######## block 1 ########
Block 1, M4 wires:
Cells faint in the background.
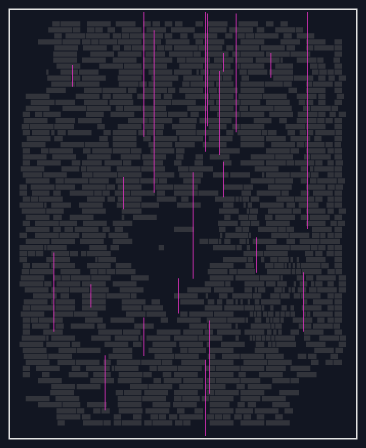

## src/rtl/fphub_div_issue.sv

```systemverilog
// Issue stage for a HUB floating-point divider. Requests are buffered in a small FIFO
// and launched one at a time. Results, or a watchdog timeout error, are returned in request order.
module fphub_div_issue #(
  parameter int M       = 23,
  parameter int E       = 8,
  parameter int DEPTH   = 4,
  parameter int TAGW    = 4,
  parameter int TIMEOUT = 63
) (
  input  logic            clk,
  input  logic            rst_l,
  input  logic            in_valid,
  output logic            in_ready,
  input  logic [M+E:0]    in_x,
  input  logic [M+E:0]    in_d,
  input  logic [TAGW-1:0] in_tag,
  output logic            div_start,
  output logic [M+E:0]    div_x,
  output logic [M+E:0]    div_d,
  input  logic [M+E:0]    div_res,
  input  logic            div_finish,
  input  logic            div_computing,
  output logic            out_valid,
  input  logic            out_ready,
  output logic [M+E:0]    out_res,
  output logic [TAGW-1:0] out_tag,
  output logic            out_err,
  output logic            busy
);
  localparam int T  = M + E;
  localparam int AW = $clog2(DEPTH);
  localparam int EW = 2 * (T + 1) + TAGW;
  localparam logic [7:0] WD_LIMIT = 8'(TIMEOUT);

  typedef enum logic [1:0] {S_IDLE, S_LAUNCH, S_WAIT, S_DONE} state_t;

  state_t          state_q;
  logic [AW:0]     wr_ptr_q, wr_ptr_d;
  logic [AW:0]     rd_ptr_q, rd_ptr_d;
  logic [EW-1:0]   mem_q [DEPTH];
  logic [EW-1:0]   head;
  logic [T:0]      head_x, head_d;
  logic [TAGW-1:0] head_tag;
  logic            fifo_empty, fifo_full;
  logic            push, pop;
  logic [T:0]      op_x_q, op_d_q, res_q;
  logic [TAGW-1:0] op_tag_q, tag_q;
  logic            err_q, valid_q, start_q;
  logic [7:0]      wdog_q, wdog_d;
  logic            unused_computing;

  function automatic logic [7:0] sat_inc8(input logic [7:0] v);
    return (v == 8'hFF) ? v : v + 8'd1;
  endfunction

  // The divider's busy flag carries no information the FSM does not already track.
  assign unused_computing = div_computing;

  // Pointers carry one extra wrap bit so full and empty are distinguishable.
  assign fifo_empty = (wr_ptr_q == rd_ptr_q);
  assign fifo_full  = (wr_ptr_q[AW] != rd_ptr_q[AW]) &&
                      (wr_ptr_q[AW-1:0] == rd_ptr_q[AW-1:0]);

  // in_ready uses only registered state, so a same-cycle pop never frees a slot early.
  assign push = in_valid && !fifo_full;
  assign pop  = (state_q == S_IDLE) && !fifo_empty;

  assign wr_ptr_d = push ? wr_ptr_q + 1'b1 : wr_ptr_q;
  assign rd_ptr_d = pop  ? rd_ptr_q + 1'b1 : rd_ptr_q;

  assign head     = mem_q[rd_ptr_q[AW-1:0]];
  assign head_x   = head[EW-1 -: T+1];
  assign head_d   = head[TAGW +: T+1];
  assign head_tag = head[TAGW-1:0];

  assign wdog_d = sat_inc8(wdog_q);

  always_ff @(posedge clk or negedge rst_l) begin
    if (!rst_l) begin
      wr_ptr_q <= '0;
      rd_ptr_q <= '0;
    end else begin
      wr_ptr_q <= wr_ptr_d;
      rd_ptr_q <= rd_ptr_d;
    end
  end

  always_ff @(posedge clk) begin
    if (push) begin
      mem_q[wr_ptr_q[AW-1:0]] <= {in_x, in_d, in_tag};
    end
  end

  always_ff @(posedge clk or negedge rst_l) begin
    if (!rst_l) begin
      state_q  <= S_IDLE;
      op_x_q   <= '0;
      op_d_q   <= '0;
      op_tag_q <= '0;
      start_q  <= 1'b0;
      wdog_q   <= '0;
      res_q    <= '0;
      tag_q    <= '0;
      err_q    <= 1'b0;
      valid_q  <= 1'b0;
    end else begin
      case (state_q)
        S_IDLE: begin
          if (pop) begin
            op_x_q   <= head_x;
            op_d_q   <= head_d;
            op_tag_q <= head_tag;
            start_q  <= 1'b1;
            state_q  <= S_LAUNCH;
          end
        end
        S_LAUNCH: begin
          start_q <= 1'b0;
          wdog_q  <= '0;
          state_q <= S_WAIT;
        end
        S_WAIT: begin
          if (div_finish) begin
            res_q   <= div_res;
            tag_q   <= op_tag_q;
            err_q   <= 1'b0;
            valid_q <= 1'b1;
            state_q <= S_DONE;
          end else if (wdog_d == WD_LIMIT) begin
            // Divider never answered: report a zero result flagged as an error.
            res_q   <= '0;
            tag_q   <= op_tag_q;
            err_q   <= 1'b1;
            valid_q <= 1'b1;
            state_q <= S_DONE;
          end else begin
            wdog_q <= wdog_d;
          end
        end
        S_DONE: begin
          if (out_ready) begin
            valid_q <= 1'b0;
            state_q <= S_IDLE;
          end
        end
        default: state_q <= S_IDLE;
      endcase
    end
  end

  // Operands stay on the divider bus from launch through completion; the divider
  // reads them combinationally for its special cases.
  assign div_x     = op_x_q;
  assign div_d     = op_d_q;
  assign div_start = start_q;

  assign in_ready  = !fifo_full;
  assign out_valid = valid_q;
  assign out_res   = res_q;
  assign out_tag   = tag_q;
  assign out_err   = err_q;
  assign busy      = !fifo_empty || (state_q != S_IDLE);

endmodule
```

## config.mk

```make
export PLATFORM = sky130hd
export DESIGN_NAME = fphub_div_issue
export DESIGN_NICKNAME = d
export VERILOG_FILES = /design/src/rtl/fphub_div_issue.sv
export SDC_FILE = /design/constraint.sdc
export NUM_CORES = 1
export LEC_CHECK = 0
export ABC_CLOCK_PERIOD_IN_PS = 3900
export CORE_ASPECT_RATIO = 1.25
export CORE_MARGIN = 4
export CORE_UTILIZATION = 54
export DETAILED_ROUTE_END_ITERATION = 8
export MAX_ROUTING_LAYER = met4
export PLACE_DENSITY = 0.79
export SETUP_SLACK_MARGIN = 0.2
export SLEW_MARGIN = 0
export SYNTH_ARGS = -nofsm -noshare
export SYNTH_HDL_FRONTEND = slang
export SYNTH_SLANG_ARGS = --single-unit
```

## constraint.sdc

```tcl
create_clock -name clk -period 3.9 [get_ports clk]
set_input_delay 0.585 -clock clk [delete_from_list [all_inputs] [get_ports clk]]
set_output_delay 0.585 -clock clk [all_outputs]
set_load 0.01 [all_outputs]
```

######## block 2 ########
===== config.mk =====
export PLATFORM = sky130hd
export DESIGN_NAME = fc_layer_sequencer
export DESIGN_NICKNAME = d
export VERILOG_FILES = /design/src/rtl/fc_seq_pkg.sv /design/src/rtl/fc_desc_fifo.sv /design/src/rtl/fc_layer_sequencer.sv
export SDC_FILE = /design/constraint.sdc
export NUM_CORES = 1
export LEC_CHECK = 0
export CAP_MARGIN = 20
export CORE_ASPECT_RATIO = 1.75
export CORE_MARGIN = 3
export CORE_UTILIZATION = 55
export DETAILED_ROUTE_END_ITERATION = 10
export HOLD_SLACK_MARGIN = 0.12
export PLACE_DENSITY = 0.79
export SYNTH_ARGS = -nofsm -noshare
export SYNTH_HDL_FRONTEND = slang
export SYNTH_SLANG_ARGS = --single-unit

===== constraint.sdc =====
create_clock -name clk -period 9.45 [get_ports clk]
set_input_delay 1.89 -clock clk [delete_from_list [all_inputs] [get_ports clk]]
set_output_delay 1.89 -clock clk [all_outputs]
set_load 0.02 [all_outputs]

===== src/rtl/fc_seq_pkg.sv =====
// rtl/fc_seq_pkg.sv - shared types and field positions for the FC layer sequencer
package fc_seq_pkg;

    typedef enum logic [1:0] {
        FC_IDLE      = 2'd0,
        FC_ISSUE     = 2'd1,
        FC_WAIT_DONE = 2'd2,
        FC_EMIT      = 2'd3
    } fc_state_e;

    localparam int FC_DESC_W = 160;

    localparam int FC_DIMS_IN_MSB  = 31;
    localparam int FC_DIMS_IN_LSB  = 16;
    localparam int FC_DIMS_OUT_MSB = 15;
    localparam int FC_DIMS_OUT_LSB = 0;

    typedef struct packed {
        logic [31:0] input_ptr;
        logic [31:0] weights_ptr;
        logic [31:0] bias_ptr;
        logic [31:0] output_ptr;
        logic [15:0] input_size;
        logic [15:0] output_size;
    } fc_desc_t;

    function automatic logic [31:0] pack_dims(input logic [15:0] in_size,
                                              input logic [15:0] out_size);
        logic [31:0] d;
        d = '0;
        d[FC_DIMS_IN_MSB:FC_DIMS_IN_LSB]   = in_size;
        d[FC_DIMS_OUT_MSB:FC_DIMS_OUT_LSB] = out_size;
        return d;
    endfunction

endpackage


===== src/rtl/fc_desc_fifo.sv =====
// rtl/fc_desc_fifo.sv - synchronous descriptor FIFO with wrapping pointers
module fc_desc_fifo
    import fc_seq_pkg::*;
#(
    parameter int DEPTH = 4
) (
    input  logic                     clk,
    input  logic                     rst,
    input  logic                     wr_en,
    input  fc_desc_t                 wr_data,
    input  logic                     rd_en,
    output fc_desc_t                 rd_data,
    output logic                     full,
    output logic                     empty,
    output logic [$clog2(DEPTH):0]   count
);

    localparam int AW = $clog2(DEPTH);

    fc_desc_t        mem [DEPTH];
    logic [AW-1:0]   wr_ptr;
    logic [AW-1:0]   rd_ptr;
    logic            do_wr;
    logic            do_rd;

    assign full    = (count == (AW+1)'(DEPTH));
    assign empty   = (count == '0);
    // A write into a full FIFO is legal when the head leaves in the same cycle.
    assign do_wr   = wr_en && (!full || rd_en);
    assign do_rd   = rd_en && !empty;
    assign rd_data = mem[rd_ptr];

    always_ff @(posedge clk or posedge rst) begin
        if (rst) begin
            wr_ptr <= '0;
            rd_ptr <= '0;
            count  <= '0;
        end else begin
            if (do_wr) wr_ptr <= wr_ptr + 1'b1;
            if (do_rd) rd_ptr <= rd_ptr + 1'b1;
            case ({do_wr, do_rd})
                2'b10:   count <= count + 1'b1;
                2'b01:   count <= count - 1'b1;
                default: count <= count;
            endcase
        end
    end

    always_ff @(posedge clk) begin
        if (do_wr) mem[wr_ptr] <= wr_data;
    end

endmodule


===== src/rtl/fc_layer_sequencer.sv =====
// rtl/fc_layer_sequencer.sv - queues FC layer descriptors and issues them to the FC unit
module fc_layer_sequencer
    import fc_seq_pkg::*;
#(
    parameter int DEPTH          = 4,
    parameter int TIMEOUT_CYCLES = 65535
) (
    input  logic        clk,
    input  logic        rst,
    input  logic        desc_valid,
    output logic        desc_ready,
    input  logic [31:0] desc_input_ptr,
    input  logic [31:0] desc_weights_ptr,
    input  logic [31:0] desc_bias_ptr,
    input  logic [31:0] desc_output_ptr,
    input  logic [15:0] desc_input_size,
    input  logic [15:0] desc_output_size,
    output logic        fc_start,
    output logic [31:0] fc_input_ptr,
    output logic [31:0] fc_weights_ptr,
    output logic [31:0] fc_bias_ptr,
    output logic [31:0] fc_output_ptr,
    output logic [31:0] fc_dims,
    input  logic        fc_ready,
    input  logic        fc_done,
    input  logic [31:0] fc_result,
    output logic        res_valid,
    input  logic        res_ready,
    output logic [31:0] res_data,
    output logic        res_error,
    output logic        busy,
    output logic [15:0] layers_done
);

    localparam int AW    = $clog2(DEPTH);
    localparam int TMO_W = $clog2(TIMEOUT_CYCLES + 1);
    localparam logic [TMO_W-1:0] TMO_LAST = TMO_W'(TIMEOUT_CYCLES - 1);

    fc_state_e        state;
    fc_desc_t         push_desc;
    fc_desc_t         head;
    logic             fifo_full;
    logic             fifo_empty;
    logic [AW:0]      fifo_count;
    logic             push;
    logic             pop;
    logic [TMO_W-1:0] tmo_cnt;

    assign push_desc = '{input_ptr:   desc_input_ptr,
                         weights_ptr: desc_weights_ptr,
                         bias_ptr:    desc_bias_ptr,
                         output_ptr:  desc_output_ptr,
                         input_size:  desc_input_size,
                         output_size: desc_output_size};

    // The entry stays in the FIFO until its result is accepted, so busy covers it.
    assign pop        = (state == FC_EMIT) && res_ready;
    assign desc_ready = !fifo_full || pop;
    assign push       = desc_valid && desc_ready;

    assign fc_start  = (state == FC_ISSUE);
    assign res_valid = (state == FC_EMIT);
    assign busy      = (fifo_count != '0) || (state != FC_IDLE);

    fc_desc_fifo #(
        .DEPTH (DEPTH)
    ) u_fifo (
        .clk     (clk),
        .rst     (rst),
        .wr_en   (push),
        .wr_data (push_desc),
        .rd_en   (pop),
        .rd_data (head),
        .full    (fifo_full),
        .empty   (fifo_empty),
        .count   (fifo_count)
    );

    always_ff @(posedge clk or posedge rst) begin
        if (rst) begin
            state          <= FC_IDLE;
            fc_input_ptr   <= '0;
            fc_weights_ptr <= '0;
            fc_bias_ptr    <= '0;
            fc_output_ptr  <= '0;
            fc_dims        <= '0;
            res_data       <= '0;
            res_error      <= 1'b0;
            layers_done    <= '0;
            tmo_cnt        <= '0;
        end else begin
            case (state)
                FC_IDLE: begin
                    if (!fifo_empty) begin
                        fc_input_ptr   <= head.input_ptr;
                        fc_weights_ptr <= head.weights_ptr;
                        fc_bias_ptr    <= head.bias_ptr;
                        fc_output_ptr  <= head.output_ptr;
                        fc_dims        <= pack_dims(head.input_size, head.output_size);
                        if (head.input_size == '0 || head.output_size == '0) begin
                            res_data  <= '0;
                            res_error <= 1'b1;
                            state     <= FC_EMIT;
                        end else if (fc_ready) begin
                            state <= FC_ISSUE;
                        end
                    end
                end
                FC_ISSUE: begin
                    tmo_cnt <= '0;
                    state   <= FC_WAIT_DONE;
                end
                FC_WAIT_DONE: begin
                    // done is checked first so it wins over a coincident timeout
                    if (fc_done) begin
                        res_data  <= fc_result;
                        res_error <= 1'b0;
                        state     <= FC_EMIT;
                    end else if (tmo_cnt == TMO_LAST) begin
                        res_data  <= '0;
                        res_error <= 1'b1;
                        state     <= FC_EMIT;
                    end else begin
                        tmo_cnt <= tmo_cnt + 1'b1;
                    end
                end
                FC_EMIT: begin
                    if (res_ready) begin
                        layers_done <= layers_done + 16'd1;
                        state       <= FC_IDLE;
                    end
                end
                default: state <= FC_IDLE;
            endcase
        end
    end

endmodule


######## block 3 ########
File: src/rtl/mux_scan_ctrl.sv
// Sequential 4-channel scanner for a downstream 4x1 mux: settle, sample, hand off.
// Define MUX_SCAN_CONT_EN to start the next scan straight after each handshake.
module mux_scan_ctrl #(
  parameter int unsigned SETTLE_CYC = 2
) (
  input  logic       clk,
  input  logic       rst_n,
  input  logic       start,
  input  logic       stop,
  input  logic       y,
  output logic [1:0] s,
  output logic       en,
  output logic [3:0] data_out,
  output logic       valid,
  input  logic       ready,
  output logic       busy
);

  typedef enum logic [1:0] {
    IDLE,
    SETTLE,
    SAMPLE,
    DONE
  } state_t;

  localparam logic [3:0] W_LAST = 4'(SETTLE_CYC - 1);

  state_t     r_state;
  logic [3:0] r_cnt;
  logic [3:0] r_cap;
  logic [3:0] r_data;
  logic [1:0] r_s;
  logic       r_en;
  logic       r_valid;

  logic [3:0] w_cap_next;
  logic       w_last_ch;

  assign w_last_ch = (r_s == 2'd3);

  // Capture including the bit sampled this cycle
  always_comb begin
    w_cap_next      = r_cap;
    w_cap_next[r_s] = y;
  end

  always_ff @(posedge clk or negedge rst_n) begin
    if (!rst_n) begin
      r_state <= IDLE;
      r_cnt   <= 4'd0;
      r_cap   <= 4'd0;
      r_data  <= 4'd0;
      r_s     <= 2'd0;
      r_en    <= 1'b0;
      r_valid <= 1'b0;
    end else if (stop && r_state != IDLE) begin
      r_state <= IDLE;
      r_cnt   <= 4'd0;
      r_s     <= 2'd0;
      r_en    <= 1'b0;
      r_valid <= 1'b0;
    end else begin
      unique case (r_state)
        IDLE: begin
          if (start && !stop) begin
            r_state <= SETTLE;
            r_cnt   <= 4'd0;
            r_cap   <= 4'd0;
            r_s     <= 2'd0;
            r_en    <= 1'b1;
          end
        end
        SETTLE: begin
          r_cnt <= r_cnt + 4'd1;
          if (r_cnt == W_LAST) begin
            r_state <= SAMPLE;
          end
        end
        SAMPLE: begin
          r_cap <= w_cap_next;
          r_cnt <= 4'd0;
          if (w_last_ch) begin
            r_state <= DONE;
            r_s     <= 2'd0;
            r_en    <= 1'b0;
            r_data  <= w_cap_next;
            r_valid <= 1'b1;
          end else begin
            r_state <= SETTLE;
            r_s     <= r_s + 2'd1;
          end
        end
        DONE: begin
          if (ready) begin
            r_valid <= 1'b0;
`ifdef MUX_SCAN_CONT_EN
            r_state <= SETTLE;
            r_cnt   <= 4'd0;
            r_cap   <= 4'd0;
            r_s     <= 2'd0;
            r_en    <= 1'b1;
`else
            r_state <= IDLE;
`endif
          end
        end
        default: r_state <= IDLE;
      endcase
    end
  end

  assign s        = r_s;
  assign en       = r_en;
  assign data_out = r_data;
  assign valid    = r_valid;
  assign busy     = (r_state != IDLE);

endmodule

File: config.mk
export PLATFORM = sky130hd
export DESIGN_NAME = mux_scan_ctrl
export DESIGN_NICKNAME = d
export VERILOG_FILES = /design/src/rtl/mux_scan_ctrl.sv
export SDC_FILE = /design/constraint.sdc
export NUM_CORES = 1
export LEC_CHECK = 0
export ABC_AREA = 1
export CAP_MARGIN = 10
export CORE_MARGIN = 5
export CORE_UTILIZATION = 52
export DETAILED_ROUTE_END_ITERATION = 10
export PLACE_DENSITY = 0.77
export SLEW_MARGIN = 20
export SYNTH_ARGS = -nofsm -noshare
export SYNTH_HDL_FRONTEND = slang
export SYNTH_SLANG_ARGS = --single-unit
File: constraint.sdc
create_clock -name clk -period 1.9 [get_ports clk]
set_input_delay 0.38 -clock clk [delete_from_list [all_inputs] [get_ports clk]]
set_output_delay 0.38 -clock clk [all_outputs]
set_load 0.005 [all_outputs]
######## block 4 ########
==> src/rtl/fp_pkg.sv <==
// Shared definitions for the pipelined floating-point multiplier: the operand
// class encoding, the bit positions inside the flag vector, and helpers that
// derive format constants from the exponent/mantissa widths.
package fp_pkg;

    // Operand classification; subnormals are folded into ZERO.
    typedef enum logic [1:0] {
        ZERO   = 2'd0,
        NORMAL = 2'd1,
        INF    = 2'd2,
        NAN    = 2'd3
    } fp_class_t;

    // Bit positions within the 4-bit flag vector {invalid, overflow, underflow, inexact}.
    localparam int FLAG_INV = 3;
    localparam int FLAG_OVF = 2;
    localparam int FLAG_UNF = 1;
    localparam int FLAG_NX  = 0;

    // Widest word the qNaN helper can describe.
    localparam int FP_MAX_W = 64;

    // Exponent bias for an exp_w-bit exponent field.
    function automatic int fp_bias(input int exp_w);
        return (32'sd1 <<< (exp_w - 32'sd1)) - 32'sd1;
    endfunction

    // Canonical quiet NaN: sign 0, exponent all ones, mantissa MSB 1, rest 0.
    // Returned right-aligned in FP_MAX_W bits; the caller narrows it to its word.
    function automatic logic [FP_MAX_W-1:0] fp_qnan(input int exp_w, input int man_w);
        logic [FP_MAX_W-1:0] word;
        word = {FP_MAX_W{1'b0}};
        for (int i = 0; i < exp_w; i++) begin
            word[man_w + i] = 1'b1;
        end
        word[man_w - 1] = 1'b1;
        return word;
    endfunction

endpackage

==> src/rtl/fp_unpack.sv <==
// Splits one operand into sign, exponent, significand with the implicit one,
// and its class. Subnormal inputs are reported as ZERO with a zero significand.
// For NaN the significand carries the raw mantissa so the caller can see its
// MSB (quiet/signalling).
module fp_unpack
    import fp_pkg::*;
#(
    parameter int EXP_W = 8,
    parameter int MAN_W = 23,
    parameter int W     = 1 + EXP_W + MAN_W
) (
    input  logic [W-1:0]     word,
    output logic             sign,
    output logic [EXP_W-1:0] exp,
    output logic [MAN_W:0]   sig,
    output logic [1:0]       cls
);

    logic [MAN_W-1:0] man_s;

    // Classify the operand from its exponent and mantissa fields.
    always_comb begin
        sign  = word[W-1];
        exp   = word[W-2:MAN_W];
        man_s = word[MAN_W-1:0];
        sig   = {(MAN_W+1){1'b0}};
        cls   = ZERO;
        if (exp == {EXP_W{1'b0}}) begin
            cls = ZERO;
            sig = {(MAN_W+1){1'b0}};
        end else if (&exp) begin
            if (man_s == {MAN_W{1'b0}}) begin
                cls = INF;
                sig = {(MAN_W+1){1'b0}};
            end else begin
                cls = NAN;
                sig = {1'b0, man_s};
            end
        end else begin
            cls = NORMAL;
            sig = {1'b1, man_s};
        end
    end

endmodule

==> src/rtl/floating_point_multiply_pipe.sv <==
// Three-stage pipelined floating-point multiplier with a global stall.
//   S1: unpack both operands, add exponents, resolve special cases.
//   S2: multiply the significands.
//   S3: normalise, round to nearest even, detect range errors, pack; these are
//       the output registers.
// Every stage advances only when the output is free or being taken
// (advance = !validOut | readyIn), so a stalled output freezes the pipe.
module floating_point_multiply_pipe
    import fp_pkg::*;
#(
    parameter int EXP_W = 8,
    parameter int MAN_W = 23,
    parameter int TAG_W = 4
) (
    input  logic                         clkIn,
    input  logic                         rstIn,
    input  logic [EXP_W+MAN_W:0]         dataAIn,
    input  logic [EXP_W+MAN_W:0]         dataBIn,
    input  logic [TAG_W-1:0]             tagIn,
    input  logic                         validIn,
    output logic                         readyOut,
    output logic [EXP_W+MAN_W:0]         dataOut,
    output logic [TAG_W-1:0]             tagOut,
    output logic [3:0]                   flagsOut,
    output logic                         validOut,
    input  logic                         readyIn
);

    localparam int W  = 1 + EXP_W + MAN_W;
    localparam int PW = 2 * MAN_W + 2;
    localparam int EW = EXP_W + 2;

    localparam logic [W-1:0]  QNAN     = W'(fp_qnan(EXP_W, MAN_W));
    localparam logic [EW-1:0] BIAS_E   = EW'(fp_bias(EXP_W));
    localparam logic [EW-1:0] EXP_MAX  = EW'((32'sd1 <<< EXP_W) - 32'sd1);

    logic advance_s;

    // Unpacked operands
    logic             sign_a_s, sign_b_s;
    logic [EXP_W-1:0] exp_a_s, exp_b_s;
    logic [MAN_W:0]   sig_a_s, sig_b_s;
    logic [1:0]       cls_a_s, cls_b_s;

    // Stage 1 combinational results
    logic             s1_sign_s;
    logic [EW-1:0]    s1_exp_s;
    logic             s1_special_s;
    logic [W-1:0]     s1_special_word_s;
    logic [3:0]       s1_special_flags_s;

    // Stage 1 registers
    logic             s1_valid_r;
    logic [TAG_W-1:0] s1_tag_r;
    logic             s1_sign_r;
    logic [EW-1:0]    s1_exp_r;
    logic             s1_special_r;
    logic [W-1:0]     s1_special_word_r;
    logic [3:0]       s1_special_flags_r;
    logic [MAN_W:0]   s1_sig_a_r, s1_sig_b_r;

    // Stage 2 registers
    logic             s2_valid_r;
    logic [TAG_W-1:0] s2_tag_r;
    logic             s2_sign_r;
    logic [EW-1:0]    s2_exp_r;
    logic             s2_special_r;
    logic [W-1:0]     s2_special_word_r;
    logic [3:0]       s2_special_flags_r;
    logic [PW-1:0]    s2_prod_r;
    logic [PW-1:0]    prod_s;

    // Stage 3 combinational results
    logic             norm_s;
    logic [PW-2:0]    shifted_s;
    logic [MAN_W-1:0] man_trunc_s;
    logic             guard_s, sticky_s, round_up_s;
    logic [MAN_W:0]   man_rnd_s;
    logic [EW-1:0]    exp_rnd_s;
    logic [W-1:0]     result_s;
    logic [3:0]       flags_s;

    // Pipeline moves when the output slot is empty or is being consumed.
    always_comb begin
        advance_s = !validOut || readyIn;
        readyOut  = advance_s;
    end

    fp_unpack #(.EXP_W(EXP_W), .MAN_W(MAN_W), .W(W)) u_unpack_a (
        .word (dataAIn),
        .sign (sign_a_s),
        .exp  (exp_a_s),
        .sig  (sig_a_s),
        .cls  (cls_a_s)
    );

    fp_unpack #(.EXP_W(EXP_W), .MAN_W(MAN_W), .W(W)) u_unpack_b (
        .word (dataBIn),
        .sign (sign_b_s),
        .exp  (exp_b_s),
        .sig  (sig_b_s),
        .cls  (cls_b_s)
    );

    // S1: sum the biased exponents and pick a special-case result by priority.
    always_comb begin
        s1_sign_s          = sign_a_s ^ sign_b_s;
        s1_exp_s           = {2'b00, exp_a_s} + {2'b00, exp_b_s} - BIAS_E;
        s1_special_s       = 1'b1;
        s1_special_word_s  = {W{1'b0}};
        s1_special_flags_s = 4'b0000;
        if ((cls_a_s == NAN) || (cls_b_s == NAN)) begin
            // Signalling NaN has a clear mantissa MSB.
            s1_special_word_s = QNAN;
            s1_special_flags_s[FLAG_INV] = ((cls_a_s == NAN) && !sig_a_s[MAN_W-1]) ||
                                           ((cls_b_s == NAN) && !sig_b_s[MAN_W-1]);
        end else if (((cls_a_s == INF) && (cls_b_s == ZERO)) ||
                     ((cls_a_s == ZERO) && (cls_b_s == INF))) begin
            s1_special_word_s = QNAN;
            s1_special_flags_s[FLAG_INV] = 1'b1;
        end else if ((cls_a_s == INF) || (cls_b_s == INF)) begin
            s1_special_word_s = {s1_sign_s, {EXP_W{1'b1}}, {MAN_W{1'b0}}};
        end else if ((cls_a_s == ZERO) || (cls_b_s == ZERO)) begin
            s1_special_word_s = {s1_sign_s, {(W-1){1'b0}}};
        end else begin
            s1_special_s = 1'b0;
        end
    end

    // S1 register: capture the accepted operation.
    always_ff @(posedge clkIn) begin
        if (rstIn) begin
            s1_valid_r         <= 1'b0;
            s1_tag_r           <= {TAG_W{1'b0}};
            s1_sign_r          <= 1'b0;
            s1_exp_r           <= {EW{1'b0}};
            s1_special_r       <= 1'b0;
            s1_special_word_r  <= {W{1'b0}};
            s1_special_flags_r <= 4'b0000;
            s1_sig_a_r         <= {(MAN_W+1){1'b0}};
            s1_sig_b_r         <= {(MAN_W+1){1'b0}};
        end else if (advance_s) begin
            s1_valid_r         <= validIn;
            s1_tag_r           <= tagIn;
            s1_sign_r          <= s1_sign_s;
            s1_exp_r           <= s1_exp_s;
            s1_special_r       <= s1_special_s;
            s1_special_word_r  <= s1_special_word_s;
            s1_special_flags_r <= s1_special_flags_s;
            s1_sig_a_r         <= sig_a_s;
            s1_sig_b_r         <= sig_b_s;
        end
    end

    // S2: full-width significand product.
    always_comb begin
        prod_s = {{(MAN_W+1){1'b0}}, s1_sig_a_r} * {{(MAN_W+1){1'b0}}, s1_sig_b_r};
    end

    // S2 register: product plus the fields carried alongside it.
    always_ff @(posedge clkIn) begin
        if (rstIn) begin
            s2_valid_r         <= 1'b0;
            s2_tag_r           <= {TAG_W{1'b0}};
            s2_sign_r          <= 1'b0;
            s2_exp_r           <= {EW{1'b0}};
            s2_special_r       <= 1'b0;
            s2_special_word_r  <= {W{1'b0}};
            s2_special_flags_r <= 4'b0000;
            s2_prod_r          <= {PW{1'b0}};
        end else if (advance_s) begin
            s2_valid_r         <= s1_valid_r;
            s2_tag_r           <= s1_tag_r;
            s2_sign_r          <= s1_sign_r;
            s2_exp_r           <= s1_exp_r;
            s2_special_r       <= s1_special_r;
            s2_special_word_r  <= s1_special_word_r;
            s2_special_flags_r <= s1_special_flags_r;
            s2_prod_r          <= prod_s;
        end
    end

    // S3: normalise, round to nearest even, range-check and pack.
    always_comb begin
        // Product of two [1,2) values lies in [1,4); the MSB says which half.
        norm_s      = s2_prod_r[PW-1];
        shifted_s   = norm_s ? s2_prod_r[PW-2:0] : {s2_prod_r[PW-3:0], 1'b0};
        man_trunc_s = shifted_s[PW-2 -: MAN_W];
        guard_s     = shifted_s[MAN_W];
        sticky_s    = |shifted_s[MAN_W-1:0];
        round_up_s  = guard_s && (sticky_s || man_trunc_s[0]);
        // A carry out of the mantissa leaves the stored field at zero, so only
        // the exponent needs bumping.
        man_rnd_s   = {1'b0, man_trunc_s} + {{MAN_W{1'b0}}, round_up_s};
        exp_rnd_s   = s2_exp_r + {{(EW-1){1'b0}}, norm_s} + {{(EW-1){1'b0}}, man_rnd_s[MAN_W]};
        result_s    = {W{1'b0}};
        flags_s     = 4'b0000;
        if (s2_special_r) begin
            result_s = s2_special_word_r;
            flags_s  = s2_special_flags_r;
        end else if (!exp_rnd_s[EW-1] && (exp_rnd_s >= EXP_MAX)) begin
            result_s = {s2_sign_r, {EXP_W{1'b1}}, {MAN_W{1'b0}}};
            flags_s[FLAG_OVF] = 1'b1;
            flags_s[FLAG_NX]  = 1'b1;
        end else if (exp_rnd_s[EW-1] || (exp_rnd_s == {EW{1'b0}})) begin
            result_s = {s2_sign_r, {(W-1){1'b0}}};
            flags_s[FLAG_UNF] = 1'b1;
            flags_s[FLAG_NX]  = 1'b1;
        end else begin
            result_s = {s2_sign_r, exp_rnd_s[EXP_W-1:0], man_rnd_s[MAN_W-1:0]};
            flags_s[FLAG_NX] = guard_s || sticky_s;
        end
    end

    // S3 / output registers: frozen while the result waits for readyIn.
    always_ff @(posedge clkIn) begin
        if (rstIn) begin
            validOut <= 1'b0;
            dataOut  <= {W{1'b0}};
            tagOut   <= {TAG_W{1'b0}};
            flagsOut <= 4'b0000;
        end else if (advance_s) begin
            validOut <= s2_valid_r;
            dataOut  <= s2_valid_r ? result_s : {W{1'b0}};
            tagOut   <= s2_valid_r ? s2_tag_r : {TAG_W{1'b0}};
            flagsOut <= s2_valid_r ? flags_s  : 4'b0000;
        end
    end

endmodule

==> config.mk <==
export PLATFORM = sky130hd
export DESIGN_NAME = floating_point_multiply_pipe
export DESIGN_NICKNAME = d
export VERILOG_FILES = /design/src/rtl/fp_pkg.sv /design/src/rtl/fp_unpack.sv /design/src/rtl/floating_point_multiply_pipe.sv
export SDC_FILE = /design/constraint.sdc
export NUM_CORES = 2
export LEC_CHECK = 0
export ABC_AREA = 1
export CAP_MARGIN = 20
export CORE_MARGIN = 1.5
export CORE_UTILIZATION = 25
export DETAILED_ROUTE_END_ITERATION = 8
export GPL_TIMING_DRIVEN = 0
export PLACE_DENSITY = 0.39
export SKIP_LAST_GASP = 1
export SLEW_MARGIN = 20
export SYNTH_ARGS = -nofsm -noshare
export SYNTH_HDL_FRONTEND = slang
export SYNTH_SLANG_ARGS = --single-unit
==> constraint.sdc <==
create_clock -name clkIn -period 9.32 [get_ports clkIn]
set_input_delay 1.864 -clock clkIn [delete_from_list [all_inputs] [get_ports clkIn]]
set_output_delay 1.864 -clock clkIn [all_outputs]
set_load 0.02 [all_outputs]
Block 1, the clock network:
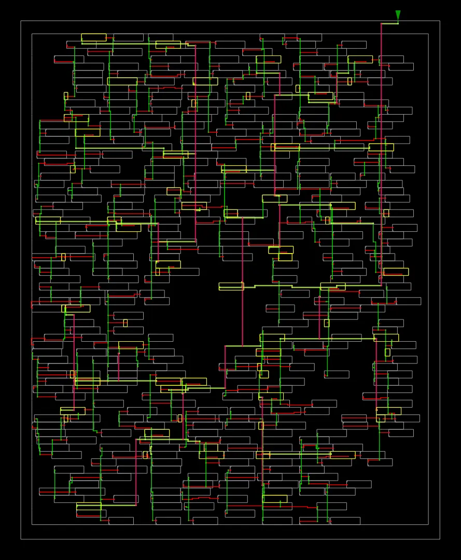
TritonCTS Sinks: 395
cts bufs inserted: 38
latest clock arrival within the worst-skew pair: 0.51 ns

## Picture notes: 'M4 wires' of block 1
nets with wire on the layer: 12
main direction: vertical
longest straight run: 97.2 µm
share of all routed wire: 2.6%
via count: 7345
drt total wl: 29.1 mm

==> ci_impl_report.md, block 1 <==
## Synthesis and layout report

| Metric | Value |
|---|---|
| Floorplan net count | `816` |
| Top_reg_cell synth | `edfxtp_1` |
| Asr flop ratio synth | `0.311` |
| Largest net degree at the start of global routing | `83` |
| Number of I/O port buffers | `approximately 210` |
| Wire per inst | `between 20 and 25 µm` |
| Highest clock rate | `between 300 and 400 MHz` |
| Status | `completed` |
| Leak | `6.64 nW` |
| Synth top cell by count | `edfxtp_1` |
| Clk network pwr share | `0.234` |
| Peak VDD IR | `0.514 mV` |
| CTS root buf | `clkbuf_16` |
| Share of power burned in registers | `0.429` |
| Final setup vio count | `0` |
| Synth-to-Final Area Change | `25.4%` |
| Hold crit path type | `in2async` |
| Synthesized cell area | `14700 µm²` |
| Num ports | `211` |
| Dominant cells by area after synthesis | `edfxtp_1, dfrtp_1, mux4_2, mux2_2, a22o_1` |
| Pwr top | `sequential cells` |
| Final Cell Area | `approximately 18000 µm²` |
| Crit Path Category | `reg2out` |
| Vias per inst | `approximately 5.6` |
| Signal buffers | `~220` |
| Max stage delay on crit path | `0.52 ns` |
[block 1: cell usage in the layout (no fill, tap or decap), types with 6 or more instances in the layout]
cell type / netlist / final
edfxtp_1: 272 / 272
clkdlybuf4s50_1: 0 / 208
dfrtp_1: 123 / 121
mux2_2: 72 / 72
mux4_2: 68 / 68
clkbuf_16: 0 / 39
a22o_1: 34 / 34
nand2_1: 14 / 14
clkbuf_1: 17 / 14
ha_1: 11 / 11
buf_4: 0 / 11
inv_1: 8 / 8
a21oi_1: 8 / 8
nor2_1: 6 / 6
o21ai_0: 6 / 6
clkbuf_8: 0 / 6
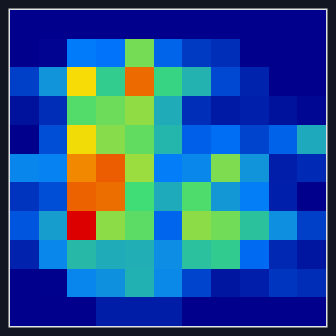
Block 3: wire density map
11 x 11 tiles, from dark blue (low) to red (high), scaled to the fullest tile. Values are wire area over tile area, all layers added.
mean over tiles: 0.11
fullest tile: 0.45
nearly empty tiles: 26%
emptiest ninth of the die: upper right
tiles over half the peak: 18%
Total GRT Usage: 0.162
drt total wl: 2.04 mm

==> ci_impl_report.md, block 3 <==
## Synthesis and layout report

| Metric | Value |
|---|---|
| Status | `completed` |
| Slew margin rel. | `0.802` |
| HPWL after DPL | `1.50 mm` |
| Stage-log warning count | `33` |
| Mapped Cells | `134` |
| CP required | `around 1.5 ns` |
| Core Region | `about 1900 µm²` |
| Top cell excl fill/tap | `nand2_1` |
| Highest clock rate | `611 MHz` |
| Wire per inst | `11.0 µm` |
| Top cell area share | `0.420` |
| Largest net degree at the start of global routing | `18` |
| Nets | `about 180` |
| TritonCTS Sinks | `17` |
| Tap Cells | `27` |
| Postcts setup bufs | `3` |
| Startpoint type of the worst setup path | `flip-flop` |
| Top cell family by delay on the critical path | `buffers and inverters` |
| Logic pwr share | `0.541` |
| Reg-to-Reg End | `en` |
| Post-DRT Antenna Nets | `0` |
| # rows | `16` |
| Met3 Usage GRT | `0.0332` |
| Pwr per Cell Area | `1190 nW/µm²` |
| Cts bufs inserted | `3` |
-- block 3: through the flow --
stage                     power, mW  cells  hold WS (ns)   util  area (µm²)
after floorplan                1.00    134        0.0844      -        1010
after global placement         1.20    176         0.452  0.628        1190
after detailed placement       1.22    176         0.467  0.628        1190
after CTS                      1.47    183         0.418  0.655        1250
after global routing           1.65    185         0.435  0.664        1260
final                          1.50    185         0.406  0.664        1260
-- block 3: Yosys cell counts, types with 3 or more instances --
library cell	n
dfrtp_1	17
ha_1	10
inv_1	17
inv_2	3
nand2_1	53
nand3_1	9
nor2_1	5
o21ai_0	8
o21ai_1	4
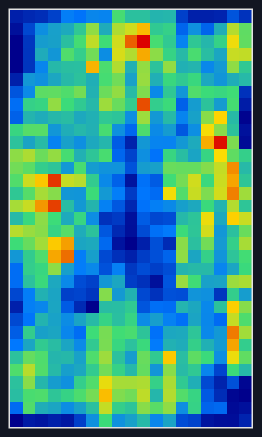
Block 2: wire density map
19 x 33 tiles, from dark blue (low) to red (high), scaled to the fullest tile. Values are wire area over tile area, all layers added.
mean over tiles: 0.18
tiles over half the peak: 29%
emptiest ninth of the die: centre
fullest tile: 0.46
Total GRT Usage: 0.228
via count: 15977
drt total wl: 69.9 mm
wire per inst: 25.2 µm

==> ci_impl_report.md, block 2 <==
## Synthesis and layout report

| Metric | Value |
|---|---|
| Crit Path Category | `in2out` |
| CP most frequent cell | `clkdlybuf4s50_1` |
| Clock group | `about 3.2 mW` |
| Final Max Tran Viols | `0` |
| RSZ-0062 raised after global routing | `no` |
| Starting Density | `0.556` |
| Crit-path cells | `clkdlybuf4s50_1 -> nand2_1 -> nand4_1 -> clkdlybuf4s50_1` |
| Antenna cells | `15` |
| Status | `completed` |
| Non-clock inverter total of the final layout | `18` |
| Postcts setup bufs | `0` |
| Met3 routed WL | `5.01 mm` |
| Die Y | `327 µm` |
| Final Cell Area | `40000 µm²` |
| Synth Warn # | `0` |
| Met3 Usage GRT | `0.0575` |
| Post-DRT Antenna Nets | `0` |
| Internal power | `about 9.4 mW` |
| Sw Share | `0.306` |
| Combinational gates | `528` |
| Cts bufs inserted | `roughly 76` |
| Startpoint type of the worst setup path | `input port` |
| P_sw | `4.12 mW` |
| Final Cycle Share | `0.579` |
block 2: critical path, delay by kind of cell:
kind,cells,cell delay (ns)
and+or+nand+nor,2,0.47
buffers and inverters,2,1.21
block 2: flip-flops by register name, summed over array words and instances (netlist names), 3 cells and up:
signal          flops
fc_bias_ptr        32
u_fifo.count        3
res_data           32
fc_weights_ptr     32
tmo_cnt            16
fc_dims            32
fc_input_ptr       32
u_fifo.mem        640
layers_done        16
fc_output_ptr      32
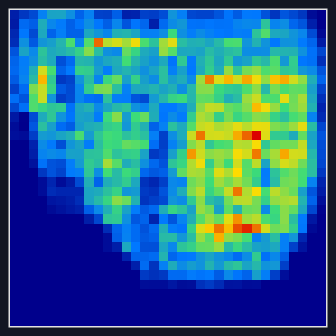
Block 4: wire density map
34 x 34 tiles, from dark blue (low) to red (high), scaled to the fullest tile. Values are wire area over tile area, all layers added.
tiles over half the peak: 20%
emptiest ninth of the die: lower left
mean over tiles: 0.15
drt total wl: 117 mm
wire per inst: 20.5 µm

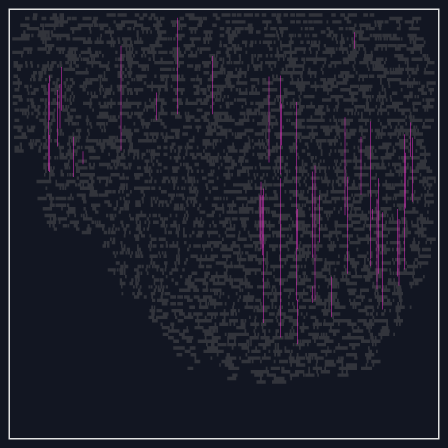
Block 4: M4 wires
Cells faint in the background.
wire length on this layer: 2460 µm
share of all routed wire: 2.1%
longest straight run: 159 µm
via count: 25082

==> ci_impl_report.md, block 4 <==
## Synthesis and layout report

| Metric | Value |
|---|---|
| CP Capture Point | `s2_prod_r[43]` |
| Status | `completed` |
| Synth Warn # | `0` |
| Comb. pwr | `~3.9 mW` |
| Top layer in use | `met4` |
| Post-route insts no fill | `5681` |
| First-pass GRT wire length | `~170 mm` |
| Die Y | `343 µm` |
| Worst Hold Depth | `2` |
| # rows | `124` |
| Met3 routed WL | `5.23 mm` |
| Synth top cell by count | `nand2_1` |
| Syn avg cell area | `7.17 µm²` |
| M1 WL | `54.3 mm` |
| CTS H-tree depth | `4` |
| YS chip area | `around 29000 µm²` |
| Worst setup EP type | `flip-flop` |
| Floorplan net count | `4770` |
| Clock group | `0.779 mW` |
| Most Crowded Layer GR | `met2` |
block 4: kinds of logic (layout without fill, tap and decap cells):
| family | Yosys count | after routing | synth area share |
|---|---|---|---|
| adders and majority gates | 676 | 676 | 0.419 |
| xor gates and xnor gates | 30 | 30 | 0.00911 |
| DFF | 179 | 179 | 0.124 |
| buffers and inverters | 1277 | 1423 | 0.168 |
| other | 0 | 1 | 0 |
| and+or+nand+nor | 1494 | 1494 | 0.212 |
| AOI/OAI and AO/OA | 366 | 366 | 0.0676 |

######## block 5 ########
Block 5, routed clock nets over the placement:
Scale bar: 50 µm.
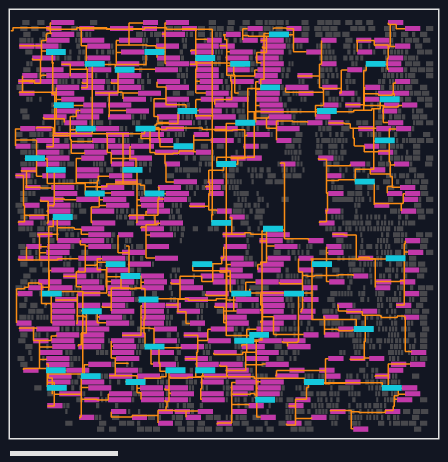

## src/rtl/fpu_issue_ctrl_if.sv

```systemverilog
// Handshake bundle between fpu_issue_ctrl, its upstream requester, the FPU and the response consumer.
// master is the controller's view; slave is the environment's view.
interface fpu_issue_ctrl_if #(
  parameter int TAG_W = 4
);
  logic             req_valid;
  logic             req_ready;
  logic [1:0]       req_opcode;
  logic [31:0]      req_a;
  logic [31:0]      req_b;
  logic [TAG_W-1:0] req_tag;

  logic             fpu_valid_in;
  logic [1:0]       fpu_opcode;
  logic [31:0]      fpu_a;
  logic [31:0]      fpu_b;
  logic             fpu_valid_out;
  logic [31:0]      fpu_result;
  logic [3:0]       fpu_flags;
  logic             fpu_used_approx;
  logic             fpu_used_bf16;

  logic             rsp_valid;
  logic             rsp_ready;
  logic [TAG_W-1:0] rsp_tag;
  logic [31:0]      rsp_result;
  logic [3:0]       rsp_flags;
  logic [1:0]       rsp_mode;
  logic [1:0]       rsp_err;

  modport master (
    input  req_valid, req_opcode, req_a, req_b, req_tag,
    output req_ready,
    output fpu_valid_in, fpu_opcode, fpu_a, fpu_b,
    input  fpu_valid_out, fpu_result, fpu_flags, fpu_used_approx, fpu_used_bf16,
    output rsp_valid, rsp_tag, rsp_result, rsp_flags, rsp_mode, rsp_err,
    input  rsp_ready
  );

  modport slave (
    output req_valid, req_opcode, req_a, req_b, req_tag,
    input  req_ready,
    input  fpu_valid_in, fpu_opcode, fpu_a, fpu_b,
    output fpu_valid_out, fpu_result, fpu_flags, fpu_used_approx, fpu_used_bf16,
    input  rsp_valid, rsp_tag, rsp_result, rsp_flags, rsp_mode, rsp_err,
    output rsp_ready
  );
endinterface

```

## src/rtl/fpu_issue_ctrl.sv

```systemverilog
// FPU issue controller: queues tagged requests, issues them one at a time, returns tagged
// responses with mode/error information, counts mode usage and guards the FPU with a watchdog.
module fpu_issue_ctrl #(
  parameter int DEPTH   = 4,
  parameter int TAG_W   = 4,
  parameter int TIMEOUT = 15
) (
  input  logic             clk,
  input  logic             rst,
  fpu_issue_ctrl_if.master bus,
  output logic [15:0]      cnt_fp32,
  output logic [15:0]      cnt_approx,
  output logic [15:0]      cnt_bf16,
  output logic             busy
);
  localparam int AW   = $clog2(DEPTH);
  localparam int WD_W = $clog2(TIMEOUT + 1);
  localparam logic [AW:0]     PTR_ONE  = 1;
  localparam logic [WD_W-1:0] WD_ONE   = 1;
  localparam logic [WD_W-1:0] WD_LIMIT = WD_W'(TIMEOUT);

  typedef struct packed {
    logic [1:0]       opcode;
    logic [31:0]      a;
    logic [31:0]      b;
    logic [TAG_W-1:0] tag;
  } req_t;

  typedef enum logic [1:0] {S_IDLE, S_ISSUE, S_WAIT, S_RESP} state_t;

  req_t             fifo_mem [DEPTH];
  logic [AW:0]      wr_ptr_reg, rd_ptr_reg;
  logic             fifo_empty, fifo_full, push, pop;
  req_t             req_in, head;

  state_t           state_reg, state_next;
  logic [WD_W-1:0]  wd_reg;
  logic             fpu_done, wd_expire;
  logic [1:0]       mode_in;

  logic [1:0]       fpu_op_reg;
  logic [31:0]      fpu_a_reg, fpu_b_reg;
  logic [TAG_W-1:0] rsp_tag_reg;
  logic [31:0]      rsp_result_reg;
  logic [3:0]       rsp_flags_reg;
  logic [1:0]       rsp_mode_reg, rsp_err_reg;
  logic [15:0]      cnt_sat [3];

  assign req_in     = {bus.req_opcode, bus.req_a, bus.req_b, bus.req_tag};
  assign head       = fifo_mem[rd_ptr_reg[AW-1:0]];
  assign fifo_empty = (wr_ptr_reg == rd_ptr_reg);
  assign fifo_full  = (wr_ptr_reg[AW] != rd_ptr_reg[AW]) &&
                      (wr_ptr_reg[AW-1:0] == rd_ptr_reg[AW-1:0]);
  assign push       = bus.req_valid && !fifo_full;
  assign pop        = (state_reg == S_IDLE) && !fifo_empty;
  assign mode_in    = bus.fpu_used_bf16 ? 2'b10 : (bus.fpu_used_approx ? 2'b01 : 2'b00);

  always_comb begin
    state_next = state_reg;
    fpu_done   = 1'b0;
    wd_expire  = 1'b0;
    case (state_reg)
      S_IDLE:  if (!fifo_empty) state_next = (head.opcode == 2'b11) ? S_RESP : S_ISSUE;
      S_ISSUE: state_next = S_WAIT;
      S_WAIT: begin
        if (bus.fpu_valid_out) begin
          fpu_done   = 1'b1;
          state_next = S_RESP;
        end else if (wd_reg + WD_ONE == WD_LIMIT) begin
          wd_expire  = 1'b1;
          state_next = S_RESP;
        end
      end
      S_RESP:  if (bus.rsp_ready) state_next = S_IDLE;
      default: state_next = S_IDLE;
    endcase
  end

  // Storage array has no reset so it maps onto RAM; only pointers are cleared.
  always_ff @(posedge clk) begin
    if (push) fifo_mem[wr_ptr_reg[AW-1:0]] <= req_in;
  end

  always_ff @(posedge clk) begin
    if (rst) begin
      state_reg      <= S_IDLE;
      wr_ptr_reg     <= '0;
      rd_ptr_reg     <= '0;
      wd_reg         <= '0;
      fpu_op_reg     <= '0;
      fpu_a_reg      <= '0;
      fpu_b_reg      <= '0;
      rsp_tag_reg    <= '0;
      rsp_result_reg <= '0;
      rsp_flags_reg  <= '0;
      rsp_mode_reg   <= '0;
      rsp_err_reg    <= '0;
    end else begin
      state_reg <= state_next;
      if (push) wr_ptr_reg <= wr_ptr_reg + PTR_ONE;
      if (pop)  rd_ptr_reg <= rd_ptr_reg + PTR_ONE;

      // Reserved opcodes never reach the FPU, so its operand bus keeps the last issue.
      if (pop) begin
        rsp_tag_reg <= head.tag;
        if (head.opcode == 2'b11) begin
          rsp_result_reg <= 32'h7FC0_0000;
          rsp_flags_reg  <= 4'h0;
          rsp_mode_reg   <= 2'b00;
          rsp_err_reg    <= 2'b01;
        end else begin
          fpu_op_reg <= head.opcode;
          fpu_a_reg  <= head.a;
          fpu_b_reg  <= head.b;
        end
      end

      if (state_reg == S_ISSUE)                          wd_reg <= '0;
      else if (state_reg == S_WAIT && !bus.fpu_valid_out) wd_reg <= wd_reg + WD_ONE;

      if (fpu_done) begin
        rsp_result_reg <= bus.fpu_result;
        rsp_flags_reg  <= bus.fpu_flags;
        rsp_mode_reg   <= mode_in;
        rsp_err_reg    <= 2'b00;
      end else if (wd_expire) begin
        rsp_result_reg <= 32'h0;
        rsp_flags_reg  <= 4'h0;
        rsp_mode_reg   <= 2'b00;
        rsp_err_reg    <= 2'b10;
      end
    end
  end

  for (genvar gi = 0; gi < 3; gi++) begin : g_cnt
    logic [15:0] cnt_reg;
    always_ff @(posedge clk) begin
      if (rst)
        cnt_reg <= '0;
      else if (fpu_done && mode_in == 2'(gi) && cnt_reg != 16'hFFFF)
        cnt_reg <= cnt_reg + 16'd1;
    end
    assign cnt_sat[gi] = cnt_reg;
  end

  assign cnt_fp32   = cnt_sat[0];
  assign cnt_approx = cnt_sat[1];
  assign cnt_bf16   = cnt_sat[2];

  assign bus.req_ready    = !fifo_full;
  assign bus.fpu_valid_in = (state_reg == S_ISSUE);
  assign bus.fpu_opcode   = fpu_op_reg;
  assign bus.fpu_a        = fpu_a_reg;
  assign bus.fpu_b        = fpu_b_reg;
  assign bus.rsp_valid    = (state_reg == S_RESP);
  assign bus.rsp_tag      = rsp_tag_reg;
  assign bus.rsp_result   = rsp_result_reg;
  assign bus.rsp_flags    = rsp_flags_reg;
  assign bus.rsp_mode     = rsp_mode_reg;
  assign bus.rsp_err      = rsp_err_reg;
  assign busy             = (state_reg != S_IDLE) || !fifo_empty;
endmodule

```

## src/flat_wrapper.sv

```systemverilog
// flat-port wrapper written by rule: the top's interface ports become plain ports
module fpu_issue_ctrl_flat 
#(
  parameter int DEPTH   = 4,
  parameter int TAG_W   = 4,
  parameter int TIMEOUT = 15
)
  (clk, rst, cnt_fp32, cnt_approx, cnt_bf16, busy, bus_req_valid, bus_req_opcode, bus_req_a, bus_req_b, bus_req_tag, bus_req_ready, bus_fpu_valid_in, bus_fpu_opcode, bus_fpu_a, bus_fpu_b, bus_fpu_valid_out, bus_fpu_result, bus_fpu_flags, bus_fpu_used_approx, bus_fpu_used_bf16, bus_rsp_valid, bus_rsp_tag, bus_rsp_result, bus_rsp_flags, bus_rsp_mode, bus_rsp_err, bus_rsp_ready);
  fpu_issue_ctrl_if #(.TAG_W(TAG_W)) bus_i ();
  input  logic clk;
  input  logic rst;
  output logic [15:0] cnt_fp32;
  output logic [15:0] cnt_approx;
  output logic [15:0] cnt_bf16;
  output logic busy;
  input wire logic [$bits(bus_i.req_valid)-1:0] bus_req_valid;
  input wire logic [$bits(bus_i.req_opcode)-1:0] bus_req_opcode;
  input wire logic [$bits(bus_i.req_a)-1:0] bus_req_a;
  input wire logic [$bits(bus_i.req_b)-1:0] bus_req_b;
  input wire logic [$bits(bus_i.req_tag)-1:0] bus_req_tag;
  output wire logic [$bits(bus_i.req_ready)-1:0] bus_req_ready;
  output wire logic [$bits(bus_i.fpu_valid_in)-1:0] bus_fpu_valid_in;
  output wire logic [$bits(bus_i.fpu_opcode)-1:0] bus_fpu_opcode;
  output wire logic [$bits(bus_i.fpu_a)-1:0] bus_fpu_a;
  output wire logic [$bits(bus_i.fpu_b)-1:0] bus_fpu_b;
  input wire logic [$bits(bus_i.fpu_valid_out)-1:0] bus_fpu_valid_out;
  input wire logic [$bits(bus_i.fpu_result)-1:0] bus_fpu_result;
  input wire logic [$bits(bus_i.fpu_flags)-1:0] bus_fpu_flags;
  input wire logic [$bits(bus_i.fpu_used_approx)-1:0] bus_fpu_used_approx;
  input wire logic [$bits(bus_i.fpu_used_bf16)-1:0] bus_fpu_used_bf16;
  output wire logic [$bits(bus_i.rsp_valid)-1:0] bus_rsp_valid;
  output wire logic [$bits(bus_i.rsp_tag)-1:0] bus_rsp_tag;
  output wire logic [$bits(bus_i.rsp_result)-1:0] bus_rsp_result;
  output wire logic [$bits(bus_i.rsp_flags)-1:0] bus_rsp_flags;
  output wire logic [$bits(bus_i.rsp_mode)-1:0] bus_rsp_mode;
  output wire logic [$bits(bus_i.rsp_err)-1:0] bus_rsp_err;
  input wire logic [$bits(bus_i.rsp_ready)-1:0] bus_rsp_ready;
  assign bus_i.req_valid = bus_req_valid;
  assign bus_i.req_opcode = bus_req_opcode;
  assign bus_i.req_a = bus_req_a;
  assign bus_i.req_b = bus_req_b;
  assign bus_i.req_tag = bus_req_tag;
  assign bus_req_ready = bus_i.req_ready;
  assign bus_fpu_valid_in = bus_i.fpu_valid_in;
  assign bus_fpu_opcode = bus_i.fpu_opcode;
  assign bus_fpu_a = bus_i.fpu_a;
  assign bus_fpu_b = bus_i.fpu_b;
  assign bus_i.fpu_valid_out = bus_fpu_valid_out;
  assign bus_i.fpu_result = bus_fpu_result;
  assign bus_i.fpu_flags = bus_fpu_flags;
  assign bus_i.fpu_used_approx = bus_fpu_used_approx;
  assign bus_i.fpu_used_bf16 = bus_fpu_used_bf16;
  assign bus_rsp_valid = bus_i.rsp_valid;
  assign bus_rsp_tag = bus_i.rsp_tag;
  assign bus_rsp_result = bus_i.rsp_result;
  assign bus_rsp_flags = bus_i.rsp_flags;
  assign bus_rsp_mode = bus_i.rsp_mode;
  assign bus_rsp_err = bus_i.rsp_err;
  assign bus_i.rsp_ready = bus_rsp_ready;
  fpu_issue_ctrl #(.DEPTH(DEPTH), .TAG_W(TAG_W), .TIMEOUT(TIMEOUT)) u_core (.clk(clk), .rst(rst), .bus(bus_i), .cnt_fp32(cnt_fp32), .cnt_approx(cnt_approx), .cnt_bf16(cnt_bf16), .busy(busy));
endmodule
```

## config.mk

```make
export PLATFORM = sky130hd
export DESIGN_NAME = fpu_issue_ctrl_flat
export DESIGN_NICKNAME = d
export VERILOG_FILES = /design/src/rtl/fpu_issue_ctrl_if.sv /design/src/rtl/fpu_issue_ctrl.sv /design/src/flat_wrapper.sv
export SDC_FILE = /design/constraint.sdc
export NUM_CORES = 1
export LEC_CHECK = 0
export ABC_AREA = 1
export CAP_MARGIN = 30
export CORE_MARGIN = 2
export CORE_UTILIZATION = 48
export CTS_CLUSTER_DIAMETER = 200
export CTS_CLUSTER_SIZE = 10
export DETAILED_ROUTE_END_ITERATION = 6
export GPL_ROUTABILITY_DRIVEN = 0
export PLACE_DENSITY_LB_ADDON = 0.12
export RECOVER_POWER = 100
export SYNTH_ARGS = -nofsm -noshare
export SYNTH_HDL_FRONTEND = slang
export SYNTH_SLANG_ARGS = --single-unit
```

## constraint.sdc

```tcl
create_clock -name clk -period 5 [get_ports clk]
set_input_delay 1 -clock clk [delete_from_list [all_inputs] [get_ports clk]]
set_output_delay 1 -clock clk [all_outputs]
set_load 0.005 [all_outputs]
```

######## block 6 ########
File: config.mk
export PLATFORM = sky130hd
export DESIGN_NAME = mem_if
export DESIGN_NICKNAME = d
export VERILOG_FILES = /design/src/rtl/mem_if.sv
export SDC_FILE = /design/constraint.sdc
export NUM_CORES = 1
export LEC_CHECK = 0
export ABC_AREA = 1
export CELL_PAD_IN_SITES_DETAIL_PLACEMENT = 0
export CELL_PAD_IN_SITES_GLOBAL_PLACEMENT = 2
export CORE_UTILIZATION = 24
export CTS_BUF_LIST = sky130_fd_sc_hd__clkbuf_8
export DETAILED_ROUTE_END_ITERATION = 6
export GPL_TIMING_DRIVEN = 0
export PLACE_DENSITY_LB_ADDON = 0.1
export SETUP_SLACK_MARGIN = 0.05
export SLEW_MARGIN = 10
export SYNTH_ARGS = -nofsm -noshare
export SYNTH_HDL_FRONTEND = slang
export SYNTH_SLANG_ARGS = --single-unit
File: constraint.sdc
create_clock -name clk -period 1.75 [get_ports clk]
set_input_delay 0.2625 -clock clk [delete_from_list [all_inputs] [get_ports clk]]
set_output_delay 0.2625 -clock clk [all_outputs]
set_load 0.02 [all_outputs]
File: src/rtl/mem_if.sv
// -----------------------------------------------------------------------------
// mem_if -- memory interface between the microinstruction datapath and a
// request/acknowledge memory port.
//
// A read (MC = 10) or write (MC = 01) is accepted in IDLE. The block latches
// the address, write data and direction, then holds mem_req high until
// mem_ack is sampled. A one-cycle Mvalid pulse follows each transaction.
// Read data is captured into Mdata and held until the next read completes.
//
// Optional feature macro: MEM_TIMEOUT_EN
//   When defined, a wait counter bounds the REQ state to TIMEOUT cycles. On
//   expiry the block pulses Mvalid with err set and abandons the access. err
//   stays set until reset or until the next command is accepted.
//   When undefined, REQ waits for mem_ack indefinitely and the err port is
//   absent.
//
// Parameters
//   DW      data width of Mdata / WRdata / memory data
//   AW      address width
//   TIMEOUT maximum REQ cycles without mem_ack (MEM_TIMEOUT_EN only)
//
// Ports
//   clk        clock; all state updates on the rising edge
//   rst        synchronous active-high reset
//   MC[1:0]    command: bit0 = MW (write), bit1 = MR (read); 11 is a no-op
//   addr       access address, sampled when a command is accepted
//   WRdata     write data, sampled when a command is accepted
//   Mdata      read data returned to the register bank
//   Mvalid     one-cycle completion pulse
//   busy       transaction in progress (REQ, DONE, ERR)
//   err        timeout flag (MEM_TIMEOUT_EN only)
//   mem_req    memory request, high throughout REQ
//   mem_we     memory write enable (latched direction)
//   mem_addr   memory address (latched)
//   mem_wdata  memory write data (latched)
//   mem_ack    memory acknowledge, honoured only in REQ
//   mem_rdata  memory read data, captured when mem_ack completes a read
// -----------------------------------------------------------------------------
module mem_if #(
    parameter int DW      = 16,
    parameter int AW      = 16,
    parameter int TIMEOUT = 15
) (
    input  logic          clk,
    input  logic          rst,
    input  logic [1:0]    MC,
    input  logic [AW-1:0] addr,
    input  logic [DW-1:0] WRdata,
    output logic [DW-1:0] Mdata,
    output logic          Mvalid,
    output logic          busy,
`ifdef MEM_TIMEOUT_EN
    output logic          err,
`endif
    output logic          mem_req,
    output logic          mem_we,
    output logic [AW-1:0] mem_addr,
    output logic [DW-1:0] mem_wdata,
    input  logic          mem_ack,
    input  logic [DW-1:0] mem_rdata
);

    // Command encodings on MC.
    localparam logic [1:0] MC_WRITE = 2'b01;
    localparam logic [1:0] MC_READ  = 2'b10;

    typedef enum logic [1:0] {
        S_IDLE,
        S_REQ,
        S_DONE
`ifdef MEM_TIMEOUT_EN
        , S_ERR
`endif
    } state_e;

    state_e          state_q;
    logic [DW-1:0]   mdata_q;
    logic            mvalid_q;
    logic            busy_q;
    logic            req_q;
    logic            we_q;
    logic [AW-1:0]   addr_q;
    logic [DW-1:0]   wdata_q;

    logic            cmd_valid;

    // Only the two single-bit commands start a transaction; 00 and 11 are no-ops.
    assign cmd_valid = (MC == MC_WRITE) || (MC == MC_READ);

`ifdef MEM_TIMEOUT_EN
    // Counter only needs to reach TIMEOUT-1: the REQ edge that would bring it
    // to TIMEOUT is the one that expires the access.
    localparam int CNT_W = (TIMEOUT > 1) ? $clog2(TIMEOUT) : 1;

    logic [CNT_W-1:0] wait_cnt_q;
    logic             err_q;
    logic             wait_expired;

    assign wait_expired = (wait_cnt_q == CNT_W'(TIMEOUT - 1));
`else
    // Without the timeout option the REQ state has no bound; TIMEOUT is kept
    // so both builds share one parameter list.
    if (TIMEOUT < 0) begin : g_timeout_unused
    end
`endif

    // -------------------------------------------------------------------------
    // Control FSM with registered outputs.
    // -------------------------------------------------------------------------
    // NOTE: every register here is written with <= so all of them update from
    // the same pre-edge values; mixing in = would make results depend on the
    // statement order inside the block.
    always_ff @(posedge clk) begin
        // NOTE: reset is synchronous and clears every register, including the
        // data-path latches, so all outputs read zero in the cycle after reset.
        if (rst) begin
            state_q    <= S_IDLE;
            mdata_q    <= '0;
            mvalid_q   <= 1'b0;
            busy_q     <= 1'b0;
            req_q      <= 1'b0;
            we_q       <= 1'b0;
            addr_q     <= '0;
            wdata_q    <= '0;
`ifdef MEM_TIMEOUT_EN
            wait_cnt_q <= '0;
            err_q      <= 1'b0;
`endif
        end else begin
            // Mvalid is a pulse; it is only re-asserted on completing edges.
            mvalid_q <= 1'b0;

            case (state_q)
                S_IDLE: begin
                    if (cmd_valid) begin
                        addr_q     <= addr;
                        wdata_q    <= WRdata;
                        we_q       <= MC[0];
                        req_q      <= 1'b1;
                        busy_q     <= 1'b1;
                        state_q    <= S_REQ;
`ifdef MEM_TIMEOUT_EN
                        wait_cnt_q <= '0;
                        err_q      <= 1'b0;
`endif
                    end
                end

                S_REQ: begin
                    // mem_ack is checked first so an acknowledge on the last
                    // allowed cycle still completes the access normally.
                    if (mem_ack) begin
                        if (!we_q) begin
                            mdata_q <= mem_rdata;
                        end
                        req_q    <= 1'b0;
                        mvalid_q <= 1'b1;
                        state_q  <= S_DONE;
                    end
`ifdef MEM_TIMEOUT_EN
                    else if (wait_expired) begin
                        req_q    <= 1'b0;
                        mvalid_q <= 1'b1;
                        err_q    <= 1'b1;
                        state_q  <= S_ERR;
                    end else begin
                        wait_cnt_q <= wait_cnt_q + 1'b1;
                    end
`endif
                end

                S_DONE: begin
                    busy_q  <= 1'b0;
                    state_q <= S_IDLE;
                end

`ifdef MEM_TIMEOUT_EN
                S_ERR: begin
                    // err is deliberately left set; it clears on the next
                    // accepted command or on reset.
                    busy_q  <= 1'b0;
                    state_q <= S_IDLE;
                end
`endif

                default: begin
                    req_q   <= 1'b0;
                    busy_q  <= 1'b0;
                    state_q <= S_IDLE;
                end
            endcase
        end
    end

    // -------------------------------------------------------------------------
    // Output mapping.
    // -------------------------------------------------------------------------
    assign Mdata     = mdata_q;
    assign Mvalid    = mvalid_q;
    assign busy      = busy_q;
    assign mem_req   = req_q;
    assign mem_we    = we_q;
    assign mem_addr  = addr_q;
    assign mem_wdata = wdata_q;
`ifdef MEM_TIMEOUT_EN
    assign err       = err_q;
`endif

endmodule

Block 6, sequential cells grouped by signal name:
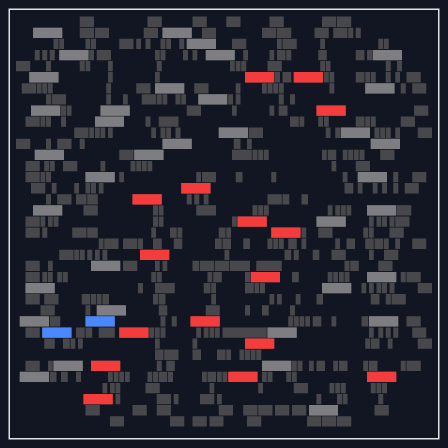
legend:
  `mem_addr`:
    colour: red
    flops: 16
  `state_q`:
    colour: blue
    flops: 2
not coloured: 36
flop share of the area: 0.280
sequential power: 1.41 mW
final design utilization: 0.376

==> ci_impl_report.md, block 6 <==
## Synthesis and layout report

| Metric | Value |
|---|---|
| Status | `completed` |
| Max stage delay on crit path | `0.62 ns` |
| Yosys cell types | `18` |
| Met1 usage | `0.152` |
| Comb. pwr | `about 0.94 mW` |
| Synthesized cell area | `about 2500 µm²` |
| Largest net degree at the start of global routing | `17` |
| Min-delay src | `mem_req` |
| Leak | `1.99 nW` |
| Slew margin rel. | `0.677` |
| Signal buffers | `124` |
| Grt ovf | `0` |
| Top cell area share | `0.426` |
| CTS H-tree depth | `2` |
| Hold endpoint | `mem_req` |
| FF/Latch Area | `1080 µm²` |
| Top_reg_cell synth | `dfxtp_1` |
| Top logic family | `simple AND/OR/NAND/NOR gates` |
| Post-CTS resize count | `0` |
| Drt pass-1 iters | `4` |
| CP Buf/Inv Count | `1` |
block 6: stage by stage:
| stage | std cells | TNS [ns] | worst slack (ns) | instance area, µm² | hold slack (ns) |
|---|---|---|---|---|---|
| final | 650 | 0 | 0.204 | 3860 | 0.468 |
| after detailed placement | 642 | -0.751 | -0.0910 | 3750 | 0.459 |
| after global routing | 650 | 0 | 0.117 | 3860 | 0.493 |
| after CTS | 650 | 0 | 0.174 | 3860 | 0.477 |
| after floorplan | 402 | 0 | 0.685 | 2540 | 0.332 |
| after global placement | 642 | -0.710 | -0.0911 | 3750 | 0.453 |
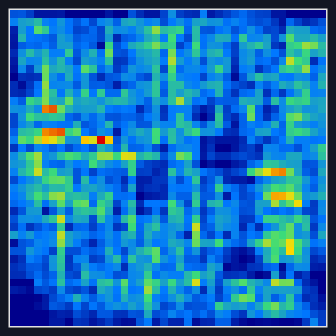
Block 5: wire density map
40 x 40 tiles, from dark blue (low) to red (high), scaled to the fullest tile. Values are wire area over tile area, all layers added.
nearly empty tiles: 3.6%
mean over tiles: 0.18
fullest tile: 0.64
emptiest ninth of the die: lower left
tiles over half the peak: 6.9%
densest ninth of the die: middle left
wire per inst: 17.2 µm
via count: 13057
Total GRT Usage: 0.215

About 'routed clock nets over the placement' of block 5:
legend:
  clock-net drivers:
    colour: cyan
    count: 51
  clock wires:
    colour: orange
    length: 5130 µm
  flip-flops:
    colour: magenta
    count: 452
flops lie: widely spread
routed clock nets: 52
Clk network pwr share: 0.292
latest clock arrival within the worst-skew pair: 0.57 ns

==> ci_impl_report.md, block 5 <==
## Synthesis and layout report

| Metric | Value |
|---|---|
| Logic cell area | `5270 µm²` |
| Vias per inst | `5.27` |
| Leak | `about 8.3 nW` |
| FF-to-FF setup slack | `1.34 ns` |
| Post-CTS resize count | `0` |
| Final Max Tran Viols | `228` |
| Postcts setup bufs | `0` |
| Worst setup EP type | `flip-flop` |
| Failing checks | `capacitance limit, slew limit` |
| Core Region | `about 37000 µm²` |
| DP Worst Slack | `1.57 ns` |
| Status | `complete, but fails checks` |
| Post-synth EDFFs | `between 200 and 300` |
| XOR Share, Synth | `0.0156` |
| Post-DRT Antenna Nets | `0` |
| TritonCTS clock tree | `done` |
| Max cap viols | `7` |
| Num ports | `275` |
| R2R depth | `7` |
## block 5: Yosys cell counts, drive strengths merged, types with 9 or more instances
cell type	n	area share
or2	9	0.0031
dfxtp	172	0.19
buf	40	0.017
a21oi	86	0.027
nor3	17	0.0059
ha	15	0.010
nor2	337	0.073
o21ai	224	0.063
nand4	11	0.0038
nand2	214	0.046
xnor2	10	0.0049
edfxtp	280	0.47
xor2	22	0.011
clkbuf	53	0.011
nand3	73	0.023
inv	78	0.017
o22ai	68	0.024
## block 5: critical path: cells and delay by family
family	cells	cell delay [ns]
buffers and inverters	2	1.15
and+or+nand+nor	2	1.88

######## block 7 ########
Block 7, wire density map:
13 x 18 tiles, from dark blue (low) to red (high), scaled to the fullest tile. Values are wire area over tile area, all layers added.
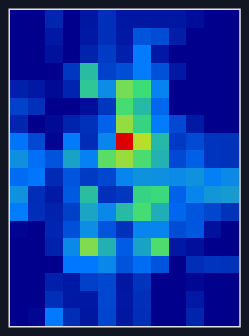

`src/rtl/fetch_unit.sv`:
```
// Instruction fetch sequencer: PC register, IDLE/RUN/DONE control and branch/halt/stall handling.
// Optional retired-instruction counter enabled by defining FETCH_INSTR_COUNT_EN.
module fetch_unit #(
    parameter int PC_W       = 10,
    parameter int IW         = 9,
    parameter int START_ADDR = 0
) (
    input  logic            clk,
    input  logic            reset,
    input  logic            start,
    input  logic            halt,
    input  logic            branch,
    input  logic            taken,
    input  logic [PC_W-1:0] target,
    input  logic            stall,
    output logic [PC_W-1:0] prog_addr,
    input  logic [IW-1:0]   prog_data,
    output logic [IW-1:0]   instr,
    output logic            instr_valid,
    output logic            done,
    output logic [15:0]     instr_count
);

    localparam logic [1:0] ST_IDLE = 2'd0;
    localparam logic [1:0] ST_RUN  = 2'd1;
    localparam logic [1:0] ST_DONE = 2'd2;

    localparam logic [PC_W-1:0] START_PC = PC_W'(START_ADDR);

    logic [1:0]      state_q, state_d;
    logic [PC_W-1:0] pc_q, pc_d;

    always_comb begin
        state_d = state_q;
        pc_d    = pc_q;
        case (state_q)
            ST_IDLE: begin
                pc_d = START_PC;
                if (start) begin
                    state_d = ST_RUN;
                end
            end
            ST_RUN: begin
                // halt outranks branch; stall freezes everything
                if (!stall) begin
                    if (halt) begin
                        state_d = ST_DONE;
                    end else if (branch && taken) begin
                        pc_d = target;
                    end else begin
                        pc_d = pc_q + 1'b1;
                    end
                end
            end
            ST_DONE: begin
                if (start) begin
                    state_d = ST_RUN;
                    pc_d    = START_PC;
                end
            end
            default: begin
                state_d = ST_IDLE;
                pc_d    = START_PC;
            end
        endcase
    end

    always_ff @(posedge clk) begin
        if (reset) begin
            state_q <= ST_IDLE;
            pc_q    <= START_PC;
        end else begin
            state_q <= state_d;
            pc_q    <= pc_d;
        end
    end

    assign prog_addr   = pc_q;
    assign instr       = prog_data;
    assign instr_valid = (state_q == ST_RUN);
    assign done        = (state_q == ST_DONE);

`ifdef FETCH_INSTR_COUNT_EN
    logic [15:0] count_q, count_d;
    logic        retire;
    logic        start_accept;

    always_comb begin
        retire       = (state_q == ST_RUN) && !stall;
        start_accept = start && (state_q != ST_RUN);
        count_d      = count_q;
        if (start_accept) begin
            count_d = '0;
        end else if (retire && (count_q != '1)) begin
            count_d = count_q + 16'd1;
        end
    end

    always_ff @(posedge clk) begin
        if (reset) begin
            count_q <= '0;
        end else begin
            count_q <= count_d;
        end
    end

    assign instr_count = count_q;
`else
    assign instr_count = '0;
`endif

endmodule

```
`config.mk`:
```
export PLATFORM = sky130hd
export DESIGN_NAME = fetch_unit
export DESIGN_NICKNAME = d
export VERILOG_FILES = /design/src/rtl/fetch_unit.sv
export SDC_FILE = /design/constraint.sdc
export NUM_CORES = 1
export LEC_CHECK = 0
export CAP_MARGIN = 20
export CELL_PAD_IN_SITES_DETAIL_PLACEMENT = 0
export CELL_PAD_IN_SITES_GLOBAL_PLACEMENT = 1
export CORE_ASPECT_RATIO = 1.5
export CORE_MARGIN = 8
export CORE_UTILIZATION = 26
export DETAILED_ROUTE_END_ITERATION = 7
export PLACE_DENSITY_LB_ADDON = 0.1
export SYNTH_ARGS = -nofsm -noshare
export SYNTH_HDL_FRONTEND = slang
export SYNTH_SLANG_ARGS = --single-unit
```
`constraint.sdc`:
```
create_clock -name clk -period 2.3 [get_ports clk]
set_input_delay 0.46 -clock clk [delete_from_list [all_inputs] [get_ports clk]]
set_output_delay 0.46 -clock clk [all_outputs]
set_load 0.1 [all_outputs]
```
######## block 8 ########
==> config.mk <==
export PLATFORM = sky130hd
export DESIGN_NAME = adc_telemetry_framer
export DESIGN_NICKNAME = d
export VERILOG_FILES = /design/src/rtl/adc_telemetry_pkg.sv /design/src/rtl/adc_telemetry_framer_timer.sv /design/src/rtl/adc_telemetry_framer.sv
export SDC_FILE = /design/constraint.sdc
export NUM_CORES = 1
export LEC_CHECK = 0
export ABC_AREA = 1
export ABC_CLOCK_PERIOD_IN_PS = 2300
export CAP_MARGIN = 30
export CORE_AREA = 2 2 117 142
export CTS_CLUSTER_DIAMETER = 30
export DETAILED_ROUTE_END_ITERATION = 8
export DIE_AREA = 0 0 119 144
export DONT_BUFFER_PORTS = 1
export PLACE_DENSITY_LB_ADDON = 0.15
export SLEW_MARGIN = 20
export SYNTH_ARGS = -nofsm -noshare
export SYNTH_HDL_FRONTEND = slang
export SYNTH_SLANG_ARGS = --single-unit
export TNS_END_PERCENT = 20
==> constraint.sdc <==
create_clock -name iCLK -period 2.3 [get_ports iCLK]
set_clock_uncertainty 0.1 [all_clocks]
set_input_delay 0.46 -clock iCLK [delete_from_list [all_inputs] [get_ports iCLK]]
set_output_delay 0.46 -clock iCLK [all_outputs]
set_load 0.1 [all_outputs]
==> src/rtl/adc_telemetry_pkg.sv <==
// Shared constants and types for the ADC telemetry framer.
// Frame geometry, default sync bytes and the framer state encoding live here.
package adc_telemetry_pkg;

    localparam int FRAME_LEN = 20;
    localparam int IDX_W     = 5;

    localparam logic [7:0] HDR0_DEFAULT = 8'hA5;
    localparam logic [7:0] HDR1_DEFAULT = 8'h5A;

    localparam logic [IDX_W-1:0] LAST_IDX = IDX_W'(FRAME_LEN - 1);

    typedef enum logic [1:0] {
        IDLE = 2'd0,
        LOAD = 2'd1,
        SEND = 2'd2
    } state_t;

    // Upper byte of a channel pair: channel number tagged onto the top nibble.
    function automatic logic [7:0] chan_hi_byte(input logic [2:0] ch, input logic [11:0] value);
        return {1'b0, ch, value[11:8]};
    endfunction

endpackage

==> src/rtl/adc_telemetry_framer_timer.sv <==
// Free-running frame period timer; emits a one-cycle tick every FRAME_PERIOD cycles.
// Disabling it parks the count at zero so the next enable starts a full period.
module telemetry_period_timer #(
    parameter int unsigned FRAME_PERIOD = 50000
) (
    input  logic iCLK,
    input  logic iRST,
    input  logic iEN,
    output logic oTICK
);

    localparam logic [23:0] LAST_COUNT = 24'(FRAME_PERIOD - 1);

    logic [23:0] count;

    always_ff @(posedge iCLK or negedge iRST) begin
        if (!iRST) begin
            count <= '0;
        end else if (!iEN) begin
            count <= '0;
        end else if (count == LAST_COUNT) begin
            count <= '0;
        end else begin
            count <= count + 24'd1;
        end
    end

    assign oTICK = iEN && (count == LAST_COUNT);

endmodule

==> src/rtl/adc_telemetry_framer.sv <==
// Snapshots the eight ADC channel registers on each period tick and streams them
// as a 20-byte framed packet (sync, sequence, channel data, checksum) to the UART TX.
module adc_telemetry_framer
    import adc_telemetry_pkg::*;
#(
    parameter int unsigned FRAME_PERIOD = 50000,
    parameter logic [7:0]  HDR0         = HDR0_DEFAULT,
    parameter logic [7:0]  HDR1         = HDR1_DEFAULT
) (
    input  logic        iCLK,
    input  logic        iRST,
    input  logic        iEN,
    input  logic [11:0] iADC_value0,
    input  logic [11:0] iADC_value1,
    input  logic [11:0] iADC_value2,
    input  logic [11:0] iADC_value3,
    input  logic [11:0] iADC_value4,
    input  logic [11:0] iADC_value5,
    input  logic [11:0] iADC_value6,
    input  logic [11:0] iADC_value7,
    output logic [7:0]  oTX_DATA,
    output logic        oTX_VALID,
    input  logic        iTX_READY,
    output logic        oBUSY,
    output logic [7:0]  oSEQ,
    output logic [7:0]  oOVR_CNT
);

    state_t           state;
    logic [IDX_W-1:0] idx;
    logic [11:0]      snap [8];
    logic [7:0]       csum;
    logic [7:0]       csum_next;
    logic [7:0]       next_byte;
    logic [IDX_W-1:0] nidx;
    logic [IDX_W-1:0] off;
    logic [2:0]       ch;
    logic             tick;
    logic             xfer;

    telemetry_period_timer #(
        .FRAME_PERIOD(FRAME_PERIOD)
    ) u_timer (
        .iCLK (iCLK),
        .iRST (iRST),
        .iEN  (iEN),
        .oTICK(tick)
    );

    assign xfer  = oTX_VALID && iTX_READY;
    assign oBUSY = (state != IDLE);

    // The byte register is preloaded with the byte after the one being accepted,
    // so the checksum byte must see the sum including the byte leaving this cycle.
    always_comb begin
        csum_next = csum;
        if (idx >= IDX_W'(2) && idx <= IDX_W'(18)) begin
            csum_next = csum + oTX_DATA;
        end
        nidx      = idx + IDX_W'(1);
        off       = nidx - IDX_W'(3);
        ch        = off[3:1];
        next_byte = 8'h00;
        if (nidx == IDX_W'(1)) begin
            next_byte = HDR1;
        end else if (nidx == IDX_W'(2)) begin
            next_byte = oSEQ;
        end else if (nidx == LAST_IDX) begin
            next_byte = csum_next;
        end else if (nidx >= IDX_W'(3) && nidx <= IDX_W'(18)) begin
            next_byte = off[0] ? snap[ch][7:0] : chan_hi_byte(ch, snap[ch]);
        end
    end

    always_ff @(posedge iCLK or negedge iRST) begin
        if (!iRST) begin
            state     <= IDLE;
            idx       <= '0;
            csum      <= '0;
            oTX_DATA  <= '0;
            oTX_VALID <= 1'b0;
            oSEQ      <= '0;
            oOVR_CNT  <= '0;
            for (int i = 0; i < 8; i++) begin
                snap[i] <= '0;
            end
        end else begin
            // A trigger that lands while any frame work is pending is lost, not queued.
            if (tick && state != IDLE && oOVR_CNT != 8'hFF) begin
                oOVR_CNT <= oOVR_CNT + 8'd1;
            end
            case (state)
                IDLE: begin
                    if (tick) begin
                        state <= LOAD;
                    end
                end
                LOAD: begin
                    snap[0]   <= iADC_value0;
                    snap[1]   <= iADC_value1;
                    snap[2]   <= iADC_value2;
                    snap[3]   <= iADC_value3;
                    snap[4]   <= iADC_value4;
                    snap[5]   <= iADC_value5;
                    snap[6]   <= iADC_value6;
                    snap[7]   <= iADC_value7;
                    idx       <= '0;
                    csum      <= '0;
                    oTX_DATA  <= HDR0;
                    oTX_VALID <= 1'b1;
                    state     <= SEND;
                end
                SEND: begin
                    if (xfer) begin
                        csum <= csum_next;
                        if (idx == LAST_IDX) begin
                            oTX_VALID <= 1'b0;
                            oTX_DATA  <= '0;
                            oSEQ      <= oSEQ + 8'd1;
                            state     <= IDLE;
                        end else begin
                            idx      <= nidx;
                            oTX_DATA <= next_byte;
                        end
                    end
                end
                default: begin
                    state     <= IDLE;
                    oTX_VALID <= 1'b0;
                end
            endcase
        end
    end

endmodule

Block 8, placed cells, one colour a class:
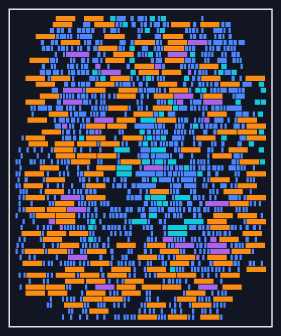
legend:
  clock drivers and dummy loads:
    colour: purple
    cells: 32
  remaining logic cells:
    colour: blue
    cells: 947
  registers:
    colour: orange
    cells: 160
  remaining buffers and delay cells:
    colour: cyan
    cells: 65
final design utilization: 0.626
Final Cell Area: 9950 µm²
Core Region: 15900 µm²
flop share of the area: 0.403
# rows: 51

==> ci_impl_report.md, block 8 <==
## Synthesis and layout report

| Metric | Value |
|---|---|
| Share of power burned in registers | `0.268` |
| Leading cell kind | `multi-input combinational cells` |
| Worst reg2reg path startpoint | `idx[0]` |
| Slowest-stage cell, CP | `dfrtp_2` |
| Logic cell area | `4100 µm²` |
| FF-to-FF setup slack | `0.01 ns` |
| Logic pwr share | `0.497` |
| Met2 Use GR | `0.445` |
| Failing checks | `hold timing` |
| Floorplan net count | `1268` |
| Stage-log warning count | `36` |
| Fill cells | `1421` |
| Worst hold slack | `-0.374 ns` |
| Gpl congestion | `roughly 0.93` |
| Final Cycle Share | `0.994` |
| Non-clk buf share | `0.0659` |
| Asr flop ratio synth | `1.00` |
| Number of I/O port buffers | `0` |
| Synthesized cell area | `~8500 µm²` |
| Critical Path Stages | `17` |
| Endpoints failing hold | `160` |
| M1 WL | `a little under 10 mm` |
| Drt pass-1 iters | `6` |
| Top cell excl fill/tap | `nand2_1` |
| Startpoint type of the worst setup path | `flip-flop` |
| Crit Path Category | `reg2reg` |
| CP most frequent cell | `nand2_1` |
| Hold crit path type | `in2async` |
| Status | `complete, but fails checks` |
| Sw Share | `0.434` |
-- block 8: registers in the layout, summed over array words and instances, names as in the netlist --
signal         flops
u_timer.count     24
csum               8
oOVR_CNT           8
idx                5
oTX_VALID          1
state              2
snap              96
oTX_DATA           8
oSEQ               8
-- block 8: through the flow --
stage	utilization	worst slack [ns]	instance area, µm²
final	0.626	0.0146	9950
after global routing	0.626	-0.109	9950
after CTS	0.610	0.0110	9700
after detailed placement	0.574	-0.0207	9120
after global placement	0.574	0.0608	9120
after floorplan	-	-0.0907	8540
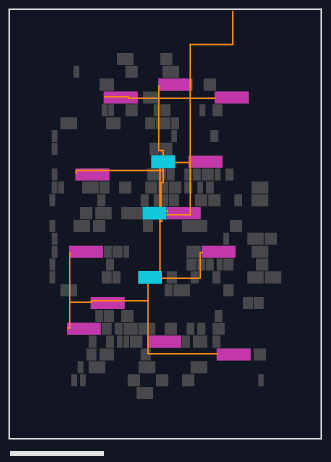
Block 7: routed clock nets over the placement
Scale bar: 20 µm.
legend:
  clock-net drivers:
    colour: cyan
    count: 3
  clock wires:
    colour: orange
    length: 252 µm
  flip-flops:
    colour: magenta
    count: 12
routed clock nets: 4
latest clock arrival within the worst-skew pair: 0.24 ns
Clock group: 0.196 mW
Clk network pwr share: 0.304

## Picture notes: 'wire density map' of block 7
fullest tile: 0.55
mean over tiles: 0.079
densest ninth of the die: centre
emptiest ninth of the die: upper right
Total GRT Usage: 0.105
wire per inst: 15.4 µm
via count: 913

==> ci_impl_report.md, block 7 <==
## Synthesis and layout report

| Metric | Value |
|---|---|
| Status | `completed` |
| Max reg flops | `10` |
| Synthesized cell area | `965 µm²` |
| Slowest-stage cell, CP | `or4b_1` |
| Endpoints failing hold | `0` |
| Min cycle time layout | `1.96 ns` |
| Non-clk buf share | `0.247` |
| Sw Share | `0.416` |
| # rows | `27` |
| Post-route insts no fill | `189` |
| RSZ-0062 raised after global routing | `no` |
| Top cell excl fill/tap | `buf_4` |
| Top cell family by delay on the critical path | `simple AND/OR/NAND/NOR gates` |
| Placed cell areas | `1150 µm²` |
| Asr flop ratio synth | `0` |
| Drt total wl | `2.92 mm` |
| Post-synth EDFFs | `0` |
| Antenna cells | `0` |
| Yosys reg bits | `12` |
==> block 7: cells by family after synthesis <==
family / count (synthesis) / share of synthesized area
AOI/OAI and AO/OA: 30 / 0.196
adders and majority gates: 1 / 0.0130
buffers and inverters: 32 / 0.232
DFF: 12 / 0.249
muxes: 2 / 0.0208
other: 1 / 0.00389
and+or+nand+nor: 46 / 0.285
==> block 7: final timing paths <==
kind / end / slack [ns] / depth (start not counted)
setup / recovery: prog_addr[5] / 0.34 / 5
hold / removal: prog_addr[5] / 0.53 / 2
hold reg to reg: prog_addr[5] / 0.53 / 2
setup reg to reg: prog_addr[5] / 0.65 / 4

######## block 9 ########
Block 9, the clock network:
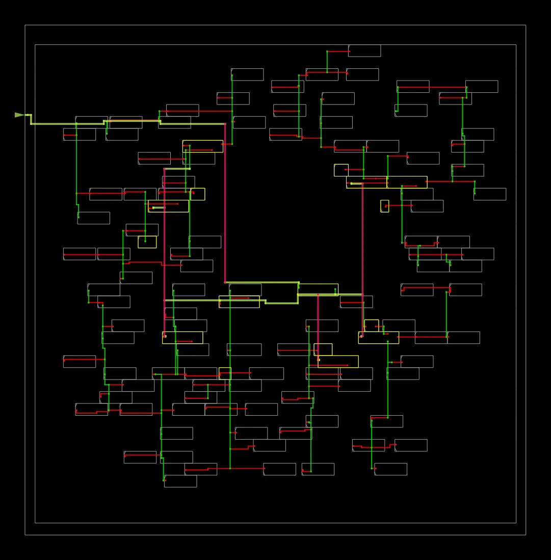

--- src/rtl/sub_serial_32.sv ---
// Byte-serial two's complement subtractor: in1 - in2 computed one byte per cycle,
// LSB first, with signed overflow / not-equal / less-than flags at completion.

module sub_serial_32_byte (
  input  logic [7:0] a,
  input  logic [7:0] b,
  input  logic       cin,
  output logic [7:0] diff,
  output logic       cout
);
  assign {cout, diff} = {1'b0, a} + {1'b0, ~b} + {8'b0, cin};
endmodule

module sub_serial_32 #(
  parameter int WIDTH = 32
) (
  input  logic             clock,
  input  logic             reset_n,
  input  logic             start,
  input  logic [WIDTH-1:0] in1,
  input  logic [WIDTH-1:0] in2,
  output logic             ready,
  output logic             valid,
  output logic [WIDTH-1:0] result,
  output logic             overflow,
  output logic             isNotEqual,
  output logic             isLessThan
);
  localparam int NB = WIDTH / 8;

  typedef enum logic [1:0] {IDLE, CALC, DONE} state_t;

  state_t              state_q, state_d;
  logic [NB-1:0][7:0]  a_q, b_q, res_q, res_nxt;
  logic [1:0]          cnt_q;
  logic                carry_q;
  logic [7:0]          diff;
  logic                cout;
  logic                last;
  logic                ovf_nxt;

  sub_serial_32_byte u_byte (
    .a    (a_q[cnt_q]),
    .b    (b_q[cnt_q]),
    .cin  (carry_q),
    .diff (diff),
    .cout (cout)
  );

  // only the lane addressed by the counter takes the fresh byte
  for (genvar i = 0; i < NB; i++) begin : g_lane
    assign res_nxt[i] = (cnt_q == 2'(i)) ? diff : res_q[i];
  end

  assign last    = (cnt_q == 2'(NB - 1));
  assign ovf_nxt = (a_q[NB-1][7] != b_q[NB-1][7]) && (res_nxt[NB-1][7] != a_q[NB-1][7]);

  always_comb begin
    state_d = state_q;
    ready   = 1'b0;
    valid   = 1'b0;
    case (state_q)
      IDLE: begin
        ready = 1'b1;
        if (start) state_d = CALC;
      end
      CALC: if (last) state_d = DONE;
      DONE: begin
        valid   = 1'b1;
        state_d = IDLE;
      end
      default: state_d = IDLE;
    endcase
  end

  always_ff @(posedge clock) begin
    if (!reset_n) begin
      state_q    <= IDLE;
      a_q        <= '0;
      b_q        <= '0;
      res_q      <= '0;
      cnt_q      <= '0;
      carry_q    <= 1'b0;
      overflow   <= 1'b0;
      isNotEqual <= 1'b0;
      isLessThan <= 1'b0;
    end else begin
      state_q <= state_d;
      case (state_q)
        IDLE: if (start) begin
          a_q     <= in1;
          b_q     <= in2;
          cnt_q   <= '0;
          carry_q <= 1'b1;
        end
        CALC: begin
          res_q   <= res_nxt;
          carry_q <= cout;
          cnt_q   <= cnt_q + 2'd1;
          if (last) begin
            overflow   <= ovf_nxt;
            isNotEqual <= |res_nxt;
            isLessThan <= res_nxt[NB-1][7] ^ ovf_nxt;
          end
        end
        default: ;
      endcase
    end
  end

  assign result = res_q;
endmodule

--- config.mk ---
export PLATFORM = sky130hd
export DESIGN_NAME = sub_serial_32
export DESIGN_NICKNAME = d
export VERILOG_FILES = /design/src/rtl/sub_serial_32.sv
export SDC_FILE = /design/constraint.sdc
export NUM_CORES = 1
export LEC_CHECK = 0
export CAP_MARGIN = 20
export CORE_AREA = 2 2 112 114
export DETAILED_ROUTE_END_ITERATION = 12
export DIE_AREA = 0 0 114 116
export PLACE_DENSITY = 0.69
export SLEW_MARGIN = 20
export SYNTH_ARGS = -nofsm -noshare
export SYNTH_HDL_FRONTEND = slang
export SYNTH_SLANG_ARGS = --single-unit
--- constraint.sdc ---
create_clock -name clock -period 3.17 [get_ports clock]
set_clock_uncertainty 0.2 [all_clocks]
set_input_delay 0.4755 -clock clock [delete_from_list [all_inputs] [get_ports clock]]
set_output_delay 0.4755 -clock clock [all_outputs]
set_load 0.03 [all_outputs]
######## block 10 ########
===== src/rtl/key_frame_assembler_pkg.sv =====
// Shared types for the key frame assembler: FSM state encoding and synchroniser depth.
// Latency: n/a (declarations only).
// Backpressure: n/a.
package key_frame_assembler_pkg;

    typedef enum logic [1:0] {
        ST_IDLE    = 2'd0,
        ST_COLLECT = 2'd1,
        ST_DONE    = 2'd2
    } kfa_state_e;

    localparam int SYNC_STAGES = 2;

endpackage


===== src/rtl/key_edge_sync.sv =====
// Raw button -> 2-flop synchroniser -> debouncer -> registered rising-edge event.
// Latency: SYNC_STAGES + DEBOUNCE_CYCLES + 1 cycles from a clean raw rising edge to evt.
// Backpressure: none; evt is a single-cycle pulse that is never stalled.
module key_edge_sync
    import key_frame_assembler_pkg::*;
#(
    parameter int DEBOUNCE_CYCLES = 4
) (
    input  logic clk,
    input  logic rst,
    input  logic raw,
    output logic evt
);

    // Events stay masked until a level held through reset release has had time to settle.
    localparam int WARM = SYNC_STAGES + DEBOUNCE_CYCLES + 1;
    localparam int CW   = $clog2(WARM + 1);

    logic          sync1_d, sync1_q;
    logic          sync2_d, sync2_q;
    logic          lvl_d, lvl_q;
    logic          lvl_prev_d, lvl_prev_q;
    logic          evt_d, evt_q;
    logic [CW-1:0] stab_d, stab_q;
    logic [CW-1:0] warm_d, warm_q;

    always_comb begin
        sync1_d    = raw;
        sync2_d    = sync1_q;
        lvl_d      = lvl_q;
        lvl_prev_d = lvl_q;
        stab_d     = '0;
        warm_d     = warm_q;
        if (warm_q != CW'(WARM)) begin
            warm_d = warm_q + 1'b1;
        end
        if (sync2_q != lvl_q) begin
            if (stab_q == CW'(DEBOUNCE_CYCLES - 1)) begin
                lvl_d = sync2_q;
            end else begin
                stab_d = stab_q + 1'b1;
            end
        end
        evt_d = (warm_q == CW'(WARM)) && lvl_q && !lvl_prev_q;
    end

    always_ff @(posedge clk or posedge rst) begin
        if (rst) begin
            sync1_q    <= 1'b0;
            sync2_q    <= 1'b0;
            lvl_q      <= 1'b0;
            lvl_prev_q <= 1'b0;
            evt_q      <= 1'b0;
            stab_q     <= '0;
            warm_q     <= '0;
        end else begin
            sync1_q    <= sync1_d;
            sync2_q    <= sync2_d;
            lvl_q      <= lvl_d;
            lvl_prev_q <= lvl_prev_d;
            evt_q      <= evt_d;
            stab_q     <= stab_d;
            warm_q     <= warm_d;
        end
    end

    assign evt = evt_q;

endmodule


===== src/rtl/key_frame_assembler.sv =====
// Assembles WIDTH-bit frames from debounced start/key1/key0 push-button events.
// Latency: bit lands 1 cycle after its key event; data_valid follows the last write by 1 cycle.
// Backpressure: none; data_valid and conflict are unconditional single-cycle pulses.
module key_frame_assembler
    import key_frame_assembler_pkg::*;
#(
    parameter int WIDTH           = 4,
    parameter int DEBOUNCE_CYCLES = 4,
    parameter int MSB_FIRST       = 1
) (
    input  logic                       clk,
    input  logic                       rst,
    input  logic                       start,
    input  logic                       key1,
    input  logic                       key0,
    output logic [WIDTH-1:0]           data,
    output logic                       data_valid,
    output logic                       busy,
    output logic [$clog2(WIDTH+1)-1:0] bit_count,
    output logic                       conflict
);

    localparam int               CW      = $clog2(WIDTH + 1);
    localparam logic [WIDTH-1:0] LSB_ONE = WIDTH'(1);
    localparam logic [WIDTH-1:0] MSB_ONE = LSB_ONE << (WIDTH - 1);

    logic start_evt, key1_evt, key0_evt;

    key_edge_sync #(.DEBOUNCE_CYCLES(DEBOUNCE_CYCLES)) u_start_sync (
        .clk(clk), .rst(rst), .raw(start), .evt(start_evt)
    );
    key_edge_sync #(.DEBOUNCE_CYCLES(DEBOUNCE_CYCLES)) u_key1_sync (
        .clk(clk), .rst(rst), .raw(key1), .evt(key1_evt)
    );
    key_edge_sync #(.DEBOUNCE_CYCLES(DEBOUNCE_CYCLES)) u_key0_sync (
        .clk(clk), .rst(rst), .raw(key0), .evt(key0_evt)
    );

    kfa_state_e       state_d, state_q;
    logic [WIDTH-1:0] data_d, data_q, bit_mask;
    logic [CW-1:0]    count_d, count_q;
    logic             fin_d, fin_q;
    logic             valid_d, valid_q;
    logic             busy_d, busy_q;
    logic             conflict_d, conflict_q;

    always_comb begin
        bit_mask   = (MSB_FIRST != 0) ? (MSB_ONE >> count_q) : (LSB_ONE << count_q);
        state_d    = state_q;
        data_d     = data_q;
        count_d    = count_q;
        fin_d      = 1'b0;
        conflict_d = 1'b0;
        // A start landing on the pulse cycle re-arms the frame, so the stale pulse is dropped.
        valid_d    = fin_q && !start_evt;
        if (start_evt) begin
            state_d = ST_COLLECT;
            data_d  = '0;
            count_d = '0;
        end else if (state_q == ST_COLLECT) begin
            if (key1_evt && key0_evt) begin
                conflict_d = 1'b1;
            end else if (key1_evt || key0_evt) begin
                data_d  = key1_evt ? (data_q | bit_mask) : (data_q & ~bit_mask);
                count_d = count_q + 1'b1;
                if (count_q == CW'(WIDTH - 1)) begin
                    state_d = ST_DONE;
                    fin_d   = 1'b1;
                end
            end
        end
        busy_d = (state_d == ST_COLLECT);
    end

    always_ff @(posedge clk or posedge rst) begin
        if (rst) begin
            state_q    <= ST_IDLE;
            data_q     <= '0;
            count_q    <= '0;
            fin_q      <= 1'b0;
            valid_q    <= 1'b0;
            busy_q     <= 1'b0;
            conflict_q <= 1'b0;
        end else begin
            state_q    <= state_d;
            data_q     <= data_d;
            count_q    <= count_d;
            fin_q      <= fin_d;
            valid_q    <= valid_d;
            busy_q     <= busy_d;
            conflict_q <= conflict_d;
        end
    end

    assign data       = data_q;
    assign data_valid = valid_q;
    assign busy       = busy_q;
    assign bit_count  = count_q;
    assign conflict   = conflict_q;

endmodule


===== config.mk =====
export PLATFORM = sky130hd
export DESIGN_NAME = key_frame_assembler
export DESIGN_NICKNAME = d
export VERILOG_FILES = /design/src/rtl/key_frame_assembler_pkg.sv /design/src/rtl/key_edge_sync.sv /design/src/rtl/key_frame_assembler.sv
export SDC_FILE = /design/constraint.sdc
export NUM_CORES = 1
export LEC_CHECK = 0
export CAP_MARGIN = 0
export CORE_MARGIN = 4
export CORE_UTILIZATION = 55
export CTS_BUF_LIST = sky130_fd_sc_hd__clkbuf_4
export CTS_CLUSTER_DIAMETER = 40
export DETAILED_ROUTE_END_ITERATION = 7
export PLACE_DENSITY_LB_ADDON = 0.1
export SLEW_MARGIN = 25
export SYNTH_ARGS = -nofsm -noshare
export SYNTH_HDL_FRONTEND = slang
export SYNTH_SLANG_ARGS = --single-unit

===== constraint.sdc =====
create_clock -name clk -period 1.7 [get_ports clk]
set_input_delay 0.34 -clock clk [delete_from_list [all_inputs] [get_ports clk]]
set_output_delay 0.34 -clock clk [all_outputs]
set_load 0.01 [all_outputs]

######## block 11 ########
==> src/rtl/reg_rename_file.sv <==
// reg_rename_file: architectural register file with per-register ROB rename tags.
// Reads return either a committed value or the ROB slot that will produce it.
// Commits are bypassed onto the read path in the same cycle.
module reg_rename_file #(
    parameter int unsigned REG_NUM = 32,
    parameter int unsigned REG_W   = 5,
    parameter int unsigned ROB_W   = 4,
    parameter int unsigned DATA_W  = 32
) (
    input  logic              clk,
    input  logic              reset,
    input  logic              ready,
    input  logic              clear,
    input  logic              rename_flag,
    input  logic [REG_W-1:0]  rename_rd,
    input  logic [ROB_W-1:0]  rename_robpos,
    input  logic              unlock,
    input  logic [REG_W-1:0]  unlock_rd,
    input  logic [ROB_W-1:0]  unlock_robpos,
    input  logic [DATA_W-1:0] unlock_val,
    input  logic [REG_W-1:0]  rs1_addr,
    input  logic [REG_W-1:0]  rs2_addr,
    output logic              rs1_busy,
    output logic [ROB_W-1:0]  rs1_robpos,
    output logic [DATA_W-1:0] rs1_val,
    output logic              rs2_busy,
    output logic [ROB_W-1:0]  rs2_robpos,
    output logic [DATA_W-1:0] rs2_val,
    output logic [5:0]        busy_cnt
);

    localparam int unsigned CNT_W = 6;
    localparam int unsigned LK_W  = 1 + ROB_W + DATA_W;

    logic [DATA_W-1:0]  val_q [REG_NUM];
    logic [DATA_W-1:0]  val_d [REG_NUM];
    logic [ROB_W-1:0]   tag_q [REG_NUM];
    logic [ROB_W-1:0]   tag_d [REG_NUM];
    logic [REG_NUM-1:0] busy_q;
    logic [REG_NUM-1:0] busy_d;
    logic [CNT_W-1:0]   busy_cnt_q;
    logic [CNT_W-1:0]   busy_cnt_d;

    logic commit_c;
    logic rename_c;

    // x0 writes are discarded; rename is stalled by ready and suppressed by flush
    assign commit_c = unlock && (unlock_rd != '0);
    assign rename_c = ready && rename_flag && (rename_rd != '0) && !clear;

    // Operand lookup: x0 is zero, a matching commit is bypassed, else state
    function automatic logic [LK_W-1:0] lookup(input logic [REG_W-1:0] addr);
        logic              b;
        logic [ROB_W-1:0]  p;
        logic [DATA_W-1:0] v;
        b = 1'b0;
        p = '0;
        v = '0;
        if (addr != '0) begin
            p = tag_q[addr];
            if (busy_q[addr] && unlock && (unlock_rd == addr) &&
                (unlock_robpos == tag_q[addr])) begin
                v = unlock_val;
            end else begin
                b = busy_q[addr];
                v = val_q[addr];
            end
        end
        return {b, p, v};
    endfunction

    // Combinational read ports; same-cycle renames are not visible here
    always_comb begin
        {rs1_busy, rs1_robpos, rs1_val} = lookup(rs1_addr);
        {rs2_busy, rs2_robpos, rs2_val} = lookup(rs2_addr);
    end

    // Next-state: commit writes value, rename overrides busy/tag, flush clears busy
    always_comb begin
        val_d      = val_q;
        tag_d      = tag_q;
        busy_d     = busy_q;
        busy_cnt_d = '0;
        if (commit_c) begin
            val_d[unlock_rd] = unlock_val;
            if (tag_q[unlock_rd] == unlock_robpos) begin
                busy_d[unlock_rd] = 1'b0;
            end
        end
        if (clear) begin
            busy_d = '0;
        end else if (rename_c) begin
            busy_d[rename_rd] = 1'b1;
            tag_d[rename_rd]  = rename_robpos;
        end
        busy_d[0] = 1'b0;
        val_d[0]  = '0;
        tag_d[0]  = '0;
        for (int unsigned i = 0; i < REG_NUM; i++) begin
            busy_cnt_d = busy_cnt_d + CNT_W'(busy_d[i]);
        end
    end

    // State registers with asynchronous reset
    always_ff @(posedge clk or posedge reset) begin
        if (reset) begin
            for (int unsigned i = 0; i < REG_NUM; i++) begin
                val_q[i] <= '0;
                tag_q[i] <= '0;
            end
            busy_q     <= '0;
            busy_cnt_q <= '0;
        end else begin
            val_q      <= val_d;
            tag_q      <= tag_d;
            busy_q     <= busy_d;
            busy_cnt_q <= busy_cnt_d;
        end
    end

    assign busy_cnt = busy_cnt_q;

endmodule

==> config.mk <==
export PLATFORM = sky130hd
export DESIGN_NAME = reg_rename_file
export DESIGN_NICKNAME = d
export VERILOG_FILES = /design/src/rtl/reg_rename_file.sv
export SDC_FILE = /design/constraint.sdc
export NUM_CORES = 2
export LEC_CHECK = 0
export CORE_ASPECT_RATIO = 1.5
export CORE_UTILIZATION = 60
export CTS_CLUSTER_SIZE = 25
export DETAILED_ROUTE_END_ITERATION = 8
export GPL_TIMING_DRIVEN = 0
export MAX_ROUTING_LAYER = met4
export PLACE_DENSITY = 0.89
export REMOVE_ABC_BUFFERS = 1
export SLEW_MARGIN = 10
export SYNTH_ARGS = -nofsm -noshare
export SYNTH_HDL_FRONTEND = slang
export SYNTH_SLANG_ARGS = --single-unit
==> constraint.sdc <==
create_clock -name clk -period 53.3 [get_ports clk]
set_input_delay 10.66 -clock clk [delete_from_list [all_inputs] [get_ports clk]]
set_output_delay 10.66 -clock clk [all_outputs]
set_load 0.01 [all_outputs]
######## block 12 ########
[src/rtl/mem_rmw_sequencer.sv]
// Data-memory access sequencer for the multicycle core: word/sub-word loads and stores,
// read-modify-write for SB/SH, and a four-access XCHG, all behind a start/done handshake.
module mem_rmw_sequencer #(
    parameter int unsigned ADDR_W      = 32,
    parameter int unsigned MEM_LAT     = 1,
    parameter bit          ALIGN_CHECK = 1'b1
) (
    input  logic              clk,
    input  logic              reset,
    input  logic              start,
    input  logic [2:0]        op,
    input  logic [ADDR_W-1:0] addr_a,
    input  logic [ADDR_W-1:0] addr_b,
    input  logic [31:0]       wdata,
    output logic              busy,
    output logic              done,
    output logic              err,
    output logic [31:0]       rdata,
    output logic [ADDR_W-1:0] mem_addr,
    output logic              mem_read,
    output logic              mem_write,
    output logic [31:0]       mem_wdata,
    input  logic [31:0]       mem_rdata
);

    localparam int unsigned DATA_W = 32;
    localparam int unsigned LAT_W  = (MEM_LAT < 2) ? 1 : $clog2(MEM_LAT + 1);

    localparam logic [2:0] OP_LW   = 3'b000;
    localparam logic [2:0] OP_LB   = 3'b001;
    localparam logic [2:0] OP_LH   = 3'b010;
    localparam logic [2:0] OP_SW   = 3'b011;
    localparam logic [2:0] OP_SB   = 3'b100;
    localparam logic [2:0] OP_SH   = 3'b101;
    localparam logic [2:0] OP_XCHG = 3'b110;
    localparam logic [2:0] OP_ILL  = 3'b111;

    typedef enum logic [2:0] {
        S_IDLE,
        S_RD_A,
        S_RD_B,
        S_WR_A,
        S_WR_B,
        S_DONE
    } state_e;

    // Alignment rule per op, evaluated on the low two address bits.
    function automatic logic misaligned(input logic [2:0] o, input logic [1:0] off);
        case (o)
            OP_LW, OP_SW, OP_XCHG: misaligned = (off != 2'b00);
            OP_LH, OP_SH:          misaligned = off[0];
            default:               misaligned = 1'b0;
        endcase
    endfunction

    function automatic logic [ADDR_W-1:0] force_align(input logic [2:0] o,
                                                      input logic [ADDR_W-1:0] a);
        case (o)
            OP_LW, OP_SW, OP_XCHG: force_align = {a[ADDR_W-1:2], 2'b00};
            OP_LH, OP_SH:          force_align = {a[ADDR_W-1:1], 1'b0};
            default:               force_align = a;
        endcase
    endfunction

    function automatic logic [DATA_W-1:0] load_extract(input logic [2:0]        o,
                                                       input logic [1:0]        off,
                                                       input logic [DATA_W-1:0] w);
        logic [7:0]  b;
        logic [15:0] h;
        b = 8'(w >> {off, 3'b000});
        h = off[1] ? w[31:16] : w[15:0];
        case (o)
            OP_LW, OP_XCHG: load_extract = w;
            OP_LB:          load_extract = {{24{b[7]}}, b};
            OP_LH:          load_extract = {{16{h[15]}}, h};
            default:        load_extract = '0;
        endcase
    endfunction

    // Replace the addressed byte/half lane of a word read back from memory.
    function automatic logic [DATA_W-1:0] lane_merge(input logic [2:0]        o,
                                                     input logic [1:0]        off,
                                                     input logic [DATA_W-1:0] w,
                                                     input logic [15:0]       d);
        logic [4:0] sh;
        case (o)
            OP_SB: begin
                sh         = {off, 3'b000};
                lane_merge = (w & ~(32'h0000_00FF << sh)) | (32'(d[7:0]) << sh);
            end
            OP_SH: begin
                sh         = {off[1], 4'b0000};
                lane_merge = (w & ~(32'h0000_FFFF << sh)) | (32'(d) << sh);
            end
            default: begin
                sh         = '0;
                lane_merge = w;
            end
        endcase
    endfunction

    state_e              state_q, state_d;
    logic [2:0]          op_q, op_d;
    logic [ADDR_W-1:0]   addr_a_q, addr_a_d;
    logic [ADDR_W-1:0]   addr_b_q, addr_b_d;
    logic [DATA_W-1:0]   wdata_q, wdata_d;
    logic [DATA_W-1:0]   tmp_a_q, tmp_a_d;
    logic [DATA_W-1:0]   tmp_b_q, tmp_b_d;
    logic [LAT_W-1:0]    lat_q, lat_d;
    logic [DATA_W-1:0]   rdata_q, rdata_d;
    logic                err_q, err_d;
    logic                done_q, done_d;
    logic                busy_q, busy_d;
    logic                mem_read_q, mem_read_d;
    logic                mem_write_q, mem_write_d;
    logic [ADDR_W-1:0]   mem_addr_q, mem_addr_d;
    logic [DATA_W-1:0]   mem_wdata_q, mem_wdata_d;
    logic                lat_done_c;
    logic                req_bad_c;

    assign lat_done_c = (lat_q == LAT_W'(MEM_LAT));
    assign req_bad_c  = (op == OP_ILL) ||
                        (ALIGN_CHECK && (misaligned(op, addr_a[1:0]) ||
                                         ((op == OP_XCHG) && misaligned(op, addr_b[1:0]))));

    // Next state, datapath capture and the registered image of every output.
    always_comb begin
        state_d     = state_q;
        op_d        = op_q;
        addr_a_d    = addr_a_q;
        addr_b_d    = addr_b_q;
        wdata_d     = wdata_q;
        tmp_a_d     = tmp_a_q;
        tmp_b_d     = tmp_b_q;
        lat_d       = lat_q;
        rdata_d     = rdata_q;
        err_d       = 1'b0;
        mem_read_d  = 1'b0;
        mem_write_d = 1'b0;
        mem_addr_d  = '0;
        mem_wdata_d = '0;

        case (state_q)
            S_IDLE: begin
                if (start) begin
                    op_d     = op;
                    addr_a_d = ALIGN_CHECK ? addr_a : force_align(op, addr_a);
                    addr_b_d = {addr_b[ADDR_W-1:2], 2'b00};
                    wdata_d  = wdata;
                    lat_d    = '0;
                    if (req_bad_c) begin
                        state_d = S_DONE;
                        err_d   = 1'b1;
                    end else if (op == OP_SW) begin
                        state_d = S_WR_A;
                    end else begin
                        state_d = S_RD_A;
                    end
                end
            end
            S_RD_A: begin
                if (lat_done_c) begin
                    tmp_a_d = mem_rdata;
                    lat_d   = '0;
                    if (op_q == OP_SB || op_q == OP_SH) begin
                        state_d = S_WR_A;
                    end else if (op_q == OP_XCHG) begin
                        state_d = S_RD_B;
                    end else begin
                        state_d = S_DONE;
                    end
                end else begin
                    lat_d = lat_q + LAT_W'(1);
                end
            end
            S_RD_B: begin
                if (lat_done_c) begin
                    tmp_b_d = mem_rdata;
                    lat_d   = '0;
                    state_d = S_WR_A;
                end else begin
                    lat_d = lat_q + LAT_W'(1);
                end
            end
            S_WR_A:  state_d = (op_q == OP_XCHG) ? S_WR_B : S_DONE;
            S_WR_B:  state_d = S_DONE;
            S_DONE:  state_d = S_IDLE;
            default: state_d = S_IDLE;
        endcase

        // Memory strobes follow the state being entered so they are registered outputs.
        case (state_d)
            S_RD_A: begin
                mem_read_d = 1'b1;
                mem_addr_d = {addr_a_d[ADDR_W-1:2], 2'b00};
            end
            S_RD_B: begin
                mem_read_d = 1'b1;
                mem_addr_d = addr_b_d;
            end
            S_WR_A: begin
                mem_write_d = 1'b1;
                mem_addr_d  = {addr_a_d[ADDR_W-1:2], 2'b00};
                if (op_d == OP_SW) begin
                    mem_wdata_d = wdata_d;
                end else if (op_d == OP_XCHG) begin
                    mem_wdata_d = tmp_b_d;
                end else begin
                    mem_wdata_d = lane_merge(op_d, addr_a_d[1:0], tmp_a_d, wdata_d[15:0]);
                end
            end
            S_WR_B: begin
                mem_write_d = 1'b1;
                mem_addr_d  = addr_b_d;
                mem_wdata_d = tmp_a_d;
            end
            default: ;
        endcase

        if (state_d == S_DONE && state_q != S_DONE) begin
            rdata_d = err_d ? '0 : load_extract(op_d, addr_a_d[1:0], tmp_a_d);
        end

        busy_d = (state_d != S_IDLE);
        done_d = (state_d == S_DONE);
    end

    always_ff @(posedge clk or posedge reset) begin
        if (reset) begin
            state_q     <= S_IDLE;
            op_q        <= '0;
            addr_a_q    <= '0;
            addr_b_q    <= '0;
            wdata_q     <= '0;
            tmp_a_q     <= '0;
            tmp_b_q     <= '0;
            lat_q       <= '0;
            rdata_q     <= '0;
            err_q       <= 1'b0;
            done_q      <= 1'b0;
            busy_q      <= 1'b0;
            mem_read_q  <= 1'b0;
            mem_write_q <= 1'b0;
            mem_addr_q  <= '0;
            mem_wdata_q <= '0;
        end else begin
            state_q     <= state_d;
            op_q        <= op_d;
            addr_a_q    <= addr_a_d;
            addr_b_q    <= addr_b_d;
            wdata_q     <= wdata_d;
            tmp_a_q     <= tmp_a_d;
            tmp_b_q     <= tmp_b_d;
            lat_q       <= lat_d;
            rdata_q     <= rdata_d;
            err_q       <= err_d;
            done_q      <= done_d;
            busy_q      <= busy_d;
            mem_read_q  <= mem_read_d;
            mem_write_q <= mem_write_d;
            mem_addr_q  <= mem_addr_d;
            mem_wdata_q <= mem_wdata_d;
        end
    end

    assign busy      = busy_q;
    assign done      = done_q;
    assign err       = err_q;
    assign rdata     = rdata_q;
    assign mem_addr  = mem_addr_q;
    assign mem_read  = mem_read_q;
    assign mem_write = mem_write_q;
    assign mem_wdata = mem_wdata_q;

endmodule
[config.mk]
export PLATFORM = sky130hd
export DESIGN_NAME = mem_rmw_sequencer
export DESIGN_NICKNAME = d
export VERILOG_FILES = /design/src/rtl/mem_rmw_sequencer.sv
export SDC_FILE = /design/constraint.sdc
export NUM_CORES = 1
export LEC_CHECK = 0
export CAP_MARGIN = 0
export CORE_MARGIN = 4
export CORE_UTILIZATION = 57
export DETAILED_ROUTE_END_ITERATION = 16
export PLACE_DENSITY = 0.86
export SKIP_CTS_REPAIR_TIMING = 1
export SLEW_MARGIN = 20
export SYNTH_ARGS = -nofsm -noshare
export SYNTH_HDL_FRONTEND = slang
export SYNTH_SLANG_ARGS = --single-unit
export TNS_END_PERCENT = 30
[constraint.sdc]
create_clock -name clk -period 20.3 [get_ports clk]
set_input_delay 4.06 -clock clk [delete_from_list [all_inputs] [get_ports clk]]
set_output_delay 4.06 -clock clk [all_outputs]
set_load 0.02 [all_outputs]
Block 10, wire density map:
13 x 13 tiles, from dark blue (low) to red (high), scaled to the fullest tile. Values are wire area over tile area, all layers added.
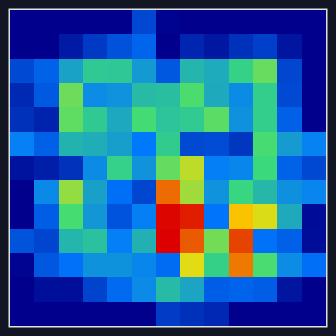
tiles over half the peak: 14%
mean over tiles: 0.097
fullest tile: 0.37
drt total wl: 2.73 mm
Total GRT Usage: 0.160
via count: 1072
wire per inst: 13.1 µm

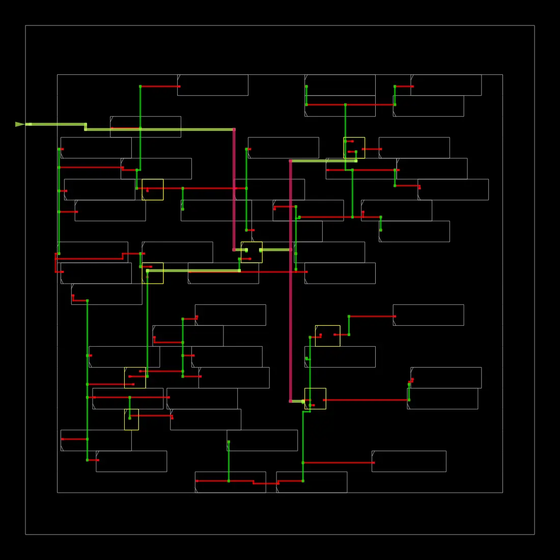
Block 10: the clock network
cts bufs inserted: 5
sequential cell count: 46
latest clock arrival within the worst-skew pair: 0.35 ns
Clock Skew: 0.00619 ns
clock buf count: 6

==> ci_impl_report.md, block 10 <==
## Synthesis and layout report

| Metric | Value |
|---|---|
| Asr flop ratio synth | `1.00` |
| Crit Path Max Fanout | `3` |
| Met2 WL post-DR | `1.37 mm` |
| Worst EP arrival | `1.27 ns` |
| Placed insts | `198` |
| Status | `completed` |
| Largest net degree at the start of global routing | `30` |
| Met3 routed WL | `approximately 91 µm` |
| Top cell family by delay on the critical path | `buffers and inverters` |
| Postcts setup bufs | `1` |
| Max stage delay on crit path | `0.54 ns` |
| Endpoints failing hold | `0` |
| Yosys cell types | `29` |
| CTS root buf | `clkbuf_4` |
| Top logic family | `simple AND/OR/NAND/NOR gates` |
| Post-synth top cells | `dfrtp_1, ha_1, mux2_2` |
| First-pass GRT wire length | `5.20 mm` |
| Hold crit path type | `in2async` |
| Slew margin rel. | `0.639` |
| Highest clock rate | `622 MHz` |
| Peak VDD IR | `around 0.80 mV` |
==> block 10: cell type report <==
type                    instances  area (µm²)  area share
flip-flops and latches         46        1150       0.535
multi-input cells              87         687       0.319
repair buffers                 19         183      0.0848
well taps                      44        55.1      0.0256
clock buffers                   6        45.0      0.0209
inverters                       5        18.8     0.00871
clock inverters                 2        13.8     0.00639
==> block 10: power breakdown <==
part | switching (mW) | leakage [nW] | internal (mW) | total (mW)
Sequential | 0.244 | 0.539 | 1.36 | 1.60
Combinational | 0.518 | 0.399 | 0.543 | 1.06
Clock | 0.327 | 0.0356 | 0.179 | 0.506
Total | 1.09 | 0.973 | 2.08 | 3.17
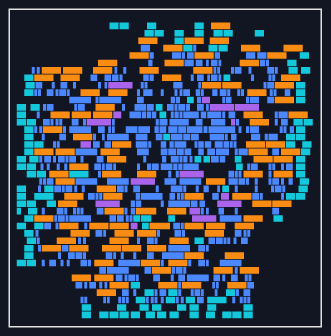
Block 9: placed cells, one colour a class
legend:
  remaining logic cells:
    colour: blue
    cells: 428
  remaining buffers and delay cells:
    colour: cyan
    cells: 120
  clock drivers and dummy loads:
    colour: purple
    cells: 16
  registers:
    colour: orange
    cells: 104
flop share of the area: 0.320
# rows: 40
final design utilization: 0.548

Notes on 'the clock network' of block 9 above:
clock buf count: 9
TritonCTS Sinks: 104
latest clock arrival within the worst-skew pair: 0.34 ns

==> ci_impl_report.md, block 9 <==
## Synthesis and layout report

| Metric | Value |
|---|---|
| Leak | `2.52 nW` |
| Min cycle time layout | `3.11 ns` |
| Sequential cell count | `104` |
| Status | `completed` |
| Maximum clock path buffer count | `2` |
| Met1 usage | `0.238` |
| Dominant cells by area after synthesis | `dfxtp_1, nand2_1, a21boi_0, mux4_2, o211a_1` |
| Number of I/O port buffers | `103` |
| Met3 routed WL | `552 µm` |
| Slowest-stage cell, CP | `mux4_2` |
| Synthesized cell area | `just under 5000 µm²` |
| Commonest cells after routing, fill and taps aside | `nand2_1, dfxtp_1, clkdlybuf4s50_1` |
| Signal buffers | `120` |
| Logic pwr share | `0.254` |
| Most Crowded Layer GR | `met2` |
-- block 9: kinds of logic (layout without fill, tap and decap cells) --
kind of cell,Yosys count,in the layout,share of synthesized area
XOR/XNOR,5,5,0.0104
AND-OR/OR-AND,143,143,0.220
adder cells (fa/ha/maj),14,14,0.0380
multiplexers,16,16,0.0730
buffers and inverters,51,151,0.0416
AND/OR/NAND/NOR,235,235,0.195
flip-flops,104,104,0.422
-- block 9: timing repair --
item,CTS,global route
hold buffers,0,0
resized,4,3
pin swaps,4,0
endpoints found under the setup margin,2,8
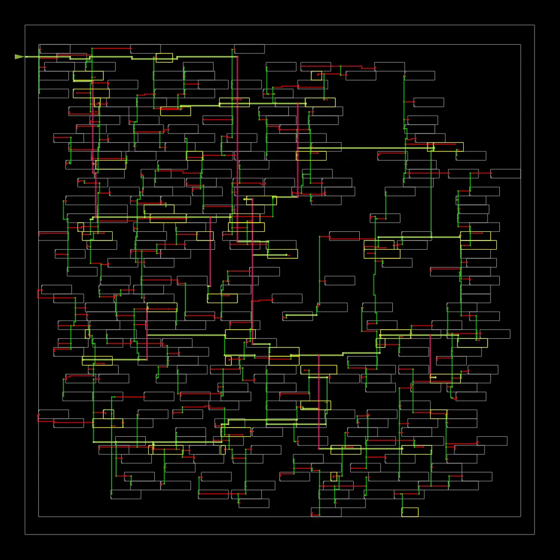
Block 12: the clock network
Clock Skew: 0.0140 ns
Clock group: 0.569 mW
cts bufs inserted: 28
clock buf count: 37
latest clock arrival within the worst-skew pair: 0.54 ns

==> ci_impl_report.md, block 12 <==
## Synthesis and layout report

| Metric | Value |
|---|---|
| Status | `completed` |
| Logic cell area | `5300 µm²` |
| FA/HA/MAJ Cells, Area Fraction | `0` |
| CP required | `20.67 ns` |
| Final Cycle Share | `0.392` |
| Sw Share | `0.422` |
| Sequential power | `0.842 mW` |
| Stage-log warning count | `28` |
| Total GRT Usage | `0.313` |
| Top_reg_cell synth | `dfrtp_1` |
| Die W | `between 150 and 200 µm` |
| Top logic family | `simple AND/OR/NAND/NOR gates` |
| Worst Hold Depth | `2` |
| Worst reg2reg path startpoint | `state_q[2]` |
| Post-synth EDFFs | `0` |
| Final Power | `2.68 mW` |
block 12: critical path, cell delays in order:
cell             delay [ns]
clkdlybuf4s50_1        0.53
nor4b_4                0.26
buf_4                  0.46
buf_4                  0.80
mux2i_2                0.31
buf_4                  0.32
clkinv_1               0.33
o311ai_0               0.21
a31oi_1                0.11
a32oi_2                0.67
o21ai_0                0.22
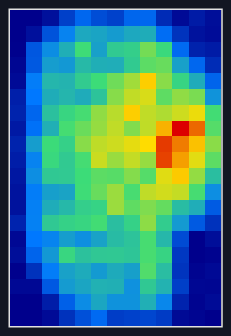
Block 11: wire density map
13 x 20 tiles, from dark blue (low) to red (high), scaled to the fullest tile. Values are wire area over tile area, all layers added.
fullest tile: 0.90
nearly empty tiles: 8.8%
mean over tiles: 0.32
emptiest ninth of the die: lower right
tiles over half the peak: 30%
wire per inst: 34.4 µm
via count: 44005
Total GRT Usage: 0.385
drt total wl: 198 mm

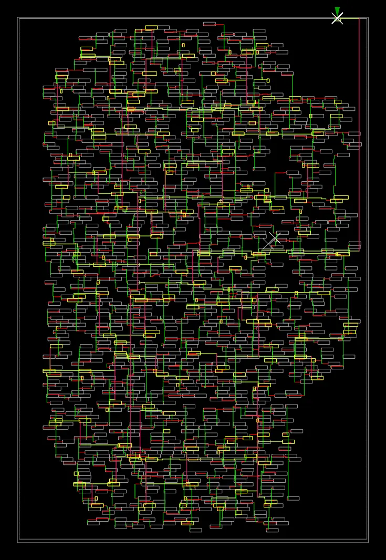
Block 11: the clock network
cts bufs inserted: 108
Clock Skew: 0.0372 ns
clock buf count: 160
sequential cell count: 1153
latest clock arrival within the worst-skew pair: 0.76 ns

==> ci_impl_report.md, block 11 <==
## Synthesis and layout report

| Metric | Value |
|---|---|
| Met3 routed WL | `22.2 mm` |
| Failing checks | `DRC` |
| Mapped Cells | `between 4000 and 5000` |
| Reg-to-Reg End | `busy_cnt[4]` |
| Gpl congestion | `between 0.9 and 1` |
| Setup TNS | `0 ns` |
| Status | `complete, but fails checks` |
| Leading area contributor after synthesis | `dfrtp_1` |
| Worst EP arrival | `15.88 ns` |
| Highest clock rate | `37.7 MHz` |
| M1 WL | `66.3 mm` |
| Postcts setup bufs | `0` |
| TritonCTS clock tree | `done` |
| Ys cells | `4350` |
| Residual DRC | `8` |
| Worst reg2reg path startpoint | `tag_q[74]` |
| Hold endpoint | `val_q[443]` |
| Most Crowded Layer GR | `met2` |
| Aoi share | `0.0223` |
| Yosys simple share | `0.0327` |
| Maximum clock path buffer count | `3` |
| Slew margin rel. | `0.0821` |
| Share of cells above drive strength 1 | `0.507` |
| Crit Path Category | `in2out` |
| Yosys cell types | `65` |
==> block 11: registers in the layout (all words and copies together) (netlist names) <==
name,cells
val_q,992
tag_q,124
busy_q,31
busy_cnt,6
==> block 11: final cells by class <==
cell class / instances / area, µm² / area share
Tap cell: 1415 / 1770 / 0.0245
Inverter: 36 / 153 / 0.00212
Antenna cell: 13 / 32.5 / 0.000451
Clock buffer: 160 / 3280 / 0.0455
Clock inverter: 35 / 497 / 0.00689
Timing Repair Buffer: 235 / 3570 / 0.0495
Multi-Input combinational cell: 2718 / 34000 / 0.471
Sequential cell: 1153 / 28900 / 0.400

==> layout pictures side by side <==
Routed clock nets over the placement.
picture 1
Scale bar: 50 µm.
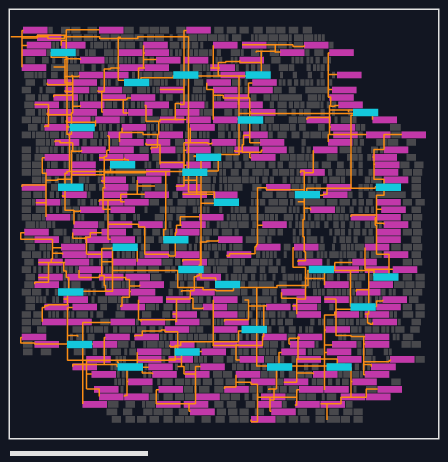
picture 2
Scale bar: 20 µm.
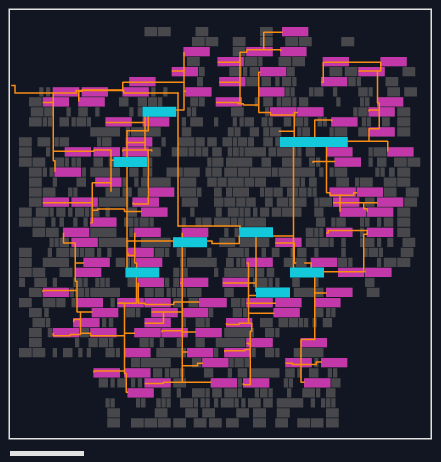
picture 3
Scale bar: 100 µm.
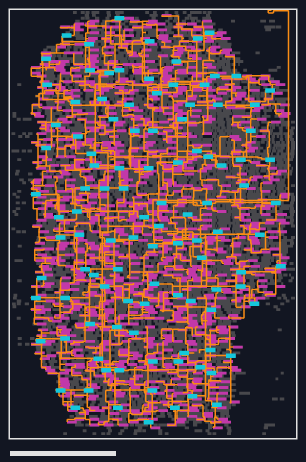
picture 4
Scale bar: 20 µm.
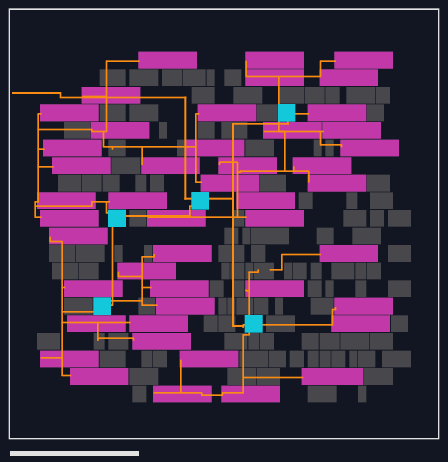
picture 2 -> block 9
picture 3 -> block 11
picture 4 -> block 10
picture 1 -> block 12

Key to picture 4:
legend:
  flip-flops:
    colour: magenta
    count: 46
  clock-net drivers:
    colour: cyan
    count: 5
  clock wires:
    colour: orange
    length: 469 µm
flops lie: widely spread


######## block 13 ########
Block 13, placed cells, one colour a class:
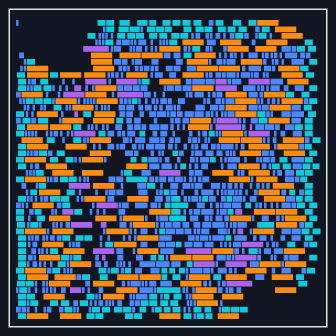

`src/rtl/lsu_pkg.sv`:
```
`default_nettype none
// ============================================================================
// Module      : lsu_pkg
// Description : Shared types and the request error check for the RMW LSU.
// Revision    : 1.0 - initial release
// ============================================================================
package lsu_pkg;

    typedef enum logic [1:0] {
        SZ_B = 2'd0,
        SZ_H = 2'd1,
        SZ_W = 2'd2
    } size_t;

    typedef enum logic [2:0] {
        IDLE   = 3'd0,
        ACCESS = 3'd1,
        RMW_RD = 3'd2,
        RMW_WR = 3'd3,
        RESP   = 3'd4
    } state_t;

    // Size code 3 is illegal, sub-word accesses must be naturally aligned,
    // and the word index must fall inside the attached memory.
    function automatic logic access_err(input logic [1:0]  size,
                                        input logic [31:0] addr,
                                        input logic [29:0] words);
        return (size == 2'd3)
            || (size == SZ_H && addr[0])
            || (size == SZ_W && addr[1:0] != 2'b00)
            || (addr[31:2] >= words);
    endfunction

endpackage : lsu_pkg
`default_nettype wire

```
`src/rtl/lsu_align.sv`:
```
`default_nettype none
// ============================================================================
// Module      : lsu_align
// Description : Little-endian lane extract/extend for loads and lane merge
//               for stores. Purely combinational.
// Revision    : 1.0 - initial release
// ============================================================================
module lsu_align
    import lsu_pkg::*;
(
    input  logic [31:0] i_word,
    input  logic [31:0] i_wdata,
    input  logic [1:0]  i_lane,
    input  logic [1:0]  i_size,
    input  logic        i_unsigned,
    output logic [31:0] o_load,
    output logic [31:0] o_store
);

    logic [7:0]  w_byte;
    logic [15:0] w_half;
    logic        w_bsign;
    logic        w_hsign;

    assign w_byte  = i_word[{i_lane, 3'b000} +: 8];
    assign w_half  = i_word[{i_lane[1], 4'b0000} +: 16];
    assign w_bsign = ~i_unsigned & w_byte[7];
    assign w_hsign = ~i_unsigned & w_half[15];

    always_comb begin
        o_load = i_word;
        case (i_size)
            SZ_B:    o_load = {{24{w_bsign}}, w_byte};
            SZ_H:    o_load = {{16{w_hsign}}, w_half};
            default: o_load = i_word;
        endcase
    end

    // Only the addressed lane is replaced; upper wdata bits are ignored.
    always_comb begin
        o_store = i_word;
        case (i_size)
            SZ_B:    o_store[{i_lane, 3'b000} +: 8]     = i_wdata[7:0];
            SZ_H:    o_store[{i_lane[1], 4'b0000} +: 16] = i_wdata[15:0];
            default: o_store = i_wdata;
        endcase
    end

endmodule : lsu_align
`default_nettype wire

```
`src/rtl/lsu_rmw.sv`:
```
`default_nettype none
// ============================================================================
// Module      : lsu_rmw
// Description : Byte/half/word load-store unit with read-modify-write for
//               sub-word stores against a word-only memory.
// Revision    : 1.0 - initial release
// ============================================================================
module lsu_rmw
    import lsu_pkg::*;
#(
    parameter int MEM_WORDS = 256
) (
    input  logic        clk,
    input  logic        reset_n,
    input  logic        req_valid,
    output logic        req_ready,
    input  logic        req_we,
    input  logic [1:0]  req_size,
    input  logic        req_unsigned,
    input  logic [31:0] req_addr,
    input  logic [31:0] req_wdata,
    output logic        resp_valid,
    output logic [31:0] resp_rdata,
    output logic        resp_err,
    output logic        mem_we,
    output logic [31:0] mem_a,
    output logic [31:0] mem_wd,
    input  logic [31:0] mem_rd
);

    localparam logic [29:0] c_mem_words = 30'(MEM_WORDS);

    state_t      r_state;
    state_t      w_state_nxt;
    logic        r_we;
    logic [1:0]  r_size;
    logic        r_unsigned;
    logic [31:0] r_addr;
    logic [31:0] r_wdata;
    logic        r_err;
    logic [31:0] r_rdata;
    logic [31:0] r_buf;

    logic        w_err;
    logic        w_accept;
    logic [31:0] w_aligned;
    logic [31:0] w_align_word;
    logic [31:0] w_load;
    logic [31:0] w_merged;

    assign w_err        = access_err(req_size, req_addr, c_mem_words);
    assign w_accept     = (r_state == IDLE) && req_valid;
    assign w_aligned    = {r_addr[31:2], 2'b00};
    assign w_align_word = (r_state == RMW_WR) ? r_buf : mem_rd;

    lsu_align u_align (
        .i_word     (w_align_word),
        .i_wdata    (r_wdata),
        .i_lane     (r_addr[1:0]),
        .i_size     (r_size),
        .i_unsigned (r_unsigned),
        .o_load     (w_load),
        .o_store    (w_merged)
    );

    always_ff @(posedge clk or negedge reset_n) begin
        if (!reset_n) begin
            r_state <= IDLE;
        end else begin
            r_state <= w_state_nxt;
        end
    end

    // Memory-facing outputs are decoded from state so reset drops them at once.
    always_comb begin
        w_state_nxt = r_state;
        req_ready   = 1'b0;
        mem_we      = 1'b0;
        mem_a       = 32'd0;
        mem_wd      = 32'd0;
        resp_valid  = 1'b0;
        resp_rdata  = 32'd0;
        resp_err    = 1'b0;
        case (r_state)
            IDLE: begin
                req_ready = 1'b1;
                if (req_valid) begin
                    if (w_err)
                        w_state_nxt = RESP;
                    else if (!req_we || req_size == SZ_W)
                        w_state_nxt = ACCESS;
                    else
                        w_state_nxt = RMW_RD;
                end
            end
            ACCESS: begin
                mem_a = w_aligned;
                if (r_we) begin
                    mem_we = 1'b1;
                    mem_wd = r_wdata;
                end
                w_state_nxt = RESP;
            end
            RMW_RD: begin
                mem_a       = w_aligned;
                w_state_nxt = RMW_WR;
            end
            RMW_WR: begin
                mem_a       = w_aligned;
                mem_we      = 1'b1;
                mem_wd      = w_merged;
                w_state_nxt = RESP;
            end
            RESP: begin
                resp_valid  = 1'b1;
                resp_rdata  = (r_we || r_err) ? 32'd0 : r_rdata;
                resp_err    = r_err;
                w_state_nxt = IDLE;
            end
            default: w_state_nxt = IDLE;
        endcase
    end

    always_ff @(posedge clk or negedge reset_n) begin
        if (!reset_n) begin
            r_we       <= 1'b0;
            r_size     <= 2'd0;
            r_unsigned <= 1'b0;
            r_addr     <= 32'd0;
            r_wdata    <= 32'd0;
            r_err      <= 1'b0;
            r_rdata    <= 32'd0;
            r_buf      <= 32'd0;
        end else begin
            if (w_accept) begin
                r_we       <= req_we;
                r_size     <= req_size;
                r_unsigned <= req_unsigned;
                r_addr     <= req_addr;
                r_wdata    <= req_wdata;
                r_err      <= w_err;
                r_rdata    <= 32'd0;
            end
            if (r_state == ACCESS && !r_we)
                r_rdata <= w_load;
            if (r_state == RMW_RD)
                r_buf <= mem_rd;
        end
    end

endmodule : lsu_rmw
`default_nettype wire

```
`config.mk`:
```
export PLATFORM = sky130hd
export DESIGN_NAME = lsu_rmw
export DESIGN_NICKNAME = d
export VERILOG_FILES = /design/src/rtl/lsu_pkg.sv /design/src/rtl/lsu_align.sv /design/src/rtl/lsu_rmw.sv
export SDC_FILE = /design/constraint.sdc
export NUM_CORES = 1
export LEC_CHECK = 0
export ABC_CLOCK_PERIOD_IN_PS = 3750
export CAP_MARGIN = 25
export CORE_MARGIN = 2
export CORE_UTILIZATION = 51
export DETAILED_ROUTE_END_ITERATION = 10
export PLACE_DENSITY = 0.82
export REMOVE_ABC_BUFFERS = 1
export SLEW_MARGIN = 0
export SYNTH_ARGS = -nofsm -noshare
export SYNTH_HDL_FRONTEND = slang
export SYNTH_HIERARCHICAL = 1
export SYNTH_SLANG_ARGS = --single-unit
```
`constraint.sdc`:
```
create_clock -name clk -period 3.75 [get_ports clk]
set_input_delay 0.75 -clock clk [delete_from_list [all_inputs] [get_ports clk]]
set_output_delay 0.75 -clock clk [all_outputs]
set_load 0.01 [all_outputs]
```
######## block 14 ########
[src/rtl/hdlc_host_master.sv]
// Register-bus initiator for the HDLC controller: turns a host byte stream into
// TX buffer writes and drains received frames from the RX buffer into a stream.
module hdlc_host_master #(
    parameter int POLL_INTERVAL = 16,
    parameter int FCS_EN        = 1,
    parameter int MAX_TX_BYTES  = 126
) (
    input  logic       Clk,
    input  logic       Rst,
    output logic [2:0] Address,
    output logic       WriteEnable,
    output logic       ReadEnable,
    output logic [7:0] DataIn,
    input  logic [7:0] DataOut,
    input  logic [7:0] TxData,
    input  logic       TxValid,
    input  logic       TxLast,
    output logic       TxReady,
    input  logic       TxAbortReq,
    output logic       TxDone,
    output logic       TxAborted,
    output logic [7:0] RxData,
    output logic       RxValid,
    output logic       RxLast,
    input  logic       RxReady,
    output logic [2:0] RxError,
    output logic       RxErrValid,
    output logic       Busy
);

    localparam logic [2:0] A_TX_SC  = 3'd0;
    localparam logic [2:0] A_TX_BUF = 3'd1;
    localparam logic [2:0] A_RX_SC  = 3'd2;
    localparam logic [2:0] A_RX_BUF = 3'd3;
    localparam logic [2:0] A_RX_LEN = 3'd4;

    localparam logic [7:0] RX_CTRL     = (FCS_EN != 0) ? 8'h20 : 8'h00;
    localparam logic [7:0] RX_DROP_CMD = RX_CTRL | 8'h02;
    localparam logic [7:0] POLL_LOAD   = 8'(POLL_INTERVAL);
    localparam logic [7:0] TX_MAX      = 8'(MAX_TX_BYTES);

    typedef enum logic [3:0] {
        S_INIT, S_IDLE, S_TX_WRITE, S_TX_ENABLE, S_TX_SETTLE, S_TX_POLL,
        S_TX_ABORT, S_RX_POLL, S_RX_LEN, S_RX_READ, S_RX_DROP, S_RX_SETTLE
    } state_t;

    state_t     state;
    logic [7:0] poll_tmr;
    logic [7:0] tx_cnt;
    logic [7:0] rx_left;
    logic [1:0] settle;

    logic bus_busy;
    logic tx_accept;
    logic rx_pop;

    // A strobe this cycle forbids one in the next: that is the mandatory gap.
    assign bus_busy  = WriteEnable | ReadEnable;
    assign tx_accept = TxValid & TxReady;
    assign rx_pop    = RxValid & RxReady;

    always_ff @(posedge Clk) begin
        if (Rst) begin
            state       <= S_INIT;
            poll_tmr    <= 8'd0;
            tx_cnt      <= 8'd0;
            rx_left     <= 8'd0;
            settle      <= 2'd0;
            Address     <= 3'd0;
            WriteEnable <= 1'b0;
            ReadEnable  <= 1'b0;
            DataIn      <= 8'd0;
            TxReady     <= 1'b0;
            TxDone      <= 1'b0;
            TxAborted   <= 1'b0;
            RxData      <= 8'd0;
            RxValid     <= 1'b0;
            RxLast      <= 1'b0;
            RxError     <= 3'd0;
            RxErrValid  <= 1'b0;
            Busy        <= 1'b0;
        end else begin
            WriteEnable <= 1'b0;
            ReadEnable  <= 1'b0;
            TxReady     <= 1'b0;
            TxDone      <= 1'b0;
            TxAborted   <= 1'b0;
            RxErrValid  <= 1'b0;
            if (rx_pop) begin
                RxValid <= 1'b0;
                RxLast  <= 1'b0;
            end

            case (state)
                S_INIT: begin
                    WriteEnable <= 1'b1;
                    Address     <= A_RX_SC;
                    DataIn      <= RX_CTRL;
                    poll_tmr    <= POLL_LOAD;
                    Busy        <= 1'b0;
                    state       <= S_IDLE;
                end

                S_IDLE: begin
                    if (poll_tmr == 8'd0) begin
                        Busy  <= 1'b1;
                        state <= S_RX_POLL;
                    end else begin
                        poll_tmr <= poll_tmr - 8'd1;
                        if (TxValid) begin
                            TxReady <= 1'b1;
                            Busy    <= 1'b1;
                            state   <= S_TX_WRITE;
                        end
                    end
                end

                S_TX_WRITE: begin
                    if (TxAbortReq) begin
                        state <= S_TX_ABORT;
                    end else if (tx_accept) begin
                        WriteEnable <= 1'b1;
                        Address     <= A_TX_BUF;
                        DataIn      <= TxData;
                        tx_cnt      <= tx_cnt + 8'd1;
                        if (TxLast || (tx_cnt + 8'd1 == TX_MAX))
                            state <= S_TX_ENABLE;
                    end else begin
                        TxReady <= (tx_cnt < TX_MAX);
                    end
                end

                S_TX_ENABLE: begin
                    if (!bus_busy) begin
                        WriteEnable <= 1'b1;
                        Address     <= A_TX_SC;
                        DataIn      <= 8'h02;
                        tx_cnt      <= 8'd0;
                        settle      <= 2'd2;
                        state       <= S_TX_SETTLE;
                    end
                end

                // Give the responder's registered status time to reflect the enable.
                S_TX_SETTLE: begin
                    if (TxAbortReq)
                        state <= S_TX_ABORT;
                    else if (settle == 2'd1)
                        state <= S_TX_POLL;
                    else
                        settle <= settle - 2'd1;
                end

                S_TX_POLL: begin
                    if (ReadEnable) begin
                        if (DataOut[3]) begin
                            TxAborted <= 1'b1;
                            Busy      <= 1'b0;
                            state     <= S_IDLE;
                        end else if (DataOut[0]) begin
                            TxDone <= 1'b1;
                            Busy   <= 1'b0;
                            state  <= S_IDLE;
                        end else if (TxAbortReq) begin
                            state <= S_TX_ABORT;
                        end
                    end else if (TxAbortReq) begin
                        state <= S_TX_ABORT;
                    end else if (!bus_busy) begin
                        ReadEnable <= 1'b1;
                        Address    <= A_TX_SC;
                    end
                end

                S_TX_ABORT: begin
                    if (!bus_busy) begin
                        WriteEnable <= 1'b1;
                        Address     <= A_TX_SC;
                        DataIn      <= 8'h04;
                        TxAborted   <= 1'b1;
                        tx_cnt      <= 8'd0;
                        Busy        <= 1'b0;
                        state       <= S_IDLE;
                    end
                end

                S_RX_POLL: begin
                    if (ReadEnable) begin
                        if (!DataOut[0]) begin
                            poll_tmr <= POLL_LOAD;
                            Busy     <= 1'b0;
                            state    <= S_IDLE;
                        end else if (|DataOut[4:2]) begin
                            RxErrValid <= 1'b1;
                            RxError    <= DataOut[4:2];
                            state      <= S_RX_DROP;
                        end else begin
                            state <= S_RX_LEN;
                        end
                    end else if (!bus_busy) begin
                        ReadEnable <= 1'b1;
                        Address    <= A_RX_SC;
                    end
                end

                S_RX_LEN: begin
                    if (ReadEnable) begin
                        if (DataOut == 8'd0) begin
                            RxErrValid <= 1'b1;
                            RxError    <= 3'b000;
                            state      <= S_RX_DROP;
                        end else begin
                            rx_left <= DataOut;
                            state   <= S_RX_READ;
                        end
                    end else if (!bus_busy) begin
                        ReadEnable <= 1'b1;
                        Address    <= A_RX_LEN;
                    end
                end

                // At most one read outstanding, and only into a free output slot,
                // so rx_left is also the number of reads still to issue.
                S_RX_READ: begin
                    if (ReadEnable) begin
                        RxData  <= DataOut;
                        RxValid <= 1'b1;
                        RxLast  <= (rx_left == 8'd1);
                        rx_left <= rx_left - 8'd1;
                    end else if (rx_left == 8'd0) begin
                        if (rx_pop) begin
                            settle <= 2'd2;
                            state  <= S_RX_SETTLE;
                        end
                    end else if (!bus_busy && (!RxValid || rx_pop)) begin
                        ReadEnable <= 1'b1;
                        Address    <= A_RX_BUF;
                    end
                end

                S_RX_DROP: begin
                    if (!bus_busy) begin
                        WriteEnable <= 1'b1;
                        Address     <= A_RX_SC;
                        DataIn      <= RX_DROP_CMD;
                        settle      <= 2'd2;
                        state       <= S_RX_SETTLE;
                    end
                end

                S_RX_SETTLE: begin
                    if (settle == 2'd1) begin
                        poll_tmr <= POLL_LOAD;
                        Busy     <= 1'b0;
                        state    <= S_IDLE;
                    end else begin
                        settle <= settle - 2'd1;
                    end
                end

                default: state <= S_INIT;
            endcase
        end
    end

endmodule

[config.mk]
export PLATFORM = sky130hd
export DESIGN_NAME = hdlc_host_master
export DESIGN_NICKNAME = d
export VERILOG_FILES = /design/src/rtl/hdlc_host_master.sv
export SDC_FILE = /design/constraint.sdc
export NUM_CORES = 1
export LEC_CHECK = 0
export CAP_MARGIN = 20
export CORE_MARGIN = 4
export CORE_UTILIZATION = 56
export CTS_CLUSTER_DIAMETER = 100
export DETAILED_ROUTE_END_ITERATION = 10
export DONT_BUFFER_PORTS = 1
export PLACE_DENSITY = 0.77
export SYNTH_ARGS = -nofsm -noshare
export SYNTH_HDL_FRONTEND = slang
export SYNTH_SLANG_ARGS = --single-unit
[constraint.sdc]
create_clock -name Clk -period 4.7 [get_ports Clk]
set_input_delay 0.47 -clock Clk [delete_from_list [all_inputs] [get_ports Clk]]
set_output_delay 0.47 -clock Clk [all_outputs]
set_load 0.05 [all_outputs]
######## block 15 ########
### config.mk
export PLATFORM = sky130hd
export DESIGN_NAME = rotate_cordic
export DESIGN_NICKNAME = d
export VERILOG_FILES = /design/src/rtl/cordic_pkg.sv /design/src/rtl/cordic_rot_stage.sv /design/src/rtl/rotate_cordic.sv
export SDC_FILE = /design/constraint.sdc
export NUM_CORES = 2
export LEC_CHECK = 0
export ABC_CLOCK_PERIOD_IN_PS = 10500
export CAP_MARGIN = 25
export CORE_AREA = 3 3 399 401
export DETAILED_ROUTE_END_ITERATION = 8
export DIE_AREA = 0 0 402 404
export DONT_BUFFER_PORTS = 1
export PLACE_DENSITY = 0.72
export REMOVE_ABC_BUFFERS = 1
export SETUP_SLACK_MARGIN = 0.05
export SLEW_MARGIN = 20
export SYNTH_ARGS = -nofsm -noshare
export SYNTH_HDL_FRONTEND = slang
export SYNTH_HIERARCHICAL = 1
export SYNTH_SLANG_ARGS = --single-unit
### constraint.sdc
create_clock -name clk -period 10.5 [get_ports clk]
set_input_delay 2.1 -clock clk [delete_from_list [all_inputs] [get_ports clk]]
set_output_delay 2.1 -clock clk [all_outputs]
set_load 0.01 [all_outputs]
### src/rtl/cordic_pkg.sv
// Shared constants and helpers for the rotation-mode CORDIC pipeline.
package cordic_pkg;

    localparam int ANGLE_W = 16;
    localparam int K_INV   = 'h4DBA;  // 1/K ~= 0.60725 in Q15

    function automatic int calc_iw(input int data_w, input int guard);
        return data_w + guard + 2;
    endfunction

    // atan(2^-i) in angle units (2^16 = 2*pi), held with 4 fractional bits and
    // re-scaled to the requested guard width with round-to-nearest.
    function automatic int atan_tab(input int i, input int guard);
        int t16;
        case (i)
            0:       t16 = 131072;
            1:       t16 = 77376;
            2:       t16 = 40884;
            3:       t16 = 20753;
            4:       t16 = 10417;
            5:       t16 = 5213;
            6:       t16 = 2607;
            7:       t16 = 1304;
            8:       t16 = 652;
            9:       t16 = 326;
            10:      t16 = 163;
            11:      t16 = 81;
            12:      t16 = 41;
            13:      t16 = 20;
            14:      t16 = 10;
            15:      t16 = 5;
            default: t16 = 0;
        endcase
        if (guard >= 4)
            return t16 <<< (guard - 4);
        else
            return (t16 + (1 << (3 - guard))) >>> (4 - guard);
    endfunction

endpackage

### src/rtl/cordic_rot_stage.sv
// One registered CORDIC micro-rotation: rotates (x, y) by +/-atan(2^-SHIFT)
// toward driving the residual angle z to zero.
module cordic_rot_stage #(
    parameter int IW    = 22,
    parameter int ZW    = 20,
    parameter int SHIFT = 0,
    parameter int ATAN  = 0
) (
    input  logic          clk,
    input  logic          rst,
    input  logic          vld_i,
    input  logic [IW-1:0] x_i,
    input  logic [IW-1:0] y_i,
    input  logic [ZW-1:0] z_i,
    output logic          vld_q,
    output logic [IW-1:0] x_q,
    output logic [IW-1:0] y_q,
    output logic [ZW-1:0] z_q
);

    localparam logic [ZW-1:0] ATAN_Z = ZW'(ATAN);

    logic          vld_d;
    logic [IW-1:0] x_d, y_d, xs, ys;
    logic [ZW-1:0] z_d;

    always_comb begin
        vld_d = vld_i;
        xs    = $signed(x_i) >>> SHIFT;
        ys    = $signed(y_i) >>> SHIFT;
        if (!z_i[ZW-1]) begin
            x_d = x_i - ys;
            y_d = y_i + xs;
            z_d = z_i - ATAN_Z;
        end else begin
            x_d = x_i + ys;
            y_d = y_i - xs;
            z_d = z_i + ATAN_Z;
        end
    end

    always_ff @(posedge clk) begin
        if (rst) begin
            vld_q <= 1'b0;
            x_q   <= '0;
            y_q   <= '0;
            z_q   <= '0;
        end else begin
            vld_q <= vld_d;
            x_q   <= x_d;
            y_q   <= y_d;
            z_q   <= z_d;
        end
    end

endmodule

### src/rtl/rotate_cordic.sv
// Rotation-mode CORDIC: (magnitude, phase) -> (r*cos, r*sin), fully pipelined,
// latency ITER+2, one sample per clock.
module rotate_cordic
    import cordic_pkg::*;
#(
    parameter int DATA_W = 16,
    parameter int ITER   = 16,
    parameter int GUARD  = 4
) (
    input  logic              clk,
    input  logic              rst,
    input  logic              valid_in,
    input  logic [DATA_W-1:0] mag_in,
    input  logic [15:0]       angle_in,
    output logic              valid_out,
    output logic [DATA_W-1:0] x_out,
    output logic [DATA_W-1:0] y_out
);

    localparam int IW = calc_iw(DATA_W, GUARD);
    localparam int ZW = ANGLE_W + GUARD;
    localparam int PW = IW + 16;

    localparam logic [DATA_W-1:0]    MAG_MAX = {1'b0, {(DATA_W-1){1'b1}}};
    localparam logic [PW-1:0]        KMUL    = PW'(K_INV);
    localparam logic signed [IW-1:0] RND     = IW'(1 << (GUARD - 1));
    localparam logic signed [IW-1:0] SAT_HI  = IW'((1 << (DATA_W - 1)) - 1);
    localparam logic signed [IW-1:0] SAT_LO  = -SAT_HI;

    // Stage A: saturate and align to the guard-extended internal grid
    logic              a_vld_d, a_vld_q;
    logic [IW-1:0]     a_mag_d, a_mag_q;
    logic [ZW-1:0]     a_ang_d, a_ang_q;
    logic [DATA_W-1:0] mag_sat;

    always_comb begin
        mag_sat = (mag_in > MAG_MAX) ? MAG_MAX : mag_in;
        a_vld_d = valid_in;
        a_mag_d = IW'(mag_sat) << GUARD;
        a_ang_d = ZW'(angle_in) << GUARD;
    end

    // Stage B: pre-scale by 1/K and fold the outer half-plane onto |z| <= 90 deg
    logic          b_vld_d, b_vld_q;
    logic [IW-1:0] b_x_d, b_x_q, b_y_d, b_y_q, x0;
    logic [ZW-1:0] b_z_d, b_z_q;
    logic [PW-1:0] prod;
    logic          fold;

    always_comb begin
        prod    = PW'(a_mag_q) * KMUL;
        x0      = IW'(prod >> 15);
        fold    = a_ang_q[ZW-1] ^ a_ang_q[ZW-2];
        b_vld_d = a_vld_q;
        b_y_d   = '0;
        if (fold) begin
            b_x_d = -x0;
            b_z_d = a_ang_q ^ {1'b1, {(ZW-1){1'b0}}};
        end else begin
            b_x_d = x0;
            b_z_d = a_ang_q;
        end
    end

    always_ff @(posedge clk) begin
        if (rst) begin
            a_vld_q <= 1'b0;
            a_mag_q <= '0;
            a_ang_q <= '0;
            b_vld_q <= 1'b0;
            b_x_q   <= '0;
            b_y_q   <= '0;
            b_z_q   <= '0;
        end else begin
            a_vld_q <= a_vld_d;
            a_mag_q <= a_mag_d;
            a_ang_q <= a_ang_d;
            b_vld_q <= b_vld_d;
            b_x_q   <= b_x_d;
            b_y_q   <= b_y_d;
            b_z_q   <= b_z_d;
        end
    end

    logic          st_v [0:ITER];
    logic [IW-1:0] st_x [0:ITER];
    logic [IW-1:0] st_y [0:ITER];
    logic [ZW-1:0] st_z [0:ITER];

    assign st_v[0] = b_vld_q;
    assign st_x[0] = b_x_q;
    assign st_y[0] = b_y_q;
    assign st_z[0] = b_z_q;

    for (genvar g = 0; g < ITER; g++) begin : g_stage
        cordic_rot_stage #(
            .IW    (IW),
            .ZW    (ZW),
            .SHIFT (g),
            .ATAN  (atan_tab(g, GUARD))
        ) u_stage (
            .clk   (clk),
            .rst   (rst),
            .vld_i (st_v[g]),
            .x_i   (st_x[g]),
            .y_i   (st_y[g]),
            .z_i   (st_z[g]),
            .vld_q (st_v[g+1]),
            .x_q   (st_x[g+1]),
            .y_q   (st_y[g+1]),
            .z_q   (st_z[g+1])
        );
    end

    // The final residual angle has no consumer.
    logic unused_z;
    assign unused_z = ^st_z[ITER];

    function automatic logic [DATA_W-1:0] rnd_sat(input logic [IW-1:0] v);
        logic signed [IW-1:0] r;
        logic [DATA_W-1:0]    res;
        r = ($signed(v) + RND) >>> GUARD;
        if (r > SAT_HI)
            res = DATA_W'(SAT_HI);
        else if (r < SAT_LO)
            res = DATA_W'(SAT_LO);
        else
            res = DATA_W'(r);
        return res;
    endfunction

    logic              o_vld_d, o_vld_q;
    logic [DATA_W-1:0] o_x_d, o_x_q, o_y_d, o_y_q;

    always_comb begin
        o_vld_d = st_v[ITER];
        o_x_d   = rnd_sat(st_x[ITER]);
        o_y_d   = rnd_sat(st_y[ITER]);
    end

    always_ff @(posedge clk) begin
        if (rst) begin
            o_vld_q <= 1'b0;
            o_x_q   <= '0;
            o_y_q   <= '0;
        end else begin
            o_vld_q <= o_vld_d;
            o_x_q   <= o_x_d;
            o_y_q   <= o_y_d;
        end
    end

    assign valid_out = o_vld_q;
    assign x_out     = o_x_q;
    assign y_out     = o_y_q;

endmodule

######## block 16 ########
## src/rtl/seq_scan_arb.sv

```systemverilog
// seq_scan_arb: round-robin front end feeding one shared
// serial pattern-count engine for NCH bit sources.
module seq_scan_arb #(
  parameter int NCH = 4,
  parameter int PLEN = 4,
  parameter logic [PLEN-1:0] PATTERN = 4'b0110,
  parameter int FRAME_LEN = 16,
  parameter int CNT_W = 5
) (
  input  logic             clk,
  input  logic             rst_n,
  input  logic [NCH-1:0]   req,
  input  logic [NCH-1:0]   bit_valid,
  input  logic [NCH-1:0]   bit_data,
  output logic [NCH-1:0]   grant,
  output logic             bit_ready,
  output logic             done,
  output logic [NCH-1:0]   done_grant,
  output logic [CNT_W-1:0] match_cnt,
  output logic             aborted
);

  localparam int IW = (NCH > 1) ? $clog2(NCH) : 1;
  localparam int BW = 8;
  localparam logic [NCH-1:0] ONE = NCH'(1);
  localparam logic [CNT_W-1:0] CMAX = '1;

  typedef enum logic [1:0] {
    IDLE,
    RUN,
    REPORT
  } state_t;

  state_t state, state_nx;

  logic [IW-1:0]    gidx;
  logic [IW-1:0]    last_grant;
  logic [IW-1:0]    pick_idx;
  logic             found;
  logic [BW-1:0]    bcnt;
  logic [BW-1:0]    bcnt_inc;
  logic [PLEN-1:0]  hist;
  logic [PLEN-1:0]  hist_nx;
  logic [CNT_W-1:0] mcnt;
  logic [CNT_W-1:0] mcnt_nx;
  logic             load;
  logic             accept;
  logic             stop;
  logic             hit;
  logic             rep;

  // rotating search starting just after the last channel served
  always_comb begin
    found = 1'b0;
    pick_idx = last_grant;
    for (int i = 1; i <= NCH; i++) begin
      if (!found && req[(int'(last_grant) + i) % NCH]) begin
        found = 1'b1;
        pick_idx = IW'((int'(last_grant) + i) % NCH);
      end
    end
  end

  // shift/compare view of the bit being offered this cycle
  always_comb begin
    bcnt_inc = bcnt + BW'(1);
    hist_nx = {hist[PLEN-2:0], bit_data[gidx]};
    hit = accept && (bcnt_inc >= BW'(PLEN)) &&
          (hist_nx == PATTERN);
    mcnt_nx = (hit && mcnt != CMAX) ? mcnt + CNT_W'(1) : mcnt;
  end

  // next state and control strobes; abort wins over accept
  always_comb begin
    state_nx = state;
    load = 1'b0;
    accept = 1'b0;
    stop = 1'b0;
    unique case (state)
      IDLE: begin
        if (found) begin
          load = 1'b1;
          state_nx = RUN;
        end
      end
      RUN: begin
        if (!req[gidx]) begin
          stop = 1'b1;
          state_nx = REPORT;
        end else if (bit_valid[gidx]) begin
          accept = 1'b1;
          if (bcnt_inc == BW'(FRAME_LEN))
            state_nx = REPORT;
        end
      end
      REPORT: state_nx = IDLE;
      default: state_nx = IDLE;
    endcase
    rep = (state == RUN) && (state_nx == REPORT);
  end

  // state register
  always_ff @(posedge clk or negedge rst_n) begin
    if (!rst_n) state <= IDLE;
    else state <= state_nx;
  end

  // frame datapath and registered outputs
  always_ff @(posedge clk or negedge rst_n) begin
    if (!rst_n) begin
      gidx <= '0;
      last_grant <= IW'(NCH - 1);
      bcnt <= '0;
      hist <= '0;
      mcnt <= '0;
      grant <= '0;
      bit_ready <= 1'b0;
      done <= 1'b0;
      done_grant <= '0;
      match_cnt <= '0;
      aborted <= 1'b0;
    end else begin
      done <= 1'b0;
      if (load) begin
        gidx <= pick_idx;
        grant <= ONE << pick_idx;
        bit_ready <= 1'b1;
        bcnt <= '0;
        hist <= '0;
        mcnt <= '0;
      end
      if (accept) begin
        hist <= hist_nx;
        bcnt <= bcnt_inc;
        mcnt <= mcnt_nx;
      end
      if (rep) begin
        done <= 1'b1;
        done_grant <= grant;
        match_cnt <= mcnt_nx;
        aborted <= stop;
        last_grant <= gidx;
        grant <= '0;
        bit_ready <= 1'b0;
      end
    end
  end

endmodule

```

## config.mk

```make
export PLATFORM = sky130hd
export DESIGN_NAME = seq_scan_arb
export DESIGN_NICKNAME = d
export VERILOG_FILES = /design/src/rtl/seq_scan_arb.sv
export SDC_FILE = /design/constraint.sdc
export NUM_CORES = 1
export LEC_CHECK = 0
export ABC_CLOCK_PERIOD_IN_PS = 3200
export CAP_MARGIN = 30
export CORE_MARGIN = 4
export CORE_UTILIZATION = 34
export CTS_CLUSTER_SIZE = 8
export DETAILED_ROUTE_END_ITERATION = 16
export GPL_TIMING_DRIVEN = 0
export PLACE_DENSITY = 0.57
export REMOVE_ABC_BUFFERS = 1
export SKIP_LAST_GASP = 1
export SYNTH_ARGS = -nofsm -noshare
export SYNTH_HDL_FRONTEND = slang
export SYNTH_SLANG_ARGS = --single-unit
```

## constraint.sdc

```tcl
create_clock -name clk -period 3.2 [get_ports clk]
set_clock_uncertainty 0.2 [all_clocks]
set_input_delay 0.64 -clock clk [delete_from_list [all_inputs] [get_ports clk]]
set_output_delay 0.64 -clock clk [all_outputs]
set_load 0.01 [all_outputs]
```

Block 16, wire density map:
17 x 17 tiles, from dark blue (low) to red (high), scaled to the fullest tile. Values are wire area over tile area, all layers added.
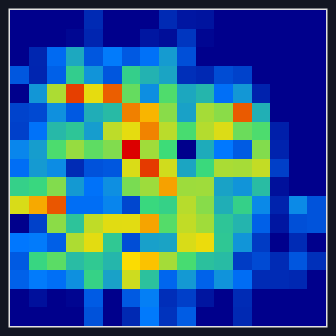
nearly empty tiles: 27%
densest ninth of the die: centre
mean over tiles: 0.086
emptiest ninth of the die: upper right
Total GRT Usage: 0.119
wire per inst: 13.3 µm

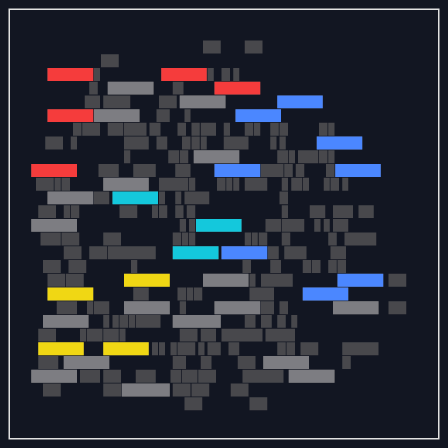
Block 16: sequential cells grouped by signal name
legend:
  `grant`:
    colour: yellow
    flops: 4
    where: lower left
  `hist`:
    colour: cyan
    flops: 3
  `bcnt`:
    colour: blue
    flops: 8
  `match_cnt`:
    colour: red
    flops: 5
    where: upper left
final design utilization: 0.433
flop share of the area: 0.393
FF/Latch Area: 953 µm²

==> ci_impl_report.md, block 16 <==
## Synthesis and layout report

| Metric | Value |
|---|---|
| Commonest cells after routing, fill and taps aside | `dfrtp_1, clkdlybuf4s50_1, nand2_1` |
| Regs by FF count | `bcnt (8), match_cnt (5), mcnt (5)` |
| Yosys cell types | `~47` |
| Met3 Usage GRT | `0.0437` |
| Clock-cell share of area | `0.0330` |
| Clock buf count | `8` |
| Final Cycle Share | `0.863` |
| Met1 usage | `0.162` |
| Max cap viols | `0` |
| Setup TNS | `0 ns` |
| Post-CTS resize count | `0` |
| Chip area | `7200 µm²` |
| Crit Path Max Fanout | `23` |
| Seq/Total Area, Yosys | `0.475` |
| Top cell family by delay on the critical path | `multiplexers` |
| Status | `completed` |
| Min cycle time layout | `about 2.8 ns` |
| Logic share of the area | `0.403` |
| Largest net degree at the start of global routing | `39` |
| Signal buffers | `30` |
| Max reg flops | `8` |
| Max stage delay on crit path | `0.56 ns` |
| Initial antenna violation count | `0` |
| Worst setup EP type | `flip-flop` |
-- block 16: worst register-to-register path: stages (launching register included) --
cell	delay, ns
dfrtp_1	0.46
ha_1	0.30
and2_1	0.16
a21oi_1	0.06
o22ai_1	0.25
nand4_2	0.22
a21oi_4	0.56
mux2_2	0.41
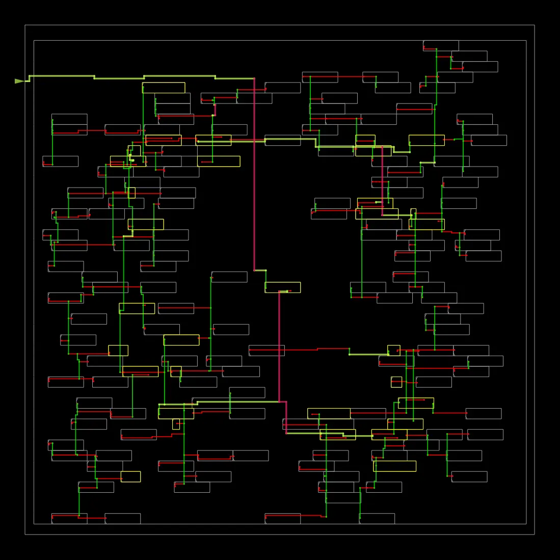
Block 13: the clock network
Clock Skew: 0.0188 ns
clock buf count: 21
TritonCTS Sinks: 136
sequential cell count: 136

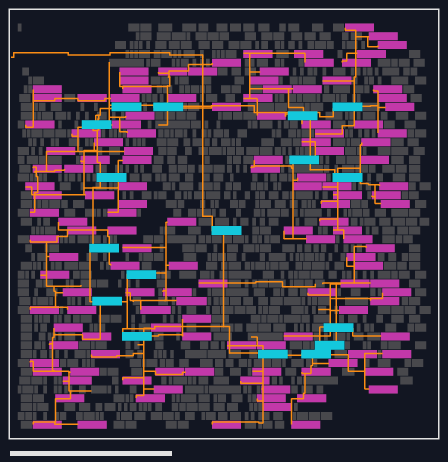
Block 13: routed clock nets over the placement
Scale bar: 50 µm.
legend:
  clock wires:
    colour: orange
    length: 1760 µm
  flip-flops:
    colour: magenta
    count: 136
  clock-net drivers:
    colour: cyan
    count: 17
flops lie: widely spread
routed clock nets: 18
latest clock arrival within the worst-skew pair: 0.43 ns

Notes on 'placed cells, one colour a class' of block 13 above:
legend:
  remaining buffers and delay cells:
    colour: cyan
    cells: 236
  registers:
    colour: orange
    cells: 136
  clock drivers and dummy loads:
    colour: purple
    cells: 32
  remaining logic cells:
    colour: blue
    cells: 764
Final Cell Area: 11300 µm²
final design utilization: 0.711
Core Region: 15900 µm²
flop share of the area: 0.301

==> ci_impl_report.md, block 13 <==
## Synthesis and layout report

| Metric | Value |
|---|---|
| Non-clk buf share | `0.208` |
| Status | `completed` |
| Worst hold slack | `a little over 0.4 ns` |
| Crit Path Max Fanout | `15` |
| Post-synth EDFFs | `0` |
| Synth Warn # | `6` |
| Area fraction in mux cells | `0.107` |
| Placed cell areas | `10500 µm²` |
| Number of I/O port buffers | `~200` |
| Combinational gates | `roughly 750` |
| Leading cell kind | `multi-input combinational cells` |
| Fill cells | `1294` |
| Initial antenna violation count | `0` |
| Stage-log warning count | `30` |
| Final worst slack | `0.103 ns` |
| Starting DRT DRC Count | `801` |
| Synthesized cell area | `8340 µm²` |
==> block 13: worst paths after layout <==
kind                                  from          end  slack [ns]  depth (start not counted)
worst max-delay path            r_state[2]    mem_wd[0]        0.10                          9
worst min-delay path               reset_n    r_buf[30]        0.41                          1
worst max register to register  r_state[2]  r_rdata[31]        0.88                         11
worst min register to register  r_addr[23]   r_addr[23]        0.47                          2
max in group asynchronous          reset_n   r_wdata[2]        2.61                          2
min in group clk                r_addr[23]   r_addr[23]        0.47                          2
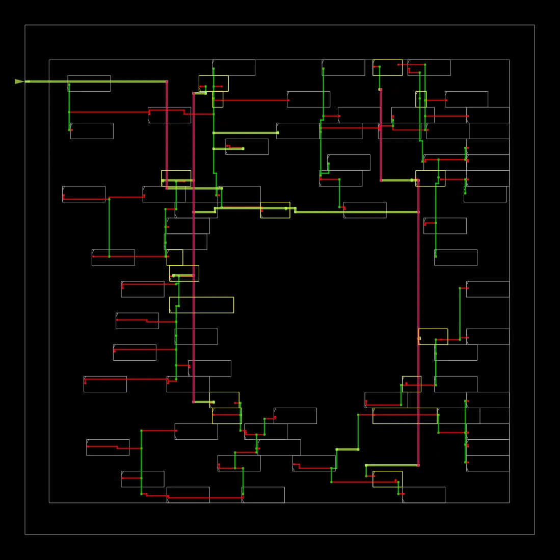
Block 14: the clock network
TritonCTS Sinks: 61
sequential cell count: 61

==> ci_impl_report.md, block 14 <==
## Synthesis and layout report

| Metric | Value |
|---|---|
| Die Y | `just under 90 µm` |
| Dominant cells by area after synthesis | `dfxtp_1, a21oi_1, nand2_1, nor2_1, nand3_1` |
| CP most frequent cell | `a21oi_1` |
| Combinational gates | `around 350` |
| Die W | `87.6 µm` |
| Status | `completed` |
| Vias per inst | `6.40` |
| Max cap viols | `0` |
| Num ports | `53` |
| Top cell excl fill/tap | `dfxtp_1` |
| Top logic family | `simple AND/OR/NAND/NOR gates` |
| Post-synth EDFFs | `0` |
| Critical Path Stages | `6` |
| Yosys simple share | `0.297` |
| Logic cell area | `2130 µm²` |
| Floorplan net count | `488` |
| Fill cells | `between 500 and 600` |
| Worst reg2reg path startpoint | `state[2]` |
| Post-synth top cells | `dfxtp_1, nand2_1, nor2_1` |
| Crit Path Category | `reg2reg` |
block 14: per-stage QoR:
step | worst slack, ns | cells | area [µm²] | util
final | 1.84 | 522 | 3750 | 0.623
after global routing | 1.58 | 522 | 3750 | 0.623
after CTS | 1.86 | 522 | 3750 | 0.623
after detailed placement | 1.88 | 506 | 3530 | 0.586
after global placement | 1.95 | 506 | 3530 | 0.586
after floorplan | 2.41 | 458 | 3550 | -
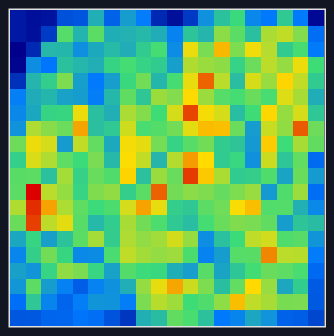
Block 15: wire density map
20 x 20 tiles, from dark blue (low) to red (high), scaled to the fullest tile. Values are wire area over tile area, all layers added.
nearly empty tiles: 0.70%
fullest tile: 0.49
mean over tiles: 0.24
tiles over half the peak: 52%
via count: 78260
drt total wl: 241 mm

==> ci_impl_report.md, block 15 <==
## Synthesis and layout report

| Metric | Value |
|---|---|
| Status | `completed` |
| Latest clock arrival within the worst-skew pair | `0.79 ns` |
| Vias per inst | `roughly 6` |
| Met3 Usage GRT | `0.0372` |
| Post-CTS resize count | `0` |
| Total GRT Usage | `0.289` |
| Final worst slack | `3.71 ns` |
| R2R depth | `22` |
| Reg-to-Reg End | `b_x_q[20]` |
| Worst setup EP type | `flip-flop` |
| # rows | `145` |
| CP required | `11.12 ns` |
| Initial antenna violation count | `6` |
| Number of global-route vias before repair | `about 75000` |
| CP Buf/Inv Count | `6` |
| RSZ-0062 raised after global routing | `no` |
| Top cell excl fill/tap | `nor2_1` |
| Number of I/O port buffers | `0` |
| Worst Hold Depth | `1` |
| Max stage delay on crit path | `~0.64 ns` |
| Clock buf count | `165` |
| Most Crowded Layer GR | `met2` |
| Final design utilization | `0.623` |
-- block 15: layer usage --
layer	up-vias	routed length, µm
met1	36924	104000
met5	-	14
li1	38787	-
met4	2	11400
met3	526	11000
met2	2021	115000
-- block 15: state kept, by name, summed over array words and instances (netlist names) --
name and count:
a_ang_q 16, a_mag_q 16, a_vld_q 1, b_vld_q 1
b_x_q 22, b_z_q 16, g_stage.u_stage/vld_q 16, g_stage.u_stage/x_q 348
g_stage.u_stage/y_q 349, g_stage.u_stage/z_q 279, valid_out 1, x_out 16
y_out 16

==> notes/layouts.md <==
Pictures saved along the way, in no particular order.

M4 wires.
Cells faint in the background.
Plate I
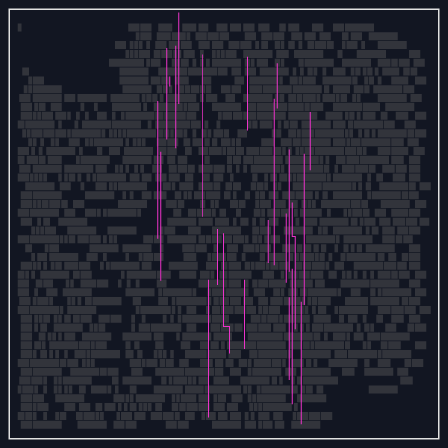
Plate II
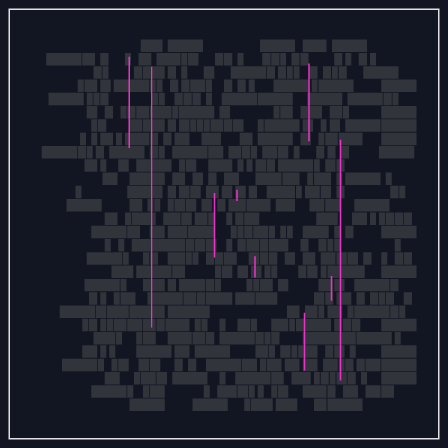
Plate III
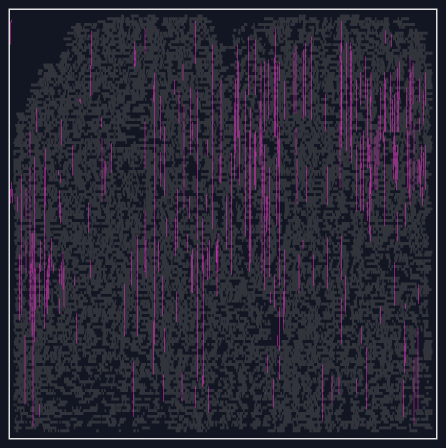
Plate III -> block 15
Plate II -> block 14
Plate I -> block 13


######## block 17 ########
Block 17, wire density map:
13 x 12 tiles, from dark blue (low) to red (high), scaled to the fullest tile. Values are wire area over tile area, all layers added.
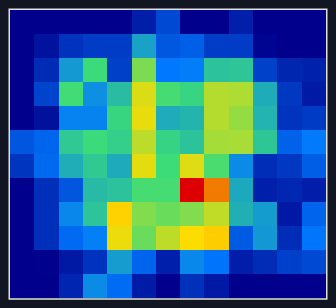

File: config.mk
export PLATFORM = sky130hd
export DESIGN_NAME = generador_contadores_vga
export DESIGN_NICKNAME = d
export VERILOG_FILES = /design/src/rtl/generador_contadores_vga_pkg.sv /design/src/rtl/generador_contadores_vga_divisor_pixel.sv /design/src/rtl/generador_contadores_vga.sv
export SDC_FILE = /design/constraint.sdc
export NUM_CORES = 1
export LEC_CHECK = 0
export CAP_MARGIN = 20
export CORE_ASPECT_RATIO = 0.9
export CORE_MARGIN = 4
export CORE_UTILIZATION = 51
export DETAILED_ROUTE_END_ITERATION = 10
export GPL_TIMING_DRIVEN = 0
export PLACE_DENSITY = 0.85
export SLEW_MARGIN = 20
export SYNTH_ARGS = -nofsm -noshare
export SYNTH_HDL_FRONTEND = slang
export SYNTH_SLANG_ARGS = --single-unit
File: constraint.sdc
create_clock -name clk -period 1.85 [get_ports clk]
set_input_delay 0.37 -clock clk [delete_from_list [all_inputs] [get_ports clk]]
set_output_delay 0.37 -clock clk [all_outputs]
set_load 0.01 [all_outputs]
File: src/rtl/generador_contadores_vga_pkg.sv
// Shared VGA timing constants and payload types for the counter stage and the sync generators.
package generador_contadores_vga_pkg;

    localparam int unsigned CNT_W   = 11;
    localparam int unsigned PRESC_W = 4;

    localparam int unsigned H_TOTAL  = 1600;
    localparam int unsigned V_TOTAL  = 521;
    localparam int unsigned H_ACTIVE = 1280;
    localparam int unsigned V_ACTIVE = 480;
    localparam int unsigned PIX_DIV  = 2;

    // HSync window bounds consumed downstream by the HSync generator.
    localparam int unsigned HSYNC_INI = 1;
    localparam int unsigned HSYNC_FIN = 1408;

    typedef struct packed {
        logic pixel_tick;
        logic fin_linea;
        logic fin_cuadro;
    } strobes_t;

endpackage

File: src/rtl/generador_contadores_vga_divisor_pixel.sv
// Pixel-clock prescaler: one-clock tick every PIX_DIV enabled system clocks.
module generador_contadores_vga_divisor_pixel
    import generador_contadores_vga_pkg::*;
#(
    parameter int unsigned PIX_DIV = 2
) (
    input  logic clk,
    input  logic rstN,
    input  logic enable,
    output logic tick
);

    localparam logic [PRESC_W-1:0] PRESC_MAX = PRESC_W'(PIX_DIV - 1);

    logic [PRESC_W-1:0] presc_q;
    logic [PRESC_W-1:0] presc_d;

    always_ff @(posedge clk or negedge rstN) begin
        if (!rstN) begin
            presc_q <= '0;
        end else begin
            presc_q <= presc_d;
        end
    end

    // Holding enable low freezes the phase so resuming loses no tick.
    always_comb begin
        tick    = 1'b0;
        presc_d = presc_q;
        if (enable) begin
            if (presc_q == PRESC_MAX) begin
                tick    = 1'b1;
                presc_d = '0;
            end else begin
                presc_d = presc_q + PRESC_W'(1);
            end
        end
    end

endmodule

File: src/rtl/generador_contadores_vga.sv
// VGA timing counters: horizontal/vertical position, line/frame strobes and active-video flag.
module generador_contadores_vga #(
    parameter int unsigned H_TOTAL  = generador_contadores_vga_pkg::H_TOTAL,
    parameter int unsigned V_TOTAL  = generador_contadores_vga_pkg::V_TOTAL,
    parameter int unsigned H_ACTIVE = generador_contadores_vga_pkg::H_ACTIVE,
    parameter int unsigned V_ACTIVE = generador_contadores_vga_pkg::V_ACTIVE,
    parameter int unsigned PIX_DIV  = generador_contadores_vga_pkg::PIX_DIV
) (
    input  logic        clk,
    input  logic        rstN,
    input  logic        enable,
    output logic        pixelTick,
    output logic [10:0] cntHorizontal,
    output logic [10:0] cntVertical,
    output logic        finLinea,
    output logic        finCuadro,
    output logic        videoActivo
);

    import generador_contadores_vga_pkg::*;

    localparam logic [CNT_W-1:0] H_LAST = CNT_W'(H_TOTAL - 1);
    localparam logic [CNT_W-1:0] V_LAST = CNT_W'(V_TOTAL - 1);
    localparam logic [CNT_W-1:0] H_ACT  = CNT_W'(H_ACTIVE);
    localparam logic [CNT_W-1:0] V_ACT  = CNT_W'(V_ACTIVE);

    logic             tick;
    logic [CNT_W-1:0] h_q;
    logic [CNT_W-1:0] h_d;
    logic [CNT_W-1:0] v_q;
    logic [CNT_W-1:0] v_d;
    strobes_t         strobes_q;
    strobes_t         strobes_d;

    generador_contadores_vga_divisor_pixel #(
        .PIX_DIV(PIX_DIV)
    ) u_divisor_pixel (
        .clk   (clk),
        .rstN  (rstN),
        .enable(enable),
        .tick  (tick)
    );

    always_ff @(posedge clk or negedge rstN) begin
        if (!rstN) begin
            h_q       <= '0;
            v_q       <= '0;
            strobes_q <= '0;
        end else begin
            h_q       <= h_d;
            v_q       <= v_d;
            strobes_q <= strobes_d;
        end
    end

    // Strobes are registered alongside the counters so they line up with the new count.
    always_comb begin
        h_d                  = h_q;
        v_d                  = v_q;
        strobes_d            = '0;
        strobes_d.pixel_tick = tick;
        if (tick) begin
            if (h_q == H_LAST) begin
                h_d                 = '0;
                strobes_d.fin_linea = 1'b1;
                if (v_q == V_LAST) begin
                    v_d                  = '0;
                    strobes_d.fin_cuadro = 1'b1;
                end else begin
                    v_d = v_q + CNT_W'(1);
                end
            end else begin
                h_d = h_q + CNT_W'(1);
            end
        end
    end

    assign pixelTick     = strobes_q.pixel_tick;
    assign finLinea      = strobes_q.fin_linea;
    assign finCuadro     = strobes_q.fin_cuadro;
    assign cntHorizontal = h_q;
    assign cntVertical   = v_q;
    assign videoActivo   = (h_q < H_ACT) && (v_q < V_ACT);

endmodule
######## block 18 ########
## config.mk

```make
export PLATFORM = sky130hd
export DESIGN_NAME = npc_sequencer_flat
export DESIGN_NICKNAME = d
export VERILOG_FILES = /design/src/rtl/npc_sequencer_pkg.sv /design/src/rtl/npc_sequencer_if.sv /design/src/rtl/npc_sequencer_branch_target_adder.sv /design/src/rtl/npc_sequencer.sv /design/src/flat_wrapper.sv
export SDC_FILE = /design/constraint.sdc
export NUM_CORES = 1
export LEC_CHECK = 0
export CAP_MARGIN = 20
export CORE_ASPECT_RATIO = 0.6
export CORE_MARGIN = 2
export CORE_UTILIZATION = 52
export CTS_BUF_LIST = sky130_fd_sc_hd__clkbuf_16
export DETAILED_ROUTE_END_ITERATION = 10
export GPL_ROUTABILITY_DRIVEN = 1
export HOLD_SLACK_MARGIN = 0.06
export PLACE_DENSITY = 0.95
export REMOVE_ABC_BUFFERS = 1
export SLEW_MARGIN = 40
export SYNTH_ARGS = -nofsm -noshare
export SYNTH_HDL_FRONTEND = slang
export SYNTH_SLANG_ARGS = --single-unit
export TNS_END_PERCENT = 5
```

## constraint.sdc

```tcl
create_clock -name clk -period 5.4 [get_ports clk]
set_input_delay 1.08 -clock clk [delete_from_list [all_inputs] [get_ports clk]]
set_output_delay 1.08 -clock clk [all_outputs]
set_load 0.01 [all_outputs]
```

## src/rtl/npc_sequencer_pkg.sv

```systemverilog
// Shared SPARC sequencing definitions: sequencer state, Bicc cond codes, reset PC.
// Latency: n/a (types, constants and a pure helper function only).
// Backpressure: n/a.
package sparc_pkg;

   localparam int ADDR_W = 32;

   typedef enum logic [0:0] {
      EXEC   = 1'b0,
      SQUASH = 1'b1
   } seq_state_t;

   localparam logic [3:0]        COND_BA          = 4'b1000;
   localparam logic [3:0]        COND_BN          = 4'b0000;
   localparam logic [ADDR_W-1:0] DEFAULT_RESET_PC = 32'h0000_0000;
   localparam logic [ADDR_W-1:0] INSTR_BYTES      = 32'd4;

   // Instructions are always word sized, so any address with low bits set is illegal.
   function automatic logic word_aligned(input logic [ADDR_W-1:0] addr);
      return addr[1:0] == 2'b00;
   endfunction

endpackage

```

## src/rtl/npc_sequencer_if.sv

```systemverilog
// Decode-to-sequencer bundle: CTI decode fields in, pc/npc/squash/align_err out.
// Latency: wires only.
// Backpressure: carried by stall / instr_valid inside the bundle.
// master = decode side (drives instruction fields), slave = sequencer.
interface npc_sequencer_if;
   import sparc_pkg::*;

   logic              stall;
   logic              instr_valid;
   logic              is_bicc;
   logic [3:0]        cond;
   logic              annul_bit;
   logic              cond_true;
   logic [21:0]       disp22;
   logic              is_call;
   logic [29:0]       disp30;
   logic              is_jmpl;
   logic [ADDR_W-1:0] jmpl_target;
   logic [ADDR_W-1:0] pc;
   logic [ADDR_W-1:0] npc;
   logic              squash;
   logic              align_err;

   modport master (
      output stall, instr_valid, is_bicc, cond, annul_bit, cond_true, disp22,
             is_call, disp30, is_jmpl, jmpl_target,
      input  pc, npc, squash, align_err
   );

   modport slave (
      input  stall, instr_valid, is_bicc, cond, annul_bit, cond_true, disp22,
             is_call, disp30, is_jmpl, jmpl_target,
      output pc, npc, squash, align_err
   );

endinterface

```

## src/rtl/npc_sequencer_branch_target_adder.sv

```systemverilog
// PC-relative target: pc + (CALL ? disp30<<2 : sext(disp22)<<2), modulo 2^32.
// Latency: combinational.
// Backpressure: none.
// Ports: pc (current pc), sel_call (1 = CALL displacement), disp22, disp30, target.
module branch_target_adder
   import sparc_pkg::*;
(
   input  logic [ADDR_W-1:0] pc,
   input  logic              sel_call,
   input  logic [21:0]       disp22,
   input  logic [29:0]       disp30,
   output logic [ADDR_W-1:0] target
);

   logic [ADDR_W-1:0] offset;

   // disp30 fills the whole word after the shift, so it needs no sign extension.
   assign offset = sel_call ? {disp30, 2'b00} : {{8{disp22[21]}}, disp22, 2'b00};
   assign target = pc + offset;

endmodule

```

## src/rtl/npc_sequencer.sv

```systemverilog
// SPARC pc/npc sequencer with delayed branches, annul (SQUASH) and JMPL alignment check.
// Latency: pc/npc/state registered, move one cycle after an advancing instruction; squash/align_err combinational.
// Backpressure: stall=1 or instr_valid=0 holds pc, npc and state; reset overrides everything.
// Ports: clk, reset (sync, active high), bus (npc_sequencer_if.slave: decode fields in, pc/npc/squash/align_err out).
module npc_sequencer
   import sparc_pkg::*;
#(
   parameter logic [ADDR_W-1:0] RESET_PC = DEFAULT_RESET_PC
) (
   input  logic           clk,
   input  logic           reset,
   npc_sequencer_if.slave bus
);

   seq_state_t        state;
   seq_state_t        state_next;
   logic [ADDR_W-1:0] pc_q;
   logic [ADDR_W-1:0] npc_q;
   logic [ADDR_W-1:0] npc_next;
   logic [ADDR_W-1:0] npc_seq;
   logic [ADDR_W-1:0] target;
   logic              advance;
   logic              jmpl_misaligned;

   assign advance = !bus.stall && bus.instr_valid;
   assign npc_seq = npc_q + INSTR_BYTES;

   branch_target_adder u_target (
      .pc       (pc_q),
      .sel_call (bus.is_call),
      .disp22   (bus.disp22),
      .disp30   (bus.disp30),
      .target   (target)
   );

   // Next-state / next-npc. Priority JMPL > CALL > Bicc. In SQUASH the
   // instruction at pc is annulled, so its CTI flags are ignored and the
   // defaults (sequential npc, back to EXEC) apply.
   always_comb begin
      state_next      = EXEC;
      npc_next        = npc_seq;
      jmpl_misaligned = 1'b0;
      if (state == EXEC) begin
         if (bus.is_jmpl) begin
            if (word_aligned(bus.jmpl_target)) begin
               npc_next = bus.jmpl_target;
            end else begin
               jmpl_misaligned = 1'b1;
            end
         end else if (bus.is_call) begin
            npc_next = target;
         end else if (bus.is_bicc) begin
            if (bus.cond == COND_BA) begin
               // BA with a=1 annuls its own delay slot even though it is taken.
               npc_next = target;
               if (bus.annul_bit) begin
                  state_next = SQUASH;
               end
            end else if (bus.cond_true && (bus.cond != COND_BN)) begin
               // Taken conditional branch: delay slot always executes.
               npc_next = target;
            end else if (bus.annul_bit) begin
               state_next = SQUASH;
            end
         end
      end
   end

   // A misaligned JMPL traps instead of retiring, so nothing moves that cycle.
   always_ff @(posedge clk) begin
      if (reset) begin
         pc_q  <= RESET_PC;
         npc_q <= RESET_PC + INSTR_BYTES;
         state <= EXEC;
      end else if (advance && !jmpl_misaligned) begin
         pc_q  <= npc_q;
         npc_q <= npc_next;
         state <= state_next;
      end
   end

   assign bus.pc        = pc_q;
   assign bus.npc       = npc_q;
   assign bus.squash    = (state == SQUASH);
   assign bus.align_err = advance && jmpl_misaligned && !reset;

endmodule

```

## src/flat_wrapper.sv

```systemverilog
// flat-port wrapper written by rule: the top's interface ports become plain ports
module npc_sequencer_flat import sparc_pkg::*;
#(
   parameter logic [ADDR_W-1:0] RESET_PC = DEFAULT_RESET_PC
)
  (clk, reset, bus_stall, bus_instr_valid, bus_is_bicc, bus_cond, bus_annul_bit, bus_cond_true, bus_disp22, bus_is_call, bus_disp30, bus_is_jmpl, bus_jmpl_target, bus_pc, bus_npc, bus_squash, bus_align_err);
  npc_sequencer_if bus_i ();
  input  logic clk;
  input  logic reset;
  input wire logic [$bits(bus_i.stall)-1:0] bus_stall;
  input wire logic [$bits(bus_i.instr_valid)-1:0] bus_instr_valid;
  input wire logic [$bits(bus_i.is_bicc)-1:0] bus_is_bicc;
  input wire logic [$bits(bus_i.cond)-1:0] bus_cond;
  input wire logic [$bits(bus_i.annul_bit)-1:0] bus_annul_bit;
  input wire logic [$bits(bus_i.cond_true)-1:0] bus_cond_true;
  input wire logic [$bits(bus_i.disp22)-1:0] bus_disp22;
  input wire logic [$bits(bus_i.is_call)-1:0] bus_is_call;
  input wire logic [$bits(bus_i.disp30)-1:0] bus_disp30;
  input wire logic [$bits(bus_i.is_jmpl)-1:0] bus_is_jmpl;
  input wire logic [$bits(bus_i.jmpl_target)-1:0] bus_jmpl_target;
  output wire logic [$bits(bus_i.pc)-1:0] bus_pc;
  output wire logic [$bits(bus_i.npc)-1:0] bus_npc;
  output wire logic [$bits(bus_i.squash)-1:0] bus_squash;
  output wire logic [$bits(bus_i.align_err)-1:0] bus_align_err;
  assign bus_i.stall = bus_stall;
  assign bus_i.instr_valid = bus_instr_valid;
  assign bus_i.is_bicc = bus_is_bicc;
  assign bus_i.cond = bus_cond;
  assign bus_i.annul_bit = bus_annul_bit;
  assign bus_i.cond_true = bus_cond_true;
  assign bus_i.disp22 = bus_disp22;
  assign bus_i.is_call = bus_is_call;
  assign bus_i.disp30 = bus_disp30;
  assign bus_i.is_jmpl = bus_is_jmpl;
  assign bus_i.jmpl_target = bus_jmpl_target;
  assign bus_pc = bus_i.pc;
  assign bus_npc = bus_i.npc;
  assign bus_squash = bus_i.squash;
  assign bus_align_err = bus_i.align_err;
  npc_sequencer #(.RESET_PC(RESET_PC)) u_core (.clk(clk), .reset(reset), .bus(bus_i));
endmodule
```

######## block 19 ########
`src/rtl/reg_xfer_sequencer_pkg.sv`:
```
// reg_xfer_sequencer_pkg
// Shared definitions for the register-transfer sequencer and the control
// unit that drives the same register file: command opcodes, FSM state
// encodings and the bit positions of the fields inside rf_rslct.
package reg_xfer_sequencer_pkg;

  typedef enum logic [1:0] {
    OP_FILL = 2'd0,
    OP_COPY = 2'd1,
    OP_PCLD = 2'd2,
    OP_READ = 2'd3
  } op_e;

  typedef enum logic [2:0] {
    ST_IDLE = 3'd0,
    ST_XFER = 3'd1,
    ST_PCLD = 3'd2,
    ST_READ = 3'd3,
    ST_RESP = 3'd4
  } state_e;

  localparam int RSLCT_W      = 20;
  localparam int RSLCT_RN_LSB = 16;
  localparam int RSLCT_RD_LSB = 12;
  localparam int RSLCT_RS_LSB = 8;
  localparam int RSLCT_RM_LSB = 0;

  // Build the register-select bus. The sequencer never uses the Rs or Rm
  // read ports, so those fields (and the reserved nibble) are held at 0.
  function automatic logic [RSLCT_W-1:0] packRslct(input logic [3:0] rnSel,
                                                   input logic [3:0] rdSel);
    logic [RSLCT_W-1:0] v;
    v = '0;
    v[RSLCT_RN_LSB +: 4] = rnSel;
    v[RSLCT_RD_LSB +: 4] = rdSel;
    v[RSLCT_RS_LSB +: 4] = 4'd0;
    v[RSLCT_RM_LSB +: 4] = 4'd0;
    return v;
  endfunction

endpackage

```
`src/rtl/reg_xfer_sequencer.sv`:
```
// reg_xfer_sequencer
// Executes block commands against a 16-entry register file:
//   FILL  write imm into cnt+1 consecutive registers starting at rd
//   COPY  copy cnt+1 registers from rn.. to rd.. in ascending order
//   PCLD  load imm into the PC
//   READ  return the value of register rn
// Each command finishes with a held response (rsp_valid/rsp_ready).
// Ports:
//   Clk, RESET            clock, synchronous active-low reset
//   cmd_*                 command handshake and fields
//   rsp_valid/ready/data  response handshake; data is 0 except for READ
//   rf_in, rf_pcin        write data to the register file / PC
//   rf_rslct              {Rn, Rd, Rs, 0, Rm} register selects
//   rf_load, rf_loadpc    register / PC write enables
//   rf_ir_cu              address source select, tied to 1
//   rf_rn                 combinational Rn read data from the register file
module reg_xfer_sequencer
  import reg_xfer_sequencer_pkg::*;
#(
  parameter int W = 32
) (
  input  logic         Clk,
  input  logic         RESET,
  input  logic         cmd_valid,
  output logic         cmd_ready,
  input  logic [1:0]   cmd_op,
  input  logic [3:0]   cmd_rd,
  input  logic [3:0]   cmd_rn,
  input  logic [3:0]   cmd_cnt,
  input  logic [W-1:0] cmd_imm,
  output logic         rsp_valid,
  input  logic         rsp_ready,
  output logic [W-1:0] rsp_data,
  output logic [W-1:0] rf_in,
  output logic [W-1:0] rf_pcin,
  output logic [19:0]  rf_rslct,
  output logic         rf_load,
  output logic         rf_loadpc,
  output logic         rf_ir_cu,
  input  logic [W-1:0] rf_rn
);

  state_e       r_state;
  logic [3:0]   r_idx;
  logic [3:0]   r_rd;
  logic [3:0]   r_rn;
  logic [3:0]   r_cnt;
  logic         r_copyPass;
  logic         r_cmdReady;
  logic         r_rspValid;
  logic [W-1:0] r_rspData;
  logic [W-1:0] r_rfIn;
  logic [W-1:0] r_rfPcin;
  logic [3:0]   r_rnSel;
  logic [3:0]   r_rdSel;
  logic         r_load;
  logic         r_loadPc;
  op_e          w_cmdOp;

  assign w_cmdOp = op_e'(cmd_op);

  // Sequencer FSM. Outputs are registered one step ahead: the edge that
  // accepts a command already sets up the selects/enables for the first
  // element, so the first write lands on the very next edge.
  always_ff @(posedge Clk) begin
    if (!RESET) begin
      r_state    <= ST_IDLE;
      r_idx      <= '0;
      r_rd       <= '0;
      r_rn       <= '0;
      r_cnt      <= '0;
      r_copyPass <= 1'b0;
      r_cmdReady <= 1'b0;
      r_rspValid <= 1'b0;
      r_rspData  <= '0;
      r_rfIn     <= '0;
      r_rfPcin   <= '0;
      r_rnSel    <= '0;
      r_rdSel    <= '0;
      r_load     <= 1'b0;
      r_loadPc   <= 1'b0;
    end else begin
      case (r_state)
        ST_IDLE: begin
          if (cmd_valid && r_cmdReady) begin
            r_cmdReady <= 1'b0;
            r_rd       <= cmd_rd;
            r_rn       <= cmd_rn;
            r_cnt      <= cmd_cnt;
            r_idx      <= '0;
            unique case (w_cmdOp)
              OP_FILL, OP_COPY: begin
                r_state    <= ST_XFER;
                r_rdSel    <= cmd_rd;
                r_rnSel    <= cmd_rn;
                r_load     <= 1'b1;
                r_copyPass <= (w_cmdOp == OP_COPY);
                r_rfIn     <= (w_cmdOp == OP_FILL) ? cmd_imm : '0;
              end
              OP_PCLD: begin
                r_state  <= ST_PCLD;
                r_rfPcin <= cmd_imm;
                r_loadPc <= 1'b1;
              end
              OP_READ: begin
                r_state <= ST_READ;
                r_rnSel <= cmd_rn;
              end
            endcase
          end else begin
            r_cmdReady <= 1'b1;
          end
        end

        ST_XFER: begin
          if (r_idx == r_cnt) begin
            r_state    <= ST_RESP;
            r_rspValid <= 1'b1;
            r_rspData  <= '0;
            r_idx      <= '0;
            r_load     <= 1'b0;
            r_copyPass <= 1'b0;
            r_rfIn     <= '0;
            r_rdSel    <= '0;
            r_rnSel    <= '0;
          end else begin
            // 4-bit sums wrap naturally, giving the mod-16 register walk.
            r_idx   <= r_idx + 4'd1;
            r_rdSel <= r_rd + r_idx + 4'd1;
            r_rnSel <= r_rn + r_idx + 4'd1;
          end
        end

        ST_PCLD: begin
          r_state    <= ST_RESP;
          r_rspValid <= 1'b1;
          r_rspData  <= '0;
          r_loadPc   <= 1'b0;
          r_rfPcin   <= '0;
        end

        ST_READ: begin
          r_state    <= ST_RESP;
          r_rspValid <= 1'b1;
          r_rspData  <= rf_rn;
          r_rnSel    <= '0;
        end

        ST_RESP: begin
          if (rsp_ready) begin
            r_state    <= ST_IDLE;
            r_rspValid <= 1'b0;
            r_rspData  <= '0;
            r_cmdReady <= 1'b1;
          end
        end

        default: begin
          r_state <= ST_IDLE;
        end
      endcase
    end
  end

  // Write enables are masked by RESET so that asserting reset in the middle
  // of a transfer suppresses the write that would otherwise land on the
  // reset edge; registers written before that edge keep their values.
  assign rf_load   = r_load & RESET;
  assign rf_loadpc = r_loadPc & RESET;

  // COPY data is a straight pass-through of the Rn read port so the value
  // read and the value written belong to the same element.
  assign rf_in     = r_copyPass ? rf_rn : r_rfIn;
  assign rf_pcin   = r_rfPcin;
  assign rf_rslct  = packRslct(r_rnSel, r_rdSel);
  assign rf_ir_cu  = 1'b1;
  assign cmd_ready = r_cmdReady;
  assign rsp_valid = r_rspValid;
  assign rsp_data  = r_rspData;

endmodule

```
`config.mk`:
```
export PLATFORM = sky130hd
export DESIGN_NAME = reg_xfer_sequencer
export DESIGN_NICKNAME = d
export VERILOG_FILES = /design/src/rtl/reg_xfer_sequencer_pkg.sv /design/src/rtl/reg_xfer_sequencer.sv
export SDC_FILE = /design/constraint.sdc
export NUM_CORES = 1
export LEC_CHECK = 0
export ABC_CLOCK_PERIOD_IN_PS = 1600
export CORE_UTILIZATION = 39
export DETAILED_ROUTE_END_ITERATION = 6
export PLACE_DENSITY = 0.76
export SETUP_SLACK_MARGIN = 0.15
export SLEW_MARGIN = 20
export SYNTH_ARGS = -nofsm -noshare
export SYNTH_HDL_FRONTEND = slang
export SYNTH_SLANG_ARGS = --single-unit
```
`constraint.sdc`:
```
create_clock -name Clk -period 1.6 [get_ports Clk]
set_input_delay 0.48 -clock Clk [delete_from_list [all_inputs] [get_ports Clk]]
set_output_delay 0.48 -clock Clk [all_outputs]
set_load 0.03 [all_outputs]
```
Block 18, routed clock nets over the placement:
Scale bar: 50 µm.
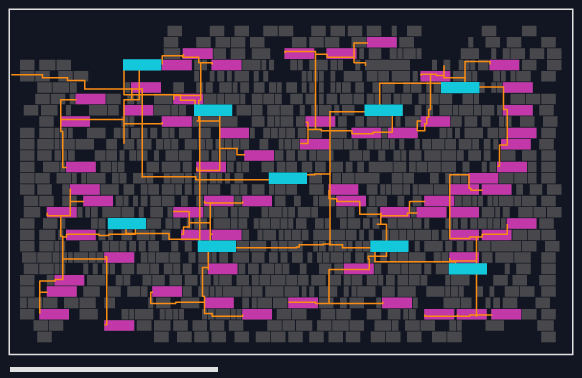
legend:
  flip-flops:
    colour: magenta
    count: 65
  clock-net drivers:
    colour: cyan
    count: 9
  clock wires:
    colour: orange
    length: 1000 µm
routed clock nets: 10
flops lie: widely spread
Clock Skew: 0.00418 ns
Clk network pwr share: 0.415
latest clock arrival within the worst-skew pair: 0.35 ns

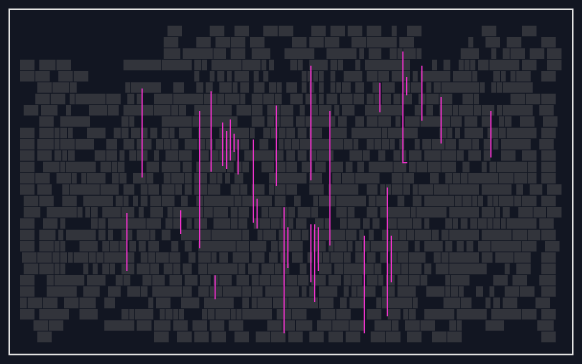
Block 18: M4 wires
Cells faint in the background.
main direction: vertical
share of all routed wire: 2.4%
drt total wl: 19.6 mm
via count: 6491

==> ci_impl_report.md, block 18 <==
## Synthesis and layout report

| Metric | Value |
|---|---|
| CP most frequent cell | `a21o_1` |
| XOR Share, Synth | `0.0622` |
| Final Power | `about 1.5 mW` |
| Chip area | `about 11000 µm²` |
| Largest net degree at the start of global routing | `55` |
| Worst Hold Depth | `2` |
| Met3 routed WL | `2.96 mm` |
| DP Worst Slack | `~0.67 ns` |
| Starting DRT DRC Count | `about 1000` |
| Nets | `987` |
| Final Cycle Share | `0.843` |
| Top logic family | `AND-OR/OR-AND gates` |
| Worst reg2reg path startpoint | `u_core.bus.pc[2]` |
| Aoi share | `0.300` |
| Worst EP arrival | `just under 5 ns` |
| TritonCTS Sinks | `65` |
| Endpoints failing hold | `0` |
| Combinational gates | `605` |
| Post-synth top cells | `nand2_1, a21oi_1, dfxtp_1` |
| Drt pass-1 iters | `8` |
| Post-DRT Antenna Nets | `0` |
| Status | `completed` |
block 18: power by group:
group	switching [mW]	leakage [nW]	total (mW)	internal [mW]
logic	0.181	2.17	0.356	0.175
registers	0.0311	0.528	0.527	0.496
clock network	0.229	0.150	0.628	0.399
block 18: state kept, by name (all words and copies together), names as in the netlist:
signal	flops
u_core.bus.npc	32
u_core.bus.pc	32
u_core.bus.squash	1
block 18: layer usage:
layer	up-vias	GRT usage
met3	64	0.123
met1	2937	0.463
li1	2951	-
met2	539	0.528
met5	-	0
met4	0	0.0905
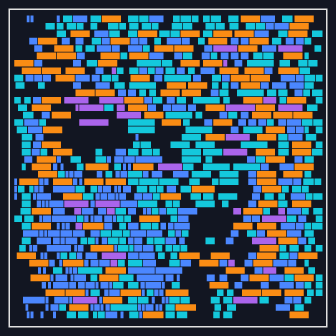
Block 19: placed cells, one colour a class
legend:
  remaining logic cells:
    colour: blue
    cells: 308
  remaining buffers and delay cells:
    colour: cyan
    cells: 288
  clock drivers and dummy loads:
    colour: purple
    cells: 32
  registers:
    colour: orange
    cells: 128
Core Region: 12700 µm²
Final Cell Area: 9210 µm²
flop share of the area: 0.282
final design utilization: 0.727

==> ci_impl_report.md, block 19 <==
## Synthesis and layout report

| Metric | Value |
|---|---|
| Status | `complete, but fails checks` |
| Failing checks | `setup timing` |
| Grt ovf | `0` |
| Total GRT Usage | `0.268` |
| Seq/Total Area, Yosys | `0.504` |
| Pwr top | `the clock network` |
| Logic share of the area | `0.292` |
| Number of global-route vias before repair | `4945` |
| Latest clock arrival within the worst-skew pair | `0.42 ns` |
| RSZ-0062 raised after global routing | `yes` |
| Final worst slack | `-0.385 ns` |
| Post-CTS resize count | `491` |
| CP required | `roughly 1.1 ns` |
| Placed cell areas | `between 7000 and 8000 µm²` |
| Final setup vio count | `between 90 and 100` |
| Share of power burned in registers | `0.361` |
| Ys cells | `between 400 and 500` |
| Stage-log warning count | `29` |
[block 19: kinds of logic after synthesis]
| group | after synthesis | synth area share |
|---|---|---|
| XOR/XNOR | 10 | 0.0172 |
| other | 2 | 0.00148 |
| adder cells (fa/ha/maj) | 9 | 0.0251 |
| AND-OR/OR-AND | 149 | 0.237 |
| buffers and inverters | 57 | 0.0638 |
| flip-flops | 128 | 0.504 |
| multiplexers | 32 | 0.0709 |
| AND/OR/NAND/NOR | 82 | 0.0803 |
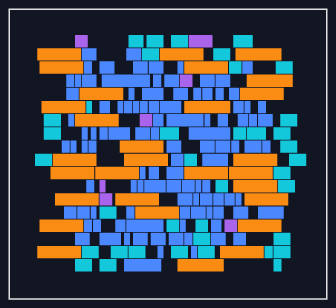
Block 17: placed cells, one colour a class
legend:
  clock drivers and dummy loads:
    colour: purple
    cells: 7
  remaining buffers and delay cells:
    colour: cyan
    cells: 38
  remaining logic cells:
    colour: blue
    cells: 106
  registers:
    colour: orange
    cells: 29
final design utilization: 0.707
# rows: 18
Final Cell Area: 1970 µm²
Core Region: 2790 µm²

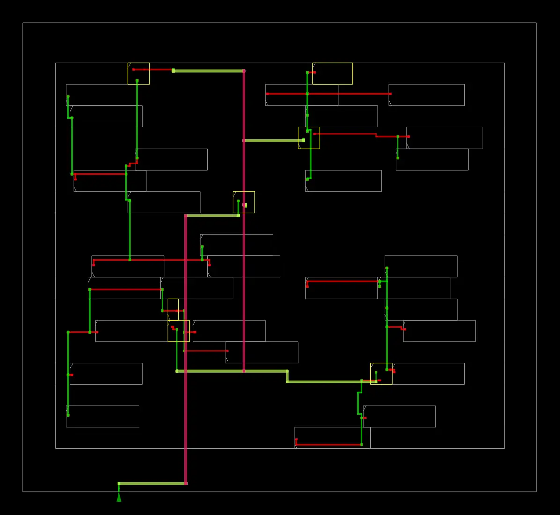
Block 17: the clock network
Clock group: 0.379 mW
sequential cell count: 29
cts bufs inserted: 5
TritonCTS Sinks: 29

About 'wire density map' of block 17:
fullest tile: 0.52
tiles over half the peak: 19%
densest ninth of the die: centre
nearly empty tiles: 19%
mean over tiles: 0.14
Total GRT Usage: 0.185
via count: 1248
drt total wl: 3.37 mm

==> ci_impl_report.md, block 17 <==
## Synthesis and layout report

| Metric | Value |
|---|---|
| Status | `completed` |
| Worst Tran Pin Value | `~0.62 ns` |
| Antenna cells | `0` |
| Synthesized cell area | `1500 µm²` |
| TritonCTS clock tree | `done` |
| Top cell area share | `0.483` |
| Startpoint type of the worst setup path | `flip-flop` |
| Crit path from | `cntVertical[2]` |
| Non-clock inverter total of the final layout | `9` |
| Top_reg_cell synth | `dfrtp_1` |
| Synth top cell by count | `dfrtp_1` |
| Highest clock rate | `542 MHz` |
| Internal power | `1.07 mW` |
| Number of global-route vias before repair | `1166` |
| Worst reg2reg path startpoint | `cntVertical[2]` |
| Logic share of the area | `0.379` |
| Hold Buf Count CTS | `0` |
| Aoi share | `0.0867` |
==> block 17: per-layer routing <==
| layer | part of all wire | GRT usage |
|---|---|---|
| met1 | 0.44 | 0.225 |
| met2 | 0.50 | 0.302 |
| met3 | 0.045 | 0.0569 |
| met4 | 0.021 | 0.0917 |
| met5 | 0 | 0 |
==> block 17: what timing repair did <==
item / CTS / global route
pin swaps: 1 / 2
resized: 13 / 6
endpoints found under the setup margin: 6 / 9
hold endpoints to repair: 0 / 0
buffers inserted: 1 / 4

######## block 20 ########
Block 20, routed clock nets over the placement:
Scale bar: 20 µm.
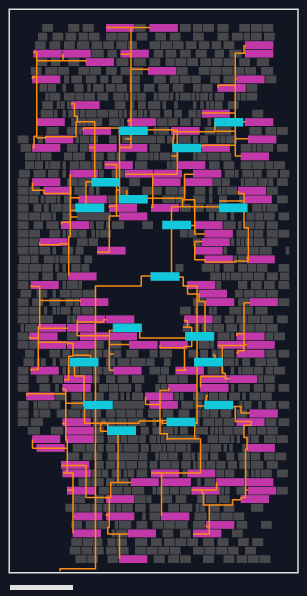

$ cat src/rtl/bypass_pkg.sv
// rtl/bypass_pkg.sv - shared types and encodings for the operand bypass network
package bypass_pkg;

  localparam int XLEN   = 32;
  localparam int REG_AW = 5;
  localparam int SEL_W  = 3;

  // One in-flight result tracked between EX and register-file writeback
  typedef struct packed {
    logic              valid;
    logic [REG_AW-1:0] rd;
    logic [XLEN-1:0]   data;
    logic              pending;
  } slot_t;

  // "No slot matched" select value: one past the oldest slot index
  function automatic logic [SEL_W-1:0] sel_none(input int depth);
    return depth[SEL_W-1:0];
  endfunction

endpackage

$ cat src/rtl/bypass_network_if.sv
// rtl/bypass_network_if.sv - pipeline-side bus of the operand bypass network
interface bypass_network_if #(
  parameter int NSRC  = 2,
  parameter int DEPTH = 3
);
  import bypass_pkg::*;

  logic                     stall_i;
  logic                     flush_i;
  logic                     ex_valid_i;
  logic                     ex_wen_i;
  logic [REG_AW-1:0]        ex_rd_i;
  logic [XLEN-1:0]          ex_data_i;
  logic                     ex_pending_i;
  logic [XLEN-1:0]          fill_data_i;
  logic [NSRC*REG_AW-1:0]   src_addr_i;
  logic [NSRC*XLEN-1:0]     rf_data_i;
  logic [NSRC*XLEN-1:0]     fwd_data_o;
  logic [NSRC*SEL_W-1:0]    fwd_sel_o;
  logic                     hazard_o;
  logic                     wb_valid_o;
  logic [REG_AW-1:0]        wb_rd_o;
  logic [XLEN-1:0]          wb_data_o;

  // Pipeline controller side
  modport master (
    output stall_i, flush_i, ex_valid_i, ex_wen_i, ex_rd_i, ex_data_i,
           ex_pending_i, fill_data_i, src_addr_i, rf_data_i,
    input  fwd_data_o, fwd_sel_o, hazard_o, wb_valid_o, wb_rd_o, wb_data_o
  );

  // Bypass network side
  modport slave (
    input  stall_i, flush_i, ex_valid_i, ex_wen_i, ex_rd_i, ex_data_i,
           ex_pending_i, fill_data_i, src_addr_i, rf_data_i,
    output fwd_data_o, fwd_sel_o, hazard_o, wb_valid_o, wb_rd_o, wb_data_o
  );

endinterface

$ cat src/rtl/bypass_match.sv
// rtl/bypass_match.sv - youngest-match priority search for one source operand
module bypass_match
  import bypass_pkg::*;
#(
  parameter int DEPTH = 3
) (
  input  slot_t [DEPTH-1:0] slots,
  input  logic [REG_AW-1:0] src_addr,
  input  logic [XLEN-1:0]   rf_data,
  output logic [SEL_W-1:0]  sel,
  output logic [XLEN-1:0]   data,
  output logic              pending
);

  // Scan oldest to youngest so the lowest matching index is the last to win;
  // x0 never matches because it is hardwired zero in the register file.
  always_comb begin
    sel     = sel_none(DEPTH);
    data    = rf_data;
    pending = 1'b0;
    for (int k = DEPTH - 1; k >= 0; k--) begin
      if ((src_addr != '0) && slots[k].valid && (slots[k].rd == src_addr)) begin
        sel     = SEL_W'(k);
        data    = slots[k].data;
        pending = slots[k].pending;
      end
    end
  end

endmodule

$ cat src/rtl/bypass_network.sv
// rtl/bypass_network.sv - in-flight result pipeline with operand forwarding and load-use detection
module bypass_network
  import bypass_pkg::*;
#(
  parameter int NSRC  = 2,
  parameter int DEPTH = 3
) (
  input  logic         clk_i,
  input  logic         rst_i,
  bypass_network_if.slave bus
);

  slot_t [DEPTH-1:0] slots_q;
  slot_t             ex_slot;
  logic [NSRC-1:0]   port_pending;

  // Incoming EX result; only register-writing instructions to x1..x31 become valid
  always_comb begin
    ex_slot.valid   = bus.ex_valid_i & bus.ex_wen_i & (bus.ex_rd_i != '0);
    ex_slot.rd      = bus.ex_rd_i;
    ex_slot.data    = bus.ex_data_i;
    ex_slot.pending = bus.ex_pending_i;
  end

  // Slot pipeline: flush kills slot 0 and wins over stall; a pending load
  // picks up its final data as it leaves slot 0, so older slots never pend.
  always_ff @(posedge clk_i or posedge rst_i) begin
    if (rst_i) begin
      slots_q <= '0;
    end else if (bus.flush_i) begin
      slots_q[0].valid <= 1'b0;
    end else if (!bus.stall_i) begin
      for (int k = 1; k < DEPTH; k++) begin
        slots_q[k] <= slots_q[k-1];
      end
      if (slots_q[0].pending) begin
        slots_q[1].data    <= bus.fill_data_i;
        slots_q[1].pending <= 1'b0;
      end
      slots_q[0] <= ex_slot;
    end
  end

  // One independent priority search per operand port
  for (genvar n = 0; n < NSRC; n++) begin : g_port
    bypass_match #(
      .DEPTH (DEPTH)
    ) u_match (
      .slots    (slots_q),
      .src_addr (bus.src_addr_i[n*REG_AW +: REG_AW]),
      .rf_data  (bus.rf_data_i[n*XLEN +: XLEN]),
      .sel      (bus.fwd_sel_o[n*SEL_W +: SEL_W]),
      .data     (bus.fwd_data_o[n*XLEN +: XLEN]),
      .pending  (port_pending[n])
    );
  end

  // Any operand waiting on an unfinished load stalls the consumer
  always_comb begin
    bus.hazard_o = |port_pending;
  end

  // The oldest slot is the register-file write port
  always_comb begin
    bus.wb_valid_o = slots_q[DEPTH-1].valid;
    bus.wb_rd_o    = slots_q[DEPTH-1].rd;
    bus.wb_data_o  = slots_q[DEPTH-1].data;
  end

endmodule

$ cat src/flat_wrapper.sv
// flat-port wrapper written by rule: the top's interface ports become plain ports
module bypass_network_flat import bypass_pkg::*;
#(
  parameter int NSRC  = 2,
  parameter int DEPTH = 3
)
  (clk_i, rst_i, bus_stall_i, bus_flush_i, bus_ex_valid_i, bus_ex_wen_i, bus_ex_rd_i, bus_ex_data_i, bus_ex_pending_i, bus_fill_data_i, bus_src_addr_i, bus_rf_data_i, bus_fwd_data_o, bus_fwd_sel_o, bus_hazard_o, bus_wb_valid_o, bus_wb_rd_o, bus_wb_data_o);
  bypass_network_if #(.NSRC(NSRC), .DEPTH(DEPTH)) bus_i ();
  input  logic clk_i;
  input  logic rst_i;
  input wire logic [$bits(bus_i.stall_i)-1:0] bus_stall_i;
  input wire logic [$bits(bus_i.flush_i)-1:0] bus_flush_i;
  input wire logic [$bits(bus_i.ex_valid_i)-1:0] bus_ex_valid_i;
  input wire logic [$bits(bus_i.ex_wen_i)-1:0] bus_ex_wen_i;
  input wire logic [$bits(bus_i.ex_rd_i)-1:0] bus_ex_rd_i;
  input wire logic [$bits(bus_i.ex_data_i)-1:0] bus_ex_data_i;
  input wire logic [$bits(bus_i.ex_pending_i)-1:0] bus_ex_pending_i;
  input wire logic [$bits(bus_i.fill_data_i)-1:0] bus_fill_data_i;
  input wire logic [$bits(bus_i.src_addr_i)-1:0] bus_src_addr_i;
  input wire logic [$bits(bus_i.rf_data_i)-1:0] bus_rf_data_i;
  output wire logic [$bits(bus_i.fwd_data_o)-1:0] bus_fwd_data_o;
  output wire logic [$bits(bus_i.fwd_sel_o)-1:0] bus_fwd_sel_o;
  output wire logic [$bits(bus_i.hazard_o)-1:0] bus_hazard_o;
  output wire logic [$bits(bus_i.wb_valid_o)-1:0] bus_wb_valid_o;
  output wire logic [$bits(bus_i.wb_rd_o)-1:0] bus_wb_rd_o;
  output wire logic [$bits(bus_i.wb_data_o)-1:0] bus_wb_data_o;
  assign bus_i.stall_i = bus_stall_i;
  assign bus_i.flush_i = bus_flush_i;
  assign bus_i.ex_valid_i = bus_ex_valid_i;
  assign bus_i.ex_wen_i = bus_ex_wen_i;
  assign bus_i.ex_rd_i = bus_ex_rd_i;
  assign bus_i.ex_data_i = bus_ex_data_i;
  assign bus_i.ex_pending_i = bus_ex_pending_i;
  assign bus_i.fill_data_i = bus_fill_data_i;
  assign bus_i.src_addr_i = bus_src_addr_i;
  assign bus_i.rf_data_i = bus_rf_data_i;
  assign bus_fwd_data_o = bus_i.fwd_data_o;
  assign bus_fwd_sel_o = bus_i.fwd_sel_o;
  assign bus_hazard_o = bus_i.hazard_o;
  assign bus_wb_valid_o = bus_i.wb_valid_o;
  assign bus_wb_rd_o = bus_i.wb_rd_o;
  assign bus_wb_data_o = bus_i.wb_data_o;
  bypass_network #(.NSRC(NSRC), .DEPTH(DEPTH)) u_core (.clk_i(clk_i), .rst_i(rst_i), .bus(bus_i));
endmodule
$ cat config.mk
export PLATFORM = sky130hd
export DESIGN_NAME = bypass_network_flat
export DESIGN_NICKNAME = d
export VERILOG_FILES = /design/src/rtl/bypass_pkg.sv /design/src/rtl/bypass_network_if.sv /design/src/rtl/bypass_match.sv /design/src/rtl/bypass_network.sv /design/src/flat_wrapper.sv
export SDC_FILE = /design/constraint.sdc
export NUM_CORES = 1
export LEC_CHECK = 0
export CAP_MARGIN = 20
export CORE_ASPECT_RATIO = 2
export CORE_MARGIN = 2
export CORE_UTILIZATION = 50
export CTS_CLUSTER_SIZE = 14
export DETAILED_ROUTE_END_ITERATION = 10
export PLACE_DENSITY = 0.93
export SYNTH_ARGS = -nofsm -noshare
export SYNTH_HDL_FRONTEND = slang
export SYNTH_SLANG_ARGS = --single-unit
$ cat constraint.sdc
create_clock -name clk_i -period 11.25 [get_ports clk_i]
set_clock_uncertainty 0.2 [all_clocks]
set_input_delay 2.25 -clock clk_i [delete_from_list [all_inputs] [get_ports clk_i]]
set_output_delay 2.25 -clock clk_i [all_outputs]
set_load 0.02 [all_outputs]
######## block 21 ########
--- src/rtl/apb_bus_arbiter.sv ---
// apb_bus_arbiter: round-robin arbiter between two requesters sharing one APB master,
// with a per-transaction timeout so a hung slave cannot stall a requester.
// Ports:
//   PCLK, PRESET                  clock, asynchronous active-low reset
//   sX_transfer/write/addr/wdata  requester X request level and payload (X = 0 CPU, 1 DMA)
//   sX_rdata/ready/err            requester X completion pulse, read data, timeout flag
//   transfer/write/addr/wdata     start pulse and latched payload towards the APB master
//   rdata/ready                   read data and completion pulse from the APB master
//   grant, busy                   current owner index, high while a transaction is in flight
module apb_bus_arbiter #(
    parameter int ADDR_W         = 32,
    parameter int DATA_W         = 32,
    parameter int TIMEOUT_CYCLES = 255
) (
    input  logic              PCLK,
    input  logic              PRESET,
    input  logic              s0_transfer,
    input  logic              s0_write,
    input  logic [ADDR_W-1:0] s0_addr,
    input  logic [DATA_W-1:0] s0_wdata,
    output logic [DATA_W-1:0] s0_rdata,
    output logic              s0_ready,
    output logic              s0_err,
    input  logic              s1_transfer,
    input  logic              s1_write,
    input  logic [ADDR_W-1:0] s1_addr,
    input  logic [DATA_W-1:0] s1_wdata,
    output logic [DATA_W-1:0] s1_rdata,
    output logic              s1_ready,
    output logic              s1_err,
    output logic              transfer,
    output logic              write,
    output logic [ADDR_W-1:0] addr,
    output logic [DATA_W-1:0] wdata,
    input  logic [DATA_W-1:0] rdata,
    input  logic              ready,
    output logic              grant,
    output logic              busy
);
    localparam int CW = (TIMEOUT_CYCLES > 0) ? $clog2(TIMEOUT_CYCLES + 1) : 1;
    localparam logic [CW-1:0] CNT_LAST = CW'((TIMEOUT_CYCLES > 0) ? TIMEOUT_CYCLES - 1 : 0);
    localparam bit TO_EN = TIMEOUT_CYCLES != 0;

    typedef enum logic [1:0] {S_IDLE, S_ISSUE, S_WAIT} state_t;

    state_t            state_q, state_d;
    logic              grant_q, grant_d;
    logic              last_q, last_d;
    logic              write_q, write_d;
    logic [ADDR_W-1:0] addr_q, addr_d;
    logic [DATA_W-1:0] wdata_q, wdata_d;
    logic [CW-1:0]     cnt_q, cnt_d;
    logic              req, pick, timeout_hit, done;

    assign req         = s0_transfer | s1_transfer;
    // on a tie the requester that did not win last time goes next
    assign pick        = (s0_transfer & s1_transfer) ? ~last_q : s1_transfer;
    assign timeout_hit = TO_EN && (cnt_q == CNT_LAST);
    // a real ready takes precedence over a timeout landing in the same cycle
    assign done        = (state_q == S_WAIT) && (ready || timeout_hit);

    always_ff @(posedge PCLK or negedge PRESET) begin
        if (!PRESET) begin
            state_q <= S_IDLE;
            grant_q <= 1'b0;
            last_q  <= 1'b1;
            write_q <= 1'b0;
            addr_q  <= '0;
            wdata_q <= '0;
            cnt_q   <= '0;
        end else begin
            state_q <= state_d;
            grant_q <= grant_d;
            last_q  <= last_d;
            write_q <= write_d;
            addr_q  <= addr_d;
            wdata_q <= wdata_d;
            cnt_q   <= cnt_d;
        end
    end

    always_comb begin
        state_d = state_q;
        grant_d = grant_q;
        last_d  = last_q;
        write_d = write_q;
        addr_d  = addr_q;
        wdata_d = wdata_q;
        cnt_d   = '0;
        case (state_q)
            S_IDLE: if (req) begin
                state_d = S_ISSUE;
                grant_d = pick;
                last_d  = pick;
                write_d = pick ? s1_write : s0_write;
                addr_d  = pick ? s1_addr : s0_addr;
                wdata_d = pick ? s1_wdata : s0_wdata;
            end
            S_ISSUE: state_d = S_WAIT;
            S_WAIT: begin
                state_d = done ? S_IDLE : S_WAIT;
                cnt_d   = done ? '0 : cnt_q + 1'b1;
            end
            default: state_d = S_IDLE;
        endcase
    end

    always_comb begin
        transfer = state_q == S_ISSUE;
        busy     = state_q != S_IDLE;
        grant    = grant_q;
        write    = write_q;
        addr     = addr_q;
        wdata    = wdata_q;
        s0_ready = done && !grant_q;
        s1_ready = done && grant_q;
        s0_err   = s0_ready && !ready;
        s1_err   = s1_ready && !ready;
        s0_rdata = (s0_ready && ready) ? rdata : '0;
        s1_rdata = (s1_ready && ready) ? rdata : '0;
    end
endmodule

--- config.mk ---
export PLATFORM = sky130hd
export DESIGN_NAME = apb_bus_arbiter
export DESIGN_NICKNAME = d
export VERILOG_FILES = /design/src/rtl/apb_bus_arbiter.sv
export SDC_FILE = /design/constraint.sdc
export NUM_CORES = 1
export LEC_CHECK = 0
export ABC_CLOCK_PERIOD_IN_PS = 2000
export CELL_PAD_IN_SITES_DETAIL_PLACEMENT = 0
export CELL_PAD_IN_SITES_GLOBAL_PLACEMENT = 2
export CORE_MARGIN = 3
export CORE_UTILIZATION = 21
export CTS_CLUSTER_DIAMETER = 40
export CTS_CLUSTER_SIZE = 16
export DETAILED_ROUTE_END_ITERATION = 10
export GPL_TIMING_DRIVEN = 0
export PLACE_DENSITY_LB_ADDON = 0.1
export SLEW_MARGIN = 5
export SYNTH_ARGS = -nofsm -noshare
export SYNTH_HDL_FRONTEND = slang
export SYNTH_SLANG_ARGS = --single-unit
--- constraint.sdc ---
create_clock -name PCLK -period 2 [get_ports PCLK]
set_input_delay 0.3 -clock PCLK [delete_from_list [all_inputs] [get_ports PCLK]]
set_output_delay 0.3 -clock PCLK [all_outputs]
set_load 0.005 [all_outputs]
######## block 22 ########
[config.mk]
export PLATFORM = sky130hd
export DESIGN_NAME = hamming_stream_encoder_flat
export DESIGN_NICKNAME = d
export VERILOG_FILES = /design/src/rtl/hamming_stream_encoder_if.sv /design/src/rtl/hamming_stream_encoder.sv /design/src/flat_wrapper.sv
export SDC_FILE = /design/constraint.sdc
export NUM_CORES = 1
export LEC_CHECK = 0
export ABC_AREA = 1
export CORE_ASPECT_RATIO = 0.75
export CORE_MARGIN = 2
export CORE_UTILIZATION = 55
export CTS_BUF_LIST = sky130_fd_sc_hd__clkbuf_16
export DETAILED_ROUTE_END_ITERATION = 8
export PLACE_DENSITY = 0.89
export SLEW_MARGIN = 20
export SYNTH_ARGS = -nofsm -noshare
export SYNTH_HDL_FRONTEND = slang
export SYNTH_SLANG_ARGS = --single-unit
[constraint.sdc]
create_clock -name clk -period 2.5 [get_ports clk]
set_input_delay 0.75 -clock clk [delete_from_list [all_inputs] [get_ports clk]]
set_output_delay 0.75 -clock clk [all_outputs]
set_load 0.01 [all_outputs]
[src/rtl/hamming_stream_encoder_if.sv]
// Valid/ready stream bundle for the Hamming(7,4) encoder: nibble input side and codeword
// output side. The encoder uses the slave modport; the stimulus/consumer uses master.
interface hamming_stream_encoder_if;
  logic       in_valid;
  logic       in_ready;
  logic [3:0] in_data;
  logic       select;
  logic [2:0] inj_pos;
  logic       out_valid;
  logic       out_ready;
  logic [6:0] out_data;

  modport master (
    output in_valid,
    input  in_ready,
    output in_data,
    output select,
    output inj_pos,
    input  out_valid,
    output out_ready,
    input  out_data
  );

  modport slave (
    input  in_valid,
    output in_ready,
    input  in_data,
    input  select,
    input  inj_pos,
    output out_valid,
    input  out_ready,
    output out_data
  );
endinterface

[src/rtl/hamming_stream_encoder.sv]
// Streaming Hamming(7,4) encoder with per-word parity select, optional single-bit error
// injection and a 2-entry output FIFO whose occupancy is tracked by a small FSM.
module hamming_stream_encoder #(
  parameter int unsigned CNT_W  = 16,
  parameter bit          INJ_EN = 1'b1
) (
  input  logic                     clk,
  input  logic                     rst_n,
  hamming_stream_encoder_if.slave  bus,
  output logic [CNT_W-1:0]         cw_count
);

  typedef enum logic [1:0] {StEmpty, StOne, StFull} state_e;

  state_e     state_q, state_d;
  logic [6:0] head_q, head_d;   // entry shown on out_data
  logic [6:0] tail_q, tail_d;   // second entry, valid only in StFull
  logic       in_ready_q, in_ready_d;
  logic [CNT_W-1:0] cnt_q, cnt_d;

  logic       push, pop;
  logic [6:0] cw_enc;
  logic [6:0] inj_mask;
  logic       d1, d2, d3, d4, p1, p2, p4;

  assign push = bus.in_valid & in_ready_q;
  assign pop  = bus.out_valid & bus.out_ready;

  // Encode the incoming nibble and apply the optional injection mask.
  always_comb begin
    d1 = bus.in_data[3];
    d2 = bus.in_data[2];
    d3 = bus.in_data[1];
    d4 = bus.in_data[0];
    p1 = d1 ^ d2 ^ d4 ^ bus.select;
    p2 = d1 ^ d3 ^ d4 ^ bus.select;
    p4 = d2 ^ d3 ^ d4 ^ bus.select;
    inj_mask = 7'b0000000;
    if (INJ_EN) begin
      case (bus.inj_pos)
        3'd1:    inj_mask = 7'b1000000;
        3'd2:    inj_mask = 7'b0100000;
        3'd3:    inj_mask = 7'b0010000;
        3'd4:    inj_mask = 7'b0001000;
        3'd5:    inj_mask = 7'b0000100;
        3'd6:    inj_mask = 7'b0000010;
        3'd7:    inj_mask = 7'b0000001;
        default: inj_mask = 7'b0000000;
      endcase
    end
    cw_enc = {p1, p2, d1, p4, d2, d3, d4} ^ inj_mask;
  end

  // State register plus FIFO storage, ready flop and accept counter.
  always_ff @(posedge clk) begin
    if (!rst_n) begin
      state_q    <= StEmpty;
      head_q     <= 7'b0000000;
      tail_q     <= 7'b0000000;
      in_ready_q <= 1'b1;
      cnt_q      <= '0;
    end else begin
      state_q    <= state_d;
      head_q     <= head_d;
      tail_q     <= tail_d;
      in_ready_q <= in_ready_d;
      cnt_q      <= cnt_d;
    end
  end

  // Next-state: occupancy transitions and where a pushed word lands.
  always_comb begin
    state_d = state_q;
    head_d  = head_q;
    tail_d  = tail_q;
    unique case (state_q)
      StEmpty: begin
        if (push) begin
          state_d = StOne;
          head_d  = cw_enc;
        end
      end
      StOne: begin
        if (push && pop) begin
          head_d = cw_enc;
        end else if (push) begin
          state_d = StFull;
          tail_d  = cw_enc;
        end else if (pop) begin
          state_d = StEmpty;
        end
      end
      StFull: begin
        // push cannot happen here since in_ready is low
        if (pop) begin
          state_d = StOne;
          head_d  = tail_q;
        end
      end
      default: state_d = StEmpty;
    endcase
    // ready is a flop so it never depends combinationally on out_ready
    in_ready_d = (state_d != StFull);
    cnt_d      = push ? cnt_q + 1'b1 : cnt_q;
  end

  // Outputs decoded from registered state only.
  always_comb begin
    bus.out_valid = (state_q != StEmpty);
    bus.out_data  = head_q;
    bus.in_ready  = in_ready_q;
    cw_count      = cnt_q;
  end

endmodule

[src/flat_wrapper.sv]
// flat-port wrapper written by rule: the top's interface ports become plain ports
module hamming_stream_encoder_flat 
#(
  parameter int unsigned CNT_W  = 16,
  parameter bit          INJ_EN = 1'b1
)
  (clk, rst_n, cw_count, bus_in_valid, bus_in_ready, bus_in_data, bus_select, bus_inj_pos, bus_out_valid, bus_out_ready, bus_out_data);
  hamming_stream_encoder_if bus_i ();
  input  logic clk;
  input  logic rst_n;
  output logic [CNT_W-1:0] cw_count;
  input wire logic [$bits(bus_i.in_valid)-1:0] bus_in_valid;
  output wire logic [$bits(bus_i.in_ready)-1:0] bus_in_ready;
  input wire logic [$bits(bus_i.in_data)-1:0] bus_in_data;
  input wire logic [$bits(bus_i.select)-1:0] bus_select;
  input wire logic [$bits(bus_i.inj_pos)-1:0] bus_inj_pos;
  output wire logic [$bits(bus_i.out_valid)-1:0] bus_out_valid;
  input wire logic [$bits(bus_i.out_ready)-1:0] bus_out_ready;
  output wire logic [$bits(bus_i.out_data)-1:0] bus_out_data;
  assign bus_i.in_valid = bus_in_valid;
  assign bus_in_ready = bus_i.in_ready;
  assign bus_i.in_data = bus_in_data;
  assign bus_i.select = bus_select;
  assign bus_i.inj_pos = bus_inj_pos;
  assign bus_out_valid = bus_i.out_valid;
  assign bus_i.out_ready = bus_out_ready;
  assign bus_out_data = bus_i.out_data;
  hamming_stream_encoder #(.CNT_W(CNT_W), .INJ_EN(INJ_EN)) u_core (.clk(clk), .rst_n(rst_n), .bus(bus_i), .cw_count(cw_count));
endmodule
######## block 23 ########
===== src/rtl/dp_mem_pkg.sv =====
// Shared constants for the dual-port memory: clear-sequencer state encoding
// and the byte-lane width used by the write byte enables.
package dp_mem_pkg;

  localparam int BYTE_W = 8;

  localparam logic [0:0] ST_INIT  = 1'b0;
  localparam logic [0:0] ST_READY = 1'b1;

endpackage


===== src/rtl/dp_mem_clr_fsm.sv =====
// Post-reset clear sequencer: walks every word once, issuing a zero-write
// strobe per cycle, then parks in READY.
module dp_mem_clr_fsm
  import dp_mem_pkg::*;
#(
  parameter int ADDR_WIDTH = 4,
  parameter int MEM_DEPTH  = 16
) (
  input  logic                  clk_i,
  input  logic                  rst_i,
  output logic                  init_busy_o,
  output logic [ADDR_WIDTH-1:0] clr_addr_o,
  output logic                  clr_we_o
);

  localparam logic [ADDR_WIDTH-1:0] LAST_ADDR = ADDR_WIDTH'(MEM_DEPTH - 1);

  logic [0:0]            state_q, state_d;
  logic [ADDR_WIDTH-1:0] clrPtr_q, clrPtr_d;

  always_comb begin
    state_d  = state_q;
    clrPtr_d = clrPtr_q;
    if (state_q == ST_INIT) begin
      if (clrPtr_q == LAST_ADDR) begin
        state_d = ST_READY;
      end else begin
        clrPtr_d = clrPtr_q + 1'b1;
      end
    end
  end

  always_ff @(posedge clk_i) begin
    if (rst_i) begin
      state_q  <= ST_INIT;
      clrPtr_q <= '0;
    end else begin
      state_q  <= state_d;
      clrPtr_q <= clrPtr_d;
    end
  end

  assign init_busy_o = (state_q == ST_INIT);
  // The edge that samples rst restarts the sweep, so it must not count as a clear write.
  assign clr_we_o    = init_busy_o && !rst_i;
  assign clr_addr_o  = clrPtr_q;

endmodule


===== src/rtl/dp_mem.sv =====
// Simple dual-port RAM with byte-enable writes, write-first same-address
// forwarding, optional read output register and a post-reset zeroing sweep.
module dp_mem
  import dp_mem_pkg::*;
#(
  parameter int ADDR_WIDTH = 4,
  parameter int MEM_DEPTH  = 16,
  parameter int MEM_WIDTH  = 16,
  parameter int RD_PIPE    = 0
) (
  input  logic                        clk,
  input  logic                        rst,
  input  logic                        wr_en,
  input  logic [ADDR_WIDTH-1:0]       wr_addr,
  input  logic [MEM_WIDTH-1:0]        wr_data,
  input  logic [MEM_WIDTH/BYTE_W-1:0] wr_be,
  input  logic                        rd_en,
  input  logic [ADDR_WIDTH-1:0]       rd_addr,
  output logic [MEM_WIDTH-1:0]        rd_data,
  output logic                        rd_valid,
  output logic                        init_busy,
  output logic                        addr_err
);

  localparam int                    NUM_BYTES = MEM_WIDTH / BYTE_W;
  localparam logic [ADDR_WIDTH:0]   DEPTH_L   = (ADDR_WIDTH + 1)'(MEM_DEPTH);

  if (MEM_DEPTH > (1 << ADDR_WIDTH)) begin : gDepthCheck
    $error("dp_mem: MEM_DEPTH does not fit in ADDR_WIDTH");
  end
  if ((MEM_WIDTH % BYTE_W) != 0) begin : gWidthCheck
    $error("dp_mem: MEM_WIDTH must be a whole number of bytes");
  end

  logic [MEM_WIDTH-1:0]  mem [MEM_DEPTH];
  logic                  clrWe;
  logic [ADDR_WIDTH-1:0] clrAddr;
  logic                  wrAcc, rdAcc, wrInRange, rdInRange;
  logic [MEM_WIDTH-1:0]  wrMask, rdWord, fwdWord;
  logic [MEM_WIDTH-1:0]  stageData_q;
  logic                  stageValid_q, addrErr_q;

  dp_mem_clr_fsm #(
    .ADDR_WIDTH (ADDR_WIDTH),
    .MEM_DEPTH  (MEM_DEPTH)
  ) uClrFsm (
    .clk_i       (clk),
    .rst_i       (rst),
    .init_busy_o (init_busy),
    .clr_addr_o  (clrAddr),
    .clr_we_o    (clrWe)
  );

  assign wrAcc     = wr_en && !init_busy && !rst;
  assign rdAcc     = rd_en && !init_busy && !rst;
  assign wrInRange = ({1'b0, wr_addr} < DEPTH_L);
  assign rdInRange = ({1'b0, rd_addr} < DEPTH_L);

  always_comb begin
    wrMask = '0;
    for (int b = 0; b < NUM_BYTES; b++) begin
      wrMask[b*BYTE_W +: BYTE_W] = {BYTE_W{wr_be[b]}};
    end
  end

  always_ff @(posedge clk) begin
    if (clrWe) begin
      mem[clrAddr] <= '0;
    end else if (wrAcc && wrInRange) begin
      mem[wr_addr] <= (mem[wr_addr] & ~wrMask) | (wr_data & wrMask);
    end
  end

  // Same-address write in the same cycle is merged so reads see the new word.
  assign rdWord = mem[rdInRange ? rd_addr : '0];

  always_comb begin
    fwdWord = rdWord;
    if (wrAcc && wrInRange && (wr_addr == rd_addr)) begin
      fwdWord = (rdWord & ~wrMask) | (wr_data & wrMask);
    end
    if (!rdInRange) begin
      fwdWord = '0;
    end
  end

  always_ff @(posedge clk) begin
    if (rst) begin
      stageValid_q <= 1'b0;
      stageData_q  <= '0;
      addrErr_q    <= 1'b0;
    end else begin
      stageValid_q <= rdAcc;
      if (rdAcc) begin
        stageData_q <= fwdWord;
      end
      addrErr_q <= (wrAcc && !wrInRange) || (rdAcc && !rdInRange);
    end
  end

  assign addr_err = addrErr_q;

  if (RD_PIPE != 0) begin : gOutReg
    logic [MEM_WIDTH-1:0] rdData_q;
    logic                 rdValid_q;

    always_ff @(posedge clk) begin
      if (rst) begin
        rdData_q  <= '0;
        rdValid_q <= 1'b0;
      end else begin
        rdValid_q <= stageValid_q;
        if (stageValid_q) begin
          rdData_q <= stageData_q;
        end
      end
    end

    assign rd_data  = rdData_q;
    assign rd_valid = rdValid_q;
  end else begin : gNoOutReg
    assign rd_data  = stageData_q;
    assign rd_valid = stageValid_q;
  end

endmodule


===== config.mk =====
export PLATFORM = sky130hd
export DESIGN_NAME = dp_mem
export DESIGN_NICKNAME = d
export VERILOG_FILES = /design/src/rtl/dp_mem_pkg.sv /design/src/rtl/dp_mem_clr_fsm.sv /design/src/rtl/dp_mem.sv
export SDC_FILE = /design/constraint.sdc
export NUM_CORES = 1
export LEC_CHECK = 0
export ABC_CLOCK_PERIOD_IN_PS = 2400
export CORE_UTILIZATION = 40
export DETAILED_ROUTE_END_ITERATION = 16
export PLACE_DENSITY = 0.63
export SLEW_MARGIN = 15
export SYNTH_ARGS = -nofsm -noshare
export SYNTH_HDL_FRONTEND = slang
export SYNTH_SLANG_ARGS = --single-unit

===== constraint.sdc =====
create_clock -name clk -period 2.4 [get_ports clk]
set_input_delay 0.36 -clock clk [delete_from_list [all_inputs] [get_ports clk]]
set_output_delay 0.36 -clock clk [all_outputs]
set_load 0.02 [all_outputs]

Block 23, wire density map:
37 x 37 tiles, from dark blue (low) to red (high), scaled to the fullest tile. Values are wire area over tile area, all layers added.
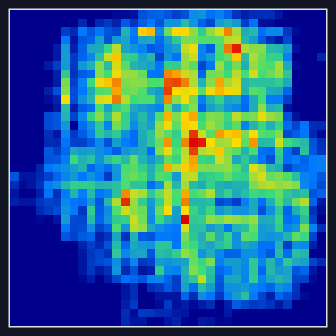
nearly empty tiles: 24%
densest ninth of the die: centre
tiles over half the peak: 20%
fullest tile: 0.65
Total GRT Usage: 0.226
drt total wl: 37.2 mm
via count: 8154

==> ci_impl_report.md, block 23 <==
## Synthesis and layout report

| Metric | Value |
|---|---|
| Status | `completed` |
| Share of power burned in registers | `0.490` |
| Worst setup EP type | `flip-flop` |
| Final setup vio count | `0` |
| Maximum clock path buffer count | `3` |
| Highest clock rate | `463 MHz` |
| Vias per inst | `6.12` |
| Aoi share | `0.0681` |
| TritonCTS Sinks | `278` |
| Synthesized cell area | `13200 µm²` |
| Leak | `5.54 nW` |
| Area fraction in mux cells | `0.238` |
| Hold crit path type | `in2reg` |
| Min cycle time layout | `2.16 ns` |
| Ys cells | `734` |
| FF-to-FF setup slack | `0.26 ns` |
| Post-CTS resize count | `0` |
| Starting Density | `0.406` |
| Top cell excl fill/tap | `edfxtp_1` |
| Final Power | `10.8 mW` |
| Sw Share | `0.214` |
| Residual DRC | `0` |
| R2R depth | `6` |
| Initial antenna violation count | `0` |
| Wire per inst | `27.9 µm` |
| Pwr top | `sequential cells` |
| Max reg flops | `256` |
| Worst Hold Depth | `4` |
| Leading area contributor after synthesis | `edfxtp_1` |
==> block 23: per-layer routing <==
metal,GRT usage,vias to the layer above,part of all wire
met5,0,-,0
met4,0.0780,0,0.032
met3,0.0404,76,0.092
met2,0.359,449,0.47
met1,0.314,4231,0.40
li1,-,3398,-
==> block 23: cell type report <==
cell class	count	area (µm²)
Clock buffer	42	837
Sequential cell	278	8130
Timing Repair Buffer	159	1610
Multi-Input combinational cell	392	4720
Fill cell	2638	16400
Tap cell	442	553
Clock inverter	13	173
Inverter	6	22.5
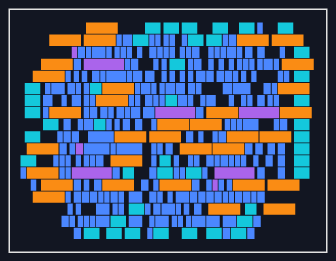
Block 22: placed cells, one colour a class
legend:
  clock drivers and dummy loads:
    colour: purple
    cells: 8
  remaining logic cells:
    colour: blue
    cells: 246
  registers:
    colour: orange
    cells: 33
  remaining buffers and delay cells:
    colour: cyan
    cells: 42
final design utilization: 0.743
Core Region: 3270 µm²
# rows: 18

==> ci_impl_report.md, block 22 <==
## Synthesis and layout report

| Metric | Value |
|---|---|
| Mapped Cells | `284` |
| Post-route insts no fill | `369` |
| Met3 Usage GRT | `0.0755` |
| Top logic family | `simple AND/OR/NAND/NOR gates` |
| Post-CTS resize count | `0` |
| Worst reg2reg path startpoint | `u_core.cw_count[0]` |
| Die Y | `54.4 µm` |
| Reg-to-Reg End | `u_core.cw_count[14]` |
| Final setup vio count | `0` |
| Placed insts | `between 300 and 400` |
| Stage-log warning count | `26` |
| Final Power | `1.35 mW` |
| Setup TNS | `0 ns` |
| Final Cell Area | `between 2000 and 2500 µm²` |
| Min cycle time layout | `2.06 ns` |
| Post-DRT Antenna Nets | `0` |
| Num ports | `37` |
| Top cell excl fill/tap | `nand2_1` |
| Non-clock inverter total of the final layout | `39` |
| Peak VDD IR | `~0.56 mV` |
| Status | `completed` |
| First-pass GRT wire length | `7.80 mm` |
| Top_reg_cell synth | `dfxtp_1` |
| Number of global-route vias before repair | `1687` |
| Max reg flops | `16` |
| M1 WL | `2.28 mm` |
| Drt total wl | `4.68 mm` |
| FF/Latch Area | `661 µm²` |
==> block 22: power by group <==
part	total, mW	leakage [nW]	switching [mW]	internal (mW)
combinational	0.212	0.668	0.118	0.0944
clock	0.569	0.0687	0.210	0.359
sequential	0.567	0.269	0.0164	0.550
==> block 22: how the worst min path moves through the flow <==
stage / to / depth (start not counted)
floorplan: u_core.tail_q[0] / 2
global placement: u_core.cw_count[8] / 2
detailed placement: u_core.cw_count[15] / 2
CTS: u_core.cw_count[8] / 2
global route: u_core.cw_count[15] / 2
finish: u_core.cw_count[15] / 2
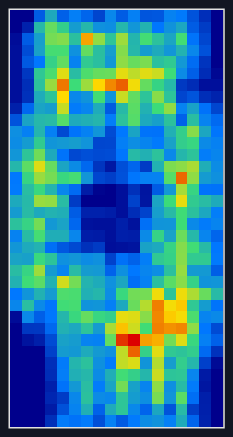
Block 20: wire density map
18 x 36 tiles, from dark blue (low) to red (high), scaled to the fullest tile. Values are wire area over tile area, all layers added.
tiles over half the peak: 20%
mean over tiles: 0.29
fullest tile: 0.87
wire per inst: 24.1 µm
via count: 7330
Total GRT Usage: 0.341
drt total wl: 27.9 mm

About 'routed clock nets over the placement' of block 20:
legend:
  clock wires:
    colour: orange
    length: 1620 µm
  clock-net drivers:
    colour: cyan
    count: 17
  flip-flops:
    colour: magenta
    count: 115
flops lie: widely spread
latest clock arrival within the worst-skew pair: 0.41 ns
Clock group: 0.568 mW
Clk network pwr share: 0.334

==> ci_impl_report.md, block 20 <==
## Synthesis and layout report

| Metric | Value |
|---|---|
| Status | `completed` |
| Cts bufs inserted | `17` |
| Post-CTS resize count | `0` |
| TritonCTS Sinks | `115` |
| Combinational gates | `537` |
| Leading cell kind | `multi-input combinational cells` |
| Final setup vio count | `0` |
| Starting DRT DRC Count | `slightly below 700` |
| Leak | `4.24 nW` |
| CP Buf/Inv Count | `3` |
| Vias per inst | `around 6.3` |
| Top cell area share | `0.378` |
| Worst hold slack | `about 0.34 ns` |
| Setup TNS | `0 ns` |
| Grt ovf | `0` |
| Crit-path cells | `clkdlybuf4s50_1 -> xor2_4 -> nor2b_1 -> nand3b_1 -> buf_4 -> a221o_1 -> a22o_1 -> clkdlybuf4s50_1` |
| Worst setup EP type | `output port` |
| Gpl congestion | `0.895` |
| Aoi share | `0.246` |
| Tap Cells | `between 150 and 200` |
| Number of global-route vias before repair | `7811` |
| Slew margin rel. | `0.226` |
| Min cycle time layout | `8.39 ns` |
-- block 20: report_power, final --
part           total, mW  switching [mW]  internal (mW)
combinational      0.528           0.265          0.263
sequential         0.604           0.104          0.499
clock              0.568           0.201          0.367
total               1.70           0.571           1.13
-- block 20: state kept, by name, summed over array words and instances, names as in the netlist --
register               flops
u_core.bus.wb_valid_o      1
u_core.slots_q            77
u_core.bus.wb_data_o      32
u_core.bus.wb_rd_o         5
-- block 20: metal layers --
metal  track usage  vias up  part of all wire
li1              -     3154                 -
met1         0.365     3525              0.33
met2         0.589      516              0.52
met3        0.0773      135             0.078
met4         0.242        0             0.066
met5             0        -                 0
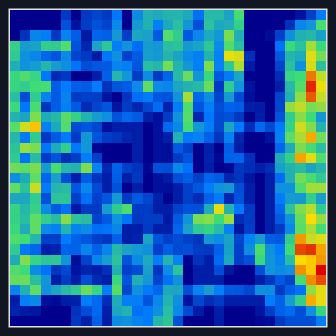
Block 21: wire density map
31 x 31 tiles, from dark blue (low) to red (high), scaled to the fullest tile. Values are wire area over tile area, all layers added.
tiles over half the peak: 12%
fullest tile: 0.46
emptiest ninth of the die: centre
nearly empty tiles: 11%
mean over tiles: 0.12
Total GRT Usage: 0.140
wire per inst: 17.2 µm
drt total wl: 16.8 mm
via count: 4064

==> ci_impl_report.md, block 21 <==
## Synthesis and layout report

| Metric | Value |
|---|---|
| Final setup vio count | `25` |
| Yosys reg bits | `approximately 77` |
| Worst setup EP type | `output port` |
| Top_reg_cell synth | `dfrtp_1` |
| Nets | `875` |
| HPWL after DPL | `12.3 mm` |
| Most Crowded Layer GR | `met2` |
| Final Max Tran Viols | `0` |
| Max stage delay on crit path | `0.42 ns` |
| Final worst slack | `-0.108 ns` |
| Initial antenna violation count | `0` |
| Internal power | `between 6 and 7 mW` |
| Non-clk buf share | `0.416` |
| Starting Density | `0.218` |
| Sequential power | `approximately 2.7 mW` |
| Final Cycle Share | `1.05` |
| Core Region | `20700 µm²` |
| Startpoint type of the worst setup path | `flip-flop` |
| Status | `complete, but fails checks` |
| CTS root buf | `clkbuf_16` |
| Syn avg cell area | `13.3 µm²` |
| CTS H-tree depth | `3` |
| Failing checks | `setup timing` |
| Met1 usage | `0.149` |
| Synth Warn # | `0` |
==> block 21: synth_stat cells, types with 2 or more instances <==
cell type and count:
nand4_1 2, a21oi_1 5, buf_6 5, nor4_1 2, nand3_1 3, ha_1 2, mux2_4 78, inv_1 4
clkbuf_1 6, buf_4 4, o21ai_0 3, xor2_1 2, nor2b_1 2, buf_2 5, nor2_1 6, or3_1 3
and2_1 64, dfrtp_1 76, mux2_2 52, nor3_1 2, and3_1 3
==> block 21: routing by layer <==
layer / wire length, µm / vias to the layer above
li1: - / 1918
met1: 6320 / 1909
met2: 8490 / 219
met3: 1630 / 18
met4: 375 / 0
met5: 0 / -

==> notes/layouts.md <==
Pictures saved along the way, in no particular order.

M4 wires.
Cells faint in the background.
panel A
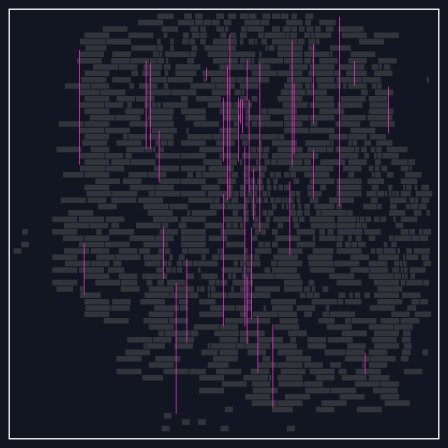
panel B
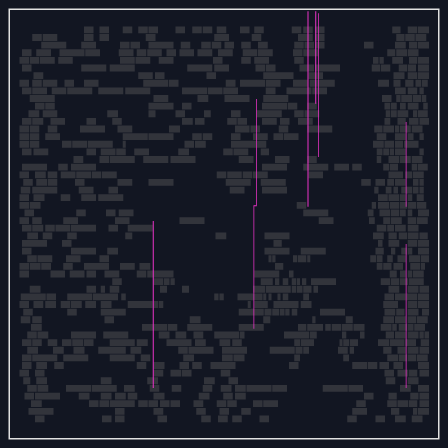
panel C
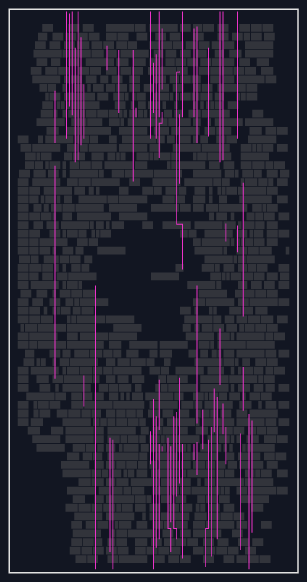
panel C -> block 20
panel A -> block 23
panel B -> block 21


######## block 24 ########
Block 24, placed cells, one colour a class:
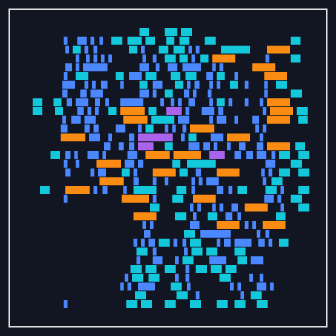

[config.mk]
export PLATFORM = sky130hd
export DESIGN_NAME = oled_spi_arbiter
export DESIGN_NICKNAME = d
export VERILOG_FILES = /design/src/rtl/oled_spi_arbiter.sv
export SDC_FILE = /design/constraint.sdc
export NUM_CORES = 1
export LEC_CHECK = 0
export ABC_AREA = 1
export CAP_MARGIN = 20
export CELL_PAD_IN_SITES_DETAIL_PLACEMENT = 1
export CELL_PAD_IN_SITES_GLOBAL_PLACEMENT = 2
export CORE_MARGIN = 5
export CORE_UTILIZATION = 19
export CTS_CLUSTER_DIAMETER = 200
export CTS_CLUSTER_SIZE = 25
export DETAILED_ROUTE_END_ITERATION = 16
export HOLD_SLACK_MARGIN = 0.06
export PLACE_DENSITY = 0.74
export RECOVER_POWER = 100
export SETUP_SLACK_MARGIN = 0.05
export SYNTH_ARGS = -nofsm -noshare
export SYNTH_HDL_FRONTEND = slang
export SYNTH_SLANG_ARGS = --single-unit
[constraint.sdc]
create_clock -name clk -period 1.45 [get_ports clk]
set_input_delay 0.29 -clock clk [delete_from_list [all_inputs] [get_ports clk]]
set_output_delay 0.29 -clock clk [all_outputs]
set_load 0.005 [all_outputs]
[src/rtl/oled_spi_arbiter.sv]
// Round-robin arbiter that lends the single OLED SPI byte engine to NREQ sequencers, one burst at a time.
// Optional macro OLED_ARB_TIMEOUT_EN adds an engine-busy watchdog that abandons a stuck burst.
module oled_spi_arbiter #(
  parameter int NREQ        = 4,
  parameter int IDW         = 2,
  parameter int TIMEOUT_CYC = 65535
) (
  input  logic              clk,
  input  logic              rst,
  input  logic [NREQ-1:0]   req,
  output logic [NREQ-1:0]   grant,
  input  logic [NREQ-1:0]   src_valid,
  input  logic [8*NREQ-1:0] src_data,
  input  logic [NREQ-1:0]   src_dc,
  input  logic [NREQ-1:0]   src_last,
  output logic [NREQ-1:0]   src_ack,
  output logic              eng_start,
  output logic [7:0]        eng_data,
  output logic              eng_dc,
  input  logic              eng_ready,
  output logic              busy,
  output logic [IDW-1:0]    cur_id,
  output logic              timeout_err
);

  typedef enum logic [2:0] {S_IDLE, S_ISSUE, S_HOLD, S_WAIT, S_RELEASE} state_t;

  state_t          state_q;
  logic [NREQ-1:0] grant_q;
  logic [NREQ-1:0] src_ack_q;
  logic [IDW-1:0]  cur_id_q;
  logic [IDW-1:0]  last_id_q;
  logic            eng_start_q;
  logic [7:0]      eng_data_q;
  logic            eng_dc_q;
  logic            last_r_q;

  logic            pick_found;
  logic [IDW-1:0]  pick_id;
  logic [NREQ-1:0] pick_oh;
  logic            g_req;
  logic            g_valid;
  logic            g_dc;
  logic            g_last;
  logic [7:0]      g_data;

  // Two passes: requesters after last_id first, then wrap around to 0..last_id.
  always_comb begin
    pick_found = 1'b0;
    pick_id    = '0;
    pick_oh    = '0;
    for (int i = 0; i < NREQ; i++) begin
      if (!pick_found && req[i] && (i > int'(last_id_q))) begin
        pick_found = 1'b1;
        pick_id    = IDW'(i);
      end
    end
    for (int i = 0; i < NREQ; i++) begin
      if (!pick_found && req[i] && (i <= int'(last_id_q))) begin
        pick_found = 1'b1;
        pick_id    = IDW'(i);
      end
    end
    for (int i = 0; i < NREQ; i++) begin
      pick_oh[i] = pick_found && (IDW'(i) == pick_id);
    end
  end

  always_comb begin
    g_req   = |(req & grant_q);
    g_valid = |(src_valid & grant_q);
    g_dc    = |(src_dc & grant_q);
    g_last  = |(src_last & grant_q);
    g_data  = '0;
    for (int i = 0; i < NREQ; i++) begin
      if (grant_q[i]) g_data = g_data | src_data[i*8 +: 8];
    end
  end

`ifdef OLED_ARB_TIMEOUT_EN
  logic [15:0] tmo_q;
  logic        timeout_err_q;
`endif

  always_ff @(posedge clk) begin
    if (rst) begin
      state_q     <= S_IDLE;
      grant_q     <= '0;
      src_ack_q   <= '0;
      cur_id_q    <= '0;
      last_id_q   <= IDW'(NREQ - 1);
      eng_start_q <= 1'b0;
      eng_data_q  <= '0;
      eng_dc_q    <= 1'b0;
      last_r_q    <= 1'b0;
`ifdef OLED_ARB_TIMEOUT_EN
      tmo_q         <= '0;
      timeout_err_q <= 1'b0;
`endif
    end else begin
      eng_start_q <= 1'b0;
      src_ack_q   <= '0;
      case (state_q)
        S_IDLE: begin
          if (pick_found) begin
            grant_q  <= pick_oh;
            cur_id_q <= pick_id;
            state_q  <= S_ISSUE;
          end
        end
        S_ISSUE: begin
          if (!g_req) begin
            state_q <= S_RELEASE;
          end else if (g_valid && eng_ready) begin
            eng_data_q  <= g_data;
            eng_dc_q    <= g_dc;
            last_r_q    <= g_last;
            eng_start_q <= 1'b1;
            src_ack_q   <= grant_q;
            state_q     <= S_HOLD;
          end
        end
        S_HOLD: begin
          // The engine may still report ready in the cycle right after start.
`ifdef OLED_ARB_TIMEOUT_EN
          tmo_q <= '0;
`endif
          state_q <= S_WAIT;
        end
        S_WAIT: begin
          if (eng_ready) begin
            state_q <= (last_r_q || !g_req) ? S_RELEASE : S_ISSUE;
          end
`ifdef OLED_ARB_TIMEOUT_EN
          else if (tmo_q == 16'(TIMEOUT_CYC - 1)) begin
            timeout_err_q <= 1'b1;
            state_q       <= S_RELEASE;
          end else begin
            tmo_q <= tmo_q + 16'd1;
          end
`endif
        end
        S_RELEASE: begin
          grant_q   <= '0;
          last_id_q <= cur_id_q;
          state_q   <= S_IDLE;
        end
        default: state_q <= S_IDLE;
      endcase
    end
  end

  assign grant     = grant_q;
  assign src_ack   = src_ack_q;
  assign eng_start = eng_start_q;
  assign eng_data  = eng_data_q;
  assign eng_dc    = eng_dc_q;
  assign cur_id    = cur_id_q;
  assign busy      = (state_q != S_IDLE);
`ifdef OLED_ARB_TIMEOUT_EN
  assign timeout_err = timeout_err_q;
`else
  assign timeout_err = 1'b0;
`endif

endmodule

######## block 25 ########
### src/rtl/jpeg_pkg.sv
// Shared definitions for the JPEG decode pipeline.
//   MARKER_PREFIX : byte that introduces a stuffed byte or a marker
//   STUFF_BYTE    : byte the encoder inserts after a data 0xFF
//   EOI           : end-of-image marker code
//   RST0 / RST7   : bounds of the restart-marker code range
//   unstuff_state_e : byte unstuffer scanning state
package jpeg_pkg;

  localparam logic [7:0] MARKER_PREFIX = 8'hFF;
  localparam logic [7:0] STUFF_BYTE    = 8'h00;
  localparam logic [7:0] EOI           = 8'hD9;
  localparam logic [7:0] RST0          = 8'hD0;
  localparam logic [7:0] RST7          = 8'hD7;

  typedef enum logic [1:0] {
    NORMAL = 2'd0,
    SAW_FF = 2'd1,
    DONE   = 2'd2
  } unstuff_state_e;

  function automatic logic is_restart(input logic [7:0] code);
    return (code >= RST0) && (code <= RST7);
  endfunction

endpackage

### src/rtl/byte_unstuffer_if.sv
// Stream signals of the byte unstuffer.
//   Word side (upstream -> unstuffer):
//     in[15:0]      stuffed bytes, first byte in [15:8], second in [7:0]
//     in_valid[1:0] number of valid bytes in the word (3 is illegal)
//     ena_in        word valid
//     rdy_out       unstuffer can accept a word this cycle
//   Byte side (unstuffer -> Huffman decoder):
//     out[7:0]      unstuffed data byte
//     ena_out       out valid
//     rdy_in        downstream accepts out
// The unstuffer uses the slave modport; the source/sink side uses master.
interface byte_unstuffer_if;

  logic [15:0] in;
  logic [1:0]  in_valid;
  logic        ena_in;
  logic        rdy_out;
  logic [7:0]  out;
  logic        ena_out;
  logic        rdy_in;

  modport slave (
    input  in, in_valid, ena_in, rdy_in,
    output rdy_out, out, ena_out
  );

  modport master (
    output in, in_valid, ena_in, rdy_in,
    input  rdy_out, out, ena_out
  );

endinterface

### src/rtl/byte_unstuffer.sv
// First stage of the JPEG decode pipeline. Takes the entropy-coded stream
// as 16-bit words of 0-2 bytes, removes the 0x00 stuffed after each data
// 0xFF, drops 0xFF fill bytes, pulls out marker codes and hands clean data
// bytes, one per cycle, to the Huffman decoder.
//   clk          : clock
//   rst          : synchronous active-high reset
//   bus          : word input / byte output streams (slave modport)
//   marker       : last marker code seen (byte following an unstuffed 0xFF)
//   marker_valid : one-cycle pulse, marker holds a new code
//   done         : one-cycle pulse when the EOI marker is decoded
//   error        : sticky protocol error (illegal in_valid or unknown marker)
module byte_unstuffer #(
  parameter logic [7:0] MARKER_PREFIX = jpeg_pkg::MARKER_PREFIX,
  parameter logic [7:0] EOI_CODE      = jpeg_pkg::EOI
) (
  input  logic                    clk,
  input  logic                    rst,
  byte_unstuffer_if.slave         bus,
  output logic [7:0]              marker,
  output logic                    marker_valid,
  output logic                    done,
  output logic                    error
);

  import jpeg_pkg::*;

  unstuff_state_e state;

  // Two-byte holding register; hold[0] is always the oldest byte.
  logic [7:0] hold [2];
  logic [1:0] cnt;

  logic       out_free;  // output register may take a new byte
  logic       adv;       // a held byte may be consumed this cycle
  logic       proc;      // a held byte is consumed this cycle
  logic       accept;    // an input word is taken this cycle
  logic [7:0] cur;       // byte being consumed

  assign out_free = !bus.ena_out || bus.rdy_in;
  // After EOI nothing is emitted, so backpressure must not stall the drop.
  assign adv      = out_free || (state == DONE);
  assign proc     = adv && (cnt != 2'd0);
  // Accept only when the slot is empty or its last byte leaves this cycle;
  // depends on rdy_in but never on ena_in.
  assign bus.rdy_out = (cnt == 2'd0) || ((cnt == 2'd1) && adv);
  assign accept   = bus.ena_in && bus.rdy_out;
  assign cur      = hold[0];

  // NOTE: the holding bytes are not reset; cnt alone says which are live,
  // so resetting them would only add muxes on the data path.
  always_ff @(posedge clk) begin
    if (accept) begin
      hold[0] <= bus.in[15:8];
      hold[1] <= bus.in[7:0];
    end else if (proc) begin
      hold[0] <= hold[1];
    end
  end

  // NOTE: every register here is assigned with <= so that each read sees
  // the value from before the edge, whatever the statement order.
  always_ff @(posedge clk) begin
    if (rst) begin
      state        <= NORMAL;
      cnt          <= 2'd0;
      bus.out      <= 8'h00;
      bus.ena_out  <= 1'b0;
      marker       <= 8'h00;
      marker_valid <= 1'b0;
      done         <= 1'b0;
      error        <= 1'b0;
    end else begin
      marker_valid <= 1'b0;
      done         <= 1'b0;
      if (out_free) begin
        bus.ena_out <= 1'b0;
      end

      // rdy_out guarantees the slot is empty (or emptying) on accept.
      if (accept) begin
        cnt <= (bus.in_valid == 2'd3) ? 2'd2 : bus.in_valid;
        if (bus.in_valid == 2'd3) begin
          error <= 1'b1;
        end
      end else if (proc) begin
        cnt <= cnt - 2'd1;
      end

      // Outside DONE, proc implies out_free, so an emit here never
      // overwrites a byte still waiting for the consumer.
      if (proc) begin
        case (state)
          NORMAL: begin
            if (cur == MARKER_PREFIX) begin
              state <= SAW_FF;
            end else begin
              bus.out     <= cur;
              bus.ena_out <= 1'b1;
            end
          end
          SAW_FF: begin
            if (cur == STUFF_BYTE) begin
              bus.out     <= MARKER_PREFIX;
              bus.ena_out <= 1'b1;
              state       <= NORMAL;
            end else if (cur == MARKER_PREFIX) begin
              state <= SAW_FF;  // fill byte
            end else begin
              marker       <= cur;
              marker_valid <= 1'b1;
              if (cur == EOI_CODE) begin
                done  <= 1'b1;
                state <= DONE;
              end else begin
                state <= NORMAL;
                if (!is_restart(cur)) begin
                  error <= 1'b1;
                end
              end
            end
          end
          DONE: begin
            state <= DONE;  // input is consumed and dropped until reset
          end
          default: begin
            state <= NORMAL;
          end
        endcase
      end
    end
  end

endmodule

### src/flat_wrapper.sv
// flat-port wrapper written by rule: the top's interface ports become plain ports
module byte_unstuffer_flat import jpeg_pkg::*;
#(
  parameter logic [7:0] MARKER_PREFIX = jpeg_pkg::MARKER_PREFIX,
  parameter logic [7:0] EOI_CODE      = jpeg_pkg::EOI
)
  (clk, rst, marker, marker_valid, done, error, bus_in, bus_in_valid, bus_ena_in, bus_rdy_in, bus_rdy_out, bus_out, bus_ena_out);
  byte_unstuffer_if bus_i ();
  input  logic clk;
  input  logic rst;
  output logic [7:0] marker;
  output logic marker_valid;
  output logic done;
  output logic error;
  input wire logic [$bits(bus_i.in)-1:0] bus_in;
  input wire logic [$bits(bus_i.in_valid)-1:0] bus_in_valid;
  input wire logic [$bits(bus_i.ena_in)-1:0] bus_ena_in;
  input wire logic [$bits(bus_i.rdy_in)-1:0] bus_rdy_in;
  output wire logic [$bits(bus_i.rdy_out)-1:0] bus_rdy_out;
  output wire logic [$bits(bus_i.out)-1:0] bus_out;
  output wire logic [$bits(bus_i.ena_out)-1:0] bus_ena_out;
  assign bus_i.in = bus_in;
  assign bus_i.in_valid = bus_in_valid;
  assign bus_i.ena_in = bus_ena_in;
  assign bus_i.rdy_in = bus_rdy_in;
  assign bus_rdy_out = bus_i.rdy_out;
  assign bus_out = bus_i.out;
  assign bus_ena_out = bus_i.ena_out;
  byte_unstuffer #(.MARKER_PREFIX(MARKER_PREFIX), .EOI_CODE(EOI_CODE)) u_core (.clk(clk), .rst(rst), .bus(bus_i), .marker(marker), .marker_valid(marker_valid), .done(done), .error(error));
endmodule
### config.mk
export PLATFORM = sky130hd
export DESIGN_NAME = byte_unstuffer_flat
export DESIGN_NICKNAME = d
export VERILOG_FILES = /design/src/rtl/jpeg_pkg.sv /design/src/rtl/byte_unstuffer_if.sv /design/src/rtl/byte_unstuffer.sv /design/src/flat_wrapper.sv
export SDC_FILE = /design/constraint.sdc
export NUM_CORES = 1
export LEC_CHECK = 0
export CAP_MARGIN = 20
export CORE_UTILIZATION = 44
export DETAILED_ROUTE_END_ITERATION = 16
export PLACE_DENSITY = 0.81
export SYNTH_ARGS = -nofsm -noshare
export SYNTH_HDL_FRONTEND = slang
export SYNTH_SLANG_ARGS = --single-unit
export TNS_END_PERCENT = 1
### constraint.sdc
create_clock -name clk -period 1.82 [get_ports clk]
set_clock_uncertainty 0.15 [all_clocks]
set_input_delay 0.364 -clock clk [delete_from_list [all_inputs] [get_ports clk]]
set_output_delay 0.364 -clock clk [all_outputs]
set_load 0.01 [all_outputs]
Block 25, wire density map:
13 x 13 tiles, from dark blue (low) to red (high), scaled to the fullest tile. Values are wire area over tile area, all layers added.
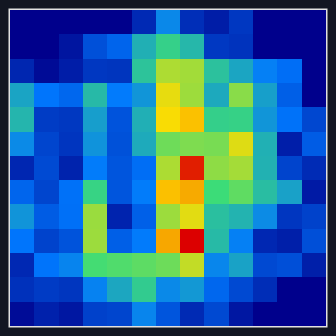
nearly empty tiles: 12%
fullest tile: 0.61
densest ninth of the die: centre
mean over tiles: 0.17
tiles over half the peak: 17%
wire per inst: 15.7 µm
drt total wl: 4.39 mm
Total GRT Usage: 0.214
via count: 1542

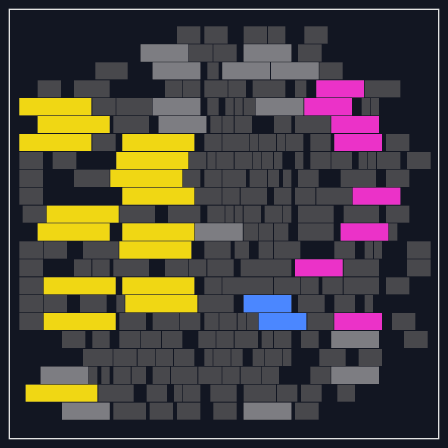
Block 25: sequential cells grouped by signal name
legend:
  `u_core.state`:
    colour: blue
    flops: 2
  `u_core.hold`:
    colour: yellow
    flops: 16
    where: middle left
  `u_core.marker`:
    colour: magenta
    flops: 8
not coloured: 14
flop share of the area: 0.355
FF/Latch Area: 961 µm²

==> ci_impl_report.md, block 25 <==
## Synthesis and layout report

| Metric | Value |
|---|---|
| Starting DRT DRC Count | `~130` |
| Placed cell areas | `2420 µm²` |
| Share of power burned in registers | `0.347` |
| Signal buffers | `74` |
| Final Cycle Share | `1.06` |
| Leading cell kind | `registers` |
| Floorplan net count | `182` |
| Top logic family | `AND-OR/OR-AND gates` |
| Post-synth top cells | `dfxtp_1, edfxtp_1, inv_1` |
| DP Worst Slack | `-0.478 ns` |
| Vias per inst | `5.53` |
| Comb. pwr | `1.99 mW` |
| Failing checks | `setup timing` |
| TritonCTS Sinks | `40` |
| First-pass GRT wire length | `6.64 mm` |
| Leak | `between 0.9 and 1 nW` |
| Crit Path Max Fanout | `3` |
| Met2 Use GR | `0.378` |
| M1 WL | `1.72 mm` |
| HPWL after DPL | `between 3 and 4 mm` |
| Tap Cells | `48` |
| Stage-log warning count | `30` |
| Sw Share | `0.354` |
| Final setup vio count | `28` |
| Final Power | `3.94 mW` |
| Final worst slack | `-0.103 ns` |
| Status | `complete, but fails checks` |
==> block 25: worst paths after layout <==
check | end | slack [ns]
setup / recovery | u_core.bus.ena_out | -0.10
hold / removal | u_core.bus.out[6] | 0.32
setup reg to reg | u_core.bus.ena_out | -0.10
hold reg to reg | u_core.bus.out[6] | 0.32
==> block 25: cell usage in the layout (no fill, tap or decap), types with 5 or more instances in the layout <==
master and instances:
a21oi_1 10, a311oi_2 8, a31o_1 8, buf_4 26, buf_6 7, clkbuf_8 5, clkdlybuf4s50_1 40, dfxtp_1 24
edfxtp_1 16, inv_1 14, mux2_4 7, nor2_1 11, o21a_1 9
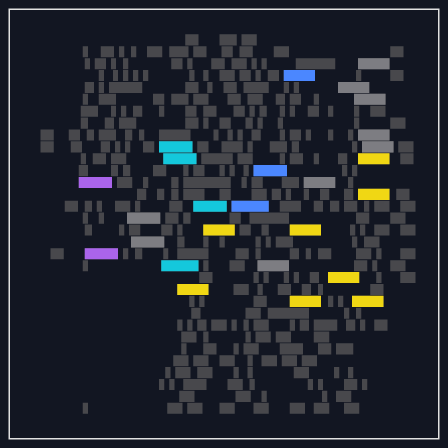
Block 24: sequential cells grouped by signal name
legend:
  `cur_id`:
    colour: purple
    flops: 2
  `grant`:
    colour: cyan
    flops: 4
    where: centre
  `eng_data`:
    colour: yellow
    flops: 8
  `state_q`:
    colour: blue
    flops: 3
not coloured: 9
flop share of the area: 0.193
FF/Latch Area: 538 µm²
sequential power: 0.816 mW
final design utilization: 0.365

## Picture notes: 'placed cells, one colour a class' of block 24
legend:
  remaining logic cells:
    colour: blue
    cells: 197
  remaining buffers and delay cells:
    colour: cyan
    cells: 99
  clock drivers and dummy loads:
    colour: purple
    cells: 4
  registers:
    colour: orange
    cells: 26
# rows: 32
Final Cell Area: 2790 µm²

==> ci_impl_report.md, block 24 <==
## Synthesis and layout report

| Metric | Value |
|---|---|
| Min-delay src | `cur_id[0]` |
| Maximum clock path buffer count | `2` |
| Top cell area share | `0.354` |
| Worst Hold Depth | `2` |
| Vias per inst | `4.26` |
| Final setup vio count | `1` |
| Cts bufs inserted | `3` |
| Max reg flops | `8` |
| Num ports | `73` |
| Leak | `between 1 and 1.5 nW` |
| Worst reg2reg path startpoint | `grant[3]` |
| Top_reg_cell synth | `dfxtp_1` |
| Highest clock rate | `689 MHz` |
| Syn avg cell area | `6.34 µm²` |
| Nets | `378` |
| Failing checks | `setup timing` |
| Hold endpoint | `last_id_q[0]` |
| Worst hold slack | `0.484 ns` |
| Postcts setup bufs | `4` |
| Ys cells | `232` |
| Status | `complete, but fails checks` |
| Grt ovf | `0` |
| FA/HA/MAJ Cells, Area Fraction | `0` |
| Share of cells above drive strength 1 | `0.304` |
| Final worst slack | `-0.00176 ns` |
| Hold crit path type | `reg2reg` |
| R2R depth | `9` |
| Worst setup EP type | `flip-flop` |
| Core Region | `7650 µm²` |
| Initial antenna violation count | `0` |
## block 24: final cells by class
type	count	area share
Clock buffer	3	0.0148
Inverter	24	0.0340
Tap cell	102	0.0457
Timing Repair Buffer	99	0.346
Clock inverter	1	0.0107
Multi-Input combinational cell	173	0.356
Sequential cell	26	0.193
## block 24: metal layers
metal,routed length (µm),vias up,global-route usage
li1,-,924,-
met1,2620,866,0.143
met2,3330,29,0.225
met3,203,4,0.0229
met4,36,0,0.0245
met5,0,-,0


## Gallery

Placed cells, one colour a class.
(a)
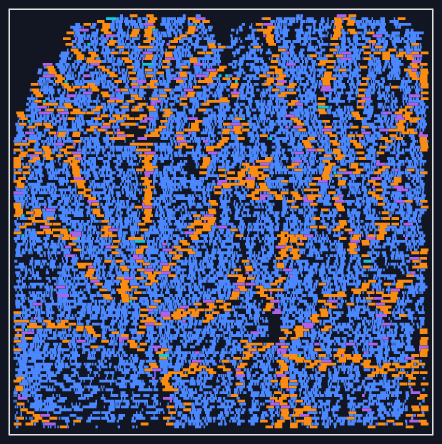
(b)
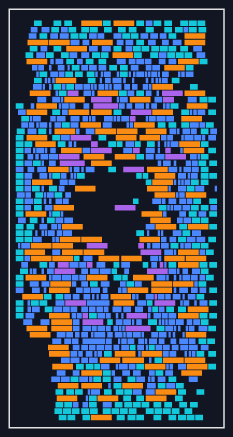
(c)
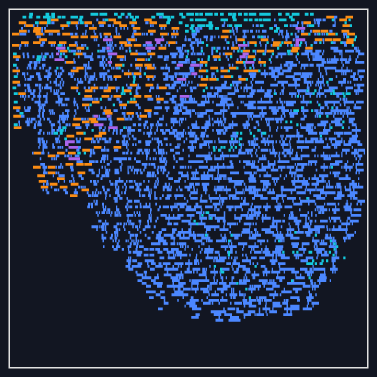
(d)
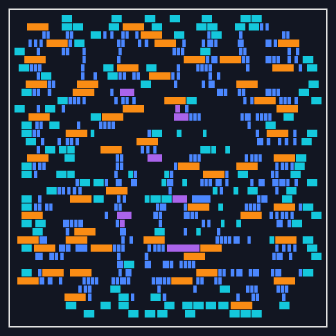
(e)
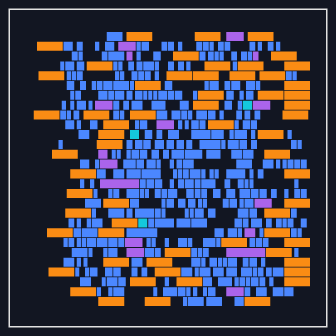
(f)
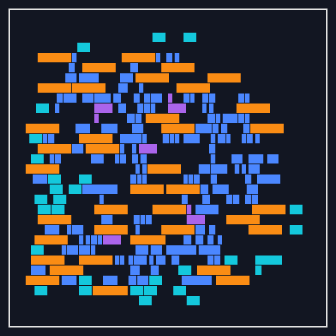
block 20: (b)
block 15: (a)
block 14: (e)
block 6: (d)
block 16: (f)
block 4: (c)


==> gallery <==
Sequential cells grouped by signal name.
shot_01.png
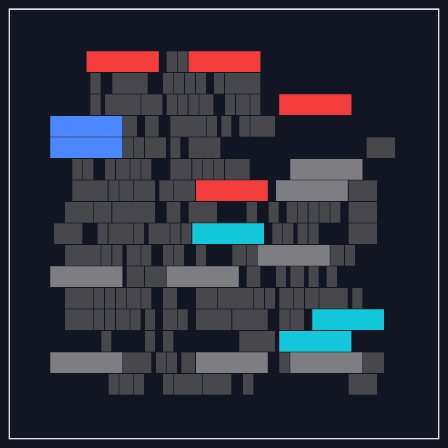
shot_02.png
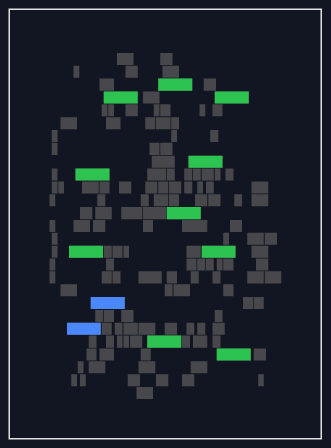
shot_03.png
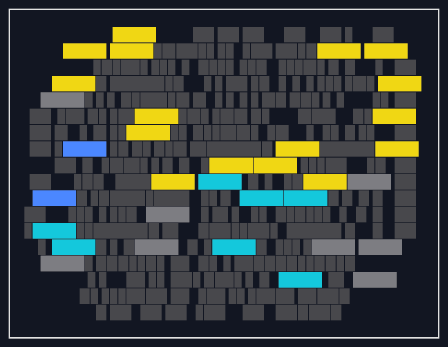
shot_04.png
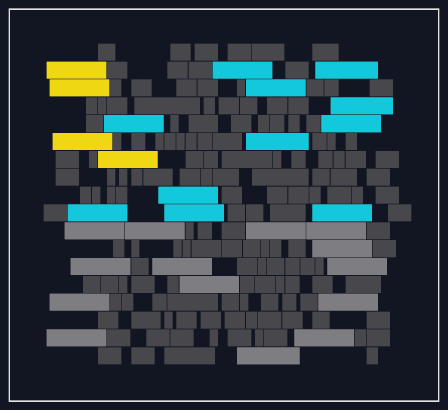
Block 22 is shot_03.png.
Block 3 is shot_01.png.
Block 7 is shot_02.png.
Block 17 is shot_04.png.
The one with the most cells is shot_03.png.
The one with the fewest sequential cells is shot_02.png.

Key to shot_03.png:
legend:
  `u_core.cw_count`:
    colour: yellow
    flops: 16
  `u_core.state_q`:
    colour: blue
    flops: 2
  `u_core.tail_q`:
    colour: cyan
    flops: 7

Power is estimated from default activity; no workload was simulated.
